# ---- design 1 ----
### Ports around the boundary, design 1

Scale: 4 px per um. Pins as bars across the die edge, other pins in gray.
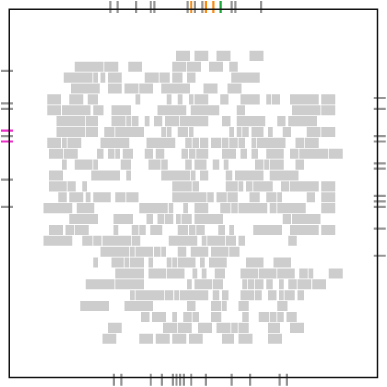

$ cat src/rtl/rps_draw_scheduler.sv
// Rock-paper-scissors frame painter: arbitrates user/computer draw requests and
// rasters one 80x120 half of the screen from a 1-cycle-latency glyph ROM.
module rps_draw_scheduler #(
  parameter logic [2:0] BG_USER = 3'b000,
  parameter logic [2:0] BG_COMP = 3'b111,
  parameter logic [2:0] FG      = 3'b010
) (
  input  logic        clock,
  input  logic        reset,
  input  logic        req_user,
  input  logic [1:0]  choice_user,
  input  logic        req_comp,
  input  logic [1:0]  choice_comp,
  input  logic        rom_q,
  output logic [14:0] rom_addr,
  output logic [1:0]  rom_sel,
  output logic [7:0]  x,
  output logic [6:0]  y,
  output logic [2:0]  colour,
  output logic        plot,
  output logic        busy,
  output logic        done,
  output logic        grant_comp
);

  typedef enum logic [1:0] {IDLE, SCAN, FLUSH, DONE} state_t;

  state_t      state, state_next;
  logic        pend_user, pend_comp;
  logic        prefer_comp;
  logic [1:0]  cap_user, cap_comp;
  logic [7:0]  base, xc;
  logic [6:0]  yc;
  logic        grant, grant_to_comp, row_end, last_addr;
  logic [14:0] scan_addr;

  // prefer_comp is separate from grant_comp so the first contested grant after
  // reset still goes to the user while grant_comp reads 0.
  always_comb begin
    grant         = (state == IDLE) && (pend_user || pend_comp);
    grant_to_comp = pend_comp && (!pend_user || prefer_comp);
    row_end       = (xc == base + 8'd79);
    last_addr     = row_end && (yc == 7'd119);
    scan_addr     = {1'b0, yc, 7'b0} + {3'b0, yc, 5'b0} + {7'b0, xc};
    state_next    = state;
    case (state)
      IDLE:    if (grant) state_next = SCAN;
      SCAN:    if (last_addr) state_next = FLUSH;
      FLUSH:   state_next = DONE;
      DONE:    state_next = IDLE;
      default: state_next = IDLE;
    endcase
  end

  always_ff @(posedge clock) begin
    if (reset) state <= IDLE;
    else       state <= state_next;
  end

  always_ff @(posedge clock) begin
    if (reset) begin
      pend_user   <= 1'b0;
      pend_comp   <= 1'b0;
      prefer_comp <= 1'b0;
      cap_user    <= '0;
      cap_comp    <= '0;
      grant_comp  <= 1'b0;
      rom_sel     <= '0;
      base        <= '0;
      xc          <= '0;
      yc          <= '0;
      x           <= '0;
      y           <= '0;
      plot        <= 1'b0;
    end else begin
      pend_user <= req_user | (pend_user & ~(grant & ~grant_to_comp));
      pend_comp <= req_comp | (pend_comp & ~(grant & grant_to_comp));
      if (req_user) cap_user <= choice_user;
      if (req_comp) cap_comp <= choice_comp;
      if (grant) begin
        grant_comp  <= grant_to_comp;
        prefer_comp <= ~grant_to_comp;
        rom_sel     <= grant_to_comp ? cap_comp : cap_user;
        base        <= grant_to_comp ? 8'd80 : 8'd0;
        xc          <= grant_to_comp ? 8'd80 : 8'd0;
        yc          <= '0;
      end else if (state == SCAN) begin
        if (row_end) begin
          xc <= base;
          yc <= yc + 7'd1;
        end else begin
          xc <= xc + 8'd1;
        end
      end
      // Pixel coordinates trail the address by the ROM's one-cycle latency.
      x    <= xc;
      y    <= yc;
      plot <= (state == SCAN);
    end
  end

  always_comb begin
    rom_addr = (state == SCAN) ? scan_addr : '0;
    busy     = (state != IDLE);
    done     = (state == DONE);
    colour   = '0;
    if (plot) colour = rom_q ? (grant_comp ? BG_COMP : BG_USER) : FG;
  end

endmodule
$ cat config.mk
export PLATFORM = sky130hd
export DESIGN_NAME = rps_draw_scheduler
export DESIGN_NICKNAME = d
export VERILOG_FILES = /design/src/rtl/rps_draw_scheduler.sv
export SDC_FILE = /design/constraint.sdc
export NUM_CORES = 1
export LEC_CHECK = 0
export CAP_MARGIN = 15
export CORE_MARGIN = 8
export CORE_UTILIZATION = 40
export CTS_CLUSTER_SIZE = 24
export DETAILED_ROUTE_END_ITERATION = 16
export PLACE_DENSITY = 0.65
export SLEW_MARGIN = 40
export SYNTH_ARGS = -nofsm -noshare
export SYNTH_HDL_FRONTEND = slang
export SYNTH_SLANG_ARGS = --single-unit
$ cat constraint.sdc
create_clock -name clock -period 7.2 [get_ports clock]
set_clock_uncertainty 0.15 [all_clocks]
set_input_delay 1.08 -clock clock [delete_from_list [all_inputs] [get_ports clock]]
set_output_delay 1.08 -clock clock [all_outputs]
set_load 0.01 [all_outputs]
# ---- design 2 ----
[src/rtl/muldiv_sequencer_if.sv]
// Request/result bundle between the CPU pipeline (master) and the
// iterative multiply/divide engine (slave).
interface muldiv_sequencer_if #(parameter int WIDTH = 32);
  logic             Start;
  logic [1:0]       Op;
  logic [WIDTH-1:0] A;
  logic [WIDTH-1:0] B;
  logic             Busy;
  logic             Done;
  logic [WIDTH-1:0] High;
  logic [WIDTH-1:0] Low;
  logic             DivByZero;

  modport master (output Start, Op, A, B,
                  input  Busy, Done, High, Low, DivByZero);
  modport slave  (input  Start, Op, A, B,
                  output Busy, Done, High, Low, DivByZero);
endinterface

[src/rtl/muldiv_sequencer.sv]
// Iterative HI/LO engine for MULT/MULTU/DIV/DIVU: magnitudes go through a
// radix-2 shift-add or restoring shift-subtract loop, and signs are fixed at the end.
module muldiv_sequencer #(
  parameter int WIDTH = 32
) (
  input  logic               clk,
  input  logic               reset,
  muldiv_sequencer_if.slave  bus
);
  localparam int CW = $clog2(WIDTH);

  typedef enum logic [2:0] {S_IDLE, S_PREP, S_RUN, S_FIX, S_DONE} state_t;

  state_t             state_q, state_d;
  logic [CW-1:0]      cnt_q, cnt_d;
  logic [1:0]         op_q, op_d;
  logic [WIDTH-1:0]   a_q, a_d, b_q, b_d;
  logic [WIDTH-1:0]   m_q, m_d;
  logic [2*WIDTH-1:0] acc_q, acc_d;
  logic               neg_lo_q, neg_lo_d, neg_hi_q, neg_hi_d;
  logic [WIDTH-1:0]   high_q, high_d, low_q, low_d;
  logic               busy_q, busy_d, done_q, done_d, dbz_q, dbz_d;

  // Single iteration steps on the {upper, lower} accumulator
  logic [WIDTH:0]     mul_sum, div_trial;
  logic [WIDTH-1:0]   div_rem;
  logic               div_qbit;
  logic [2*WIDTH-1:0] mul_next, div_next, prod_fix;
  logic               sa, sb, is_div, div_zero;

  assign is_div   = op_q[1];
  assign div_zero = is_div && (b_q == '0);
  assign sa       = op_q[0] & a_q[WIDTH-1];
  assign sb       = op_q[0] & b_q[WIDTH-1];

  assign mul_sum  = {1'b0, acc_q[2*WIDTH-1:WIDTH]} + (acc_q[0] ? {1'b0, m_q} : '0);
  assign mul_next = {mul_sum, acc_q[WIDTH-1:1]};

  // Remainder shifted left with the next dividend bit; keep it if the subtract borrows
  assign div_trial = {acc_q[2*WIDTH-1:WIDTH], acc_q[WIDTH-1]} - {1'b0, m_q};
  assign div_qbit  = ~div_trial[WIDTH];
  assign div_rem   = div_qbit ? div_trial[WIDTH-1:0]
                              : {acc_q[2*WIDTH-2:WIDTH], acc_q[WIDTH-1]};
  assign div_next  = {div_rem, acc_q[WIDTH-2:0], div_qbit};

  assign prod_fix  = neg_lo_q ? -acc_q : acc_q;

  always_comb begin
    state_d  = state_q;
    cnt_d    = cnt_q;
    op_d     = op_q;
    a_d      = a_q;
    b_d      = b_q;
    m_d      = m_q;
    acc_d    = acc_q;
    neg_lo_d = neg_lo_q;
    neg_hi_d = neg_hi_q;
    high_d   = high_q;
    low_d    = low_q;
    case (state_q)
      S_IDLE: if (bus.Start) begin
        op_d    = bus.Op;
        a_d     = bus.A;
        b_d     = bus.B;
        state_d = S_PREP;
      end
      S_PREP: begin
        m_d      = sb ? -b_q : b_q;
        acc_d    = {{WIDTH{1'b0}}, (sa ? -a_q : a_q)};
        neg_lo_d = sa ^ sb;
        neg_hi_d = sa;
        cnt_d    = '0;
        state_d  = S_RUN;
      end
      S_RUN: begin
        acc_d = is_div ? div_next : mul_next;
        cnt_d = cnt_q + 1'b1;
        if (cnt_q == CW'(WIDTH-1)) begin
          cnt_d   = '0;
          state_d = S_FIX;
        end
      end
      S_FIX: begin
        if (!is_div) begin
          high_d = prod_fix[2*WIDTH-1:WIDTH];
          low_d  = prod_fix[WIDTH-1:0];
        end else if (div_zero) begin
          high_d = a_q;
          low_d  = '1;
        end else begin
          high_d = neg_hi_q ? -acc_q[2*WIDTH-1:WIDTH] : acc_q[2*WIDTH-1:WIDTH];
          low_d  = neg_lo_q ? -acc_q[WIDTH-1:0]       : acc_q[WIDTH-1:0];
        end
        state_d = S_DONE;
      end
      S_DONE:  state_d = S_IDLE;
      default: state_d = S_IDLE;
    endcase
  end

  // Status flags are registered decodes of the upcoming state
  always_comb begin
    busy_d = (state_d == S_PREP) || (state_d == S_RUN) || (state_d == S_FIX);
    done_d = (state_d == S_DONE);
    dbz_d  = (state_d == S_DONE) && div_zero;
  end

  always_ff @(posedge clk or posedge reset) begin
    if (reset) begin
      state_q  <= S_IDLE;
      cnt_q    <= '0;
      op_q     <= '0;
      a_q      <= '0;
      b_q      <= '0;
      m_q      <= '0;
      acc_q    <= '0;
      neg_lo_q <= 1'b0;
      neg_hi_q <= 1'b0;
      high_q   <= '0;
      low_q    <= '0;
      busy_q   <= 1'b0;
      done_q   <= 1'b0;
      dbz_q    <= 1'b0;
    end else begin
      state_q  <= state_d;
      cnt_q    <= cnt_d;
      op_q     <= op_d;
      a_q      <= a_d;
      b_q      <= b_d;
      m_q      <= m_d;
      acc_q    <= acc_d;
      neg_lo_q <= neg_lo_d;
      neg_hi_q <= neg_hi_d;
      high_q   <= high_d;
      low_q    <= low_d;
      busy_q   <= busy_d;
      done_q   <= done_d;
      dbz_q    <= dbz_d;
    end
  end

  assign bus.Busy      = busy_q;
  assign bus.Done      = done_q;
  assign bus.High      = high_q;
  assign bus.Low       = low_q;
  assign bus.DivByZero = dbz_q;
endmodule

[src/flat_wrapper.sv]
// flat-port wrapper written by rule: the top's interface ports become plain ports
module muldiv_sequencer_flat 
#(
  parameter int WIDTH = 32
)
  (clk, reset, bus_Start, bus_Op, bus_A, bus_B, bus_Busy, bus_Done, bus_High, bus_Low, bus_DivByZero);
  muldiv_sequencer_if #(.WIDTH(WIDTH)) bus_i ();
  input  logic clk;
  input  logic reset;
  input wire logic [$bits(bus_i.Start)-1:0] bus_Start;
  input wire logic [$bits(bus_i.Op)-1:0] bus_Op;
  input wire logic [$bits(bus_i.A)-1:0] bus_A;
  input wire logic [$bits(bus_i.B)-1:0] bus_B;
  output wire logic [$bits(bus_i.Busy)-1:0] bus_Busy;
  output wire logic [$bits(bus_i.Done)-1:0] bus_Done;
  output wire logic [$bits(bus_i.High)-1:0] bus_High;
  output wire logic [$bits(bus_i.Low)-1:0] bus_Low;
  output wire logic [$bits(bus_i.DivByZero)-1:0] bus_DivByZero;
  assign bus_i.Start = bus_Start;
  assign bus_i.Op = bus_Op;
  assign bus_i.A = bus_A;
  assign bus_i.B = bus_B;
  assign bus_Busy = bus_i.Busy;
  assign bus_Done = bus_i.Done;
  assign bus_High = bus_i.High;
  assign bus_Low = bus_i.Low;
  assign bus_DivByZero = bus_i.DivByZero;
  muldiv_sequencer #(.WIDTH(WIDTH)) u_core (.clk(clk), .reset(reset), .bus(bus_i));
endmodule
[config.mk]
export PLATFORM = sky130hd
export DESIGN_NAME = muldiv_sequencer_flat
export DESIGN_NICKNAME = d
export VERILOG_FILES = /design/src/rtl/muldiv_sequencer_if.sv /design/src/rtl/muldiv_sequencer.sv /design/src/flat_wrapper.sv
export SDC_FILE = /design/constraint.sdc
export NUM_CORES = 1
export LEC_CHECK = 0
export CAP_MARGIN = 30
export CORE_UTILIZATION = 59
export CTS_CLUSTER_DIAMETER = 60
export DETAILED_ROUTE_END_ITERATION = 6
export PLACE_DENSITY = 0.78
export SYNTH_ARGS = -nofsm -noshare
export SYNTH_HDL_FRONTEND = slang
export SYNTH_SLANG_ARGS = --single-unit
[constraint.sdc]
create_clock -name clk -period 12.6 [get_ports clk]
set_input_delay 3.78 -clock clk [delete_from_list [all_inputs] [get_ports clk]]
set_output_delay 3.78 -clock clk [all_outputs]
set_load 0.02 [all_outputs]
# ---- design 3 ----
## config.mk

```make
export PLATFORM = sky130hd
export DESIGN_NAME = transmit_flat
export DESIGN_NICKNAME = d
export VERILOG_FILES = /design/src/rtl/transmit_if.sv /design/src/rtl/transmit.sv /design/src/flat_wrapper.sv
export SDC_FILE = /design/constraint.sdc
export NUM_CORES = 1
export LEC_CHECK = 0
export CAP_MARGIN = 10
export CORE_MARGIN = 1.5
export CORE_UTILIZATION = 46
export CTS_CLUSTER_SIZE = 24
export DETAILED_ROUTE_END_ITERATION = 6
export GPL_TIMING_DRIVEN = 0
export PLACE_DENSITY = 0.7
export REMOVE_ABC_BUFFERS = 1
export SYNTH_ARGS = -nofsm -noshare
export SYNTH_HDL_FRONTEND = slang
export SYNTH_SLANG_ARGS = --single-unit
```

## constraint.sdc

```tcl
create_clock -name clk -period 4.6 [get_ports clk]
set_clock_uncertainty 0.15 [all_clocks]
set_input_delay 0.69 -clock clk [delete_from_list [all_inputs] [get_ports clk]]
set_output_delay 0.69 -clock clk [all_outputs]
set_load 0.01 [all_outputs]
```

## src/rtl/transmit_if.sv

```systemverilog
// Host-side bus of the UART transmitter: word, valid/ready handshake,
// serial line and end-of-frame pulse.
interface transmit_if;
  logic [7:0] data;
  logic       send;
  logic       ready;
  logic       txd;
  logic       done;

  modport master (output data, send, input ready, txd, done);
  modport slave  (input data, send, output ready, txd, done);
endinterface

```

## src/rtl/transmit.sv

```systemverilog
// UART transmitter: start bit, 8 data bits LSB first, optional even parity,
// then STOP_BITS stop bits, each bit held CLKS_PER_BIT clocks.
// Optional feature macro: TX_PARITY_EN (adds an even-parity bit after bit 7).
// A new word may be accepted in the last cycle of the last stop bit, so
// frames can run back to back with no idle gap.
module transmit #(
  parameter int CLKS_PER_BIT = 1,
  parameter int STOP_BITS    = 1
) (
  input  logic     clk,
  input  logic     rst,
  transmit_if.slave bus
);

  localparam int              CNT_W     = $clog2(CLKS_PER_BIT) + 1;
  localparam logic [CNT_W-1:0] CNT_LAST = CNT_W'(CLKS_PER_BIT - 1);
  localparam logic [2:0]       STOP_LAST = 3'(STOP_BITS - 1);

  typedef enum logic [2:0] {
    ST_IDLE,
    ST_START,
    ST_DATA,
`ifdef TX_PARITY_EN
    ST_PARITY,
`endif
    ST_STOP
  } state_t;

  state_t           state_q, state_d;
  logic [CNT_W-1:0] cnt_q, cnt_d;
  logic [2:0]       idx_q, idx_d;
  logic [7:0]       shift_q, shift_d;
  logic             txd_q, txd_d;
  logic             done_q, done_d;
`ifdef TX_PARITY_EN
  logic             parity_q, parity_d;
`endif

  logic bit_end;
  logic last_stop;
  logic ready_w;
  logic accept;

  assign bit_end   = (cnt_q == CNT_LAST);
  assign last_stop = (state_q == ST_STOP) && (idx_q == STOP_LAST) && bit_end;
  assign ready_w   = (state_q == ST_IDLE) || last_stop;
  assign accept    = bus.send && ready_w;

  assign bus.ready = ready_w;
  assign bus.txd   = txd_q;
  assign bus.done  = done_q;

  // Next-state, counters, shift register and registered line level
  always_comb begin
    state_d  = state_q;
    cnt_d    = bit_end ? '0 : cnt_q + 1'b1;
    idx_d    = idx_q;
    shift_d  = shift_q;
    done_d   = 1'b0;
`ifdef TX_PARITY_EN
    parity_d = parity_q;
`endif

    case (state_q)
      ST_IDLE: begin
        cnt_d = '0;
        if (accept) begin
          state_d  = ST_START;
          shift_d  = bus.data;
          idx_d    = 3'd0;
`ifdef TX_PARITY_EN
          parity_d = ^bus.data;
`endif
        end
      end
      ST_START: begin
        if (bit_end) begin
          state_d = ST_DATA;
          idx_d   = 3'd0;
        end
      end
      ST_DATA: begin
        if (bit_end) begin
          shift_d = shift_q >> 1;
          if (idx_q == 3'd7) begin
            idx_d = 3'd0;
`ifdef TX_PARITY_EN
            state_d = ST_PARITY;
`else
            state_d = ST_STOP;
`endif
          end else begin
            idx_d = idx_q + 3'd1;
          end
        end
      end
`ifdef TX_PARITY_EN
      ST_PARITY: begin
        if (bit_end) begin
          state_d = ST_STOP;
          idx_d   = 3'd0;
        end
      end
`endif
      ST_STOP: begin
        if (bit_end) begin
          if (idx_q == STOP_LAST) begin
            done_d = 1'b1;
            idx_d  = 3'd0;
            if (accept) begin
              // Chain straight into the next frame's start bit.
              state_d  = ST_START;
              shift_d  = bus.data;
`ifdef TX_PARITY_EN
              parity_d = ^bus.data;
`endif
            end else begin
              state_d = ST_IDLE;
            end
          end else begin
            idx_d = idx_q + 3'd1;
          end
        end
      end
      default: state_d = ST_IDLE;
    endcase

    // Line level follows the state being entered so txd is a clean flop.
    case (state_d)
      ST_START:  txd_d = 1'b0;
      ST_DATA:   txd_d = shift_d[0];
`ifdef TX_PARITY_EN
      ST_PARITY: txd_d = parity_d;
`endif
      default:   txd_d = 1'b1;
    endcase
  end

  // State and datapath registers with synchronous reset
  always_ff @(posedge clk) begin
    if (rst) begin
      state_q  <= ST_IDLE;
      cnt_q    <= '0;
      idx_q    <= 3'd0;
      shift_q  <= 8'd0;
      txd_q    <= 1'b1;
      done_q   <= 1'b0;
`ifdef TX_PARITY_EN
      parity_q <= 1'b0;
`endif
    end else begin
      state_q  <= state_d;
      cnt_q    <= cnt_d;
      idx_q    <= idx_d;
      shift_q  <= shift_d;
      txd_q    <= txd_d;
      done_q   <= done_d;
`ifdef TX_PARITY_EN
      parity_q <= parity_d;
`endif
    end
  end

endmodule

```

## src/flat_wrapper.sv

```systemverilog
// flat-port wrapper written by rule: the top's interface ports become plain ports
module transmit_flat 
#(
  parameter int CLKS_PER_BIT = 1,
  parameter int STOP_BITS    = 1
)
  (clk, rst, bus_data, bus_send, bus_ready, bus_txd, bus_done);
  transmit_if bus_i ();
  input  logic clk;
  input  logic rst;
  input wire logic [$bits(bus_i.data)-1:0] bus_data;
  input wire logic [$bits(bus_i.send)-1:0] bus_send;
  output wire logic [$bits(bus_i.ready)-1:0] bus_ready;
  output wire logic [$bits(bus_i.txd)-1:0] bus_txd;
  output wire logic [$bits(bus_i.done)-1:0] bus_done;
  assign bus_i.data = bus_data;
  assign bus_i.send = bus_send;
  assign bus_ready = bus_i.ready;
  assign bus_txd = bus_i.txd;
  assign bus_done = bus_i.done;
  transmit #(.CLKS_PER_BIT(CLKS_PER_BIT), .STOP_BITS(STOP_BITS)) u_core (.clk(clk), .rst(rst), .bus(bus_i));
endmodule
```

# ---- design 4 ----
<file path="config.mk">
export PLATFORM = sky130hd
export DESIGN_NAME = playbus_sequencer
export DESIGN_NICKNAME = d
export VERILOG_FILES = /design/src/rtl/playbus_pkg.sv /design/src/rtl/pb_run_sync.sv /design/src/rtl/playbus_sequencer.sv
export SDC_FILE = /design/constraint.sdc
export NUM_CORES = 1
export LEC_CHECK = 0
export CAP_MARGIN = 20
export CORE_ASPECT_RATIO = 1.5
export CORE_MARGIN = 2
export CORE_UTILIZATION = 35
export CTS_BUF_LIST = sky130_fd_sc_hd__clkbuf_8
export CTS_CLUSTER_SIZE = 16
export DETAILED_ROUTE_END_ITERATION = 10
export GPL_TIMING_DRIVEN = 0
export PLACE_DENSITY_LB_ADDON = 0.05
export SYNTH_ARGS = -nofsm -noshare
export SYNTH_HDL_FRONTEND = slang
export SYNTH_HIERARCHICAL = 1
export SYNTH_SLANG_ARGS = --single-unit
export TNS_END_PERCENT = 10
</file>
<file path="constraint.sdc">
create_clock -name CK2HZ -period 4.23 [get_ports CK2HZ]
set_input_delay 0.6345 -clock CK2HZ [delete_from_list [all_inputs] [get_ports CK2HZ]]
set_output_delay 0.6345 -clock CK2HZ [all_outputs]
set_load 0.01 [all_outputs]
</file>
<file path="src/rtl/playbus_pkg.sv">
// Shared definitions for the PlayBus address-stepping sequencer: function codes,
// PlayBus controller state encodings and the sequencer state type.
package playbus_pkg;

  typedef enum logic [2:0] {
    F_ROM_RD   = 3'd0,
    F_RAM_RD   = 3'd1,
    F_RAM_WR_S = 3'd2,
    F_ROM_DYN  = 3'd3,
    F_RAM_DYN  = 3'd4,
    F_ROM_LED  = 3'd5,
    F_RAM_WR_D = 3'd6,
    F_RAM_LED  = 3'd7
  } pb_func_t;

  typedef enum logic [1:0] {
    ST_IDLE  = 2'd0,
    ST_START = 2'd1,
    ST_WRITE = 2'd2,
    ST_END   = 2'd3
  } pb_st_t;

  typedef enum logic [2:0] {
    S_IDLE,
    S_ISSUE,
    S_RELEASE,
    S_ADVANCE,
    S_DONE,
    S_ERR
  } seq_state_t;

  // Codes 3..7 need a GO handshake; 0..2 are simply held on the bus.
  function automatic logic is_dynamic(input logic [2:0] func);
    return func >= 3'd3;
  endfunction

endpackage

</file>
<file path="src/rtl/pb_run_sync.sv">
// Two-flop synchroniser for the asynchronous RUN button plus a rising-edge
// detector fed from a third flop.
module pb_run_sync (
  input  logic CK2HZ,
  input  logic n_CLR,
  input  logic RUN,
  output logic run_sync,
  output logic run_rise
);

  logic meta_q, meta_d;
  logic sync_q, sync_d;
  logic prev_q, prev_d;

  always_comb begin
    meta_d = RUN;
    sync_d = meta_q;
    prev_d = sync_q;
  end

  always_ff @(posedge CK2HZ or negedge n_CLR) begin
    if (!n_CLR) begin
      meta_q <= 1'b0;
      sync_q <= 1'b0;
      prev_q <= 1'b0;
    end else begin
      meta_q <= meta_d;
      sync_q <= sync_d;
      prev_q <= prev_d;
    end
  end

  assign run_sync = sync_q;
  assign run_rise = sync_q & ~prev_q;

endmodule

</file>
<file path="src/rtl/playbus_sequencer.sv">
// Repeats one PlayBus function over an inclusive, wrapping address range,
// handshaking GO/St for dynamic functions and dwelling for static ones.
module playbus_sequencer
  import playbus_pkg::*;
#(
  parameter int DWELL   = 4,
  parameter int TIMEOUT = 8
) (
  input  logic       CK2HZ,
  input  logic       n_CLR,
  input  logic       RUN,
  input  logic [2:0] MODE,
  input  logic [3:0] START_ADD,
  input  logic [3:0] END_ADD,
  input  logic       HOLD,
  input  logic [1:0] St,
  output logic [2:0] FUNC,
  output logic [3:0] ADD,
  output logic       GO,
  output logic       BUSY,
  output logic       DONE,
  output logic       ERR
);

  localparam logic [3:0] DWELL_C   = 4'(DWELL);
  localparam logic [3:0] TIMEOUT_C = 4'(TIMEOUT);

  seq_state_t state_q, state_d;
  logic [2:0] func_q, func_d;
  logic [3:0] add_q, add_d;
  logic [3:0] end_q, end_d;
  logic [3:0] cnt_q, cnt_d;
  logic       go_q, go_d;
  logic       run_sync, run_rise;
  logic [3:0] cnt_inc;

  pb_run_sync u_run_sync (
    .CK2HZ    (CK2HZ),
    .n_CLR    (n_CLR),
    .RUN      (RUN),
    .run_sync (run_sync),
    .run_rise (run_rise)
  );

  assign cnt_inc = cnt_q + 4'd1;

  // The single counter times the dwell for static codes and the St==3 timeout
  // for dynamic ones; it restarts on every entry to ISSUE.
  always_comb begin
    state_d = state_q;
    func_d  = func_q;
    add_d   = add_q;
    end_d   = end_q;
    cnt_d   = cnt_q;
    unique case (state_q)
      S_IDLE: begin
        if (run_rise) begin
          func_d  = MODE;
          add_d   = START_ADD;
          end_d   = END_ADD;
          cnt_d   = 4'd0;
          state_d = S_ISSUE;
        end
      end
      S_ISSUE: begin
        cnt_d = cnt_inc;
        if (is_dynamic(func_q)) begin
          if (St == ST_END)             state_d = S_RELEASE;
          else if (cnt_inc == TIMEOUT_C) state_d = S_ERR;
        end else if (cnt_inc == DWELL_C) begin
          state_d = S_ADVANCE;
        end
      end
      S_RELEASE: begin
        if (St == ST_IDLE) state_d = S_ADVANCE;
      end
      S_ADVANCE: begin
        if (!HOLD) begin
          if (add_q == end_q) begin
            state_d = S_DONE;
          end else begin
            add_d   = add_q + 4'd1;
            cnt_d   = 4'd0;
            state_d = S_ISSUE;
          end
        end
      end
      S_DONE: begin
        if (!run_sync) state_d = S_IDLE;
      end
      S_ERR: state_d = S_ERR;
      default: state_d = S_IDLE;
    endcase
    go_d = (state_d == S_ISSUE) && is_dynamic(func_d);
  end

  always_ff @(posedge CK2HZ or negedge n_CLR) begin
    if (!n_CLR) begin
      state_q <= S_IDLE;
      func_q  <= 3'd0;
      add_q   <= 4'd0;
      end_q   <= 4'd0;
      cnt_q   <= 4'd0;
      go_q    <= 1'b0;
    end else begin
      state_q <= state_d;
      func_q  <= func_d;
      add_q   <= add_d;
      end_q   <= end_d;
      cnt_q   <= cnt_d;
      go_q    <= go_d;
    end
  end

  assign FUNC = func_q;
  assign ADD  = add_q;
  assign GO   = go_q;
  assign BUSY = (state_q == S_ISSUE) || (state_q == S_RELEASE) || (state_q == S_ADVANCE);
  assign DONE = (state_q == S_DONE);
  assign ERR  = (state_q == S_ERR);

endmodule

</file>
### Signal wires on met1, design 4

Scale: 4 px per um. Cells faint in the background.
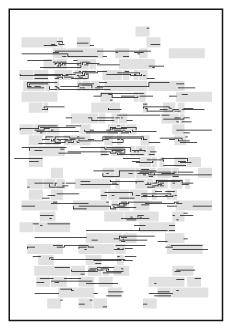
The layer holds 40% of the routed length. 143 nets have wire on it. The longest straight run is 20.2 um.

==> impl_metrics.toml, design 4 <==
# synthesis and place-and-route metrics
[status]
status = "completed"

[worst_setup_path]
crit_chain = "buf_2, nand2b_1, nor2_1, clkdlybuf4s50_1"
reg2reg_depth = 5
end_kind = "output port"
slowest_stage = "clkdlybuf4s50_1"
cp.depth = 4

[min_path]
min_from = "u_run_sync/meta_q$_DFF_PN0_"

[power]
seq_power_share_pct = 34.1
power_leader = "combinational cells"
pg_seq_w = 0.000397
internal_power_w = 0.000731
power_density_mw_per_mm2 = 700

[yosys]
edf_count = 0
syn-cell-area_mm2 = 0.00126
syn_inst = 116
synth_seq_share_pct = 43.7
ys.warnings.count = 6

[global_routing]
overflow = 0
use_met3_pct = 2.50
grt-busiest-layer = "met2"
grtUsageTotal_pct = 16.1
antenna_found_initial = 0

[final_layout]
clk_share_pct = 4.28
fin_nets = 168
fill_cells = 326
antennaDiodeCount = 0
drive_gt1_share_pct = 15.5
buffers = 32
n_all_inverters = 5

[timing]
setup_violations = 0

[place]
dp_cells = 185

[clock_tree]
clock-sinks = 22
clk_pin_slew_ps = 80
cts_setup_buffers = 0
cts_buffer_depth = 2

[floorplanning]
row_count = 26

[routing]
drtIter0Drc = 22
drc = 0
-- design 4: flip-flops by register name (all words and copies together) (netlist names) --
| register | count |
|---|---|
| ADD | 4 |
| cnt_q | 4 |
| end_q | 4 |
| FUNC | 3 |
| state_q | 3 |
| GO | 1 |
| u_run_sync/meta_q | 1 |
| u_run_sync/prev_q | 1 |
| u_run_sync/run_sync | 1 |
-- design 4: layout by cell type, fill, tap and decap left out, types with 2 or more instances in the layout --
cell type,instances
clkbuf_8,3
o21ai_0,5
o2bb2ai_1,2
dfrtp_1,22
mux2_1,2
nor2_1,7
a21oi_1,5
clkdlybuf4s50_1,27
inv_1,5
ha_1,2
xnor2_1,5
nand3_1,3
nor3_1,2
buf_2,3
mux2_2,6
nand2_1,8
a22o_1,2
a21o_1,2
a221oi_1,3
nand2b_1,3
-- design 4: logic make-up (layout without fill, tap and decap cells) --
logic type               count (synthesis)  after routing  synth area share (%)
XOR/XNOR                                 6              6                  4.17
multiplexers                            10             10                  9.14
AND/OR/NAND/NOR                         38             38                  20.7
AND-OR/OR-AND                           29             29                  17.0
buffers and inverters                    9             41                  3.28
adder cells (fa/ha/maj)                  2              2                  1.99
flip-flops                              22             22                  43.7
### Signal wires on met3, design 1

Scale: 3 px per um. Cells faint in the background.
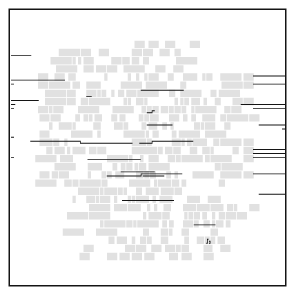
The layer carries 309 um of wire. The longest straight run is 17.7 um.

About 'Ports around the boundary' of design 1:
Key: green = grant_comp [pins 1, direction output, edge north]; magenta = choice_user [pins 2, direction input, edge west]; orange = colour [pins 3, direction output, edge north]
All pins by edge: 15 north, 14 south, 11 east, 8 west.

==> impl_metrics.toml, design 1 <==
# synthesis and place-and-route metrics
[status]
status = "completed"

[routing]
wl_um = 5240
drtIter0Drc = 133
topRoutingLayerUsed = "met4"

[clock_tree]
numCtsBuffers = 5
cts_setup_buffers = 0
cts_tree = "yes"
cts_repair_resize_count = 0

[worst_setup_path]
crit_arrival_ps = 3410
start_kind = "flop"
worstPathMaxFanout = 8

[yosys]
ys_top_cells_by_count = "dfxtp_1, nor2_1, ha_1"
avgSynthCellArea_um2 = 8.88
synth_seq_share_pct = 37.6

[floorplanning]
pin_count = 48
core_region_area_mm2 = 0.00551
fp_util_pct = 41.6
die_y_um = 91.7

[final_layout]
antennaDiodeCount = 0
area_growth_pct = 26.9

[global_routing]
grtUsageMet2_pct = 21.7
overflow = 0

[timing]
drv_slew = 0
whs_ps = 317
period_used_pct = 64.4

[place]
gp_congestion = 0.832
place_hpwl_um = 3920

[job]
maxCapViolations = 0
-- design 1: kinds of logic after synthesis --
kind of cell    count (synthesis)  synth area share [%]
xor+xnor                        2                 0.764
fa+ha+maj                      21                  12.1
mux                             9                  3.93
simple gates                   91                  22.1
buf+inv                        30                  5.24
compound gates                 62                  18.3
flops                          43                  37.6
-- design 1: worst max-delay path, cell delays in order (launching register included) --
cell             delay [ps]
dfxtp_1                 490
inv_1                   140
fa_1                    610
inv_1                    60
ha_1                    290
a211oi_1                100
o211a_1                 250
or4_1                   460
a21oi_1                 160
clkdlybuf4s50_1         560
-- design 1: where the power goes --
part | switching [W] | total, W | internal (W)
registers | 0.0000248 | 0.000283 | 0.000258
logic | 0.0000900 | 0.000168 | 0.0000780
clock network | 0.0000807 | 0.000148 | 0.0000678
-- design 1: cell type report --
cell class | instances | area, um^2 | share of cell area [%]
clock buffers | 6 | 72.6 | 2.49
clock inverters | 2 | 12.5 | 0.430
well taps | 72 | 90.1 | 3.10
repair buffers | 50 | 490 | 16.9
flip-flops and latches | 43 | 861 | 29.6
multi-input cells | 185 | 1310 | 45.1
inverters | 19 | 71.3 | 2.45
### Ports around the boundary, design 3

Scale: 10 px per um. Pins as bars across the die edge, other pins in gray.
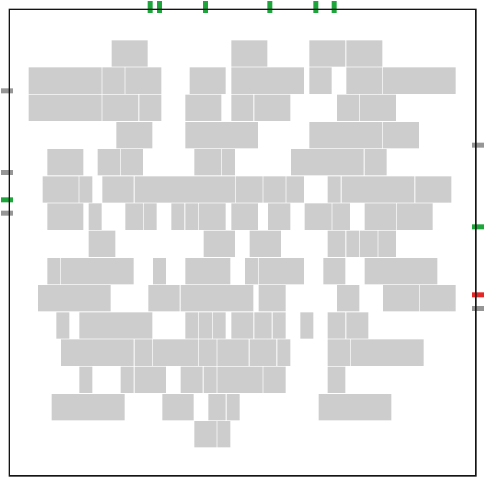
Key: red = bus_send [pins 1, direction input, edge east]; green = bus_data [pins 8, direction input, edge 6 north, 1 east, 1 west]

### Signal wires on met3, design 3

Scale: 6 px per um. Cells faint in the background.
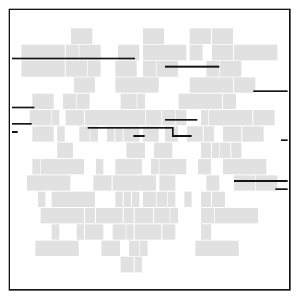
The longest straight run is 20.2 um. The layer carries 77.7 um of wire. 11 nets have wire on it. The layer holds 4.8% of the routed length. The wires run mostly horizontal.

==> impl_metrics.toml, design 3 <==
# synthesis and place-and-route metrics
[place]
gp_congestion = 0.801
place_hpwl_um = 1230

[global_routing]
overflow = 0
grt-busiest-layer = "met2"
use_met1_pct = 25.4
antenna_found_initial = 0
grt_max_degree = 17

[yosys]
synth_xor_xnor_area_share_pct = 0
synthAoiAreaFrac_pct = 23.6
avgSynthCellArea_um2 = 8.98
syn-cell-area_um2 = 871

[worst_setup_path]
worstPathMaxFanout = 4
crit_arrival_ps = 2000
critical_path.top_delay_family = "buffers and inverters"

[routing]
routedWlPerCell_um = 12.0
ant_nets = 0
vias = 750
wl_met3_um = 77

[floorplanning]
chipArea_mm2 = 0.00216
fp_util_pct = 49.9

[clock_tree]
cts-htree-levels = 1
cts_tree = "yes"
clkLatencyLatePin_ps = 290
cts_hold_buf = 0

[power]
switchingPower_w = 0.0000624
p_clk_share_pct = 29.2
p_sw_share_pct = 23.5
pg_seq_w = 0.000158
p_comb_share_pct = 11.4

[job]
maxCapViolations = 0

[status]
status = "completed"

[timing]
tightest_slew_ps = 705

[final_layout]
fill_cells = 163
[design 3: stage by stage]
stage | cells | hold slack, ps | area [um^2]
2_1_floorplan | 94 | 296 | 851
3_3_place_gp | 132 | 310 | 1010
3_5_place_dp | 132 | 313 | 1010
4_1_cts | 136 | 341 | 1040
5_1_grt | 136 | 354 | 1040
6_report | 136 | 337 | 1040
[design 3: area by class of cell]
type                    instances  share of cell area (%)
inverters                       7                    2.53
well taps                      25                    3.01
clock buffers                   4                    2.53
multi-input cells              70                    46.6
repair buffers                 13                    12.5
flip-flops and latches         17                    32.8
[design 3: final timing paths]
path | startpoint | end | slack [ps] | depth (start not counted)
max reg2reg | u_core.idx_q[0]$_SDFFE_PP0P_ | u_core.shift_q[6]$_SDFFE_PP0P_ | 2650 | 6
min reg2reg | u_core.shift_q[3]$_SDFFE_PP0P_ | u_core.shift_q[3]$_SDFFE_PP0P_ | 340 | 1
max | u_core.idx_q[0]$_SDFFE_PP0P_ | bus_ready | 1760 | 6
min | u_core.shift_q[3]$_SDFFE_PP0P_ | u_core.shift_q[3]$_SDFFE_PP0P_ | 340 | 1
### Signal wires on met3, design 2

Scale: 1.5 px per um. Cells faint in the background.
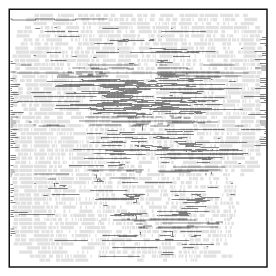
The layer holds 11% of the routed length. The longest straight run is 99.4 um. The layer carries 5470 um of wire.

==> impl_metrics.toml, design 2 <==
# synthesis and place-and-route metrics
[global_routing]
grt-busiest-layer = "met2"
grtUsageTotal_pct = 34.4

[power]
irDropWorstVdd_uv = 204
p_clk_share_pct = 14.0
p_sw_share_pct = 48.0

[place]
io_buffers = 135
dpl_cell_area_mm2 = 0.0184

[job]
warnings = 26

[routing]
wl_met3_um = 5470

[final_layout]
logic_area_mm2 = 0.0101
register_area_mm2 = 0.00598
fill_cells = 2277
layout.cells.most_common_list = "dfrtp_1, nand2_1, o21ai_0"

[worst_setup_path]
critical_path.top_delay_family = "buffers and inverters"
worstPathMaxFanout = 2
end_kind = "output port"

[yosys]
ys_sh_mux_pct = 7.24
yosysUniqueCellTypes = 69
synthAoiAreaFrac_pct = 22.2
ff_type = "dfrtp_1"

[clock_tree]
cts_buffer_depth = 3
clkLatencyLatePin_ps = 550
cts_hold_buf = 0
clock-sinks = 239
cts_repair_resize_count = 0

[timing]
final.setup_skew_ps = 11.5
post-route-min-period_ps = 5440

[floorplanning]
core_region_area_mm2 = 0.0279

[status]
status = "completed"
==> design 2: cell type report <==
cell class              instances  share of cell area, %
clock buffers                  35                   3.86
clock inverters                15                   1.09
inverters                      71                   1.42
multi-input cells            1554                   52.3
flip-flops and latches        239                   30.9
well taps                     378                   2.44
repair buffers                157                   7.93
==> design 2: power groups by stage <==
stage	Sequential, W	Clock [W]	Combinational, W
5_1_grt	0.00175	0.000875	0.00377
3_5_place_dp	0.00170	0	0.00335
2_1_floorplan	0.00154	0	0.00249
6_report	0.00172	0.000838	0.00344
3_3_place_gp	0.00168	0	0.00326
4_1_cts	0.00169	0.000844	0.00338
==> design 2: sequential cells by signal, indices dropped and copies added, names as in the netlist <==
signal / flops
u_core.neg_hi_q: 1
u_core.state_q: 3
u_core.bus.DivByZero: 1
u_core.bus.Done: 1
u_core.b_q: 32
u_core.bus.Busy: 1
u_core.bus.High: 32
u_core.bus.Low: 32
u_core.op_q: 2
u_core.neg_lo_q: 1
u_core.a_q: 32
u_core.acc_q: 64
u_core.m_q: 32
u_core.cnt_q: 5

==> notes/layouts.md <==
Pictures saved along the way, in no particular order.

Track usage over the die.
(a)
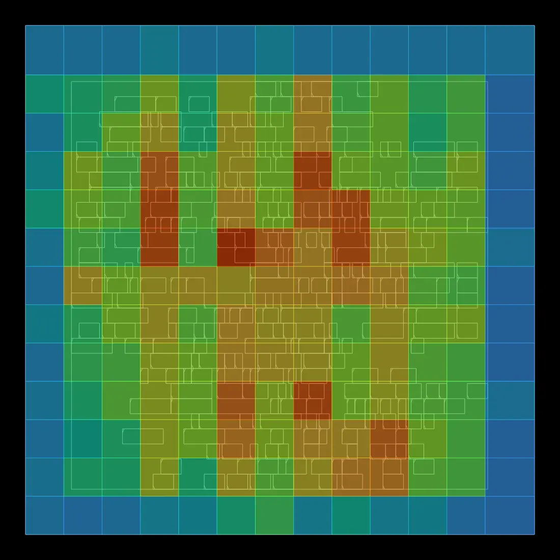
(b)
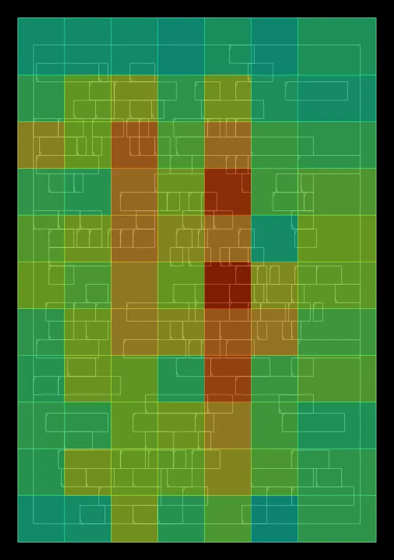
(c)
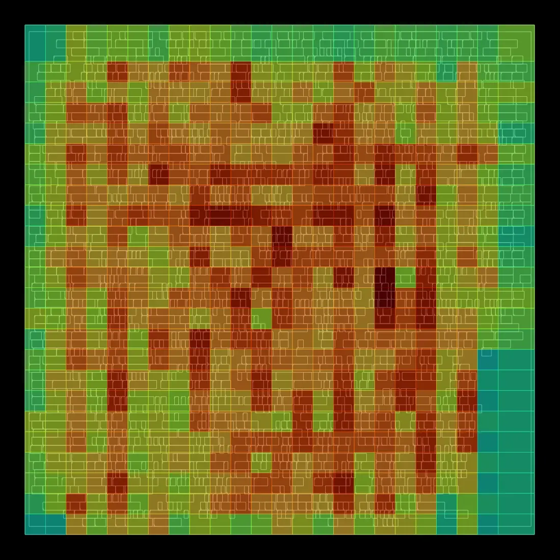
| from | picture |
|---|---|
| design 1 | (a) |
| design 4 | (b) |
| design 2 | (c) |


# ---- design 5 ----
`config.mk`:
```
export PLATFORM = sky130hd
export DESIGN_NAME = ldiv_result_buf
export DESIGN_NICKNAME = d
export VERILOG_FILES = /design/src/rtl/ldiv_result_buf.sv
export SDC_FILE = /design/constraint.sdc
export NUM_CORES = 1
export LEC_CHECK = 0
export CAP_MARGIN = 20
export CELL_PAD_IN_SITES_DETAIL_PLACEMENT = 0
export CELL_PAD_IN_SITES_GLOBAL_PLACEMENT = 2
export CORE_MARGIN = 4
export CORE_UTILIZATION = 34
export DETAILED_ROUTE_END_ITERATION = 6
export HOLD_SLACK_MARGIN = 0.06
export PLACE_DENSITY = 0.71
export SYNTH_ARGS = -nofsm -noshare
export SYNTH_HDL_FRONTEND = slang
export SYNTH_SLANG_ARGS = --single-unit
```
`constraint.sdc`:
```
create_clock -name clk -period 2.1 [get_ports clk]
set_input_delay 0.21 -clock clk [delete_from_list [all_inputs] [get_ports clk]]
set_output_delay 0.21 -clock clk [all_outputs]
set_load 0.01 [all_outputs]
```
`src/rtl/ldiv_result_buf.sv`:
```
// Result FIFO (first-word-fall-through) and issue-credit tracker placed behind
// the fixed-latency, non-stallable pipelined long divider.
module ldiv_result_buf #(
  parameter int NUMERATOR_WIDTH = 10,
  parameter int QUOTIENT_WIDTH  = 10,
  parameter int DEPTH           = 4
) (
  input  logic                       clk,
  input  logic                       resetb,
  input  logic                       issue,
  input  logic                       res_valid,
  input  logic [QUOTIENT_WIDTH-1:0]  res_quotient,
  input  logic [NUMERATOR_WIDTH-1:0] res_remainder,
  output logic                       issue_ok,
  output logic                       out_valid,
  input  logic                       out_ready,
  output logic [QUOTIENT_WIDTH-1:0]  out_quotient,
  output logic [NUMERATOR_WIDTH-1:0] out_remainder,
  output logic [$clog2(DEPTH):0]     occupancy,
  output logic [$clog2(DEPTH):0]     inflight,
  output logic                       err
);
  localparam int PW = $clog2(DEPTH);
  localparam int CW = PW + 1;
  localparam int EW = QUOTIENT_WIDTH + NUMERATOR_WIDTH;
  localparam logic [CW-1:0] DEPTH_C  = CW'(DEPTH);
  localparam logic [CW-1:0] INFL_MAX = CW'(2 * DEPTH - 1);

  logic [EW-1:0] mem [DEPTH];
  logic [EW-1:0] res_word;
  logic [EW-1:0] head;
  logic [EW-1:0] head_nxt;
  logic [PW-1:0] wptr;
  logic [PW-1:0] rptr;
  logic [PW-1:0] rptr_nxt;
  logic [CW-1:0] occ_nxt;
  logic [CW-1:0] infl_nxt;
  logic [CW:0]   credit_sum;
  logic          full;
  logic          empty;
  logic          push;
  logic          pop;
  logic          err_set;

  assign res_word   = {res_quotient, res_remainder};
  assign full       = (occupancy == DEPTH_C);
  assign empty      = (occupancy == '0);
  assign out_valid  = ~empty;
  assign push       = res_valid & ~full;
  assign pop        = out_valid & out_ready;
  assign rptr_nxt   = pop ? rptr + PW'(1) : rptr;

  // Credit counts both stored and still-in-the-divider results, from registers only.
  assign credit_sum = {1'b0, occupancy} + {1'b0, inflight};
  assign issue_ok   = (credit_sum < {1'b0, DEPTH_C});

  assign err_set = (issue & ~issue_ok) | (res_valid & full) | (res_valid & (inflight == '0));

  always_comb begin
    occ_nxt = occupancy;
    if (push && !pop) begin
      occ_nxt = occupancy + CW'(1);
    end else if (pop && !push) begin
      occ_nxt = occupancy - CW'(1);
    end
  end

  always_comb begin
    infl_nxt = inflight;
    if (issue && !res_valid) begin
      if (inflight != INFL_MAX) infl_nxt = inflight + CW'(1);
    end else if (res_valid && !issue) begin
      if (inflight != '0) infl_nxt = inflight - CW'(1);
    end
  end

  // Registered head: bypass the incoming word when it lands in the slot about
  // to be presented, and hold the last value whenever the FIFO goes empty.
  always_comb begin
    head_nxt = head;
    if (occ_nxt != '0) begin
      head_nxt = (push && (wptr == rptr_nxt)) ? res_word : mem[rptr_nxt];
    end
  end

  assign {out_quotient, out_remainder} = head;

  always_ff @(posedge clk or negedge resetb) begin
    if (!resetb) begin
      wptr      <= '0;
      rptr      <= '0;
      occupancy <= '0;
      inflight  <= '0;
      head      <= '0;
      err       <= 1'b0;
    end else begin
      if (push) wptr <= wptr + PW'(1);
      rptr      <= rptr_nxt;
      occupancy <= occ_nxt;
      inflight  <= infl_nxt;
      head      <= head_nxt;
      if (err_set) err <= 1'b1;
    end
  end

  always_ff @(posedge clk) begin
    if (push) mem[wptr] <= res_word;
  end

endmodule

```
# ---- design 6 ----
`src/rtl/booth_mult_arbiter.sv`:
```
// rtl/booth_mult_arbiter.sv - round-robin arbiter sharing one sequential Booth multiplier among NREQ clients
module booth_mult_arbiter #(
    parameter int NREQ    = 2,
    parameter int W       = 8,
    parameter int RW      = 16,
    parameter int TIMEOUT = 15
) (
    input  logic              clk,
    input  logic              rst,
    input  logic [NREQ-1:0]   req,
    input  logic [NREQ*W-1:0] req_x,
    input  logic [NREQ*W-1:0] req_y,
    output logic [NREQ-1:0]   gnt,
    output logic [NREQ-1:0]   rsp_valid,
    input  logic [NREQ-1:0]   rsp_ready,
    output logic [RW-1:0]     rsp_result,
    output logic              rsp_err,
    output logic              mul_start,
    output logic [W-1:0]      mul_x,
    output logic [W-1:0]      mul_y,
    input  logic              mul_done,
    input  logic [RW-1:0]     mul_result
);

    localparam int IW = (NREQ > 2) ? 2 : 1;

    typedef enum logic [1:0] {
        S_IDLE,
        S_ISSUE,
        S_WAIT,
        S_RESP
    } state_t;

    state_t        r_state;
    state_t        w_next;
    logic [IW-1:0] r_owner;
    logic [IW-1:0] r_last;
    logic [IW-1:0] w_pick;
    logic [IW:0]   w_sum;
    logic          w_found;
    logic          w_timeout;
    logic [7:0]    r_wd;
    logic [RW-1:0] r_result;
    logic          r_err;
    logic [W-1:0]  r_x;
    logic [W-1:0]  r_y;

    // Scan last+1, last+2, ... modulo NREQ; first requester found wins.
    always_comb begin
        w_found = 1'b0;
        w_pick  = r_last;
        w_sum   = '0;
        for (int k = 1; k <= NREQ; k++) begin
            w_sum = {1'b0, r_last} + (IW+1)'(k);
            if (w_sum >= (IW+1)'(NREQ)) begin
                w_sum = w_sum - (IW+1)'(NREQ);
            end
            if (!w_found && req[w_sum[IW-1:0]]) begin
                w_found = 1'b1;
                w_pick  = w_sum[IW-1:0];
            end
        end
    end

    assign w_timeout = (r_wd == 8'(TIMEOUT - 1));

    always_ff @(posedge clk) begin
        if (!rst) begin
            r_state <= S_IDLE;
        end else begin
            r_state <= w_next;
        end
    end

    always_comb begin
        w_next    = r_state;
        gnt       = '0;
        rsp_valid = '0;
        mul_start = 1'b0;
        case (r_state)
            S_IDLE: begin
                if (w_found) w_next = S_ISSUE;
            end
            S_ISSUE: begin
                gnt[r_owner] = 1'b1;
                mul_start    = 1'b1;
                w_next       = S_WAIT;
            end
            // done is only looked at here so a stale level from the last op is skipped
            S_WAIT: begin
                if (mul_done || w_timeout) w_next = S_RESP;
            end
            S_RESP: begin
                rsp_valid[r_owner] = 1'b1;
                if (rsp_ready[r_owner]) w_next = S_IDLE;
            end
            default: w_next = S_IDLE;
        endcase
    end

    always_ff @(posedge clk) begin
        if (!rst) begin
            r_owner  <= '0;
            r_last   <= IW'(NREQ - 1);
            r_wd     <= '0;
            r_result <= '0;
            r_err    <= 1'b0;
            r_x      <= '0;
            r_y      <= '0;
        end else begin
            case (r_state)
                S_IDLE: begin
                    if (w_found) begin
                        r_owner <= w_pick;
                        r_x     <= req_x[w_pick*W +: W];
                        r_y     <= req_y[w_pick*W +: W];
                    end
                end
                S_ISSUE: r_wd <= '0;
                S_WAIT: begin
                    if (mul_done) begin
                        r_result <= mul_result;
                        r_err    <= 1'b0;
                    end else if (w_timeout) begin
                        r_result <= '0;
                        r_err    <= 1'b1;
                    end else begin
                        r_wd <= r_wd + 8'd1;
                    end
                end
                S_RESP: begin
                    if (rsp_ready[r_owner]) r_last <= r_owner;
                end
                default: ;
            endcase
        end
    end

    assign rsp_result = r_result;
    assign rsp_err    = r_err;
    assign mul_x      = r_x;
    assign mul_y      = r_y;

endmodule

```
`config.mk`:
```
export PLATFORM = sky130hd
export DESIGN_NAME = booth_mult_arbiter
export DESIGN_NICKNAME = d
export VERILOG_FILES = /design/src/rtl/booth_mult_arbiter.sv
export SDC_FILE = /design/constraint.sdc
export NUM_CORES = 1
export LEC_CHECK = 0
export CAP_MARGIN = 25
export CORE_MARGIN = 10
export CORE_UTILIZATION = 44
export DETAILED_ROUTE_END_ITERATION = 6
export GPL_TIMING_DRIVEN = 0
export PLACE_DENSITY = 0.85
export SLEW_MARGIN = 25
export SYNTH_ARGS = -nofsm -noshare
export SYNTH_HDL_FRONTEND = slang
export SYNTH_SLANG_ARGS = --single-unit
```
`constraint.sdc`:
```
create_clock -name clk -period 3 [get_ports clk]
set_clock_uncertainty 0.15 [all_clocks]
set_input_delay 0.45 -clock clk [delete_from_list [all_inputs] [get_ports clk]]
set_output_delay 0.45 -clock clk [all_outputs]
set_load 0.05 [all_outputs]
```
# ---- design 7 ----
[config.mk]
export PLATFORM = sky130hd
export DESIGN_NAME = seven_segment_scanner
export DESIGN_NICKNAME = d
export VERILOG_FILES = /design/src/rtl/seven_seg_pkg.sv /design/src/rtl/seg_hex_decoder.sv /design/src/rtl/seven_segment_scanner.sv
export SDC_FILE = /design/constraint.sdc
export NUM_CORES = 1
export LEC_CHECK = 0
export CAP_MARGIN = 20
export CELL_PAD_IN_SITES_DETAIL_PLACEMENT = 1
export CELL_PAD_IN_SITES_GLOBAL_PLACEMENT = 1
export CORE_UTILIZATION = 44
export DETAILED_ROUTE_END_ITERATION = 8
export GPL_TIMING_DRIVEN = 1
export PLACE_DENSITY_LB_ADDON = 0.1
export SLEW_MARGIN = 25
export SYNTH_ARGS = -nofsm -noshare
export SYNTH_HDL_FRONTEND = slang
export SYNTH_SLANG_ARGS = --single-unit
export TNS_END_PERCENT = 100
[constraint.sdc]
create_clock -name CLK -period 2.3 [get_ports CLK]
set_input_delay 0.345 -clock CLK [delete_from_list [all_inputs] [get_ports CLK]]
set_output_delay 0.345 -clock CLK [all_outputs]
set_load 0.01 [all_outputs]
[src/rtl/seven_seg_pkg.sv]
// Shared constants for the seven-segment scanner: blank codes, hex decode table, digit index type.
// The LEADING_ZERO_BLANK_EN macro is consumed by the top level, not by this package.
package seven_seg_pkg;

    localparam logic [7:0] SEG_BLANK  = 8'hFF;
    localparam logic [3:0] ANODES_OFF = 4'hF;
    localparam logic [7:0] SEG_DP_ONLY = 8'h7F;

    // Active-low {g,f,e,d,c,b,a}; entry 15 first.
    localparam logic [15:0][6:0] SEG_TABLE = {
        7'h0E, 7'h06, 7'h21, 7'h46, 7'h03, 7'h08, 7'h10, 7'h00,
        7'h78, 7'h02, 7'h12, 7'h19, 7'h30, 7'h24, 7'h79, 7'h40
    };

    typedef logic [1:0] digit_idx_t;

endpackage

[src/rtl/seg_hex_decoder.sv]
// Combinational hex nibble to active-low seven-segment pattern {g..a}.
module seg_hex_decoder
    import seven_seg_pkg::*;
(
    input  logic [3:0] nibble,
    output logic [6:0] seg_n
);

    assign seg_n = SEG_TABLE[nibble];

endmodule

[src/rtl/seven_segment_scanner.sv]
// Time-multiplexed 4-digit common-anode driver with frame-latched display word.
// Define LEADING_ZERO_BLANK_EN to blank leading zero digits (digit 0 always shown).
module seven_segment_scanner
    import seven_seg_pkg::*;
#(
    parameter int REFRESH_DIV = 100000
) (
    input  logic        CLK,
    input  logic        RESET,
    input  logic [15:0] NUM_IN,
    input  logic [3:0]  DP_IN,
    input  logic        ENABLE,
    output logic [3:0]  SEG_SELECT,
    output logic [7:0]  LED_OUT,
    output logic        FRAME_TICK
);

    localparam int CNT_W = (REFRESH_DIV < 2) ? 1 : $clog2(REFRESH_DIV);

    if (REFRESH_DIV < 2) begin : g_bad_div
        $error("seven_segment_scanner: REFRESH_DIV must be >= 2");
    end

    logic [CNT_W-1:0] cnt_q, cnt_d;
    digit_idx_t       idx_q, idx_d;
    logic [15:0]      shadow_num_q, shadow_num_d;
    logic [3:0]       shadow_dp_q, shadow_dp_d;
    logic             load_pending_q, load_pending_d;
    logic             frame_tick_q, frame_tick_d;
    logic [3:0]       seg_sel_q, seg_sel_d;
    logic [7:0]       led_q, led_d;

    logic             tick;
    logic             latch;
    logic [3:0]       cur_nibble;
    logic             cur_dp;
    logic [6:0]       cur_seg;
    logic             blank;

    assign tick  = (cnt_q == CNT_W'(REFRESH_DIV - 1));
    assign latch = (tick && idx_q == 2'd3) || load_pending_q;

    always_comb begin
        cnt_d          = tick ? '0 : cnt_q + 1'b1;
        idx_d          = tick ? idx_q + 2'd1 : idx_q;
        shadow_num_d   = latch ? NUM_IN : shadow_num_q;
        shadow_dp_d    = latch ? DP_IN  : shadow_dp_q;
        load_pending_d = 1'b0;
        frame_tick_d   = latch;
    end

    assign cur_nibble = shadow_num_q[{idx_q, 2'b00} +: 4];
    assign cur_dp     = shadow_dp_q[idx_q];

    seg_hex_decoder u_dec (
        .nibble (cur_nibble),
        .seg_n  (cur_seg)
    );

`ifdef LEADING_ZERO_BLANK_EN
    // A digit is a leading zero when it and every more significant nibble are zero.
    always_comb begin
        blank = 1'b0;
        case (idx_q)
            2'd3:    blank = (shadow_num_q[15:12] == 4'h0);
            2'd2:    blank = (shadow_num_q[15:8]  == 8'h00);
            2'd1:    blank = (shadow_num_q[15:4]  == 12'h000);
            default: blank = 1'b0;
        endcase
    end
`else
    assign blank = 1'b0;
`endif

    always_comb begin
        seg_sel_d = ~(4'b0001 << idx_q);
        led_d     = {~cur_dp, cur_seg};
        if (blank) begin
            if (cur_dp) begin
                led_d = SEG_DP_ONLY;
            end else begin
                seg_sel_d = ANODES_OFF;
                led_d     = SEG_BLANK;
            end
        end
        // Shadow is still stale during the very first post-reset cycle.
        if (!ENABLE || load_pending_q) begin
            seg_sel_d = ANODES_OFF;
            led_d     = SEG_BLANK;
        end
    end

    always_ff @(posedge CLK or negedge RESET) begin
        if (!RESET) begin
            cnt_q          <= '0;
            idx_q          <= '0;
            shadow_num_q   <= '0;
            shadow_dp_q    <= '0;
            load_pending_q <= 1'b1;
            frame_tick_q   <= 1'b0;
            seg_sel_q      <= ANODES_OFF;
            led_q          <= SEG_BLANK;
        end else begin
            cnt_q          <= cnt_d;
            idx_q          <= idx_d;
            shadow_num_q   <= shadow_num_d;
            shadow_dp_q    <= shadow_dp_d;
            load_pending_q <= load_pending_d;
            frame_tick_q   <= frame_tick_d;
            seg_sel_q      <= seg_sel_d;
            led_q          <= led_d;
        end
    end

    assign SEG_SELECT = seg_sel_q;
    assign LED_OUT    = led_q;
    assign FRAME_TICK = frame_tick_q;

endmodule

# ---- design 8 ----
==> src/rtl/seg_scan_display.sv <==
// Multiplexed 4-digit common-anode 7-segment driver with shadow-latched BCD, dp, blanking and overflow.
// Optional leading-zero suppression is enabled by defining LEADING_ZERO_BLANK_EN.
module seg_scan_display #(
  parameter int SCAN_DIV       = 50000,
  parameter bit SEG_ACTIVE_LOW = 1'b1
) (
  input  logic        CLK,
  input  logic        RST,
  input  logic        Load,
  input  logic [15:0] BCD,
  input  logic [2:0]  DotLed,
  input  logic        Ovf,
  output logic [7:0]  Seg,
  output logic [3:0]  Dig
);

  localparam int            CW      = $clog2(SCAN_DIV);
  localparam logic [CW-1:0] CNT_MAX = CW'(SCAN_DIV - 1);
  localparam logic [7:0]    SEG_OFF = {8{SEG_ACTIVE_LOW}};
  localparam logic [3:0]    DIG_OFF = {4{SEG_ACTIVE_LOW}};

  logic [15:0]   bcd_q;
  logic [2:0]    dot_q;
  logic          ovf_q;
  logic [CW-1:0] cnt_q, cnt_d;
  logic [1:0]    idx_q, idx_d;
  logic [7:0]    seg_q, seg_d;
  logic [3:0]    dig_q, dig_d;

  logic [3:0]    digit_sel;
  logic          dp_sel;
  logic          blank_sel;
  logic [7:0]    seg_act;

  function automatic logic [6:0] seg7(input logic [3:0] v);
    case (v)
      4'd0:    seg7 = 7'h3F;
      4'd1:    seg7 = 7'h06;
      4'd2:    seg7 = 7'h5B;
      4'd3:    seg7 = 7'h4F;
      4'd4:    seg7 = 7'h66;
      4'd5:    seg7 = 7'h6D;
      4'd6:    seg7 = 7'h7D;
      4'd7:    seg7 = 7'h07;
      4'd8:    seg7 = 7'h7F;
      4'd9:    seg7 = 7'h6F;
      default: seg7 = 7'h00;
    endcase
  endfunction

  // NOTE: every always_comb output gets a default first so no path can infer a latch.
  always_comb begin
    digit_sel = bcd_q[3:0];
    dp_sel    = 1'b0;
    case (idx_q)
      2'd1:    begin digit_sel = bcd_q[7:4];   dp_sel = dot_q[0]; end
      2'd2:    begin digit_sel = bcd_q[11:8];  dp_sel = dot_q[1]; end
      2'd3:    begin digit_sel = bcd_q[15:12]; dp_sel = dot_q[2]; end
      default: begin digit_sel = bcd_q[3:0];   dp_sel = 1'b0;     end
    endcase
  end

`ifdef LEADING_ZERO_BLANK_EN
  // zero_from[k]: shadow digits k..3 are all zero; D0 is never suppressed.
  logic [3:0] zero_from;
  logic [1:0] dp_pos;
  assign zero_from[3] = (bcd_q[15:12] == 4'd0);
  assign zero_from[2] = zero_from[3] && (bcd_q[11:8] == 4'd0);
  assign zero_from[1] = zero_from[2] && (bcd_q[7:4] == 4'd0);
  assign zero_from[0] = 1'b0;
  assign dp_pos    = dot_q[2] ? 2'd3 : dot_q[1] ? 2'd2 : dot_q[0] ? 2'd1 : 2'd0;
  assign blank_sel = (idx_q > dp_pos) && zero_from[idx_q];
`else
  assign blank_sel = 1'b0;
`endif

  assign seg_act = ovf_q     ? 8'h40 :
                   blank_sel ? 8'h00 : {dp_sel, seg7(digit_sel)};

  always_comb begin
    cnt_d = (cnt_q == CNT_MAX) ? '0 : cnt_q + CW'(1);
    idx_d = (cnt_q == CNT_MAX) ? idx_q + 2'd1 : idx_q;
    seg_d = seg_q;
    dig_d = dig_q;
    // Output latches only at slot start, so a Load mid-slot never tears the digit.
    if (cnt_q == '0) begin
      seg_d = seg_act ^ SEG_OFF;
      dig_d = (4'b0001 << idx_q) ^ DIG_OFF;
    end
  end

  // NOTE: sequential state uses non-blocking assignments so all registers update together.
  always_ff @(posedge CLK) begin
    if (RST) begin
      bcd_q <= '0;
      dot_q <= '0;
      ovf_q <= 1'b0;
      cnt_q <= '0;
      idx_q <= '0;
      seg_q <= SEG_OFF;
      dig_q <= DIG_OFF;
    end else begin
      cnt_q <= cnt_d;
      idx_q <= idx_d;
      seg_q <= seg_d;
      dig_q <= dig_d;
      if (Load) begin
        bcd_q <= BCD;
        dot_q <= DotLed;
        ovf_q <= Ovf;
      end
    end
  end

  assign Seg = seg_q;
  assign Dig = dig_q;

endmodule

==> config.mk <==
export PLATFORM = sky130hd
export DESIGN_NAME = seg_scan_display
export DESIGN_NICKNAME = d
export VERILOG_FILES = /design/src/rtl/seg_scan_display.sv
export SDC_FILE = /design/constraint.sdc
export NUM_CORES = 1
export LEC_CHECK = 0
export ABC_AREA = 0
export CORE_MARGIN = 3
export CORE_UTILIZATION = 40
export CTS_CLUSTER_SIZE = 14
export DETAILED_ROUTE_END_ITERATION = 10
export PLACE_DENSITY = 0.59
export SETUP_SLACK_MARGIN = 0.05
export SLEW_MARGIN = 10
export SYNTH_ARGS = -nofsm -noshare
export SYNTH_HDL_FRONTEND = slang
export SYNTH_SLANG_ARGS = --single-unit
==> constraint.sdc <==
create_clock -name CLK -period 5.1 [get_ports CLK]
set_input_delay 1.02 -clock CLK [delete_from_list [all_inputs] [get_ports CLK]]
set_output_delay 1.02 -clock CLK [all_outputs]
set_load 0.02 [all_outputs]
# ---- design 9 ----
==> src/rtl/counter_timp.sv <==
// counter_timp
// Hours:minutes time-of-day counter for the go-home timer datapath.
// Either of two external times can be loaded; afterwards the counter
// advances one minute every TICKS_PER_MIN clock cycles, up or down,
// and presents the hours in 24 h or 12 h display format.
//
// Ports:
//   clock        system clock, all state changes on the rising edge
//   reset        synchronous active-low reset
//   timp_ore1    hours of load source 1 (0..23)
//   timp_minute1 minutes of load source 1 (0..59)
//   timp_ore2    hours of load source 2 (0..23)
//   timp_minute2 minutes of load source 2 (0..59)
//   load_1       load source 1 (level, highest priority)
//   load_2       load source 2 (level, used only when load_1 is low)
//   s12          1 = 12 h display on out_ore, 0 = 24 h
//   s3           count direction, 0 = up, 1 = down
//   out_ore      displayed hours
//   out_minute   displayed minutes
module counter_timp #(
  parameter int TICKS_PER_MIN = 60
) (
  input  logic       clock,
  input  logic       reset,
  input  logic [4:0] timp_ore1,
  input  logic [5:0] timp_minute1,
  input  logic [4:0] timp_ore2,
  input  logic [5:0] timp_minute2,
  input  logic       load_1,
  input  logic       load_2,
  input  logic       s12,
  input  logic       s3,
  output logic [4:0] out_ore,
  output logic [5:0] out_minute
);

  // A one-cycle prescaler still needs a 1-bit register to stay legal.
  localparam int PW = (TICKS_PER_MIN > 1) ? $clog2(TICKS_PER_MIN) : 1;
  localparam logic [PW-1:0] P_LAST = PW'(TICKS_PER_MIN - 1);

  logic [PW-1:0] r_presc;
  logic [4:0]    r_hour;
  logic [5:0]    r_min;

  logic          w_valid1;
  logic          w_valid2;
  logic          w_tick;
  logic [4:0]    w_stepHour;
  logic [5:0]    w_stepMin;

  assign w_valid1 = (timp_ore1 <= 5'd23) && (timp_minute1 <= 6'd59);
  assign w_valid2 = (timp_ore2 <= 5'd23) && (timp_minute2 <= 6'd59);
  assign w_tick   = (r_presc == P_LAST);

  // Time after one minute step in the current direction. Counting down
  // saturates at 00:00 instead of wrapping to 23:59.
  always_comb begin
    w_stepHour = r_hour;
    w_stepMin  = r_min;
    if (!s3) begin
      if (r_min < 6'd59) begin
        w_stepMin = r_min + 6'd1;
      end else begin
        w_stepMin  = 6'd0;
        w_stepHour = (r_hour >= 5'd23) ? 5'd0 : r_hour + 5'd1;
      end
    end else begin
      if (r_min != 6'd0) begin
        w_stepMin = r_min - 6'd1;
      end else if (r_hour != 5'd0) begin
        w_stepMin  = 6'd59;
        w_stepHour = r_hour - 5'd1;
      end
    end
  end

  // An out-of-range source 1 blocks the whole cycle: source 2 is not
  // consulted and nothing counts. A held load keeps reloading.
  always_ff @(posedge clock) begin
    if (!reset) begin
      r_hour  <= 5'd0;
      r_min   <= 6'd0;
      r_presc <= '0;
    end else if (load_1) begin
      if (w_valid1) begin
        r_hour  <= timp_ore1;
        r_min   <= timp_minute1;
        r_presc <= '0;
      end
    end else if (load_2) begin
      if (w_valid2) begin
        r_hour  <= timp_ore2;
        r_min   <= timp_minute2;
        r_presc <= '0;
      end
    end else begin
      if (w_tick) begin
        r_presc <= '0;
        r_hour  <= w_stepHour;
        r_min   <= w_stepMin;
      end else begin
        r_presc <= r_presc + 1'b1;
      end
    end
  end

  // 12 h mode shows midnight as 12 and afternoon hours as 1..11.
  always_comb begin
    out_ore = r_hour;
    if (s12) begin
      if (r_hour == 5'd0) begin
        out_ore = 5'd12;
      end else if (r_hour > 5'd12) begin
        out_ore = r_hour - 5'd12;
      end
    end
  end

  assign out_minute = r_min;

endmodule

==> config.mk <==
export PLATFORM = sky130hd
export DESIGN_NAME = counter_timp
export DESIGN_NICKNAME = d
export VERILOG_FILES = /design/src/rtl/counter_timp.sv
export SDC_FILE = /design/constraint.sdc
export NUM_CORES = 1
export LEC_CHECK = 0
export CAP_MARGIN = 20
export CORE_MARGIN = 2
export CORE_UTILIZATION = 40
export DETAILED_ROUTE_END_ITERATION = 6
export PLACE_DENSITY = 0.66
export SYNTH_ARGS = -nofsm -noshare
export SYNTH_HDL_FRONTEND = slang
export SYNTH_SLANG_ARGS = --single-unit
==> constraint.sdc <==
create_clock -name clock -period 5.9 [get_ports clock]
set_clock_uncertainty 0.05 [all_clocks]
set_input_delay 1.18 -clock clock [delete_from_list [all_inputs] [get_ports clock]]
set_output_delay 1.18 -clock clock [all_outputs]
set_load 0.02 [all_outputs]

==> layout pictures side by side <==
Track usage over the die.
shot_01.png
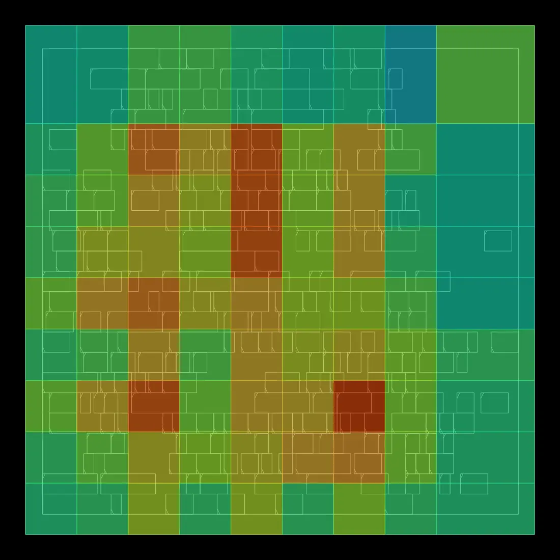
shot_02.png
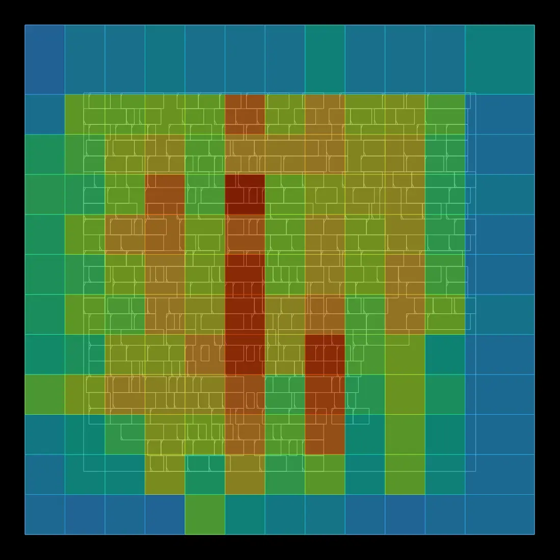
shot_03.png
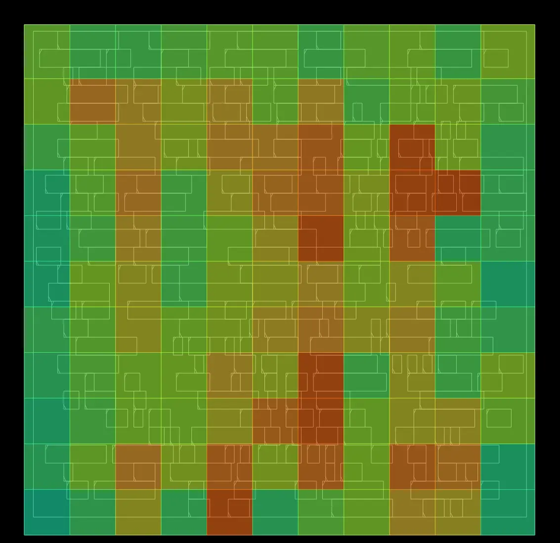
shot_04.png
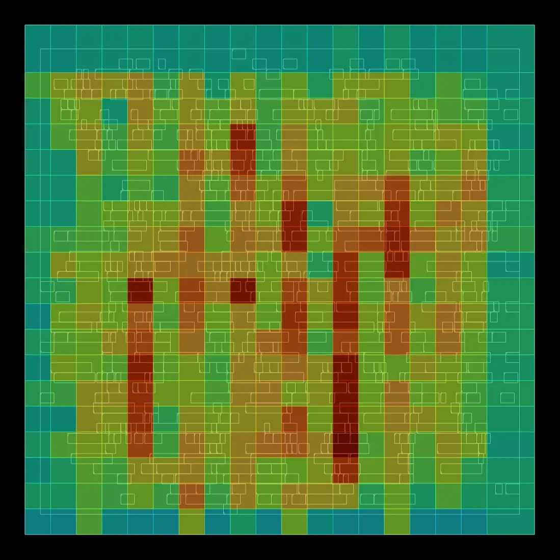
shot_05.png
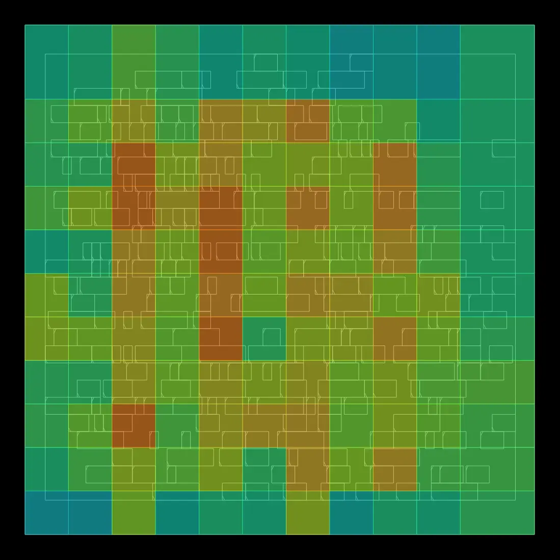
shot_03.png -> design 7
shot_01.png -> design 9
shot_02.png -> design 6
shot_05.png -> design 8
shot_04.png -> design 5
- most wire per cell: shot_04.png
- highest utilization: shot_02.png

### The metal 2 layer, design 5

Scale: 3 px per um.
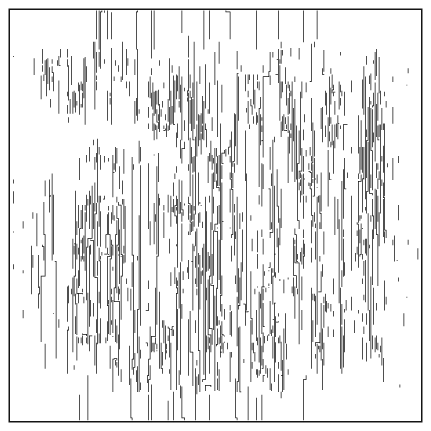
545 nets have wire on it. The layer holds 48% of the routed length. The longest straight run is 60.8 um.

==> impl_metrics.toml, design 5 <==
# synthesis and place-and-route metrics
[power]
switchingPower_w = 0.00411
pg_comb_w = 0.00604

[clock_tree]
numCtsBuffers = 9
cts_buffer_depth = 2

[status]
violations = "setup timing"
status = "finished, violations left"

[timing]
setup_tns_ps = -924
setup_ws_ps = -64.9
slew_headroom_pct = 72.6
setup_violations = 20

[final_layout]
drive_gt1_share_pct = 24.3
antennaDiodeCount = 0

[yosys]
top_logic_kind = "AND-OR/OR-AND gates"
ff_type = "edfxtp_1"

[min_path]
hp-class = "input port to asynchronous set/reset pin"

[floorplanning]
row_count = 46

[worst_setup_path]
crit_chain = "inv_2, ha_4, buf_6, nand2b_4, a311oi_2, a21oi_2, a31oi_2, buf_6, clkbuf_16, mux2_2"
rr_endpoint = "head[16]$_DFFE_PN0P_"
-- design 5: layout make-up --
class	instances	area, um^2
Clock buffer	12	256
Clock inverter	4	28.8
Timing Repair Buffer	128	1350
Sequential cell	111	3180
Multi-Input combinational cell	343	2380
Tap cell	216	270
Inverter	16	62.6
Fill cell	1489	8580
-- design 5: layout by cell type (no fill, tap or decap), drive strengths merged, types with 2 or more instances in the layout --
cell / count
dfrtp: 31
nor2: 24
clkinv: 2
ha: 10
mux2: 21
a21oi: 28
nor2b: 4
nand2b: 2
a311oi: 20
nand4: 3
or2: 2
nand3: 2
and2: 5
a211oi: 23
xnor2: 5
edfxtp: 80
clkbuf: 13
a311o: 19
and3: 40
inv: 17
buf: 74
clkdlybuf4s50: 50
or3: 2
o21ai: 5
nand2: 88
nor3: 6
a31oi: 21
a211o: 2
-- design 5: metal layers --
metal	up-vias	part of all wire, %	GRT usage [%]
met5	-	0	0
met4	0	1.7	6.21
met3	21	3.4	2.94
met2	89	48	28.5
met1	2191	47	23.6
li1	2124	-	-
-- design 5: flip-flops by register name, indices dropped and copies added, names as in the netlist --
signal     flops
inflight       3
wptr           2
occupancy      3
mem           80
err            1
rptr           2
head          20
### Ports around the boundary, design 9

Scale: 6 px per um. Pins as bars across the die edge, other pins in gray.
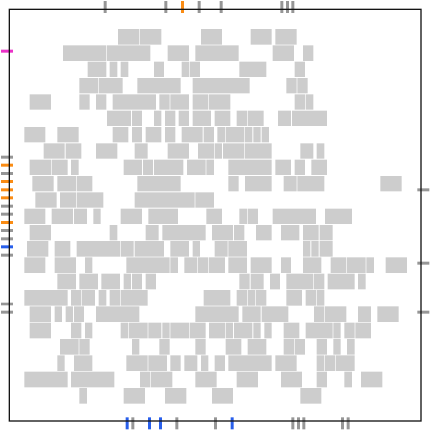
Key: orange = timp_minute2 [pins 6, direction input, edge 5 west, 1 north]; magenta = clock [pins 1, direction input, edge west]; blue = timp_ore1 [pins 5, direction input, edge 4 south, 1 west]

==> impl_metrics.toml, design 9 <==
# synthesis and place-and-route metrics
[yosys]
ys_top_cells_by_area = "dfxtp_1, ha_1, a21oi_1"
avgSynthCellArea_um2 = 7.78
ys_top_cells_by_count = "nor2_1, dfxtp_1, a21oi_1"
edf_count = 0
ys_sh_simple_pct = 24.5
ys_cells = 213
ff_type = "dfxtp_1"
async_flop_share_pct = 0
ys_sh_mux_pct = 0.604

[timing]
tightest_slew_ps = 778
post-route-min-period_ps = 4200
max_freq_mhz = 238
setup_tns_ps = 0

[power]
switchingPower_w = 0.000147
pg_comb_w = 0.000163
p_clk_w = 0.0000876
internal_power_w = 0.000250
irDropWorstVdd_uv = 105

[worst_setup_path]
critPathLaunch = "s12"
critPathRequiredTime_ps = 4670
end_kind = "output port"

[clock_tree]
numCtsBuffers = 3
clk_pin_slew_ps = 70
clkLatencyLatePin_ps = 250

[floorplanning]
core_region_area_mm2 = 0.00400

[final_layout]
buffers = 38
area_growth_pct = 24.5
layout.cells.most_common_list = "clkdlybuf4s50_1, nor2_1, dfxtp_1"
fin_nets = 281
clk_share_pct = 2.18
n_all_inverters = 12
antennaDiodeCount = 0

[routing]
ant_nets = 0
routedWlPerCell_um = 14.8

[global_routing]
antenna_found_initial = 0
grt_pass1_wl_um = 7150

[place]
place_hpwl_um = 3290

[status]
status = "completed"
[design 9: routing by layer]
| metal | track usage, % | wire, um | share of wire (%) |
|---|---|---|---|
| met2 | 30.9 | 1980 | 46 |
| met4 | 5.75 | 42 | 0.97 |
| met5 | 0 | 0 | 0 |
| met1 | 28.8 | 2080 | 48 |
| met3 | 2.14 | 223 | 5.2 |
[design 9: sequential cells by signal (all words and copies together), names as in the netlist]
| name | flops |
|---|---|
| out_minute | 6 |
| r_hour | 5 |
| r_presc | 6 |
[design 9: through the flow]
stage | util, % | hold slack [ps] | power (W) | std cells | cell area [um^2]
after floorplan | - | 421 | 0.000254 | 213 | 1660
after global placement | 50.5 | 439 | 0.000311 | 288 | 2020
after detailed placement | 50.5 | 441 | 0.000311 | 288 | 2020
after CTS | 51.6 | 453 | 0.000399 | 292 | 2060
after global routing | 51.6 | 488 | 0.000424 | 292 | 2060
final | 51.6 | 460 | 0.000397 | 292 | 2060
[design 9: critical path, cell delays in order]
cell and delay, ps:
clkdlybuf4s50_1 550, inv_1 70, or3_1 340, o31ai_1 190, clkdlybuf4s50_1 630
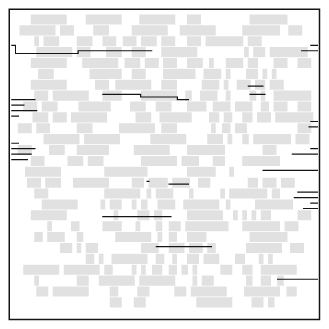
*Signal wires on met3, design 7*
Scale: 4 px per um. Cells faint in the background.
The wires run mostly horizontal. 25 nets have wire on it. The longest straight run is 18.4 um.

==> impl_metrics.toml, design 7 <==
# synthesis and place-and-route metrics
[yosys]
ff_type = "dfrtp_1"

[job]
warnings = 34

[clock_tree]
cts_repair_resize_count = 0
cts-htree-levels = 2

[final_layout]
antennaDiodeCount = 0
biggestCellCategory = "flip-flops and latches"
seqAreaFraction_pct = 44.3
drive_gt1_share_pct = 24.7
logic_area_mm2 = 0.00105
logic_gates = 123

[place]
io_buffers = 35

[power]
power_leader = "registers"
p_comb_share_pct = 11.7

[timing]
tightest_slew_ps = 671

[worst_setup_path]
rr_endpoint = "LED_OUT[3]$_DFF_PN1_"
end_kind = "flop"

[routing]
routedWlPerCell_um = 16.5

[global_routing]
use_met3_pct = 4.64

[status]
status = "completed"
design 7: through the flow:
| step | worst slack, ps | power, W | instances | hold WS (ps) |
|---|---|---|---|---|
| floorplan | 490 | 0.00116 | 193 | 49.4 |
| global placement | 270 | 0.00125 | 295 | 439 |
| detailed placement | 170 | 0.00127 | 295 | 453 |
| CTS | 144 | 0.00201 | 303 | 168 |
| global route | 10.2 | 0.00207 | 303 | 209 |
| finish | 169 | 0.00199 | 303 | 148 |
design 7: Yosys cell counts (3+ instances only):
library cell	number
dfrtp_1	40
mux2_2	21
nand2_1	14
dfstp_2	13
ha_1	11
nor2_1	11
inv_1	9
xor2_1	9
mux4_2	5
nand4_1	5
xnor2_1	5
mux2i_1	4
a21oi_1	3
buf_6	3
nand3_1	3
o211ai_1	3
o221ai_1	3
design 7: cells by family (layout without fill, tap and decap cells):
family	Yosys count	count (layout)	share of synthesized area [%]
simple gates	51	51	11.4
xor+xnor	14	14	4.93
buf+inv	17	55	3.82
compound gates	16	16	4.53
other cells	1	1	0.151
flops	53	53	54.0
fa+ha+maj	11	11	5.54
mux	30	30	15.7
### Ports around the boundary, design 6

Scale: 6 px per um. Pins as bars across the die edge, other pins in gray.
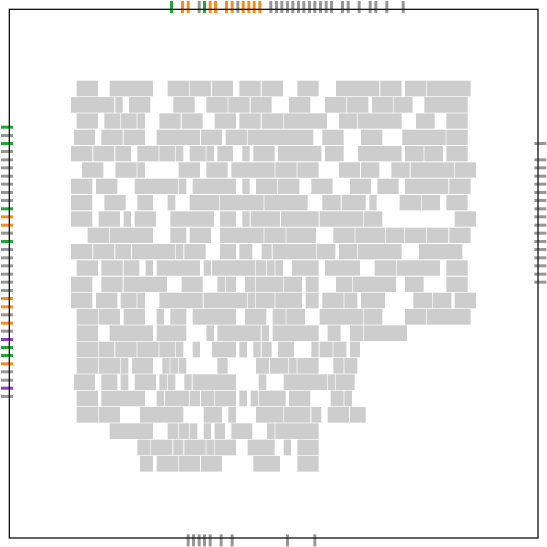
Key: orange = req_y [pins 16, direction input, edge 10 north, 6 west]; purple = gnt [pins 2, direction output, edge west]; green = mul_x [pins 8, direction output, edge 6 west, 2 north]
All pins by edge: 34 west, 33 north, 17 east, 9 south.

### Signal wires on met1, design 6

Scale: 4 px per um. Cells faint in the background.
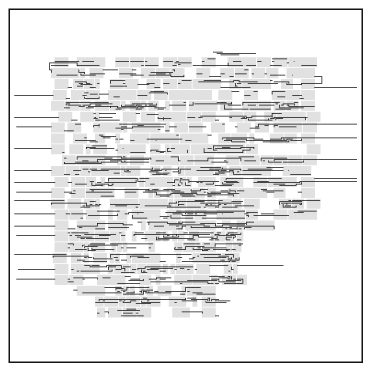
The wires run mostly horizontal. The layer holds 41% of the routed length.

==> impl_metrics.toml, design 6 <==
# synthesis and place-and-route metrics
[floorplanning]
chipArea_mm2 = 0.00772
die_width_um = 87.9

[routing]
viasPerCell = 5.22
drtIter0Drc = 68

[place]
pre_cts_slack_ps = 697
dpl_cell_area_mm2 = 0.00300

[final_layout]
fill_cells = 327
n_all_inverters = 8
register_area_um2 = 901
fin_nets = 363
clk_share_pct = 3.58
drive_gt1_share_pct = 7.28

[timing]
setup_ws_ps = 365
tightest_slew_ps = 552

[global_routing]
antenna_found_initial = 0

[worst_setup_path]
path_class = "flop to output port"
crit_chain = "inv_1, ha_1, inv_1, nor2_1, clkdlybuf4s50_1"
critPathBufInv = 3

[clock_tree]
clkLatencyLatePin_ps = 290

[status]
status = "completed"

[power]
p_leak_nw = 1.24
design 6: per-layer routing:
metal  GRT usage (%)  up-vias
met1            16.1      844
met3            6.87        4
met4            3.91        0
li1                -      938
met2            23.5       63
met5               0        -
design 6: Yosys cell counts (all sizes together) (3+ instances only):
master | n | area share (%)
o21ai | 3 | 0.74
dfxtp | 45 | 44
nand3 | 3 | 0.74
clkbuf | 7 | 1.3
a31oi | 3 | 1.2
nand4 | 3 | 0.93
nor2 | 24 | 4.4
buf | 7 | 2.5
and3 | 3 | 0.93
a21oi | 6 | 2.0
a211oi | 18 | 6.7
nand2 | 8 | 1.5
a22o | 17 | 7.8
inv | 8 | 1.5
nand2b | 4 | 1.2
ha | 7 | 4.3
mux2i | 19 | 9.4
design 6: where the power goes:
group	total [W]	internal, W	switching, W
Clock	0.000457	0.000250	0.000206
Sequential	0.000786	0.000715	0.0000706
Combinational	0.00119	0.000443	0.000752
design 6: cells by family after synthesis:
family | after synthesis | share of synthesized area (%)
fa+ha+maj | 7 | 4.32
buf+inv | 22 | 5.31
simple gates | 52 | 12.9
mux | 21 | 10.5
flops | 45 | 44.4
compound gates | 56 | 22.5
### Signal wires on met3, design 8

Scale: 3 px per um. Cells faint in the background.
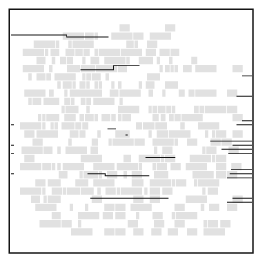
The wires run mostly horizontal. 21 nets have wire on it. The longest straight run is 25.8 um.

==> impl_metrics.toml, design 8 <==
# synthesis and place-and-route metrics
[status]
status = "completed"

[global_routing]
use_met1_pct = 22.6
grtUsageMet2_pct = 23.9

[yosys]
synth_seq_share_pct = 44.8
yosys_register_bits = 50
synthAoiAreaFrac_pct = 9.29
synth_xor_xnor_area_share_pct = 5.88

[final_layout]
antennaDiodeCount = 0
clk_share_pct = 3.90
fin_cells = 342

[worst_setup_path]
r2r-start = "cnt_q[0]$_SDFF_PP0_"
end_kind = "flop"
critPathLaunch = "cnt_q[0]$_SDFF_PP0_"

[clock_tree]
cts_buffer_depth = 2
clk_pin_slew_ps = 90

[place]
place_hpwl_um = 3310

[routing]
topRoutingLayerUsed = "met4"

[power]
p_comb_share_pct = 15.2
p_clk_w = 0.000274

[timing]
rsz0062_at_grt = "no"
design 8: critical path: stages, from the launching register on:
cell and delay [ps]:
dfxtp_1 350, inv_1 70, ha_1 130, nor4b_2 230, nand4_1 480, or2_0 500
a2111o_1 430, o32a_1 180
design 8: stage by stage:
step                cell area [um^2]  utilization (%)  hold WS [ps]  setup WS, ps  power, W
finish                          2730             51.8           468          2630  0.000825
global route                    2730             51.8           488          2400  0.000867
CTS                             2730             51.8           470          2610  0.000835
detailed placement              2620             49.8           449          2310  0.000561
global placement                2620             49.8           446          2330  0.000559
floorplan                       2240                -           437          3020  0.000508
design 8: state kept, by name (all words and copies together) (netlist names):
signal / flops
Seg: 8
Dig: 4
idx_q: 2
bcd_q: 16
dot_q: 3
cnt_q: 16
ovf_q: 1
design 8: cell usage in the layout, fill, tap and decap left out, types with 4 or more instances in the layout:
cell              n
a211o_1           4
a222oi_1          5
clkbuf_8          5
dfxtp_1          50
inv_1            15
mux2i_1          22
clkdlybuf4s50_1  34
xor2_1            4
ha_1              9
nand2_1           7
and3_1            5
xnor2_1          11
nor2_1           53
nand4_1           4
nor3_1            4
nand3_1           6

# ---- design 10 ----
### Signal wires on met3, design 10

Scale: 4 px per um. Cells faint in the background.
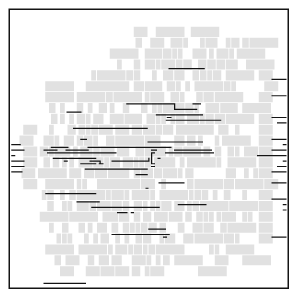

`config.mk`:
```
export PLATFORM = sky130hd
export DESIGN_NAME = multicycle_control
export DESIGN_NICKNAME = d
export VERILOG_FILES = /design/src/rtl/mips_ctrl_pkg.sv /design/src/rtl/multicycle_control_alu_decode.sv /design/src/rtl/multicycle_control.sv
export SDC_FILE = /design/constraint.sdc
export NUM_CORES = 1
export LEC_CHECK = 0
export CAP_MARGIN = 20
export CORE_MARGIN = 2
export CORE_UTILIZATION = 54
export CTS_BUF_LIST = sky130_fd_sc_hd__clkbuf_2
export CTS_CLUSTER_SIZE = 28
export DETAILED_ROUTE_END_ITERATION = 6
export PLACE_DENSITY = 0.9
export SYNTH_ARGS = -nofsm -noshare
export SYNTH_HDL_FRONTEND = slang
export SYNTH_SLANG_ARGS = --single-unit
```
`constraint.sdc`:
```
create_clock -name clock -period 4.7 [get_ports clock]
set_clock_uncertainty 0.1 [all_clocks]
set_input_delay 0.94 -clock clock [delete_from_list [all_inputs] [get_ports clock]]
set_output_delay 0.94 -clock clock [all_outputs]
set_load 0.03 [all_outputs]
```
`src/rtl/mips_ctrl_pkg.sv`:
```
// Shared encodings for the MIPS multi-cycle control: FSM states, opcodes,
// R-type function codes, ulaCore operation codes and ALU input selects.
package mips_ctrl_pkg;

  typedef enum logic [2:0] {
    FETCH   = 3'd0,
    DECODE  = 3'd1,
    EXECUTE = 3'd2,
    MEM     = 3'd3,
    WB      = 3'd4,
    BRANCH  = 3'd5,
    TRAP    = 3'd6
  } ctrlStateT;

  localparam logic [5:0] OP_RTYPE = 6'b000000;
  localparam logic [5:0] OP_ADDI  = 6'b001000;
  localparam logic [5:0] OP_LUI   = 6'b001111;
  localparam logic [5:0] OP_LW    = 6'b100011;
  localparam logic [5:0] OP_SW    = 6'b101011;
  localparam logic [5:0] OP_BEQ   = 6'b000100;

  localparam logic [5:0] FN_ADD = 6'b100000;
  localparam logic [5:0] FN_SUB = 6'b100010;
  localparam logic [5:0] FN_AND = 6'b100100;
  localparam logic [5:0] FN_OR  = 6'b100101;
  localparam logic [5:0] FN_SLT = 6'b101010;
  localparam logic [5:0] FN_SLL = 6'b000000;

  localparam logic [3:0] ALU_AND = 4'b0000;
  localparam logic [3:0] ALU_OR  = 4'b0001;
  localparam logic [3:0] ALU_ADD = 4'b0010;
  localparam logic [3:0] ALU_SUB = 4'b0110;
  localparam logic [3:0] ALU_SLT = 4'b0111;
  localparam logic [3:0] ALU_SLL = 4'b1000;
  localparam logic [3:0] ALU_LUI = 4'b1001;

  localparam logic [1:0] IN1_REG  = 2'd0;
  localparam logic [1:0] IN1_ZIMM = 2'd1;
  localparam logic [1:0] IN1_SIMM = 2'd2;

endpackage

```
`src/rtl/multicycle_control_alu_decode.sv`:
```
// Combinational instruction decode: (opcode, funct) to ulaCore operation,
// ALU input selects and an illegal-instruction flag.
import mips_ctrl_pkg::*;

module alu_decode (
  input  logic [5:0] opcode,
  input  logic [5:0] funct,
  output logic [3:0] aluOp,
  output logic [1:0] in1Sel,
  output logic       in2Sel,
  output logic       illegal
);

  always_comb begin
    aluOp   = ALU_AND;
    in1Sel  = IN1_REG;
    in2Sel  = 1'b0;
    illegal = 1'b0;
    case (opcode)
      OP_RTYPE: begin
        case (funct)
          FN_ADD:  aluOp = ALU_ADD;
          FN_SUB:  aluOp = ALU_SUB;
          FN_AND:  aluOp = ALU_AND;
          FN_OR:   aluOp = ALU_OR;
          FN_SLT:  aluOp = ALU_SLT;
          FN_SLL: begin
            aluOp  = ALU_SLL;
            in2Sel = 1'b1;
          end
          default: illegal = 1'b1;
        endcase
      end
      OP_ADDI, OP_LW, OP_SW: begin
        aluOp  = ALU_ADD;
        in1Sel = IN1_SIMM;
      end
      OP_LUI: begin
        aluOp  = ALU_LUI;
        in1Sel = IN1_ZIMM;
      end
      OP_BEQ:  aluOp = ALU_SUB;
      default: illegal = 1'b1;
    endcase
  end

endmodule

```
`src/rtl/multicycle_control.sv`:
```
// Multi-cycle MIPS sequencer: one registered state drives every datapath
// select and strobe; data memory completes through mem_ready with a watchdog.
import mips_ctrl_pkg::*;

module multicycle_control #(
  parameter int MEM_TIMEOUT = 15
) (
  input  logic       clock,
  input  logic       resetn,
  input  logic [5:0] opcode,
  input  logic [5:0] funct,
  input  logic       zero_flag,
  input  logic       mem_ready,
  output logic       ir_write,
  output logic       pc_write,
  output logic       pc_src,
  output logic [1:0] alu_in1_sel,
  output logic       alu_in2_sel,
  output logic [3:0] alu_op,
  output logic       mem_read,
  output logic       mem_write,
  output logic       mem_to_reg,
  output logic       reg_dst,
  output logic       reg_write,
  output logic       fault,
  output logic [2:0] state_dbg
);

  localparam logic [7:0] TIMEOUT_LAST = 8'(MEM_TIMEOUT - 1);

  ctrlStateT  stateReg, stateNext;
  logic       startedReg;
  logic [5:0] opcodeReg, functReg;
  logic [7:0] memTimerReg;

  logic       irWriteReg, pcWriteReg, aluIn2SelReg;
  logic [1:0] aluIn1SelReg;
  logic [3:0] aluOpReg;
  logic       memReadReg, memWriteReg, memToRegReg, regDstReg, regWriteReg, faultReg;

  logic [5:0] decOpcode, decFunct;
  logic [3:0] decAluOp;
  logic [1:0] decIn1Sel;
  logic       decIn2Sel, decIllegal;
  logic       nextIsLw, nextIsSw, nextIsRtype, aluActive;

  // In DECODE the live instruction bits are decoded so EXECUTE outputs can be
  // registered on the same edge that latches them.
  assign decOpcode = (stateReg == DECODE) ? opcode : opcodeReg;
  assign decFunct  = (stateReg == DECODE) ? funct  : functReg;

  alu_decode u_alu_decode (
    .opcode  (decOpcode),
    .funct   (decFunct),
    .aluOp   (decAluOp),
    .in1Sel  (decIn1Sel),
    .in2Sel  (decIn2Sel),
    .illegal (decIllegal)
  );

  assign nextIsLw    = (decOpcode == OP_LW);
  assign nextIsSw    = (decOpcode == OP_SW);
  assign nextIsRtype = (decOpcode == OP_RTYPE);

  always_comb begin
    stateNext = TRAP;
    case (stateReg)
      FETCH:   stateNext = DECODE;
      DECODE:  stateNext = decIllegal ? TRAP : ((opcode == OP_BEQ) ? BRANCH : EXECUTE);
      EXECUTE: stateNext = (nextIsLw || nextIsSw) ? MEM : WB;
      MEM: begin
        if (mem_ready)                      stateNext = nextIsLw ? WB : FETCH;
        else if (memTimerReg >= TIMEOUT_LAST) stateNext = TRAP;
        else                                stateNext = MEM;
      end
      WB, BRANCH: stateNext = FETCH;
      default:    stateNext = TRAP;
    endcase
  end

  // No ALU result register in this datapath, so ALU controls stay valid
  // through MEM and WB where the address/result is still consumed.
  assign aluActive = (stateNext == EXECUTE) || (stateNext == MEM) ||
                     (stateNext == WB) || (stateNext == BRANCH);

  always_ff @(posedge clock) begin
    if (!resetn) begin
      stateReg     <= FETCH;
      startedReg   <= 1'b0;
      opcodeReg    <= '0;
      functReg     <= '0;
      memTimerReg  <= '0;
      irWriteReg   <= 1'b0;
      pcWriteReg   <= 1'b0;
      aluIn1SelReg <= IN1_REG;
      aluIn2SelReg <= 1'b0;
      aluOpReg     <= ALU_AND;
      memReadReg   <= 1'b0;
      memWriteReg  <= 1'b0;
      memToRegReg  <= 1'b0;
      regDstReg    <= 1'b0;
      regWriteReg  <= 1'b0;
      faultReg     <= 1'b0;
    end else if (!startedReg) begin
      // First cycle out of reset: present FETCH with its strobe asserted.
      startedReg <= 1'b1;
      irWriteReg <= 1'b1;
    end else begin
      stateReg <= stateNext;
      if (stateReg == DECODE) begin
        opcodeReg <= opcode;
        functReg  <= funct;
      end
      if (stateReg != MEM)
        memTimerReg <= '0;
      else if (memTimerReg != 8'hFF)
        memTimerReg <= memTimerReg + 8'd1;

      irWriteReg   <= (stateNext == FETCH);
      pcWriteReg   <= (stateNext == WB) || (stateNext == BRANCH);
      aluOpReg     <= aluActive ? decAluOp  : ALU_AND;
      aluIn1SelReg <= aluActive ? decIn1Sel : IN1_REG;
      aluIn2SelReg <= aluActive && decIn2Sel;
      memReadReg   <= (stateNext == MEM) && nextIsLw;
      memWriteReg  <= (stateNext == MEM) && nextIsSw;
      memToRegReg  <= (stateNext == WB) && nextIsLw;
      regDstReg    <= (stateNext == WB) && nextIsRtype;
      regWriteReg  <= (stateNext == WB);
      faultReg     <= faultReg || (stateNext == TRAP);
    end
  end

  assign ir_write    = irWriteReg;
  assign pc_write    = pcWriteReg || ((stateReg == MEM) && memWriteReg && mem_ready);
  assign pc_src      = (stateReg == BRANCH) && zero_flag;
  assign alu_in1_sel = aluIn1SelReg;
  assign alu_in2_sel = aluIn2SelReg;
  assign alu_op      = aluOpReg;
  assign mem_read    = memReadReg;
  assign mem_write   = memWriteReg;
  assign mem_to_reg  = memToRegReg;
  assign reg_dst     = regDstReg;
  assign reg_write   = regWriteReg;
  assign fault       = faultReg;
  assign state_dbg   = stateReg;

endmodule

```
# ---- design 11 ----
[src/rtl/spi_packet_master.sv]
// SPI mode-0 initiator for fixed-width packets: shifts tx_packet out MSB-first on MOSI
// while capturing MISO, and groups packets into SSEL frames using tx_last.
module spi_packet_master #(
  parameter int PACKET_WIDTH = 40,
  parameter int CLK_DIV      = 4,
  parameter int GAP_CYCLES   = 8
) (
  input  logic                    clk,
  input  logic                    reset_n,
  input  logic [PACKET_WIDTH-1:0] tx_packet,
  input  logic                    tx_last,
  input  logic                    tx_valid,
  output logic                    tx_ready,
  output logic [PACKET_WIDTH-1:0] rx_packet,
  output logic                    rx_valid,
  output logic                    busy,
  output logic                    spi_SCLK,
  output logic                    spi_SSEL,
  output logic                    spi_MOSI,
  input  logic                    spi_MISO
);

  localparam int BW = $clog2(PACKET_WIDTH);
  localparam int DW = $clog2(CLK_DIV);
  localparam int GW = $clog2(GAP_CYCLES + 1);
  localparam logic [BW-1:0] LAST_BIT = BW'(PACKET_WIDTH - 1);
  localparam logic [DW-1:0] DIV_END  = DW'(CLK_DIV - 1);
  localparam logic [GW-1:0] GAP_END  = GW'(GAP_CYCLES - 1);

  typedef enum logic [2:0] {IDLE, LEAD, HIGH, LOW, DONE, WAIT, GAP} state_t;

  state_t                  state_q, state_d;
  logic [PACKET_WIDTH-1:0] tx_shift_q, tx_shift_d;
  logic [PACKET_WIDTH-1:0] rx_shift_q, rx_shift_d;
  logic [PACKET_WIDTH-1:0] rx_packet_q, rx_packet_d;
  logic [BW-1:0]           bit_cnt_q, bit_cnt_d;
  logic [DW-1:0]           div_cnt_q, div_cnt_d;
  logic [GW-1:0]           gap_cnt_q, gap_cnt_d;
  logic                    last_q, last_d;
  logic                    sclk_q, sclk_d;
  logic                    ssel_q, ssel_d;
  logic                    mosi_q, mosi_d;
  logic                    tx_ready_q, tx_ready_d;
  logic                    rx_valid_q, rx_valid_d;
  logic                    busy_q, busy_d;
  logic                    accept;

  assign accept = tx_valid && tx_ready_q;

  always_comb begin
    state_d     = state_q;
    tx_shift_d  = tx_shift_q;
    rx_shift_d  = rx_shift_q;
    rx_packet_d = rx_packet_q;
    bit_cnt_d   = bit_cnt_q;
    div_cnt_d   = div_cnt_q;
    gap_cnt_d   = gap_cnt_q;
    last_d      = last_q;
    sclk_d      = sclk_q;
    ssel_d      = ssel_q;
    mosi_d      = mosi_q;
    tx_ready_d  = tx_ready_q;
    rx_valid_d  = 1'b0;

    case (state_q)
      // IDLE and WAIT differ only in SSEL, which an accept pulls (or keeps) low
      IDLE, WAIT: begin
        tx_ready_d = 1'b1;
        if (accept) begin
          tx_shift_d = tx_packet;
          last_d     = tx_last;
          mosi_d     = tx_packet[PACKET_WIDTH-1];
          ssel_d     = 1'b0;
          sclk_d     = 1'b0;
          bit_cnt_d  = '0;
          div_cnt_d  = '0;
          tx_ready_d = 1'b0;
          state_d    = LEAD;
        end
      end
      LEAD, LOW: begin
        if (div_cnt_q == DIV_END) begin
          div_cnt_d = '0;
          sclk_d    = 1'b1;
          state_d   = HIGH;
        end else begin
          div_cnt_d = div_cnt_q + 1'b1;
        end
      end
      HIGH: begin
        if (div_cnt_q == DIV_END) begin
          div_cnt_d  = '0;
          sclk_d     = 1'b0;
          rx_shift_d = {rx_shift_q[PACKET_WIDTH-2:0], spi_MISO};
          if (bit_cnt_q == LAST_BIT) begin
            // publish here so rx_valid occupies the DONE cycle, never alongside tx_ready
            rx_packet_d = {rx_shift_q[PACKET_WIDTH-2:0], spi_MISO};
            rx_valid_d  = 1'b1;
            state_d     = DONE;
          end else begin
            mosi_d     = tx_shift_q[PACKET_WIDTH-2];
            tx_shift_d = {tx_shift_q[PACKET_WIDTH-2:0], 1'b0};
            bit_cnt_d  = bit_cnt_q + 1'b1;
            state_d    = LOW;
          end
        end else begin
          div_cnt_d = div_cnt_q + 1'b1;
        end
      end
      DONE: begin
        if (last_q) begin
          ssel_d    = 1'b1;
          gap_cnt_d = '0;
          state_d   = GAP;
        end else begin
          tx_ready_d = 1'b1;
          state_d    = WAIT;
        end
      end
      GAP: begin
        if (gap_cnt_q == GAP_END) begin
          tx_ready_d = 1'b1;
          state_d    = IDLE;
        end else begin
          gap_cnt_d = gap_cnt_q + 1'b1;
        end
      end
      default: state_d = IDLE;
    endcase

    busy_d = (state_d != IDLE);
  end

  always_ff @(posedge clk or negedge reset_n) begin
    if (!reset_n) begin
      state_q     <= IDLE;
      tx_shift_q  <= '0;
      rx_shift_q  <= '0;
      rx_packet_q <= '0;
      bit_cnt_q   <= '0;
      div_cnt_q   <= '0;
      gap_cnt_q   <= '0;
      last_q      <= 1'b0;
      sclk_q      <= 1'b0;
      ssel_q      <= 1'b1;
      mosi_q      <= 1'b0;
      tx_ready_q  <= 1'b0;
      rx_valid_q  <= 1'b0;
      busy_q      <= 1'b0;
    end else begin
      state_q     <= state_d;
      tx_shift_q  <= tx_shift_d;
      rx_shift_q  <= rx_shift_d;
      rx_packet_q <= rx_packet_d;
      bit_cnt_q   <= bit_cnt_d;
      div_cnt_q   <= div_cnt_d;
      gap_cnt_q   <= gap_cnt_d;
      last_q      <= last_d;
      sclk_q      <= sclk_d;
      ssel_q      <= ssel_d;
      mosi_q      <= mosi_d;
      tx_ready_q  <= tx_ready_d;
      rx_valid_q  <= rx_valid_d;
      busy_q      <= busy_d;
    end
  end

  assign tx_ready  = tx_ready_q;
  assign rx_packet = rx_packet_q;
  assign rx_valid  = rx_valid_q;
  assign busy      = busy_q;
  assign spi_SCLK  = sclk_q;
  assign spi_SSEL  = ssel_q;
  assign spi_MOSI  = mosi_q;

endmodule

[config.mk]
export PLATFORM = sky130hd
export DESIGN_NAME = spi_packet_master
export DESIGN_NICKNAME = d
export VERILOG_FILES = /design/src/rtl/spi_packet_master.sv
export SDC_FILE = /design/constraint.sdc
export NUM_CORES = 1
export LEC_CHECK = 0
export ABC_AREA = 1
export ABC_CLOCK_PERIOD_IN_PS = 1500
export CORE_UTILIZATION = 49
export DETAILED_ROUTE_END_ITERATION = 10
export GPL_TIMING_DRIVEN = 1
export PLACE_DENSITY = 0.85
export SLEW_MARGIN = 20
export SYNTH_ARGS = -nofsm -noshare
export SYNTH_HDL_FRONTEND = slang
export SYNTH_SLANG_ARGS = --single-unit
[constraint.sdc]
create_clock -name clk -period 1.5 [get_ports clk]
set_input_delay 0.375 -clock clk [delete_from_list [all_inputs] [get_ports clk]]
set_output_delay 0.375 -clock clk [all_outputs]
set_load 0.01 [all_outputs]
# ---- design 12 ----
[config.mk]
export PLATFORM = sky130hd
export DESIGN_NAME = us_mac_rx_dispatch
export DESIGN_NICKNAME = d
export VERILOG_FILES = /design/src/rtl/us_mac_rx_dispatch.sv
export SDC_FILE = /design/constraint.sdc
export NUM_CORES = 1
export LEC_CHECK = 0
export CAP_MARGIN = 10
export CORE_UTILIZATION = 42
export DETAILED_ROUTE_END_ITERATION = 6
export GPL_TIMING_DRIVEN = 0
export PLACE_DENSITY_LB_ADDON = 0.05
export SLEW_MARGIN = 0
export SYNTH_ARGS = -nofsm -noshare
export SYNTH_HDL_FRONTEND = slang
export SYNTH_SLANG_ARGS = --single-unit
[constraint.sdc]
create_clock -name rx_axis_aclk -period 2.3 [get_ports rx_axis_aclk]
set_input_delay 0.46 -clock rx_axis_aclk [delete_from_list [all_inputs] [get_ports rx_axis_aclk]]
set_output_delay 0.46 -clock rx_axis_aclk [all_outputs]
set_load 0.01 [all_outputs]
[src/rtl/us_mac_rx_dispatch.sv]
// MAC RX frame dispatcher: filters on destination MAC, steers frames
// to the IP or ARP stream by EtherType, and keeps per-class counters.
module us_mac_rx_dispatch #(
  parameter int          COUNT_W  = 32,
  parameter logic [15:0] IP_TYPE  = 16'h0800,
  parameter logic [15:0] ARP_TYPE = 16'h0806
) (
  input  logic               rx_axis_aclk,
  input  logic               rx_axis_aresetn,
  input  logic [63:0]        rx_mac_axis_tdata,
  input  logic [7:0]         rx_mac_axis_tkeep,
  input  logic               rx_mac_axis_tvalid,
  input  logic               rx_mac_axis_tuser,
  input  logic               rx_mac_axis_tlast,
  input  logic [47:0]        local_mac_addr,
  input  logic               promisc_en,
  output logic [63:0]        ip_axis_tdata,
  output logic [7:0]         ip_axis_tkeep,
  output logic               ip_axis_tvalid,
  output logic               ip_axis_tuser,
  output logic               ip_axis_tlast,
  output logic [63:0]        arp_axis_tdata,
  output logic [7:0]         arp_axis_tkeep,
  output logic               arp_axis_tvalid,
  output logic               arp_axis_tuser,
  output logic               arp_axis_tlast,
  output logic [COUNT_W-1:0] frame_ip_cnt,
  output logic [COUNT_W-1:0] frame_arp_cnt,
  output logic [COUNT_W-1:0] frame_drop_cnt,
  output logic [COUNT_W-1:0] frame_err_cnt,
  output logic [15:0]        last_type
);

  localparam logic [2:0] S_IDLE  = 3'd0;
  localparam logic [2:0] S_HDR   = 3'd1;
  localparam logic [2:0] S_FWD   = 3'd2;
  localparam logic [2:0] S_FLUSH = 3'd3;
  localparam logic [2:0] S_DROP  = 3'd4;

  logic [2:0]         r_state;
  logic [63:0]        r_hold_data;
  logic [7:0]         r_hold_keep;
  logic               r_hold_user;
  logic               r_sel_arp;
  logic [63:0]        r_out_data;
  logic [7:0]         r_out_keep;
  logic               r_out_valid;
  logic               r_out_last;
  logic               r_out_user;
  logic [COUNT_W-1:0] r_ip_cnt;
  logic [COUNT_W-1:0] r_arp_cnt;
  logic [COUNT_W-1:0] r_drop_cnt;
  logic [COUNT_W-1:0] r_err_cnt;
  logic [15:0]        r_last_type;

  logic [47:0] w_dst;
  logic [15:0] w_type;
  logic        w_match;
  logic        w_is_ip;
  logic        w_is_arp;
  logic        w_fwd;

  // Beat 0 sits in hold while beat 1 carries the EtherType.
  assign w_dst = {r_hold_data[7:0],   r_hold_data[15:8],
                  r_hold_data[23:16], r_hold_data[31:24],
                  r_hold_data[39:32], r_hold_data[47:40]};
  assign w_type = {rx_mac_axis_tdata[39:32],
                   rx_mac_axis_tdata[47:40]};
  assign w_match = (w_dst == local_mac_addr)
                 | (w_dst == 48'hFFFF_FFFF_FFFF)
                 | promisc_en;
  assign w_is_ip  = w_match & (w_type == IP_TYPE);
  assign w_is_arp = w_match & (w_type == ARP_TYPE);
  assign w_fwd    = w_is_ip | w_is_arp;

  always_ff @(posedge rx_axis_aclk or negedge rx_axis_aresetn) begin
    if (!rx_axis_aresetn) begin
      r_state     <= S_IDLE;
      r_hold_data <= '0;
      r_hold_keep <= '0;
      r_hold_user <= 1'b0;
      r_sel_arp   <= 1'b0;
      r_out_data  <= '0;
      r_out_keep  <= '0;
      r_out_valid <= 1'b0;
      r_out_last  <= 1'b0;
      r_out_user  <= 1'b0;
      r_ip_cnt    <= '0;
      r_arp_cnt   <= '0;
      r_drop_cnt  <= '0;
      r_err_cnt   <= '0;
      r_last_type <= '0;
    end else begin
      r_out_valid <= 1'b0;
      r_out_last  <= 1'b0;
      r_out_user  <= 1'b0;
      unique case (r_state)
        S_IDLE, S_FLUSH: begin
          if (r_state == S_FLUSH) begin
            r_out_data  <= r_hold_data;
            r_out_keep  <= r_hold_keep;
            r_out_valid <= 1'b1;
            r_out_last  <= 1'b1;
            r_out_user  <= r_hold_user;
            if (r_sel_arp) r_arp_cnt <= r_arp_cnt + 1'b1;
            else           r_ip_cnt  <= r_ip_cnt + 1'b1;
            if (r_hold_user) r_err_cnt <= r_err_cnt + 1'b1;
          end
          if (rx_mac_axis_tvalid) begin
            r_hold_data <= rx_mac_axis_tdata;
            r_hold_keep <= rx_mac_axis_tkeep;
            r_hold_user <= rx_mac_axis_tuser;
            if (rx_mac_axis_tlast) begin
              r_drop_cnt <= r_drop_cnt + 1'b1;
              r_state    <= S_IDLE;
            end else begin
              r_state <= S_HDR;
            end
          end else begin
            r_state <= S_IDLE;
          end
        end
        S_HDR: begin
          if (rx_mac_axis_tvalid) begin
            r_last_type <= w_type;
            if (w_fwd) begin
              r_out_data  <= r_hold_data;
              r_out_keep  <= r_hold_keep;
              r_out_valid <= 1'b1;
              r_sel_arp   <= w_is_arp;
              r_hold_data <= rx_mac_axis_tdata;
              r_hold_keep <= rx_mac_axis_tkeep;
              r_hold_user <= rx_mac_axis_tuser;
              r_state <= rx_mac_axis_tlast ? S_FLUSH : S_FWD;
            end else begin
              r_drop_cnt <= r_drop_cnt + 1'b1;
              r_state <= rx_mac_axis_tlast ? S_IDLE : S_DROP;
            end
          end
        end
        S_FWD: begin
          if (rx_mac_axis_tvalid) begin
            r_out_data  <= r_hold_data;
            r_out_keep  <= r_hold_keep;
            r_out_valid <= 1'b1;
            r_hold_data <= rx_mac_axis_tdata;
            r_hold_keep <= rx_mac_axis_tkeep;
            r_hold_user <= rx_mac_axis_tuser;
            if (rx_mac_axis_tlast) r_state <= S_FLUSH;
          end
        end
        S_DROP: begin
          if (rx_mac_axis_tvalid && rx_mac_axis_tlast)
            r_state <= S_IDLE;
        end
        default: r_state <= S_IDLE;
      endcase
    end
  end

  // Data is shared; only the selected port sees valid/last/user.
  assign ip_axis_tdata   = r_out_data;
  assign ip_axis_tkeep   = r_out_keep;
  assign ip_axis_tvalid  = r_out_valid & ~r_sel_arp;
  assign ip_axis_tlast   = r_out_last  & ~r_sel_arp;
  assign ip_axis_tuser   = r_out_user  & ~r_sel_arp;
  assign arp_axis_tdata  = r_out_data;
  assign arp_axis_tkeep  = r_out_keep;
  assign arp_axis_tvalid = r_out_valid & r_sel_arp;
  assign arp_axis_tlast  = r_out_last  & r_sel_arp;
  assign arp_axis_tuser  = r_out_user  & r_sel_arp;

  assign frame_ip_cnt   = r_ip_cnt;
  assign frame_arp_cnt  = r_arp_cnt;
  assign frame_drop_cnt = r_drop_cnt;
  assign frame_err_cnt  = r_err_cnt;
  assign last_type      = r_last_type;

endmodule

### Track usage over the die, design 10

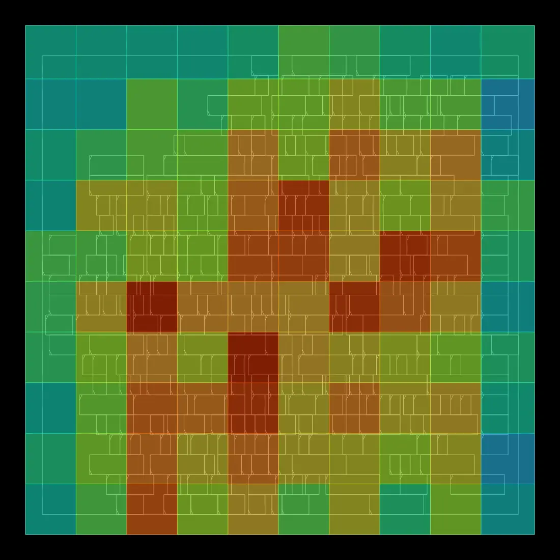
GR Layer Usage met2: 36.4%
WL per Instance: 15.1 um
GR Util All Layers: 23.0%
met1 Use GR: 31.2%

About 'Signal wires on met3' of design 10:
The layer holds 6.3% of the routed length. The longest straight run is 20.7 um.

==> impl_metrics.toml, design 10 <==
# synthesis and place-and-route metrics
[final_layout]
buffer_area_share_pct = 13.0
fin_cells = 376

[routing]
drc = 0
wl_met1_um = 2590

[worst_setup_path]
r2r_slack_ps = 2080
start_kind = "input port"
critical-path-max-stage-delay_ps = 700
r2r-start = "state_dbg[0]$_SDFFE_PN0P_"

[floorplanning]
core_region_area_mm2 = 0.00406
die_width_um = 69.4
die_y_um = 69.4

[global_routing]
use_met3_pct = 4.65

[yosys]
yosys_area_mm2 = 0.00231
ys_cells = 294
syn-num-nets = 312

[power]
p_leak_nw = 0.996

[timing]
drv_slew = 0
period_used_pct = 72.0

[place]
gp_congestion = 0.957

[clock_tree]
cts-htree-levels = 2

[min_path]
min_from = "alu_in2_sel$_SDFFE_PN0P_"

[status]
status = "completed"
==> design 10: cells in the final DEF (no fill, tap or decap), types with 2 or more instances in the layout <==
| master | count |
|---|---|
| o21bai_1 | 3 |
| o21ai_1 | 4 |
| buf_4 | 2 |
| nor3_1 | 9 |
| o31ai_1 | 10 |
| nand2_1 | 66 |
| nand3_1 | 7 |
| o211a_1 | 2 |
| and2_1 | 2 |
| and3_1 | 4 |
| nor3b_1 | 3 |
| nor2_1 | 20 |
| nand3b_1 | 4 |
| nand2b_1 | 5 |
| inv_1 | 7 |
| clkdlybuf4s50_1 | 34 |
| bufinv_16 | 2 |
| xor2_1 | 4 |
| dfxtp_1 | 39 |
| nor3_2 | 2 |
| nand4_1 | 3 |
| o2bb2ai_1 | 2 |
| o21a_1 | 2 |
| o21ai_0 | 6 |
| nor4_1 | 2 |
| a211oi_1 | 2 |
| a21oi_1 | 22 |
| clkbuf_2 | 6 |
| nor2b_1 | 4 |
| mux2i_1 | 6 |
| or2_1 | 2 |
| or3_1 | 3 |
| ha_1 | 2 |
==> design 10: power breakdown <==
part	leakage [nW]	internal [W]	switching, W
logic	0.627	0.0000669	0.0000959
registers	0.316	0.000342	0.0000153
clock network	0.0532	0.000146	0.000112
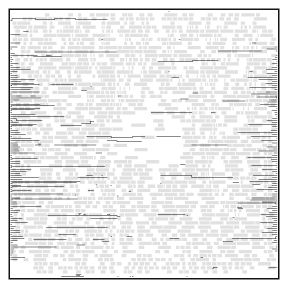
*Signal wires on met3, design 12*
Scale: 1.5 px per um. Cells faint in the background.
The layer holds 6.5% of the routed length. The longest straight run is 62.1 um. 246 nets have wire on it. The layer carries 2510 um of wire.

### Signal wires on met1, design 12

Scale: 2 px per um. Cells faint in the background.
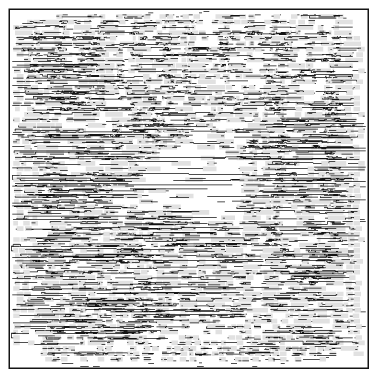
The layer holds 42% of the routed length. The longest straight run is 57.0 um. The layer carries 16200 um of wire.

==> impl_metrics.toml, design 12 <==
# synthesis and place-and-route metrics
[yosys]
ff_type = "dfrtp_1"
yosysUniqueCellTypes = 41

[worst_setup_path]
crit_chain = "xor2_2, nor4_2, nand4_1, o31ai_4, nand4_1, a21oi_4, buf_12, buf_12, mux2_4"
r2r-start = "r_hold_data[3]$_DFFE_PN0P_"

[power]
power_density_mw_per_mm2 = 960

[timing]
whs_ps = -15.6
setup_violations = 178
setup_ws_ps = -420
rsz0062_at_grt = "yes"
max_freq_mhz = 368
hold_viol = 2

[status]
violations = "hold timing, setup timing"
status = "finished, violations left"

[routing]
wl_met1_um = 16200

[global_routing]
grt-busiest-layer = "met2"
-- design 12: kinds of logic after synthesis --
logic type | synth area share [%]
AOI/OAI and AO/OA | 0.830
muxes | 14.2
xor gates and xnor gates | 11.5
DFF | 56.5
adders and majority gates | 0.382
and+or+nand+nor | 11.3
buffers and inverters | 5.34
-- design 12: power by group through the flow --
stage / combinational (W) / sequential (W) / clock, W
floorplan: 0.00239 / 0.00747 / 0
global placement: 0.00546 / 0.00759 / 0
detailed placement: 0.00553 / 0.00762 / 0
CTS: 0.00621 / 0.00758 / 0.00612
global route: 0.00665 / 0.00774 / 0.00634
finish: 0.00625 / 0.00759 / 0.00598
-- design 12: final cells by class --
cell class	instances	area (um^2)	area share [%]
Sequential cell	296	7410	35.9
Tap cell	396	495	2.40
Multi-Input combinational cell	638	5570	27.0
Timing Repair Buffer	478	4950	24.0
Clock buffer	47	1030	5.01
Clock inverter	13	223	1.08
Antenna cell	6	15.0	0.0728
Buffer	97	911	4.41
Inverter	6	25.0	0.121
-- design 12: what timing repair did --
action | CTS | global route
setup endpoints to repair | 224 | 218
resized | 179 | 39
buffers inserted | 30 | 16
cloned | 10 | 3
pin swaps | 46 | 26
### Track usage over the die, design 11

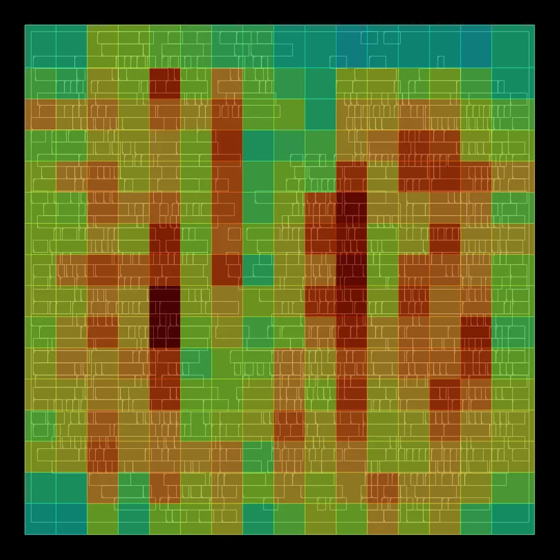
GR Util All Layers: 22.2%
WL per Instance: 14.2 um
routing usage on met3: 6.32%
met1 Use GR: 28.8%

==> impl_metrics.toml, design 11 <==
# synthesis and place-and-route metrics
[power]
internal_power_w = 0.00955
irDropWorstVdd_uv = 861
p_comb_share_pct = 38.5
seq_power_share_pct = 33.9
p_leak_nw = 4.39
p_clk_w = 0.00412
switchingPower_w = 0.00539

[worst_setup_path]
worstSetupEndpoint = "tx_shift_q[2]$_DFFE_PN0P_"
critical-path-max-stage-delay_ps = 380
start_kind = "flop"
r2r-start = "bit_cnt_q[0]$_DFFE_PN0P_"

[clock_tree]
clock-sinks = 140
cts_buffer_depth = 2

[yosys]
largest_area_cell = "dfrtp_1"
ff_type = "dfrtp_1"
syn-num-nets = 796
edf_count = 0
syn-cell-area_mm2 = 0.00604

[final_layout]
final_util_pct = 71.5
area_growth_pct = 42.3

[floorplanning]
core_region_area_mm2 = 0.0120
pin_count = 91

[timing]
final.setup_skew_ps = 5.43
post-route-min-period_ps = 1670
setup_violations = 55
setup_ws_ps = -170

[routing]
topRoutingLayerUsed = "met4"
wl_met1_um = 6480
firstDrtPassIters = 5

[status]
violations = "setup timing"
status = "finished, violations left"

[global_routing]
grt_pass1_wl_um = 22200
grt-busiest-layer = "met2"

[job]
maxCapViolations = 0

[place]
gp_congestion = 0.789
[design 11: layout make-up]
| type | instances | area [um^2] |
|---|---|---|
| Inverter | 61 | 231 |
| Clock buffer | 19 | 443 |
| Clock inverter | 13 | 143 |
| Sequential cell | 140 | 3510 |
| Fill cell | 849 | 3420 |
| Timing Repair Buffer | 155 | 1640 |
| Multi-Input combinational cell | 516 | 2440 |
| Tap cell | 147 | 184 |
[design 11: what timing repair did]
action / in CTS / in global routing
endpoints found under the setup margin: 114 / 103
pin swaps: 6 / 18
hold endpoints to repair: 70 / 0
resized: 76 / 95
gates cloned: 5 / 8
setup buffers: 9 / 12
hold buffers: 1 / 0
[design 11: metrics by stage]
step	hold WS (ps)	setup slack (ps)	instance area, um^2	setup TNS, ps	std cells
after floorplan	79.4	-10.6	6040	-348	748
after global placement	182	-157	7290	-6080	985
after detailed placement	183	-201	7290	-8210	985
after CTS	317	-113	8080	-3670	1032
after global routing	321	-258	8590	-12350	1051
final	323	-170	8590	-5110	1051
[design 11: logic make-up after synthesis]
| logic type | synth area share [%] |
|---|---|
| fa+ha+maj | 0.622 |
| simple gates | 27.4 |
| compound gates | 7.38 |
| flops | 58.1 |
| buf+inv | 6.24 |
| xor+xnor | 0.290 |

## Gallery

The metal 2 layer.
image #1
Scale: 3 px per um.
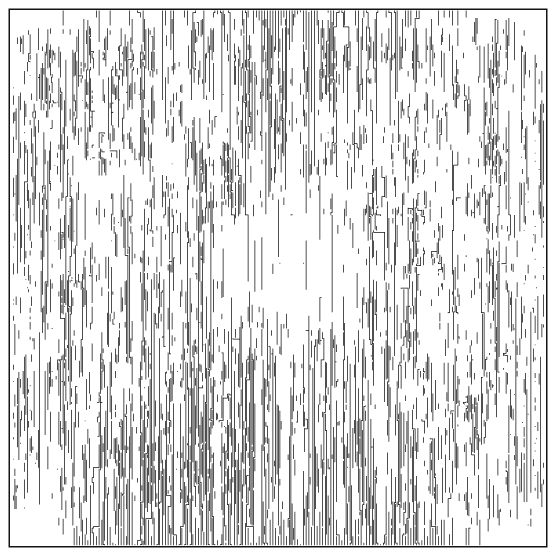
image #2
Scale: 4 px per um.
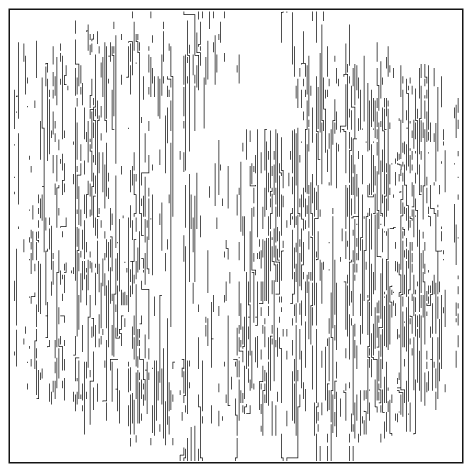
image #3
Scale: 6 px per um.
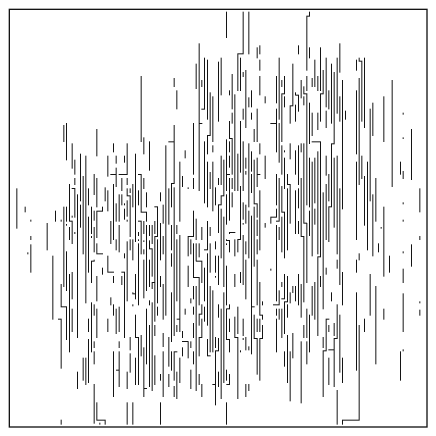
design 11 -> image #2
design 10 -> image #3
design 12 -> image #1
The one with the largest die is image #1.

Key to image #3:
285 nets have wire on it. The layer holds 46% of the routed length. The wires run mostly vertical. The layer carries 2590 um of wire. The longest straight run is 28.2 um.


# ---- design 13 ----
[config.mk]
export PLATFORM = sky130hd
export DESIGN_NAME = mem_arbiter_flat
export DESIGN_NICKNAME = d
export VERILOG_FILES = /design/src/rtl/mem_arbiter_if.sv /design/src/rtl/mem_arbiter.sv /design/src/flat_wrapper.sv
export SDC_FILE = /design/constraint.sdc
export NUM_CORES = 1
export LEC_CHECK = 0
export CELL_PAD_IN_SITES_DETAIL_PLACEMENT = 0
export CELL_PAD_IN_SITES_GLOBAL_PLACEMENT = 2
export CORE_MARGIN = 8
export CORE_UTILIZATION = 27
export DETAILED_ROUTE_END_ITERATION = 7
export HOLD_SLACK_MARGIN = 0.15
export PLACE_DENSITY = 0.87
export SLEW_MARGIN = 20
export SYNTH_ARGS = -nofsm -noshare
export SYNTH_HDL_FRONTEND = slang
export SYNTH_SLANG_ARGS = --single-unit
export TNS_END_PERCENT = 5
[constraint.sdc]
create_clock -name CLK -period 4.4 [get_ports CLK]
set_clock_uncertainty 0.15 [all_clocks]
set_input_delay 0.88 -clock CLK [delete_from_list [all_inputs] [get_ports CLK]]
set_output_delay 0.88 -clock CLK [all_outputs]
set_load 0.05 [all_outputs]
[src/rtl/mem_arbiter_if.sv]
// mem_arbiter_if: CPU instruction/data request ports and shared RAM port of mem_arbiter.
interface mem_arbiter_if;
    logic        iREN;
    logic [31:0] iaddr;
    logic        iwait;
    logic [31:0] iload;
    logic        dREN;
    logic        dWEN;
    logic [31:0] daddr;
    logic [31:0] dstore;
    logic        dwait;
    logic [31:0] dload;
    logic        ramREN;
    logic        ramWEN;
    logic [31:0] ramaddr;
    logic [31:0] ramstore;
    logic [31:0] ramload;
    logic [1:0]  ramstate;
    logic        err;
    modport slave (
        input  iREN, iaddr, dREN, dWEN, daddr, dstore, ramload, ramstate,
        output iwait, iload, dwait, dload, ramREN, ramWEN, ramaddr, ramstore, err
    );
    modport master (
        output iREN, iaddr, dREN, dWEN, daddr, dstore, ramload, ramstate,
        input  iwait, iload, dwait, dload, ramREN, ramWEN, ramaddr, ramstore, err
    );
endinterface

[src/rtl/mem_arbiter.sv]
// mem_arbiter: single-port RAM arbiter, data priority with bounded instruction starvation.
module mem_arbiter #(
    parameter logic [3:0] ISTARVE = 4'd4
) (
    input logic          CLK,
    input logic          nRST,
    mem_arbiter_if.slave bus
);
    typedef enum logic [1:0] {IDLE, IXFER, DXFER} state_t;

    state_t      state, next_state;
    logic [3:0]  streak;
    logic        op_w, err_q;
    logic [31:0] addr_q, store_q, iload_q, dload_q, rdata;
    logic        d_win, i_win, owner_req, done, fail;

    assign d_win = (bus.dREN | bus.dWEN) && !(bus.iREN && streak == ISTARVE);
    assign i_win = bus.iREN && !d_win;

    // ramstate[1] marks ACCESS or ERROR; a dropped request beats a same-cycle completion
    always_comb begin
        next_state = state;
        owner_req  = (state == IXFER) ? bus.iREN : (bus.dREN | bus.dWEN);
        done       = (state != IDLE) && owner_req && bus.ramstate[1];
        fail       = done && bus.ramstate[0];
        rdata      = fail ? 32'hBAD1_BAD1 : bus.ramload;
        next_state = (state == IDLE) ? (d_win ? DXFER : i_win ? IXFER : IDLE)
                   : (!owner_req || done) ? IDLE : state;
    end

    assign bus.iwait    = !(done && state == IXFER);
    assign bus.dwait    = !(done && state == DXFER);
    assign bus.iload    = (done && state == IXFER) ? rdata : iload_q;
    assign bus.dload    = (done && state == DXFER && !op_w) ? rdata : dload_q;
    assign bus.ramREN   = (state == IXFER) || (state == DXFER && !op_w);
    assign bus.ramWEN   = (state == DXFER) && op_w;
    assign bus.ramaddr  = addr_q;
    assign bus.ramstore = store_q;
    assign bus.err      = err_q;

    always_ff @(posedge CLK or negedge nRST) begin
        if (!nRST) begin
            state   <= IDLE;
            streak  <= 4'd0;
            op_w    <= 1'b0;
            err_q   <= 1'b0;
            addr_q  <= 32'd0;
            store_q <= 32'd0;
            iload_q <= 32'd0;
            dload_q <= 32'd0;
        end else begin
            state <= next_state;
            if (state == IDLE && d_win) begin
                addr_q  <= bus.daddr;
                store_q <= bus.dstore;
                op_w    <= bus.dWEN;
                streak  <= bus.iREN ? (streak == ISTARVE ? streak : streak + 4'd1) : 4'd0;
            end else if (state == IDLE && i_win) begin
                addr_q <= bus.iaddr;
                op_w   <= 1'b0;
                streak <= 4'd0;
            end
            if (done && state == IXFER) iload_q <= rdata;
            if (done && state == DXFER && !op_w) dload_q <= rdata;
            if (fail) err_q <= 1'b1;
        end
    end
endmodule

[src/flat_wrapper.sv]
// flat-port wrapper written by rule: the top's interface ports become plain ports
module mem_arbiter_flat 
#(
    parameter logic [3:0] ISTARVE = 4'd4
)
  (CLK, nRST, bus_iREN, bus_iaddr, bus_dREN, bus_dWEN, bus_daddr, bus_dstore, bus_ramload, bus_ramstate, bus_iwait, bus_iload, bus_dwait, bus_dload, bus_ramREN, bus_ramWEN, bus_ramaddr, bus_ramstore, bus_err);
  mem_arbiter_if bus_i ();
  input logic CLK;
  input logic nRST;
  input wire logic [$bits(bus_i.iREN)-1:0] bus_iREN;
  input wire logic [$bits(bus_i.iaddr)-1:0] bus_iaddr;
  input wire logic [$bits(bus_i.dREN)-1:0] bus_dREN;
  input wire logic [$bits(bus_i.dWEN)-1:0] bus_dWEN;
  input wire logic [$bits(bus_i.daddr)-1:0] bus_daddr;
  input wire logic [$bits(bus_i.dstore)-1:0] bus_dstore;
  input wire logic [$bits(bus_i.ramload)-1:0] bus_ramload;
  input wire logic [$bits(bus_i.ramstate)-1:0] bus_ramstate;
  output wire logic [$bits(bus_i.iwait)-1:0] bus_iwait;
  output wire logic [$bits(bus_i.iload)-1:0] bus_iload;
  output wire logic [$bits(bus_i.dwait)-1:0] bus_dwait;
  output wire logic [$bits(bus_i.dload)-1:0] bus_dload;
  output wire logic [$bits(bus_i.ramREN)-1:0] bus_ramREN;
  output wire logic [$bits(bus_i.ramWEN)-1:0] bus_ramWEN;
  output wire logic [$bits(bus_i.ramaddr)-1:0] bus_ramaddr;
  output wire logic [$bits(bus_i.ramstore)-1:0] bus_ramstore;
  output wire logic [$bits(bus_i.err)-1:0] bus_err;
  assign bus_i.iREN = bus_iREN;
  assign bus_i.iaddr = bus_iaddr;
  assign bus_i.dREN = bus_dREN;
  assign bus_i.dWEN = bus_dWEN;
  assign bus_i.daddr = bus_daddr;
  assign bus_i.dstore = bus_dstore;
  assign bus_i.ramload = bus_ramload;
  assign bus_i.ramstate = bus_ramstate;
  assign bus_iwait = bus_i.iwait;
  assign bus_iload = bus_i.iload;
  assign bus_dwait = bus_i.dwait;
  assign bus_dload = bus_i.dload;
  assign bus_ramREN = bus_i.ramREN;
  assign bus_ramWEN = bus_i.ramWEN;
  assign bus_ramaddr = bus_i.ramaddr;
  assign bus_ramstore = bus_i.ramstore;
  assign bus_err = bus_i.err;
  mem_arbiter #(.ISTARVE(ISTARVE)) u_core (.CLK(CLK), .nRST(nRST), .bus(bus_i));
endmodule
# ---- design 14 ----
## src/rtl/alu_share_arbiter_pkg.sv

```systemverilog
// Shared op codes and slot state encoding for the two-requester ALU arbiter.
package alu_share_arbiter_pkg;

    localparam logic [1:0] ALU_ADD = 2'b00;
    localparam logic [1:0] ALU_SUB = 2'b01;
    localparam logic [1:0] ALU_AND = 2'b10;
    localparam logic [1:0] ALU_XOR = 2'b11;

    typedef enum logic {
        ST_IDLE = 1'b0,
        ST_FULL = 1'b1
    } state_t;

endpackage

```

## src/rtl/alu_share_arbiter_alu_core.sv

```systemverilog
// Combinational ALU: ripple-carry add/sub (B inverted, carry-in 1 for sub), AND, XOR,
// plus Y86-style zero/sign/overflow flags.
module alu_core
    import alu_share_arbiter_pkg::*;
#(
    parameter int WIDTH = 64
) (
    input  logic [1:0]       op_i,
    input  logic [WIDTH-1:0] a_i,
    input  logic [WIDTH-1:0] b_i,
    output logic [WIDTH-1:0] r_o,
    output logic             zf_o,
    output logic             sf_o,
    output logic             of_o
);

    logic             sub;
    logic [WIDTH-1:0] bx;
    logic [WIDTH-1:0] carry;
    logic [WIDTH-1:0] sum;

    assign sub      = (op_i == ALU_SUB);
    assign bx       = sub ? ~b_i : b_i;
    assign carry[0] = sub;

    // Full-adder chain; the carry out of the top bit is never needed.
    for (genvar i = 0; i < WIDTH - 1; i++) begin : g_fa
        assign carry[i+1] = (a_i[i] & bx[i]) | (carry[i] & (a_i[i] ^ bx[i]));
    end
    assign sum = a_i ^ bx ^ carry;

    always_comb begin
        r_o  = sum;
        of_o = 1'b0;
        case (op_i)
            ALU_ADD: begin
                r_o  = sum;
                of_o = (a_i[WIDTH-1] == b_i[WIDTH-1]) & (sum[WIDTH-1] != a_i[WIDTH-1]);
            end
            ALU_SUB: begin
                r_o  = sum;
                of_o = (a_i[WIDTH-1] != b_i[WIDTH-1]) & (sum[WIDTH-1] != a_i[WIDTH-1]);
            end
            ALU_AND: r_o = a_i & b_i;
            ALU_XOR: r_o = a_i ^ b_i;
            default: r_o = sum;
        endcase
    end

    assign zf_o = (r_o == '0);
    assign sf_o = r_o[WIDTH-1];

endmodule

```

## src/rtl/alu_share_arbiter.sv

```systemverilog
// Round-robin sharing of one ALU between two requesters with a single registered
// response slot; both sides use valid/ready so either can stall.
module alu_share_arbiter
    import alu_share_arbiter_pkg::*;
#(
    parameter int WIDTH = 64
) (
    input  logic             clk,
    input  logic             rst,
    input  logic             req0_valid,
    output logic             req0_ready,
    input  logic [1:0]       req0_op,
    input  logic [WIDTH-1:0] req0_a,
    input  logic [WIDTH-1:0] req0_b,
    input  logic             req1_valid,
    output logic             req1_ready,
    input  logic [1:0]       req1_op,
    input  logic [WIDTH-1:0] req1_a,
    input  logic [WIDTH-1:0] req1_b,
    output logic             rsp_valid,
    input  logic             rsp_ready,
    output logic             rsp_id,
    output logic [WIDTH-1:0] rsp_result,
    output logic             rsp_zf,
    output logic             rsp_sf,
    output logic             rsp_of
);

    state_t           state_q, state_d;
    logic             rr_q, rr_d;
    logic             id_q;
    logic [WIDTH-1:0] result_q;
    logic             zf_q, sf_q, of_q;

    logic             gnt0, gnt1, can_accept, accept;
    logic [1:0]       alu_op;
    logic [WIDTH-1:0] alu_a, alu_b, alu_r;
    logic             alu_zf, alu_sf, alu_of;

    // rr_q names the requester that wins when both are valid.
    assign gnt0       = req0_valid & (~req1_valid | ~rr_q);
    assign gnt1       = req1_valid & (~req0_valid |  rr_q);
    assign can_accept = (state_q == ST_IDLE) | rsp_ready;
    assign accept     = can_accept & (gnt0 | gnt1) & ~rst;

    assign alu_op = gnt1 ? req1_op : req0_op;
    assign alu_a  = gnt1 ? req1_a  : req0_a;
    assign alu_b  = gnt1 ? req1_b  : req0_b;

    alu_core #(.WIDTH(WIDTH)) u_alu (
        .op_i (alu_op),
        .a_i  (alu_a),
        .b_i  (alu_b),
        .r_o  (alu_r),
        .zf_o (alu_zf),
        .sf_o (alu_sf),
        .of_o (alu_of)
    );

    always_ff @(posedge clk) begin
        if (rst) begin
            state_q  <= ST_IDLE;
            rr_q     <= 1'b0;
            id_q     <= 1'b0;
            result_q <= '0;
            zf_q     <= 1'b0;
            sf_q     <= 1'b0;
            of_q     <= 1'b0;
        end else begin
            state_q <= state_d;
            rr_q    <= rr_d;
            if (accept) begin
                id_q     <= gnt1;
                result_q <= alu_r;
                zf_q     <= alu_zf;
                sf_q     <= alu_sf;
                of_q     <= alu_of;
            end
        end
    end

    always_comb begin
        state_d = state_q;
        rr_d    = rr_q;
        if (accept) begin
            state_d = ST_FULL;
            rr_d    = ~gnt1;
        end else if (state_q == ST_FULL && rsp_ready) begin
            state_d = ST_IDLE;
        end
    end

    always_comb begin
        req0_ready = can_accept & gnt0 & ~rst;
        req1_ready = can_accept & gnt1 & ~rst;
        rsp_valid  = (state_q == ST_FULL);
        rsp_id     = id_q;
        rsp_result = result_q;
        rsp_zf     = zf_q;
        rsp_sf     = sf_q;
        rsp_of     = of_q;
    end

endmodule

```

## config.mk

```make
export PLATFORM = sky130hd
export DESIGN_NAME = alu_share_arbiter
export DESIGN_NICKNAME = d
export VERILOG_FILES = /design/src/rtl/alu_share_arbiter_pkg.sv /design/src/rtl/alu_share_arbiter_alu_core.sv /design/src/rtl/alu_share_arbiter.sv
export SDC_FILE = /design/constraint.sdc
export NUM_CORES = 1
export LEC_CHECK = 0
export CAP_MARGIN = 10
export CORE_MARGIN = 3
export CORE_UTILIZATION = 35
export CTS_BUF_LIST = sky130_fd_sc_hd__clkbuf_4
export DETAILED_ROUTE_END_ITERATION = 6
export PLACE_DENSITY = 0.69
export SYNTH_ARGS = -nofsm -noshare
export SYNTH_HDL_FRONTEND = slang
export SYNTH_SLANG_ARGS = --single-unit
```

## constraint.sdc

```tcl
create_clock -name clk -period 37.7 [get_ports clk]
set_input_delay 9.425 -clock clk [delete_from_list [all_inputs] [get_ports clk]]
set_output_delay 9.425 -clock clk [all_outputs]
set_load 0.02 [all_outputs]
```


## Gallery

Signal wires on met3.
Scale: 1.5 px per um. Cells faint in the background.
picture 1
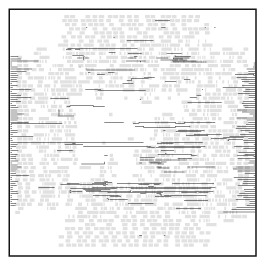
picture 2
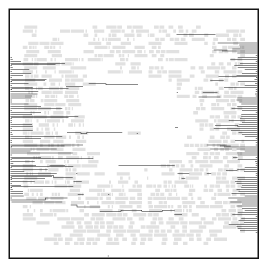
Picture 1 is design 14.
Picture 2 is design 13.

### Track usage over the die, design 13

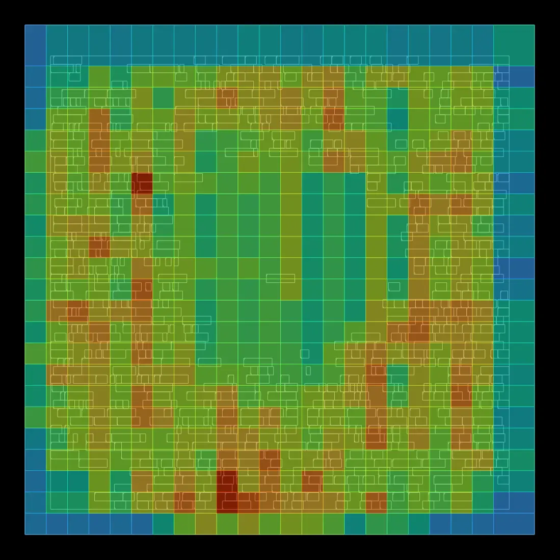
met1 Use GR: 18.2%
WL per Instance: 19.1 um
GR Layer Usage met2: 22.7%
final core utilization: 46.5%

==> impl_metrics.toml, design 13 <==
# synthesis and place-and-route metrics
[power]
switchingPower_w = 0.00419

[yosys]
syn_inst = 510
syn-cell-area_mm2 = 0.00600
top_area_share_pct = 56.7
ff_type = "dfrtp_1"
yosys_register_bits = 136

[worst_setup_path]
critical-path-max-stage-delay_ps = 690
rr_endpoint = "u_core.bus.ramaddr[20]$_DFFE_PN0P_"
slowest_stage = "clkdlybuf4s50_1"
critPathRequiredTime_ps = 3370
start_kind = "input port"
cp.depth = 5
worstPathMaxFanout = 65

[timing]
period_used_pct = 87.2
slew_headroom_pct = 45.0

[final_layout]
final_area_mm2 = 0.0102
fin_cells = 1056
fin_nets = 900

[status]
status = "completed"

[global_routing]
grt_max_degree = 84

[clock_tree]
clock-sinks = 136

[routing]
drc = 0

[min_path]
hp-class = "flop to flop"
## design 13: cells by family (layout without fill, tap and decap cells)
kind of cell	Yosys count	count (layout)	synth area share, %
simple gates	147	147	15.0
compound gates	114	114	13.2
buf+inv	63	329	4.84
flops	136	136	56.7
mux	47	47	9.76
fa+ha+maj	2	2	0.417
xor+xnor	1	1	0.146
## design 13: worst register-to-register path, stage by stage (launching register included)
cell and delay, ps:
dfrtp_1 430, inv_1 80, ha_1 170, nand4b_1 560, buf_4 460, and4_1 210, a221o_1 260
## design 13: metal layers
metal,track usage (%),up-vias,wire [um],share of wire (%)
met1,18.2,2407,8400,42
li1,-,2339,-,-
met2,22.7,220,8980,45
met4,4.18,0,218,1.1
met5,0,-,0,0
met3,7.06,14,2570,13
## design 13: area by class of cell
cell class | count | share of cell area [%]
Timing Repair Buffer | 279 | 33.7
Sequential cell | 136 | 33.5
Multi-Input combinational cell | 311 | 22.8
Clock buffer | 18 | 4.23
Tap cell | 280 | 3.45
Clock inverter | 14 | 1.60
Inverter | 18 | 0.665
### Track usage over the die, design 14

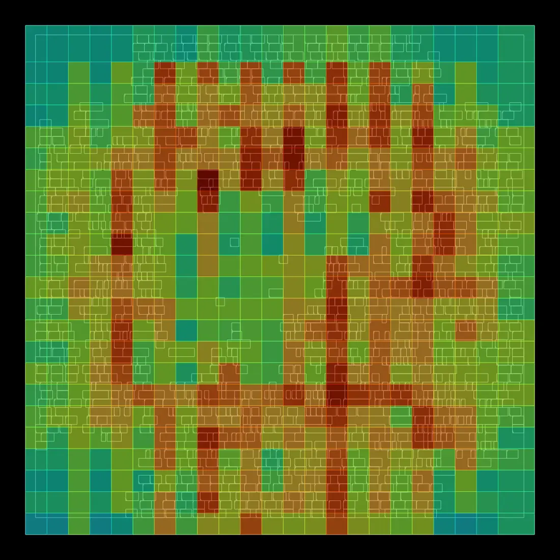
GR Layer Usage met2: 41.2%
GR Util All Layers: 24.2%
final core utilization: 52.1%

### The metal 2 layer, design 14

Scale: 3 px per um.
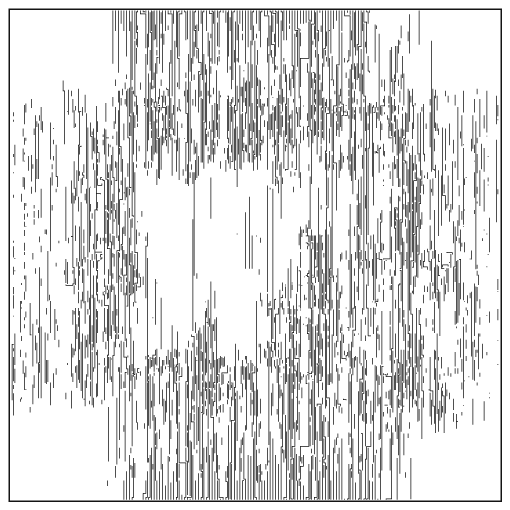
The layer carries 16000 um of wire. The longest straight run is 67.5 um. 1440 nets have wire on it. The wires run mostly vertical.

==> impl_metrics.toml, design 14 <==
# synthesis and place-and-route metrics
[power]
pg_comb_w = 0.000254
p_clk_share_pct = 15.2
p_comb_share_pct = 63.2
pg_seq_w = 0.0000866

[yosys]
syn-cell-area_mm2 = 0.00868
ys_sh_simple_pct = 12.2
ys_cells = 1007
async_flop_share_pct = 0

[final_layout]
final_area_mm2 = 0.0127
area_growth_pct = 45.9
logic_gates = 790
antennaDiodeCount = 1
flops = 69
register_area_mm2 = 0.00138
comb-cell-share_pct = 54.1

[worst_setup_path]
rr_endpoint = "rsp_zf$_SDFFE_PP0P_"
crit_path_frequent_cell = "fa_2"
r2r_slack_ps = 9590
r2r-start = "rr_q$_SDFFE_PP0P_"

[routing]
drc = 0
drtIter0Drc = 570
viasPerCell = 5.39
wl_um = 32900

[global_routing]
use_met1_pct = 31.3
grt_max_degree = 72

[job]
maxCapViolations = 0
warnings = 27

[place]
dpl_cell_area_mm2 = 0.0124

[status]
status = "completed"

[min_path]
min_from = "rsp_result[20]$_SDFFE_PP0P_"

[timing]
setup_ws_ps = 743

[clock_tree]
cts_setup_buffers = 0
cts-htree-levels = 3

[floorplanning]
taps = 324
[design 14: worst max-delay path, delay by kind of cell]
family | cells | cell delay (ps)
buffers and inverters | 3 | 440
AOI/OAI and AO/OA | 5 | 710
muxes | 1 | 80
adders and majority gates | 62 | 25460
and+or+nand+nor | 7 | 1160
[design 14: layout by cell type, fill, tap and decap left out, types with 3 or more instances in the layout]
master / count
nand3_1: 3
xnor2_1: 63
dfxtp_1: 69
xor2_1: 4
mux2_2: 67
nor4_2: 3
o22ai_1: 4
ha_1: 64
nor2_1: 25
nand2_1: 121
o21ai_1: 7
nor3_1: 11
clkbuf_4: 9
fa_2: 55
clkdlybuf4s50_1: 332
a21oi_1: 84
nor4_1: 10
a22oi_1: 29
inv_1: 63
o21ai_4: 3
a32oi_1: 31
mux2i_1: 75
and3_1: 29
nand4_1: 3
or4_1: 5
buf_4: 36
a211oi_1: 22
fa_1: 7
o21ai_0: 36
[design 14: stage by stage]
stage          TNS (ps)  power (W)
6_report              0   0.000402
5_1_grt           -13.8   0.000435
4_1_cts               0   0.000402
3_5_place_dp      -3680   0.000337
3_3_place_gp      -1440   0.000332
2_1_floorplan         0   0.000242

# ---- design 15 ----
### Signal wires on met1, design 15

Scale: 3 px per um. Cells faint in the background.
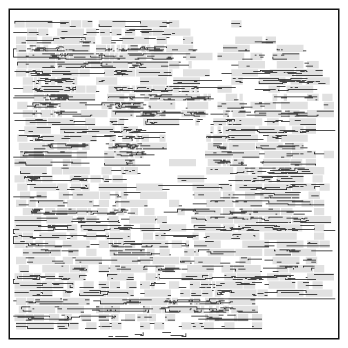

**src/rtl/tcam_search_ctrl.sv**
```systemverilog
// Command front-end for the 64x28 TCAM wrapper: arbitrates rule writes and
// key searches onto the single memory port, tracks searches through the
// fixed read latency and buffers tagged results in an in-order FIFO.
module tcam_search_ctrl #(
  parameter int KEY_W     = 28,
  parameter int WADDR_W   = 10,
  parameter int DATA_W    = 32,
  parameter int MASK_W    = 4,
  parameter int PMA_W     = 6,
  parameter int TAG_W     = 4,
  parameter int RD_LAT    = 2,
  parameter int RSP_DEPTH = 4,
  parameter int WR_BURST  = 4
) (
  input  logic               in_clk,
  input  logic               in_rstn,
  input  logic               in_srch_valid,
  output logic               out_srch_ready,
  input  logic [KEY_W-1:0]   in_srch_key,
  input  logic [TAG_W-1:0]   in_srch_tag,
  input  logic               in_wr_valid,
  output logic               out_wr_ready,
  input  logic [WADDR_W-1:0] in_wr_addr,
  input  logic [DATA_W-1:0]  in_wr_data,
  input  logic [MASK_W-1:0]  in_wr_mask,
  output logic               out_rsp_valid,
  input  logic               in_rsp_ready,
  output logic [PMA_W-1:0]   out_rsp_pma,
  output logic [TAG_W-1:0]   out_rsp_tag,
  output logic               out_mem_csb,
  output logic               out_mem_web,
  output logic [MASK_W-1:0]  out_mem_wmask,
  output logic [KEY_W-1:0]   out_mem_addr,
  output logic [DATA_W-1:0]  out_mem_wdata,
  input  logic [PMA_W-1:0]   in_mem_pma,
  output logic               out_idle
);

  localparam int PTR_W = (RSP_DEPTH > 1) ? $clog2(RSP_DEPTH) : 1;
  localparam int CNT_W = $clog2(RSP_DEPTH + RD_LAT + 2);
  localparam int BST_W = $clog2(WR_BURST + 1);

  logic             wr_grant;
  logic             srch_grant;
  logic             credit_ok;
  logic [CNT_W-1:0] inflight;
  logic [CNT_W-1:0] occupancy;
  logic [BST_W-1:0] burst_cnt;

  logic [RD_LAT:0]  pipe_vld;
  logic [TAG_W-1:0] pipe_tag [RD_LAT+1];

  logic [PMA_W-1:0] fifo_pma [RSP_DEPTH];
  logic [TAG_W-1:0] fifo_tag [RSP_DEPTH];
  logic [PTR_W-1:0] wr_ptr;
  logic [PTR_W-1:0] rd_ptr;
  logic [CNT_W-1:0] fifo_count;
  logic             push;
  logic             pop;

  // Count searches still travelling through the latency pipe; a result only
  // leaves the pipe by entering the FIFO, so pipe + FIFO bounds outstanding work.
  always_comb begin
    inflight = '0;
    for (int i = 0; i <= RD_LAT; i++) begin
      inflight = inflight + CNT_W'(pipe_vld[i]);
    end
  end

  assign occupancy = inflight + fifo_count;
  assign credit_ok = occupancy < CNT_W'(RSP_DEPTH);

  // Pick at most one operation per cycle: writes first, searches when no write
  // is pending or when a waiting search has seen a full write burst.
  always_comb begin
    wr_grant   = 1'b0;
    srch_grant = 1'b0;
    if (in_rstn) begin
      if (in_srch_valid && credit_ok &&
          (!in_wr_valid || burst_cnt == BST_W'(WR_BURST))) begin
        srch_grant = 1'b1;
      end else if (in_wr_valid) begin
        wr_grant = 1'b1;
      end
    end
  end

  assign out_wr_ready   = wr_grant;
  assign out_srch_ready = srch_grant;

  // Count writes that overtake a waiting search so it cannot starve.
  always_ff @(posedge in_clk or negedge in_rstn) begin
    if (!in_rstn) begin
      burst_cnt <= '0;
    end else if (srch_grant || !in_srch_valid) begin
      burst_cnt <= '0;
    end else if (wr_grant && burst_cnt != BST_W'(WR_BURST)) begin
      burst_cnt <= burst_cnt + BST_W'(1);
    end
  end

  // Register the granted operation onto the memory port one cycle later.
  always_ff @(posedge in_clk or negedge in_rstn) begin
    if (!in_rstn) begin
      out_mem_csb   <= 1'b1;
      out_mem_web   <= 1'b1;
      out_mem_wmask <= '0;
      out_mem_addr  <= '0;
      out_mem_wdata <= '0;
    end else if (wr_grant) begin
      out_mem_csb   <= 1'b0;
      out_mem_web   <= 1'b0;
      out_mem_wmask <= in_wr_mask;
      out_mem_addr  <= {{(KEY_W-WADDR_W){1'b0}}, in_wr_addr};
      out_mem_wdata <= in_wr_data;
    end else if (srch_grant) begin
      out_mem_csb   <= 1'b0;
      out_mem_web   <= 1'b1;
      out_mem_wmask <= '0;
      out_mem_addr  <= in_srch_key;
      out_mem_wdata <= '0;
    end else begin
      out_mem_csb   <= 1'b1;
      out_mem_web   <= 1'b1;
      out_mem_wmask <= '0;
      out_mem_addr  <= '0;
      out_mem_wdata <= '0;
    end
  end

  // Shift each granted search's tag along so it lines up with its match address.
  always_ff @(posedge in_clk or negedge in_rstn) begin
    if (!in_rstn) begin
      pipe_vld <= '0;
      for (int i = 0; i <= RD_LAT; i++) begin
        pipe_tag[i] <= '0;
      end
    end else begin
      pipe_vld[0] <= srch_grant;
      pipe_tag[0] <= in_srch_tag;
      for (int i = 1; i <= RD_LAT; i++) begin
        pipe_vld[i] <= pipe_vld[i-1];
        pipe_tag[i] <= pipe_tag[i-1];
      end
    end
  end

  assign push = pipe_vld[RD_LAT];
  assign pop  = out_rsp_valid && in_rsp_ready;

  // Capture the match address and tag into the in-order response buffer.
  always_ff @(posedge in_clk or negedge in_rstn) begin
    if (!in_rstn) begin
      wr_ptr <= '0;
      for (int i = 0; i < RSP_DEPTH; i++) begin
        fifo_pma[i] <= '0;
        fifo_tag[i] <= '0;
      end
    end else if (push) begin
      fifo_pma[wr_ptr] <= in_mem_pma;
      fifo_tag[wr_ptr] <= pipe_tag[RD_LAT];
      wr_ptr <= (wr_ptr == PTR_W'(RSP_DEPTH-1)) ? '0 : wr_ptr + PTR_W'(1);
    end
  end

  // Advance the read side and keep occupancy; push with pop leaves it unchanged.
  always_ff @(posedge in_clk or negedge in_rstn) begin
    if (!in_rstn) begin
      rd_ptr     <= '0;
      fifo_count <= '0;
    end else begin
      if (pop) begin
        rd_ptr <= (rd_ptr == PTR_W'(RSP_DEPTH-1)) ? '0 : rd_ptr + PTR_W'(1);
      end
      case ({push, pop})
        2'b10:   fifo_count <= fifo_count + CNT_W'(1);
        2'b01:   fifo_count <= fifo_count - CNT_W'(1);
        default: fifo_count <= fifo_count;
      endcase
    end
  end

  assign out_rsp_valid = (fifo_count != '0);
  assign out_rsp_pma   = fifo_pma[rd_ptr];
  assign out_rsp_tag   = fifo_tag[rd_ptr];

  assign out_idle = !in_srch_valid && !in_wr_valid && (pipe_vld == '0) &&
                    (fifo_count == '0) && out_mem_csb;

  // The credit check must make a push into a full buffer unreachable.
  a_no_overflow : assert property (@(posedge in_clk) disable iff (!in_rstn)
    !(push && fifo_count == CNT_W'(RSP_DEPTH)));

endmodule

```
**config.mk**
```make
export PLATFORM = sky130hd
export DESIGN_NAME = tcam_search_ctrl
export DESIGN_NICKNAME = d
export VERILOG_FILES = /design/src/rtl/tcam_search_ctrl.sv
export SDC_FILE = /design/constraint.sdc
export NUM_CORES = 1
export LEC_CHECK = 0
export ABC_AREA = 0
export CAP_MARGIN = 0
export CORE_UTILIZATION = 45
export CTS_CLUSTER_SIZE = 12
export DETAILED_ROUTE_END_ITERATION = 8
export HOLD_SLACK_MARGIN = 0.06
export PLACE_DENSITY_LB_ADDON = 0.25
export SYNTH_ARGS = -nofsm -noshare
export SYNTH_HDL_FRONTEND = slang
export SYNTH_SLANG_ARGS = --single-unit
export TNS_END_PERCENT = 100
```
**constraint.sdc**
```tcl
create_clock -name in_clk -period 4.7 [get_ports in_clk]
set_input_delay 1.175 -clock in_clk [delete_from_list [all_inputs] [get_ports in_clk]]
set_output_delay 1.175 -clock in_clk [all_outputs]
set_load 0.05 [all_outputs]
```
# ---- design 16 ----
==> config.mk <==
export PLATFORM = sky130hd
export DESIGN_NAME = alu_op_sequencer
export DESIGN_NICKNAME = d
export VERILOG_FILES = /design/src/rtl/legv8_pkg.sv /design/src/rtl/legv8_imm_gen.sv /design/src/rtl/alu_op_sequencer.sv
export SDC_FILE = /design/constraint.sdc
export NUM_CORES = 1
export LEC_CHECK = 0
export ABC_CLOCK_PERIOD_IN_PS = 4019
export CORE_MARGIN = 5
export CORE_UTILIZATION = 42
export DETAILED_ROUTE_END_ITERATION = 7
export PLACE_DENSITY = 0.82
export SYNTH_ARGS = -nofsm -noshare
export SYNTH_HDL_FRONTEND = slang
export SYNTH_HIERARCHICAL = 1
export SYNTH_SLANG_ARGS = --single-unit
==> constraint.sdc <==
create_clock -name clk -period 4.02 [get_ports clk]
set_clock_uncertainty 0.2 [all_clocks]
set_input_delay 0.603 -clock clk [delete_from_list [all_inputs] [get_ports clk]]
set_output_delay 0.603 -clock clk [all_outputs]
set_load 0.01 [all_outputs]
==> src/rtl/legv8_pkg.sv <==
// Shared LEGv8 opcode constants, ALU control codes and sequencer enums.
// Used by the ALU op sequencer and the immediate generator.
package legv8_pkg;

    localparam logic [10:0] OP_ADD  = 11'b10001011000;
    localparam logic [10:0] OP_SUB  = 11'b11001011000;
    localparam logic [10:0] OP_AND  = 11'b10001010000;
    localparam logic [10:0] OP_ORR  = 11'b10101010000;
    localparam logic [10:0] OP_EOR  = 11'b11001010000;
    localparam logic [10:0] OP_LDUR = 11'b11111000010;
    localparam logic [10:0] OP_STUR = 11'b11111000000;
    localparam logic [8:0]  OP_MOVZ = 9'b110100101;
    localparam logic [7:0]  OP_CBZ  = 8'b10110100;
    localparam logic [7:0]  OP_CBNZ = 8'b10110101;

    localparam logic [3:0] ALU_NOP  = 4'b0000;
    localparam logic [3:0] ALU_ADD  = 4'b0010;
    localparam logic [3:0] ALU_SUB  = 4'b1010;
    localparam logic [3:0] ALU_AND  = 4'b0110;
    localparam logic [3:0] ALU_ORR  = 4'b0100;
    localparam logic [3:0] ALU_EOR  = 4'b1001;
    localparam logic [3:0] ALU_MOVZ = 4'b1101;
    localparam logic [3:0] ALU_CBZ  = 4'b0111;
    localparam logic [3:0] ALU_CBNZ = 4'b0001;

    typedef enum logic [2:0] {
        ST_IDLE,
        ST_DECODE,
        ST_EXEC,
        ST_WB,
        ST_MEM,
        ST_MEM_WAIT,
        ST_BR,
        ST_ILLEGAL
    } seq_state_e;

    typedef enum logic [2:0] {
        CLS_NONE,
        CLS_RTYPE,
        CLS_MOVZ,
        CLS_LOAD,
        CLS_STORE,
        CLS_CB
    } instr_class_e;

endpackage

==> src/rtl/legv8_imm_gen.sv <==
// Combinational immediate extractor for the LEGv8 D, IM and CB formats.
// Takes Instr[23:5], which covers every immediate field of those formats.
module legv8_imm_gen
    import legv8_pkg::*;
#(
    parameter int DATA_W = 32
) (
    input  logic [23:5]       imm_bits,
    output logic [DATA_W-1:0] d_imm,
    output logic [DATA_W-1:0] im_imm,
    output logic [DATA_W-1:0] cb_offset
);

    logic [DATA_W-1:0] cb_sext;

    assign d_imm     = {{(DATA_W-9){imm_bits[20]}}, imm_bits[20:12]};
    assign im_imm    = {{(DATA_W-16){1'b0}}, imm_bits[20:5]};
    assign cb_sext   = {{(DATA_W-19){imm_bits[23]}}, imm_bits[23:5]};
    // Word offset to byte offset; the top two bits fall off so it wraps at DATA_W.
    assign cb_offset = {cb_sext[DATA_W-3:0], 2'b00};

endmodule

==> src/rtl/alu_op_sequencer.sv <==
// Multi-cycle LEGv8 control sequencer: decodes one instruction per handshake,
// steers the ALU, then retires it as a write-back, memory access or branch.
module alu_op_sequencer
    import legv8_pkg::*;
#(
    parameter int DATA_W      = 32,
    parameter int MEM_TIMEOUT = 15
) (
    input  logic              clk,
    input  logic              reset,
    input  logic [31:0]       Instr,
    input  logic              Instr_valid,
    output logic              Instr_ready,
    output logic [4:0]        Rn_addr,
    output logic [4:0]        Rm_addr,
    output logic [4:0]        Rd_addr,
    output logic [3:0]        ALU_control,
    output logic              ALUSrc,
    output logic [DATA_W-1:0] Sign_extend,
    input  logic [DATA_W-1:0] ALU_Result,
    input  logic              Zero,
    output logic              Reg_write,
    output logic [DATA_W-1:0] Wb_data,
    output logic [DATA_W-1:0] Mem_addr,
    output logic              Mem_read,
    output logic              Mem_write,
    input  logic [DATA_W-1:0] Mem_rdata,
    input  logic              Mem_rvalid,
    output logic              Branch_taken,
    output logic [DATA_W-1:0] Branch_offset,
    output logic              Done,
    output logic              Illegal,
    output logic              Mem_err
);

    localparam int CNT_W = $clog2(MEM_TIMEOUT + 1);

    seq_state_e        state, next_state;
    instr_class_e      dec_cls, cls_q;
    logic [3:0]        dec_alu_ctrl, alu_ctrl_q;
    logic              dec_alu_src, alu_src_q;
    logic [DATA_W-1:0] dec_sext, sext_q;
    logic [DATA_W-1:0] br_off_q, result_q;
    logic              zero_q;
    logic [4:0]        rn_q, rm_q, rd_q;
    logic [CNT_W-1:0]  wait_cnt;
    logic [DATA_W-1:0] d_imm, im_imm, cb_off;
    logic              accept;

    assign accept = Instr_valid & Instr_ready;

    legv8_imm_gen #(.DATA_W(DATA_W)) u_imm_gen (
        .imm_bits  (Instr[23:5]),
        .d_imm     (d_imm),
        .im_imm    (im_imm),
        .cb_offset (cb_off)
    );

    // Decoding the incoming word lets the registered controls be valid during DECODE.
    always_comb begin
        dec_cls      = CLS_NONE;
        dec_alu_ctrl = ALU_NOP;
        dec_alu_src  = 1'b0;
        dec_sext     = '0;
        if (Instr[31:21] == OP_ADD) begin
            dec_cls      = CLS_RTYPE;
            dec_alu_ctrl = ALU_ADD;
        end else if (Instr[31:21] == OP_SUB) begin
            dec_cls      = CLS_RTYPE;
            dec_alu_ctrl = ALU_SUB;
        end else if (Instr[31:21] == OP_AND) begin
            dec_cls      = CLS_RTYPE;
            dec_alu_ctrl = ALU_AND;
        end else if (Instr[31:21] == OP_ORR) begin
            dec_cls      = CLS_RTYPE;
            dec_alu_ctrl = ALU_ORR;
        end else if (Instr[31:21] == OP_EOR) begin
            dec_cls      = CLS_RTYPE;
            dec_alu_ctrl = ALU_EOR;
        end else if (Instr[31:21] == OP_LDUR || Instr[31:21] == OP_STUR) begin
            dec_cls      = (Instr[31:21] == OP_LDUR) ? CLS_LOAD : CLS_STORE;
            dec_alu_ctrl = ALU_ADD;
            dec_alu_src  = 1'b1;
            dec_sext     = d_imm;
        end else if (Instr[31:23] == OP_MOVZ) begin
            dec_cls      = CLS_MOVZ;
            dec_alu_ctrl = ALU_MOVZ;
            dec_alu_src  = 1'b1;
            dec_sext     = im_imm;
        end else if (Instr[31:24] == OP_CBZ || Instr[31:24] == OP_CBNZ) begin
            dec_cls      = CLS_CB;
            dec_alu_ctrl = (Instr[31:24] == OP_CBZ) ? ALU_CBZ : ALU_CBNZ;
        end
    end

    always_ff @(posedge clk or posedge reset) begin
        if (reset) begin
            state      <= ST_IDLE;
            cls_q      <= CLS_NONE;
            alu_ctrl_q <= ALU_NOP;
            alu_src_q  <= 1'b0;
            sext_q     <= '0;
            br_off_q   <= '0;
            rn_q       <= '0;
            rm_q       <= '0;
            rd_q       <= '0;
            result_q   <= '0;
            zero_q     <= 1'b0;
            wait_cnt   <= '0;
        end else begin
            state <= next_state;
            if (accept) begin
                cls_q      <= dec_cls;
                alu_ctrl_q <= dec_alu_ctrl;
                alu_src_q  <= dec_alu_src;
                sext_q     <= dec_sext;
                br_off_q   <= cb_off;
                rn_q       <= (dec_cls == CLS_CB) ? Instr[4:0] : Instr[9:5];
                rm_q       <= Instr[20:16];
                rd_q       <= Instr[4:0];
            end
            if (state == ST_EXEC) begin
                result_q <= ALU_Result;
                zero_q   <= Zero;
            end
            if (state == ST_MEM) begin
                wait_cnt <= '0;
            end else if (state == ST_MEM_WAIT && !Mem_rvalid) begin
                wait_cnt <= wait_cnt + CNT_W'(1);
            end
        end
    end

    assign Rn_addr = rn_q;
    assign Rm_addr = rm_q;
    assign Rd_addr = rd_q;

    always_comb begin
        next_state    = state;
        Instr_ready   = 1'b0;
        ALU_control   = alu_ctrl_q;
        ALUSrc        = alu_src_q;
        Sign_extend   = sext_q;
        Reg_write     = 1'b0;
        Wb_data       = '0;
        Mem_addr      = '0;
        Mem_read      = 1'b0;
        Mem_write     = 1'b0;
        Branch_taken  = 1'b0;
        Branch_offset = '0;
        Done          = 1'b0;
        Illegal       = 1'b0;
        Mem_err       = 1'b0;
        case (state)
            ST_IDLE: begin
                Instr_ready = 1'b1;
                ALU_control = ALU_NOP;
                ALUSrc      = 1'b0;
                Sign_extend = '0;
                if (Instr_valid) next_state = ST_DECODE;
            end
            ST_DECODE: begin
                next_state = (cls_q == CLS_NONE) ? ST_ILLEGAL : ST_EXEC;
            end
            ST_ILLEGAL: begin
                Illegal    = 1'b1;
                next_state = ST_IDLE;
            end
            ST_EXEC: begin
                case (cls_q)
                    CLS_RTYPE, CLS_MOVZ: next_state = ST_WB;
                    CLS_LOAD, CLS_STORE: next_state = ST_MEM;
                    CLS_CB:              next_state = ST_BR;
                    default:             next_state = ST_IDLE;
                endcase
            end
            ST_WB: begin
                Reg_write  = 1'b1;
                Wb_data    = result_q;
                Done       = 1'b1;
                next_state = ST_IDLE;
            end
            ST_MEM: begin
                Mem_addr = result_q;
                if (cls_q == CLS_STORE) begin
                    Mem_write  = 1'b1;
                    Done       = 1'b1;
                    next_state = ST_IDLE;
                end else begin
                    Mem_read   = 1'b1;
                    next_state = ST_MEM_WAIT;
                end
            end
            ST_MEM_WAIT: begin
                Mem_addr = result_q;
                if (Mem_rvalid) begin
                    Reg_write  = 1'b1;
                    Wb_data    = Mem_rdata;
                    Done       = 1'b1;
                    next_state = ST_IDLE;
                end else if (wait_cnt == CNT_W'(MEM_TIMEOUT - 1)) begin
                    Mem_err    = 1'b1;
                    next_state = ST_IDLE;
                end
            end
            ST_BR: begin
                Branch_taken  = zero_q;
                Branch_offset = br_off_q;
                Done          = 1'b1;
                next_state    = ST_IDLE;
            end
            default: next_state = ST_IDLE;
        endcase
    end

endmodule
# ---- design 17 ----
===== src/rtl/fixed_point_pkg.sv =====
// Shared constants and state encoding for the decimal fixed-point divider.
// Result encoding: X +/- Y/10^5, with X=256 meaning "-0.Y".
package fixed_point_pkg;

  localparam int FRAC_SCALE = 100000;
  localparam int FRAC_BITS  = 17;
  localparam int NEG_ZERO_X = 256;
  localparam int X_SAT      = 255;
  localparam int Y_SAT      = 99999;

  typedef enum logic [2:0] {
    IDLE,
    INT,
    MUL,
    FRAC,
    DONE
  } state_t;

endpackage


===== src/rtl/restoring_div_step.sv =====
// One restoring-division step: shift in a dividend bit, trial-subtract
// the divisor, keep the difference when it does not go negative.
module restoring_div_step #(
  parameter int W = 21
) (
  input  logic [W-1:0] rem_in,
  input  logic         bit_in,
  input  logic [W-1:0] divisor,
  output logic [W-1:0] rem_out,
  output logic         q_bit
);

  logic [W:0] sh;

  always_comb begin
    sh      = {rem_in, bit_in};
    q_bit   = (sh >= {1'b0, divisor});
    rem_out = q_bit ? W'(sh - {1'b0, divisor}) : sh[W-1:0];
  end

endmodule


===== src/rtl/int_div_int_fixed_point.sv =====
// Sequential signed divider producing a decimal fixed-point quotient.
// One shared restoring step serves the integer and fractional phases.
module int_div_int_fixed_point #(
  parameter int INT_W      = 21,
  parameter int FRAC_SCALE = 100000,
  parameter int FRAC_BITS  = 17
) (
  input  logic             clk,
  input  logic             reset,
  input  logic             start,
  input  logic [INT_W-1:0] num,
  input  logic [INT_W-1:0] den,
  output logic             busy,
  output logic             done,
  output logic [9:0]       fixed_X,
  output logic [17:0]      fixed_Y,
  output logic             overflow
);

  import fixed_point_pkg::*;

  localparam int P_W = INT_W + FRAC_BITS;

  state_t               state;
  logic [INT_W-1:0]     acc;
  logic [INT_W-1:0]     dvs;
  logic [INT_W-1:0]     rem;
  logic [FRAC_BITS-1:0] fsh;
  logic                 neg;
  logic                 dz;
  logic [4:0]           cnt;

  logic [INT_W-1:0]     num_mag;
  logic [INT_W-1:0]     den_mag;
  logic                 step_bit;
  logic                 q_bit;
  logic [INT_W-1:0]     rem_nx;
  logic [P_W-1:0]       prod;
  logic                 sat;
  logic [9:0]           x_nx;

  restoring_div_step #(
    .W(INT_W)
  ) u_step (
    .rem_in (rem),
    .bit_in (step_bit),
    .divisor(dvs),
    .rem_out(rem_nx),
    .q_bit  (q_bit)
  );

  // acc holds the dividend, then the integer quotient through FRAC/DONE
  always_comb begin
    num_mag  = num[INT_W-1] ? -num : num;
    den_mag  = den[INT_W-1] ? -den : den;
    step_bit = (state == FRAC) ? fsh[FRAC_BITS-1]
                               : acc[INT_W-1];
    prod     = P_W'(rem) * P_W'(FRAC_SCALE);
    sat      = dz || (acc > INT_W'(X_SAT));
    x_nx     = acc[9:0];
    if (sat) begin
      x_nx = neg ? -10'(X_SAT) : 10'(X_SAT);
    end else if (neg) begin
      if (acc == '0 && fsh != '0)
        x_nx = 10'(NEG_ZERO_X);
      else
        x_nx = -acc[9:0];
    end
  end

  always_ff @(posedge clk) begin
    if (reset) begin
      state    <= IDLE;
      busy     <= 1'b0;
      done     <= 1'b0;
      fixed_X  <= '0;
      fixed_Y  <= '0;
      overflow <= 1'b0;
      acc      <= '0;
      dvs      <= '0;
      rem      <= '0;
      fsh      <= '0;
      neg      <= 1'b0;
      dz       <= 1'b0;
      cnt      <= '0;
    end else begin
      done <= 1'b0;
      unique case (state)
        IDLE: begin
          if (start) begin
            acc   <= num_mag;
            dvs   <= den_mag;
            rem   <= '0;
            neg   <= num[INT_W-1] ^ den[INT_W-1];
            dz    <= (den == '0);
            cnt   <= '0;
            busy  <= 1'b1;
            state <= INT;
          end
        end
        INT: begin
          acc <= {acc[INT_W-2:0], q_bit};
          rem <= rem_nx;
          cnt <= cnt + 5'd1;
          if (cnt == 5'(INT_W - 1)) begin
            cnt   <= '0;
            state <= MUL;
          end
        end
        MUL: begin
          rem   <= prod[P_W-1:FRAC_BITS];
          fsh   <= prod[FRAC_BITS-1:0];
          state <= FRAC;
        end
        FRAC: begin
          fsh <= {fsh[FRAC_BITS-2:0], q_bit};
          rem <= rem_nx;
          cnt <= cnt + 5'd1;
          if (cnt == 5'(FRAC_BITS - 1)) begin
            cnt   <= '0;
            state <= DONE;
          end
        end
        DONE: begin
          fixed_X  <= x_nx;
          fixed_Y  <= sat ? 18'(Y_SAT) : 18'(fsh);
          overflow <= sat;
          done     <= 1'b1;
          busy     <= 1'b0;
          state    <= IDLE;
        end
        default: state <= IDLE;
      endcase
    end
  end

endmodule


===== config.mk =====
export PLATFORM = sky130hd
export DESIGN_NAME = int_div_int_fixed_point
export DESIGN_NICKNAME = d
export VERILOG_FILES = /design/src/rtl/fixed_point_pkg.sv /design/src/rtl/restoring_div_step.sv /design/src/rtl/int_div_int_fixed_point.sv
export SDC_FILE = /design/constraint.sdc
export NUM_CORES = 1
export LEC_CHECK = 0
export ABC_AREA = 0
export CELL_PAD_IN_SITES_DETAIL_PLACEMENT = 0
export CELL_PAD_IN_SITES_GLOBAL_PLACEMENT = 1
export CORE_ASPECT_RATIO = 0.6
export CORE_UTILIZATION = 42
export DETAILED_ROUTE_END_ITERATION = 6
export GPL_TIMING_DRIVEN = 0
export PLACE_DENSITY = 0.78
export SLEW_MARGIN = 40
export SYNTH_ARGS = -nofsm -noshare
export SYNTH_HDL_FRONTEND = slang
export SYNTH_SLANG_ARGS = --single-unit

===== constraint.sdc =====
create_clock -name clk -period 5.8 [get_ports clk]
set_clock_uncertainty 0.15 [all_clocks]
set_input_delay 0.87 -clock clk [delete_from_list [all_inputs] [get_ports clk]]
set_output_delay 0.87 -clock clk [all_outputs]
set_load 0.03 [all_outputs]

# ---- design 18 ----
<file path="config.mk">
export PLATFORM = sky130hd
export DESIGN_NAME = param_stack
export DESIGN_NICKNAME = d
export VERILOG_FILES = /design/src/rtl/param_stack_pkg.sv /design/src/rtl/param_stack_mem.sv /design/src/rtl/param_stack.sv
export SDC_FILE = /design/constraint.sdc
export NUM_CORES = 1
export LEC_CHECK = 0
export CORE_MARGIN = 3
export CORE_UTILIZATION = 57
export CTS_BUF_LIST = sky130_fd_sc_hd__clkbuf_16
export CTS_CLUSTER_SIZE = 24
export DETAILED_ROUTE_END_ITERATION = 8
export PLACE_DENSITY = 0.78
export SYNTH_ARGS = -nofsm -noshare
export SYNTH_HDL_FRONTEND = slang
export SYNTH_SLANG_ARGS = --single-unit
</file>
<file path="constraint.sdc">
create_clock -name i_clk -period 3.2 [get_ports i_clk]
set_input_delay 0.64 -clock i_clk [delete_from_list [all_inputs] [get_ports i_clk]]
set_output_delay 0.64 -clock i_clk [all_outputs]
set_load 0.05 [all_outputs]
</file>
<file path="src/rtl/param_stack_pkg.sv">
// Shared types for the parameter stack: the per-cycle operation and its decode.
package param_stack_pkg;

    typedef enum logic [2:0] {
        OP_IDLE,
        OP_PUSH,
        OP_POP,
        OP_REPLACE,
        OP_REJECT
    } op_e;

    // Push+pop on an empty stack degrades to a plain push; on a non-empty one it replaces the top.
    function automatic op_e decode_op(input logic push, input logic pop,
                                      input logic full, input logic empty);
        op_e op;
        op = OP_IDLE;
        if (push && pop)
            op = empty ? OP_PUSH : OP_REPLACE;
        else if (push)
            op = full ? OP_REJECT : OP_PUSH;
        else if (pop)
            op = empty ? OP_REJECT : OP_POP;
        return op;
    endfunction

endpackage

</file>
<file path="src/rtl/param_stack_mem.sv">
// Stack storage: WIDTH x DEPTH, one synchronous write port, one asynchronous read port.
module stack_mem #(
    parameter int WIDTH = 8,
    parameter int DEPTH = 8,
    localparam int AW = (DEPTH > 1) ? $clog2(DEPTH) : 1
) (
    input  logic             i_clk,
    input  logic             i_we,
    input  logic [AW-1:0]    i_waddr,
    input  logic [WIDTH-1:0] i_wdata,
    input  logic [AW-1:0]    i_raddr,
    output logic [WIDTH-1:0] o_rdata
);

    logic [WIDTH-1:0] r_mem [DEPTH];

    always_ff @(posedge i_clk) begin
        if (i_we)
            r_mem[i_waddr] <= i_wdata;
    end

    assign o_rdata = r_mem[i_raddr];

endmodule

</file>
<file path="src/rtl/param_stack.sv">
// LIFO parameter stack with push/pop/replace decode and optional sticky error flags.
// Define PARAM_STACK_ERR_EN to build the OVERFLOW/UNDERFLOW flag logic; otherwise both read 0.
module param_stack
    import param_stack_pkg::*;
#(
    parameter int WIDTH = 8,
    parameter int DEPTH = 8,
    localparam int CW = $clog2(DEPTH + 1),
    localparam int AW = (DEPTH > 1) ? $clog2(DEPTH) : 1
) (
    input  logic             i_clk,
    input  logic             i_rst_n,
    input  logic             i_push,
    input  logic             i_pop,
    input  logic             i_clr_err,
    input  logic [WIDTH-1:0] i_data_in,
    output logic [WIDTH-1:0] o_data_out,
    output logic [CW-1:0]    o_count,
    output logic             o_full,
    output logic             o_empty,
    output logic             o_overflow,
    output logic             o_underflow
);

    logic [CW-1:0]    r_count;
    op_e              w_op;
    logic             w_full;
    logic             w_empty;
    logic             w_we;
    logic [AW-1:0]    w_top_addr;
    logic [AW-1:0]    w_waddr;
    logic [WIDTH-1:0] w_rdata;

    assign w_full     = (r_count == CW'(DEPTH));
    assign w_empty    = (r_count == '0);
    assign w_op       = decode_op(i_push, i_pop, w_full, w_empty);
    assign w_top_addr = AW'(r_count - CW'(1));

    always_comb begin
        w_we    = 1'b0;
        w_waddr = w_top_addr;
        case (w_op)
            OP_PUSH: begin
                w_we    = 1'b1;
                w_waddr = AW'(r_count);
            end
            OP_REPLACE: begin
                w_we    = 1'b1;
                w_waddr = w_top_addr;
            end
            default: ;
        endcase
    end

    always_ff @(posedge i_clk or negedge i_rst_n) begin
        if (!i_rst_n)
            r_count <= '0;
        else if (w_op == OP_PUSH)
            r_count <= r_count + CW'(1);
        else if (w_op == OP_POP)
            r_count <= r_count - CW'(1);
    end

    stack_mem #(
        .WIDTH (WIDTH),
        .DEPTH (DEPTH)
    ) u_mem (
        .i_clk   (i_clk),
        .i_we    (w_we),
        .i_waddr (w_waddr),
        .i_wdata (i_data_in),
        .i_raddr (w_top_addr),
        .o_rdata (w_rdata)
    );

    // Outputs depend only on the registered count, so reset clears them without a clock.
    assign o_data_out = w_empty ? '0 : w_rdata;
    assign o_count    = r_count;
    assign o_full     = w_full;
    assign o_empty    = w_empty;

`ifdef PARAM_STACK_ERR_EN
    logic r_overflow;
    logic r_underflow;
    logic w_ovf_evt;
    logic w_udf_evt;

    assign w_ovf_evt = (w_op == OP_REJECT) && i_push;
    assign w_udf_evt = (w_op == OP_REJECT) && i_pop;

    // A new rejection on the same edge as CLR_ERR keeps the flag set.
    always_ff @(posedge i_clk or negedge i_rst_n) begin
        if (!i_rst_n) begin
            r_overflow  <= 1'b0;
            r_underflow <= 1'b0;
        end else begin
            if (w_ovf_evt)
                r_overflow <= 1'b1;
            else if (i_clr_err)
                r_overflow <= 1'b0;
            if (w_udf_evt)
                r_underflow <= 1'b1;
            else if (i_clr_err)
                r_underflow <= 1'b0;
        end
    end

    assign o_overflow  = r_overflow;
    assign o_underflow = r_underflow;
`else
    logic w_unused_clr_err;
    assign w_unused_clr_err = i_clr_err;
    assign o_overflow  = 1'b0;
    assign o_underflow = 1'b0;
`endif

endmodule

</file>
### Track usage over the die, design 17

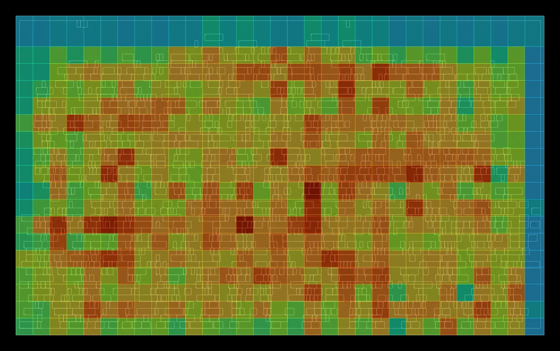
final core utilization: 50.0%
met1 Use GR: 43.5%
GR Util All Layers: 26.1%
GR Layer Usage met2: 32.8%

### Signal wires on met1, design 17

Scale: 2 px per um. Cells faint in the background.
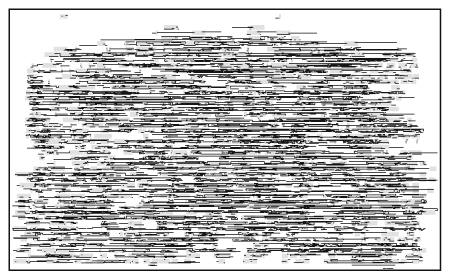
The longest straight run is 86.5 um. 1682 nets have wire on it. The wires run mostly horizontal. The layer holds 55% of the routed length.

==> impl_metrics.toml, design 17 <==
# synthesis and place-and-route metrics
[timing]
tightest_slew_ps = 865

[status]
status = "completed"

[final_layout]
fin_nets = 1770
area_growth_pct = 16.1

[yosys]
synthAoiAreaFrac_pct = 18.1
yosysUniqueCellTypes = 63
avgSynthCellArea_um2 = 8.05

[worst_setup_path]
critPathLaunch = "rem[17]$_SDFFE_PP0P_"

[floorplanning]
chipArea_mm2 = 0.0279
core_region_area_mm2 = 0.0265

[clock_tree]
clockRootBuffer = "clkbuf_16"

[routing]
routedWlPerCell_um = 18.7
drc = 0

[min_path]
hold_end = "fixed_Y[12]$_SDFFE_PP0P_"
hp-class = "flop to flop"

[place]
dpl_cell_area_mm2 = 0.0126
design 17: flip-flops by register name, indices dropped and copies added (netlist names):
name      cells
acc          21
dvs          21
rem          21
fixed_Y      17
fsh          17
fixed_X      10
cnt           5
state         3
busy          1
done          1
dz            1
neg           1
overflow      1
design 17: per-layer routing:
metal	vias up	global-route usage [%]	part of all wire, %
li1	5065	-	-
met1	4974	43.5	55
met2	337	32.8	36
met3	16	5.69	8.7
met4	0	3.78	0.61
met5	-	0	0
design 17: cell usage after synthesis, types with 9 or more instances:
cell type	n
nor2_1	117
a221oi_1	9
nand3_1	33
nor2b_1	10
nor3_1	47
o211ai_1	12
nor4_1	10
nand2_1	112
xnor2_1	47
clkbuf_1	51
a21oi_1	110
ha_1	154
dfxtp_1	120
a31oi_1	10
o21ai_0	44
mux2i_1	18
a21o_1	22
nand2b_1	13
or3_1	10
nand4_1	10
fa_1	60
o31ai_1	15
a211oi_1	29
inv_1	199
xor2_1	43
a22oi_1	23
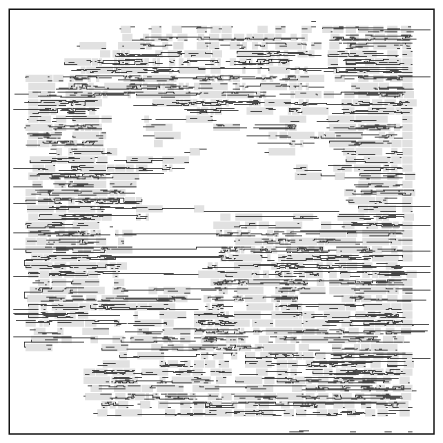
*Signal wires on met1, design 16*
Scale: 3 px per um. Cells faint in the background.
The longest straight run is 45.1 um. The layer holds 38% of the routed length.

==> impl_metrics.toml, design 16 <==
# synthesis and place-and-route metrics
[status]
status = "completed"

[final_layout]
buffers = 274
antennaDiodeCount = 0
lay_top_count = "clkdlybuf4s50_1"
drive_gt1_share_pct = 15.9
n_clock_buffer = 19
biggestCellCategory = "flip-flops and latches"
final_util_pct = 58.7
n_all_inverters = 5
clk_share_pct = 6.55
layout.cells.most_common_list = "clkdlybuf4s50_1, dfrtp_1, mux2_2"

[yosys]
ys_sh_mux_pct = 12.7
synth_seq_share_pct = 44.0
top_logic_kind = "simple AND/OR/NAND/NOR gates"
yosys_area_mm2 = 0.00722
yosysUniqueCellTypes = 51
async_flop_share_pct = 100
ff_type = "dfrtp_1"

[job]
maxCapViolations = 0
warnings = 27

[clock_tree]
cts_repair_resize_count = 0
clock-sinks = 127

[routing]
wl_met1_um = 8500
drtIter0Drc = 253
wl_um = 22500

[global_routing]
antenna_found_initial = 1
grt-busiest-layer = "met2"
overflow = 0

[floorplanning]
taps = 225
die_y_um = 141
chipArea_mm2 = 0.0199

[worst_setup_path]
slowest_stage = "dfrtp_1"
critPathBufInv = 2
critical-path-max-stage-delay_ps = 600
critPathRequiredTime_ps = 3220

[timing]
drv_slew = 0
slew_headroom_pct = 29.3

[min_path]
hold_end = "alu_ctrl_q[1]$_DFFE_PP0P_"
==> design 16: tightest hold or removal path, delay by kind of cell, from the launching register on <==
family / cells / cell delay, ps
AOI/OAI and AO/OA: 1 / 60
DFF: 1 / 340
and+or+nand+nor: 1 / 40
==> design 16: state kept, by name, summed over array words and instances (netlist names) <==
register and cells:
Rd_addr 5, Rm_addr 5, Rn_addr 5, alu_ctrl_q 4, alu_src_q 1, br_off_q 32, cls_q 3, result_q 32
sext_q 32, state 3, wait_cnt 4, zero_q 1
==> design 16: cell usage after synthesis, drive strengths merged (3+ instances only) <==
master	n	share of area (%)
dfrtp	127	44
buf	110	11
mux2	75	12
nand2	53	2.8
o21ai	47	3.3
nor2b	44	3.8
and2	35	3.0
and3	35	3.1
clkbuf	34	2.2
a22o	32	3.9
a22oi	32	3.3
nor2	9	0.47
a21oi	7	0.49
mux2i	7	0.97
nand2b	6	0.55
inv	5	0.26
nor4b	4	1.1
a31oi	3	0.26
nor3	3	0.36
==> design 16: metrics by stage <==
step                      std cells  hold slack, ps
after CTS                      1099             280
after detailed placement       1067             267
final                          1099             273
after global placement         1067             256
after floorplan                 712             242
after global routing           1099             302
### Signal wires on met3, design 18

Scale: 3 px per um. Cells faint in the background.
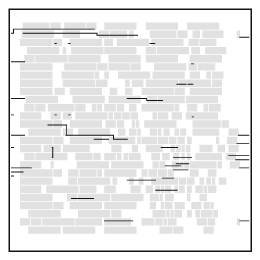
The wires run mostly horizontal. The longest straight run is 26.9 um. 27 nets have wire on it. The layer holds 3.6% of the routed length. The layer carries 244 um of wire.

==> impl_metrics.toml, design 18 <==
# synthesis and place-and-route metrics
[job]
maxCapViolations = 0

[floorplanning]
chipArea_mm2 = 0.00643
core_region_area_mm2 = 0.00520

[worst_setup_path]
critical-path-max-stage-delay_ps = 440
crit_path_frequent_cell = "inv_1"

[min_path]
hp-class = "input port to asynchronous set/reset pin"

[status]
status = "completed"

[clock_tree]
cts_setup_buffers = 0
cts_hold_buf = 0

[final_layout]
logic_area_mm2 = 0.00109
area_growth_pct = 27.6

[routing]
viasPerCell = 5.79

[yosys]
top_logic_kind = "multiplexers"
async_flop_share_pct = 5.88

[timing]
period_used_pct = 95.5
[design 18: final cells by class]
| class | instances | share of cell area [%] |
|---|---|---|
| Clock buffer | 9 | 5.63 |
| Sequential cell | 68 | 50.6 |
| Clock inverter | 7 | 2.22 |
| Timing Repair Buffer | 42 | 11.3 |
| Multi-Input combinational cell | 136 | 27.4 |
| Inverter | 6 | 0.688 |
| Tap cell | 70 | 2.19 |
[design 18: path summary, 6_finish.rpt]
path | endpoint | depth (start not counted)
min reg2reg | o_count[3]$_DFFE_PN0P_ | 1
max | o_data_out[1] | 7
min | o_count[0]$_DFFE_PN0P_ | 1
max in group asynchronous | o_count[0]$_DFFE_PN0P_ | 1
max reg2reg | u_mem.r_mem[7][3]$_DFFE_PP_ | 8
min in group i_clk | o_count[3]$_DFFE_PN0P_ | 1
[design 18: metrics by stage]
stage,instances,hold WS (ps),instance area [um^2]
floorplan,228,344,3230
global placement,322,645,3670
detailed placement,322,651,3670
CTS,338,506,3990
global route,338,512,4000
finish,338,510,4000
[design 18: sequential cells by signal, indices dropped and copies added, names as in the netlist]
register and count:
o_count 4, u_mem.r_mem 64
### The metal 4 layer, design 15

Scale: 2 px per um. Cells faint in the background.
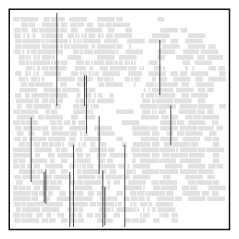
The longest straight run is 46.2 um. The layer holds 3.1% of the routed length. 11 nets have wire on it.

## Picture notes: 'Signal wires on met1' of design 15
The layer carries 4510 um of wire. 558 nets have wire on it. The longest straight run is 41.9 um. The wires run mostly horizontal. The layer holds 37% of the routed length.

==> impl_metrics.toml, design 15 <==
# synthesis and place-and-route metrics
[final_layout]
area_growth_pct = 46.7
logic_area_mm2 = 0.00169
clk_share_pct = 7.94
biggestCellCategory = "flip-flops and latches"
seqAreaFraction_pct = 43.1
n_clock_buffer = 26

[routing]
drc = 0
drtIter0Drc = 180
ant_nets = 0

[global_routing]
antenna_found_initial = 0
grt_max_degree = 86
grt_pass1_wl_um = 19500

[clock_tree]
cts_buffer_depth = 2
cts_tree = "yes"
numCtsBuffers = 17
clk_pin_slew_ps = 50

[yosys]
avgSynthCellArea_um2 = 13.8
ys_cells = 376
ys_top_cells_by_count = "dfrtp_1, mux2_2, nor3b_1"
fa_ha_area_share_pct = 3.18
ys_sh_mux_pct = 13.7
ys_sh_simple_pct = 10.9
yosys_register_bits = 131
synth_seq_share_pct = 63.3
top_logic_kind = "multiplexers"
ys.warnings.count = 0

[worst_setup_path]
critical-path-max-stage-delay_ps = 850
start_kind = "input port"
critPathBufInv = 3
critPathRequiredTime_ps = 3520

[timing]
slew_headroom_pct = 32.7
max_freq_mhz = 237
setup_ws_ps = 488
rsz0062_at_grt = "no"
hold_viol = 0

[status]
status = "completed"

[floorplanning]
row_count = 38
fp_util_pct = 47.0
-- design 15: per-layer routing --
layer | vias to the layer above | wire (um)
met3 | 32 | 1190
met5 | - | 0
met2 | 152 | 6220
met4 | 0 | 384
met1 | 1794 | 4510
li1 | 1645 | -
-- design 15: worst paths after layout --
check / startpoint / to / slack, ps / cells after the start
hold reg to reg: pipe_tag[4]$_DFF_PN0_ / pipe_tag[0]$_DFF_PN0_ / 350 / 0
hold / removal: pipe_tag[4]$_DFF_PN0_ / pipe_tag[0]$_DFF_PN0_ / 350 / 0
setup / recovery: in_srch_valid / out_idle / 490 / 5
min in group asynchronous: in_rstn / out_mem_addr[16]$_DFF_PN0_ / 750 / 1
setup reg to reg: pipe_vld[0]$_DFF_PN0_ / out_mem_addr[5]$_DFF_PN0_ / 2120 / 5
max in group asynchronous: in_rstn / out_mem_wdata[31]$_DFF_PN0_ / 2550 / 2
-- design 15: metrics by stage --
step / hold slack, ps / std cells
finish: 349 / 700
floorplan: 331 / 376
detailed placement: 336 / 670
global placement: 333 / 670
CTS: 353 / 700
global route: 356 / 700


==> layout pictures side by side <==
Track usage over the die.
Plate I
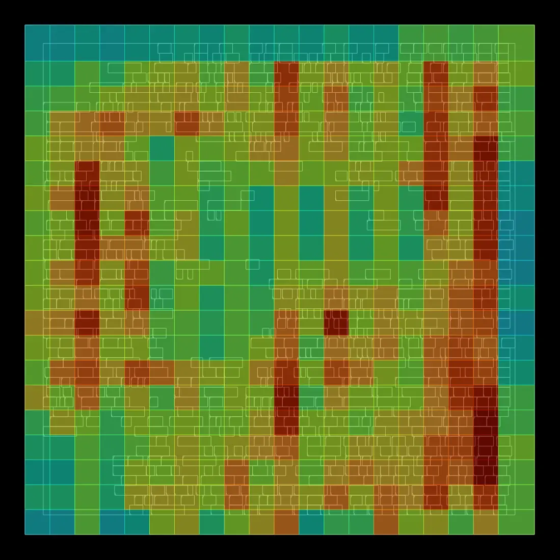
Plate II
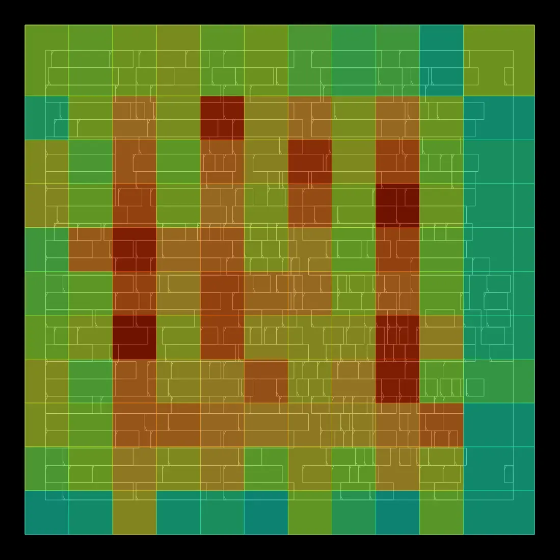
Plate III
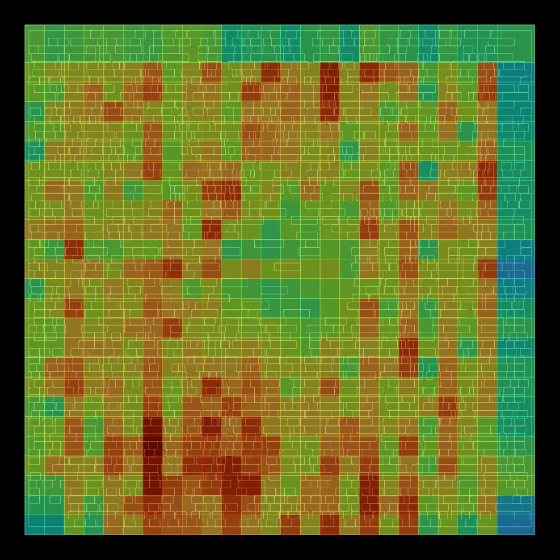
Plate IV
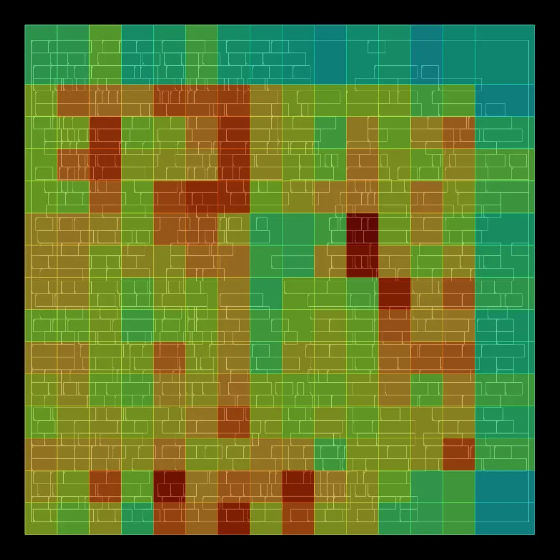
Plate IV comes from design 15.
Plate I comes from design 16.
Plate III comes from design 12.
Plate II comes from design 18.


==> notes/layouts.md <==
Pictures saved along the way, in no particular order.

Ports around the boundary.
Scale: 6 px per um. Pins as bars across the die edge, other pins in gray.
panel A
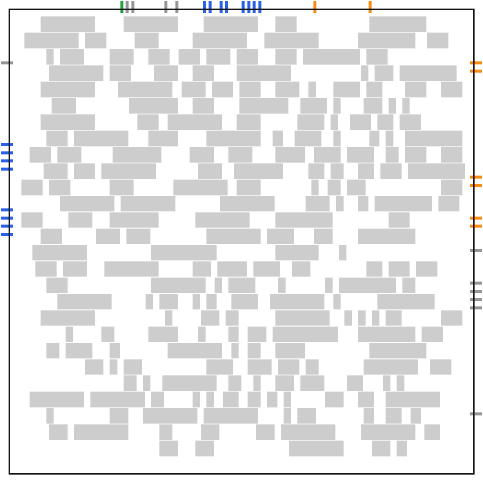
panel B
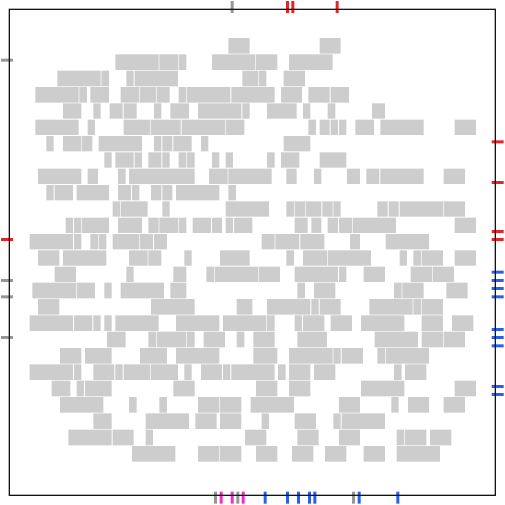
panel C
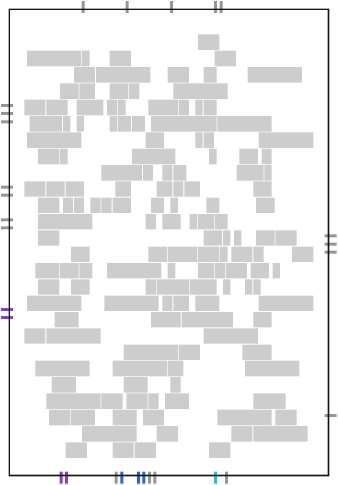
- fewest pins: panel C
- smallest die: panel C
design 4: panel C
design 7: panel A
design 8: panel B

No activity file was given, so power comes from the tool's default toggle rates.
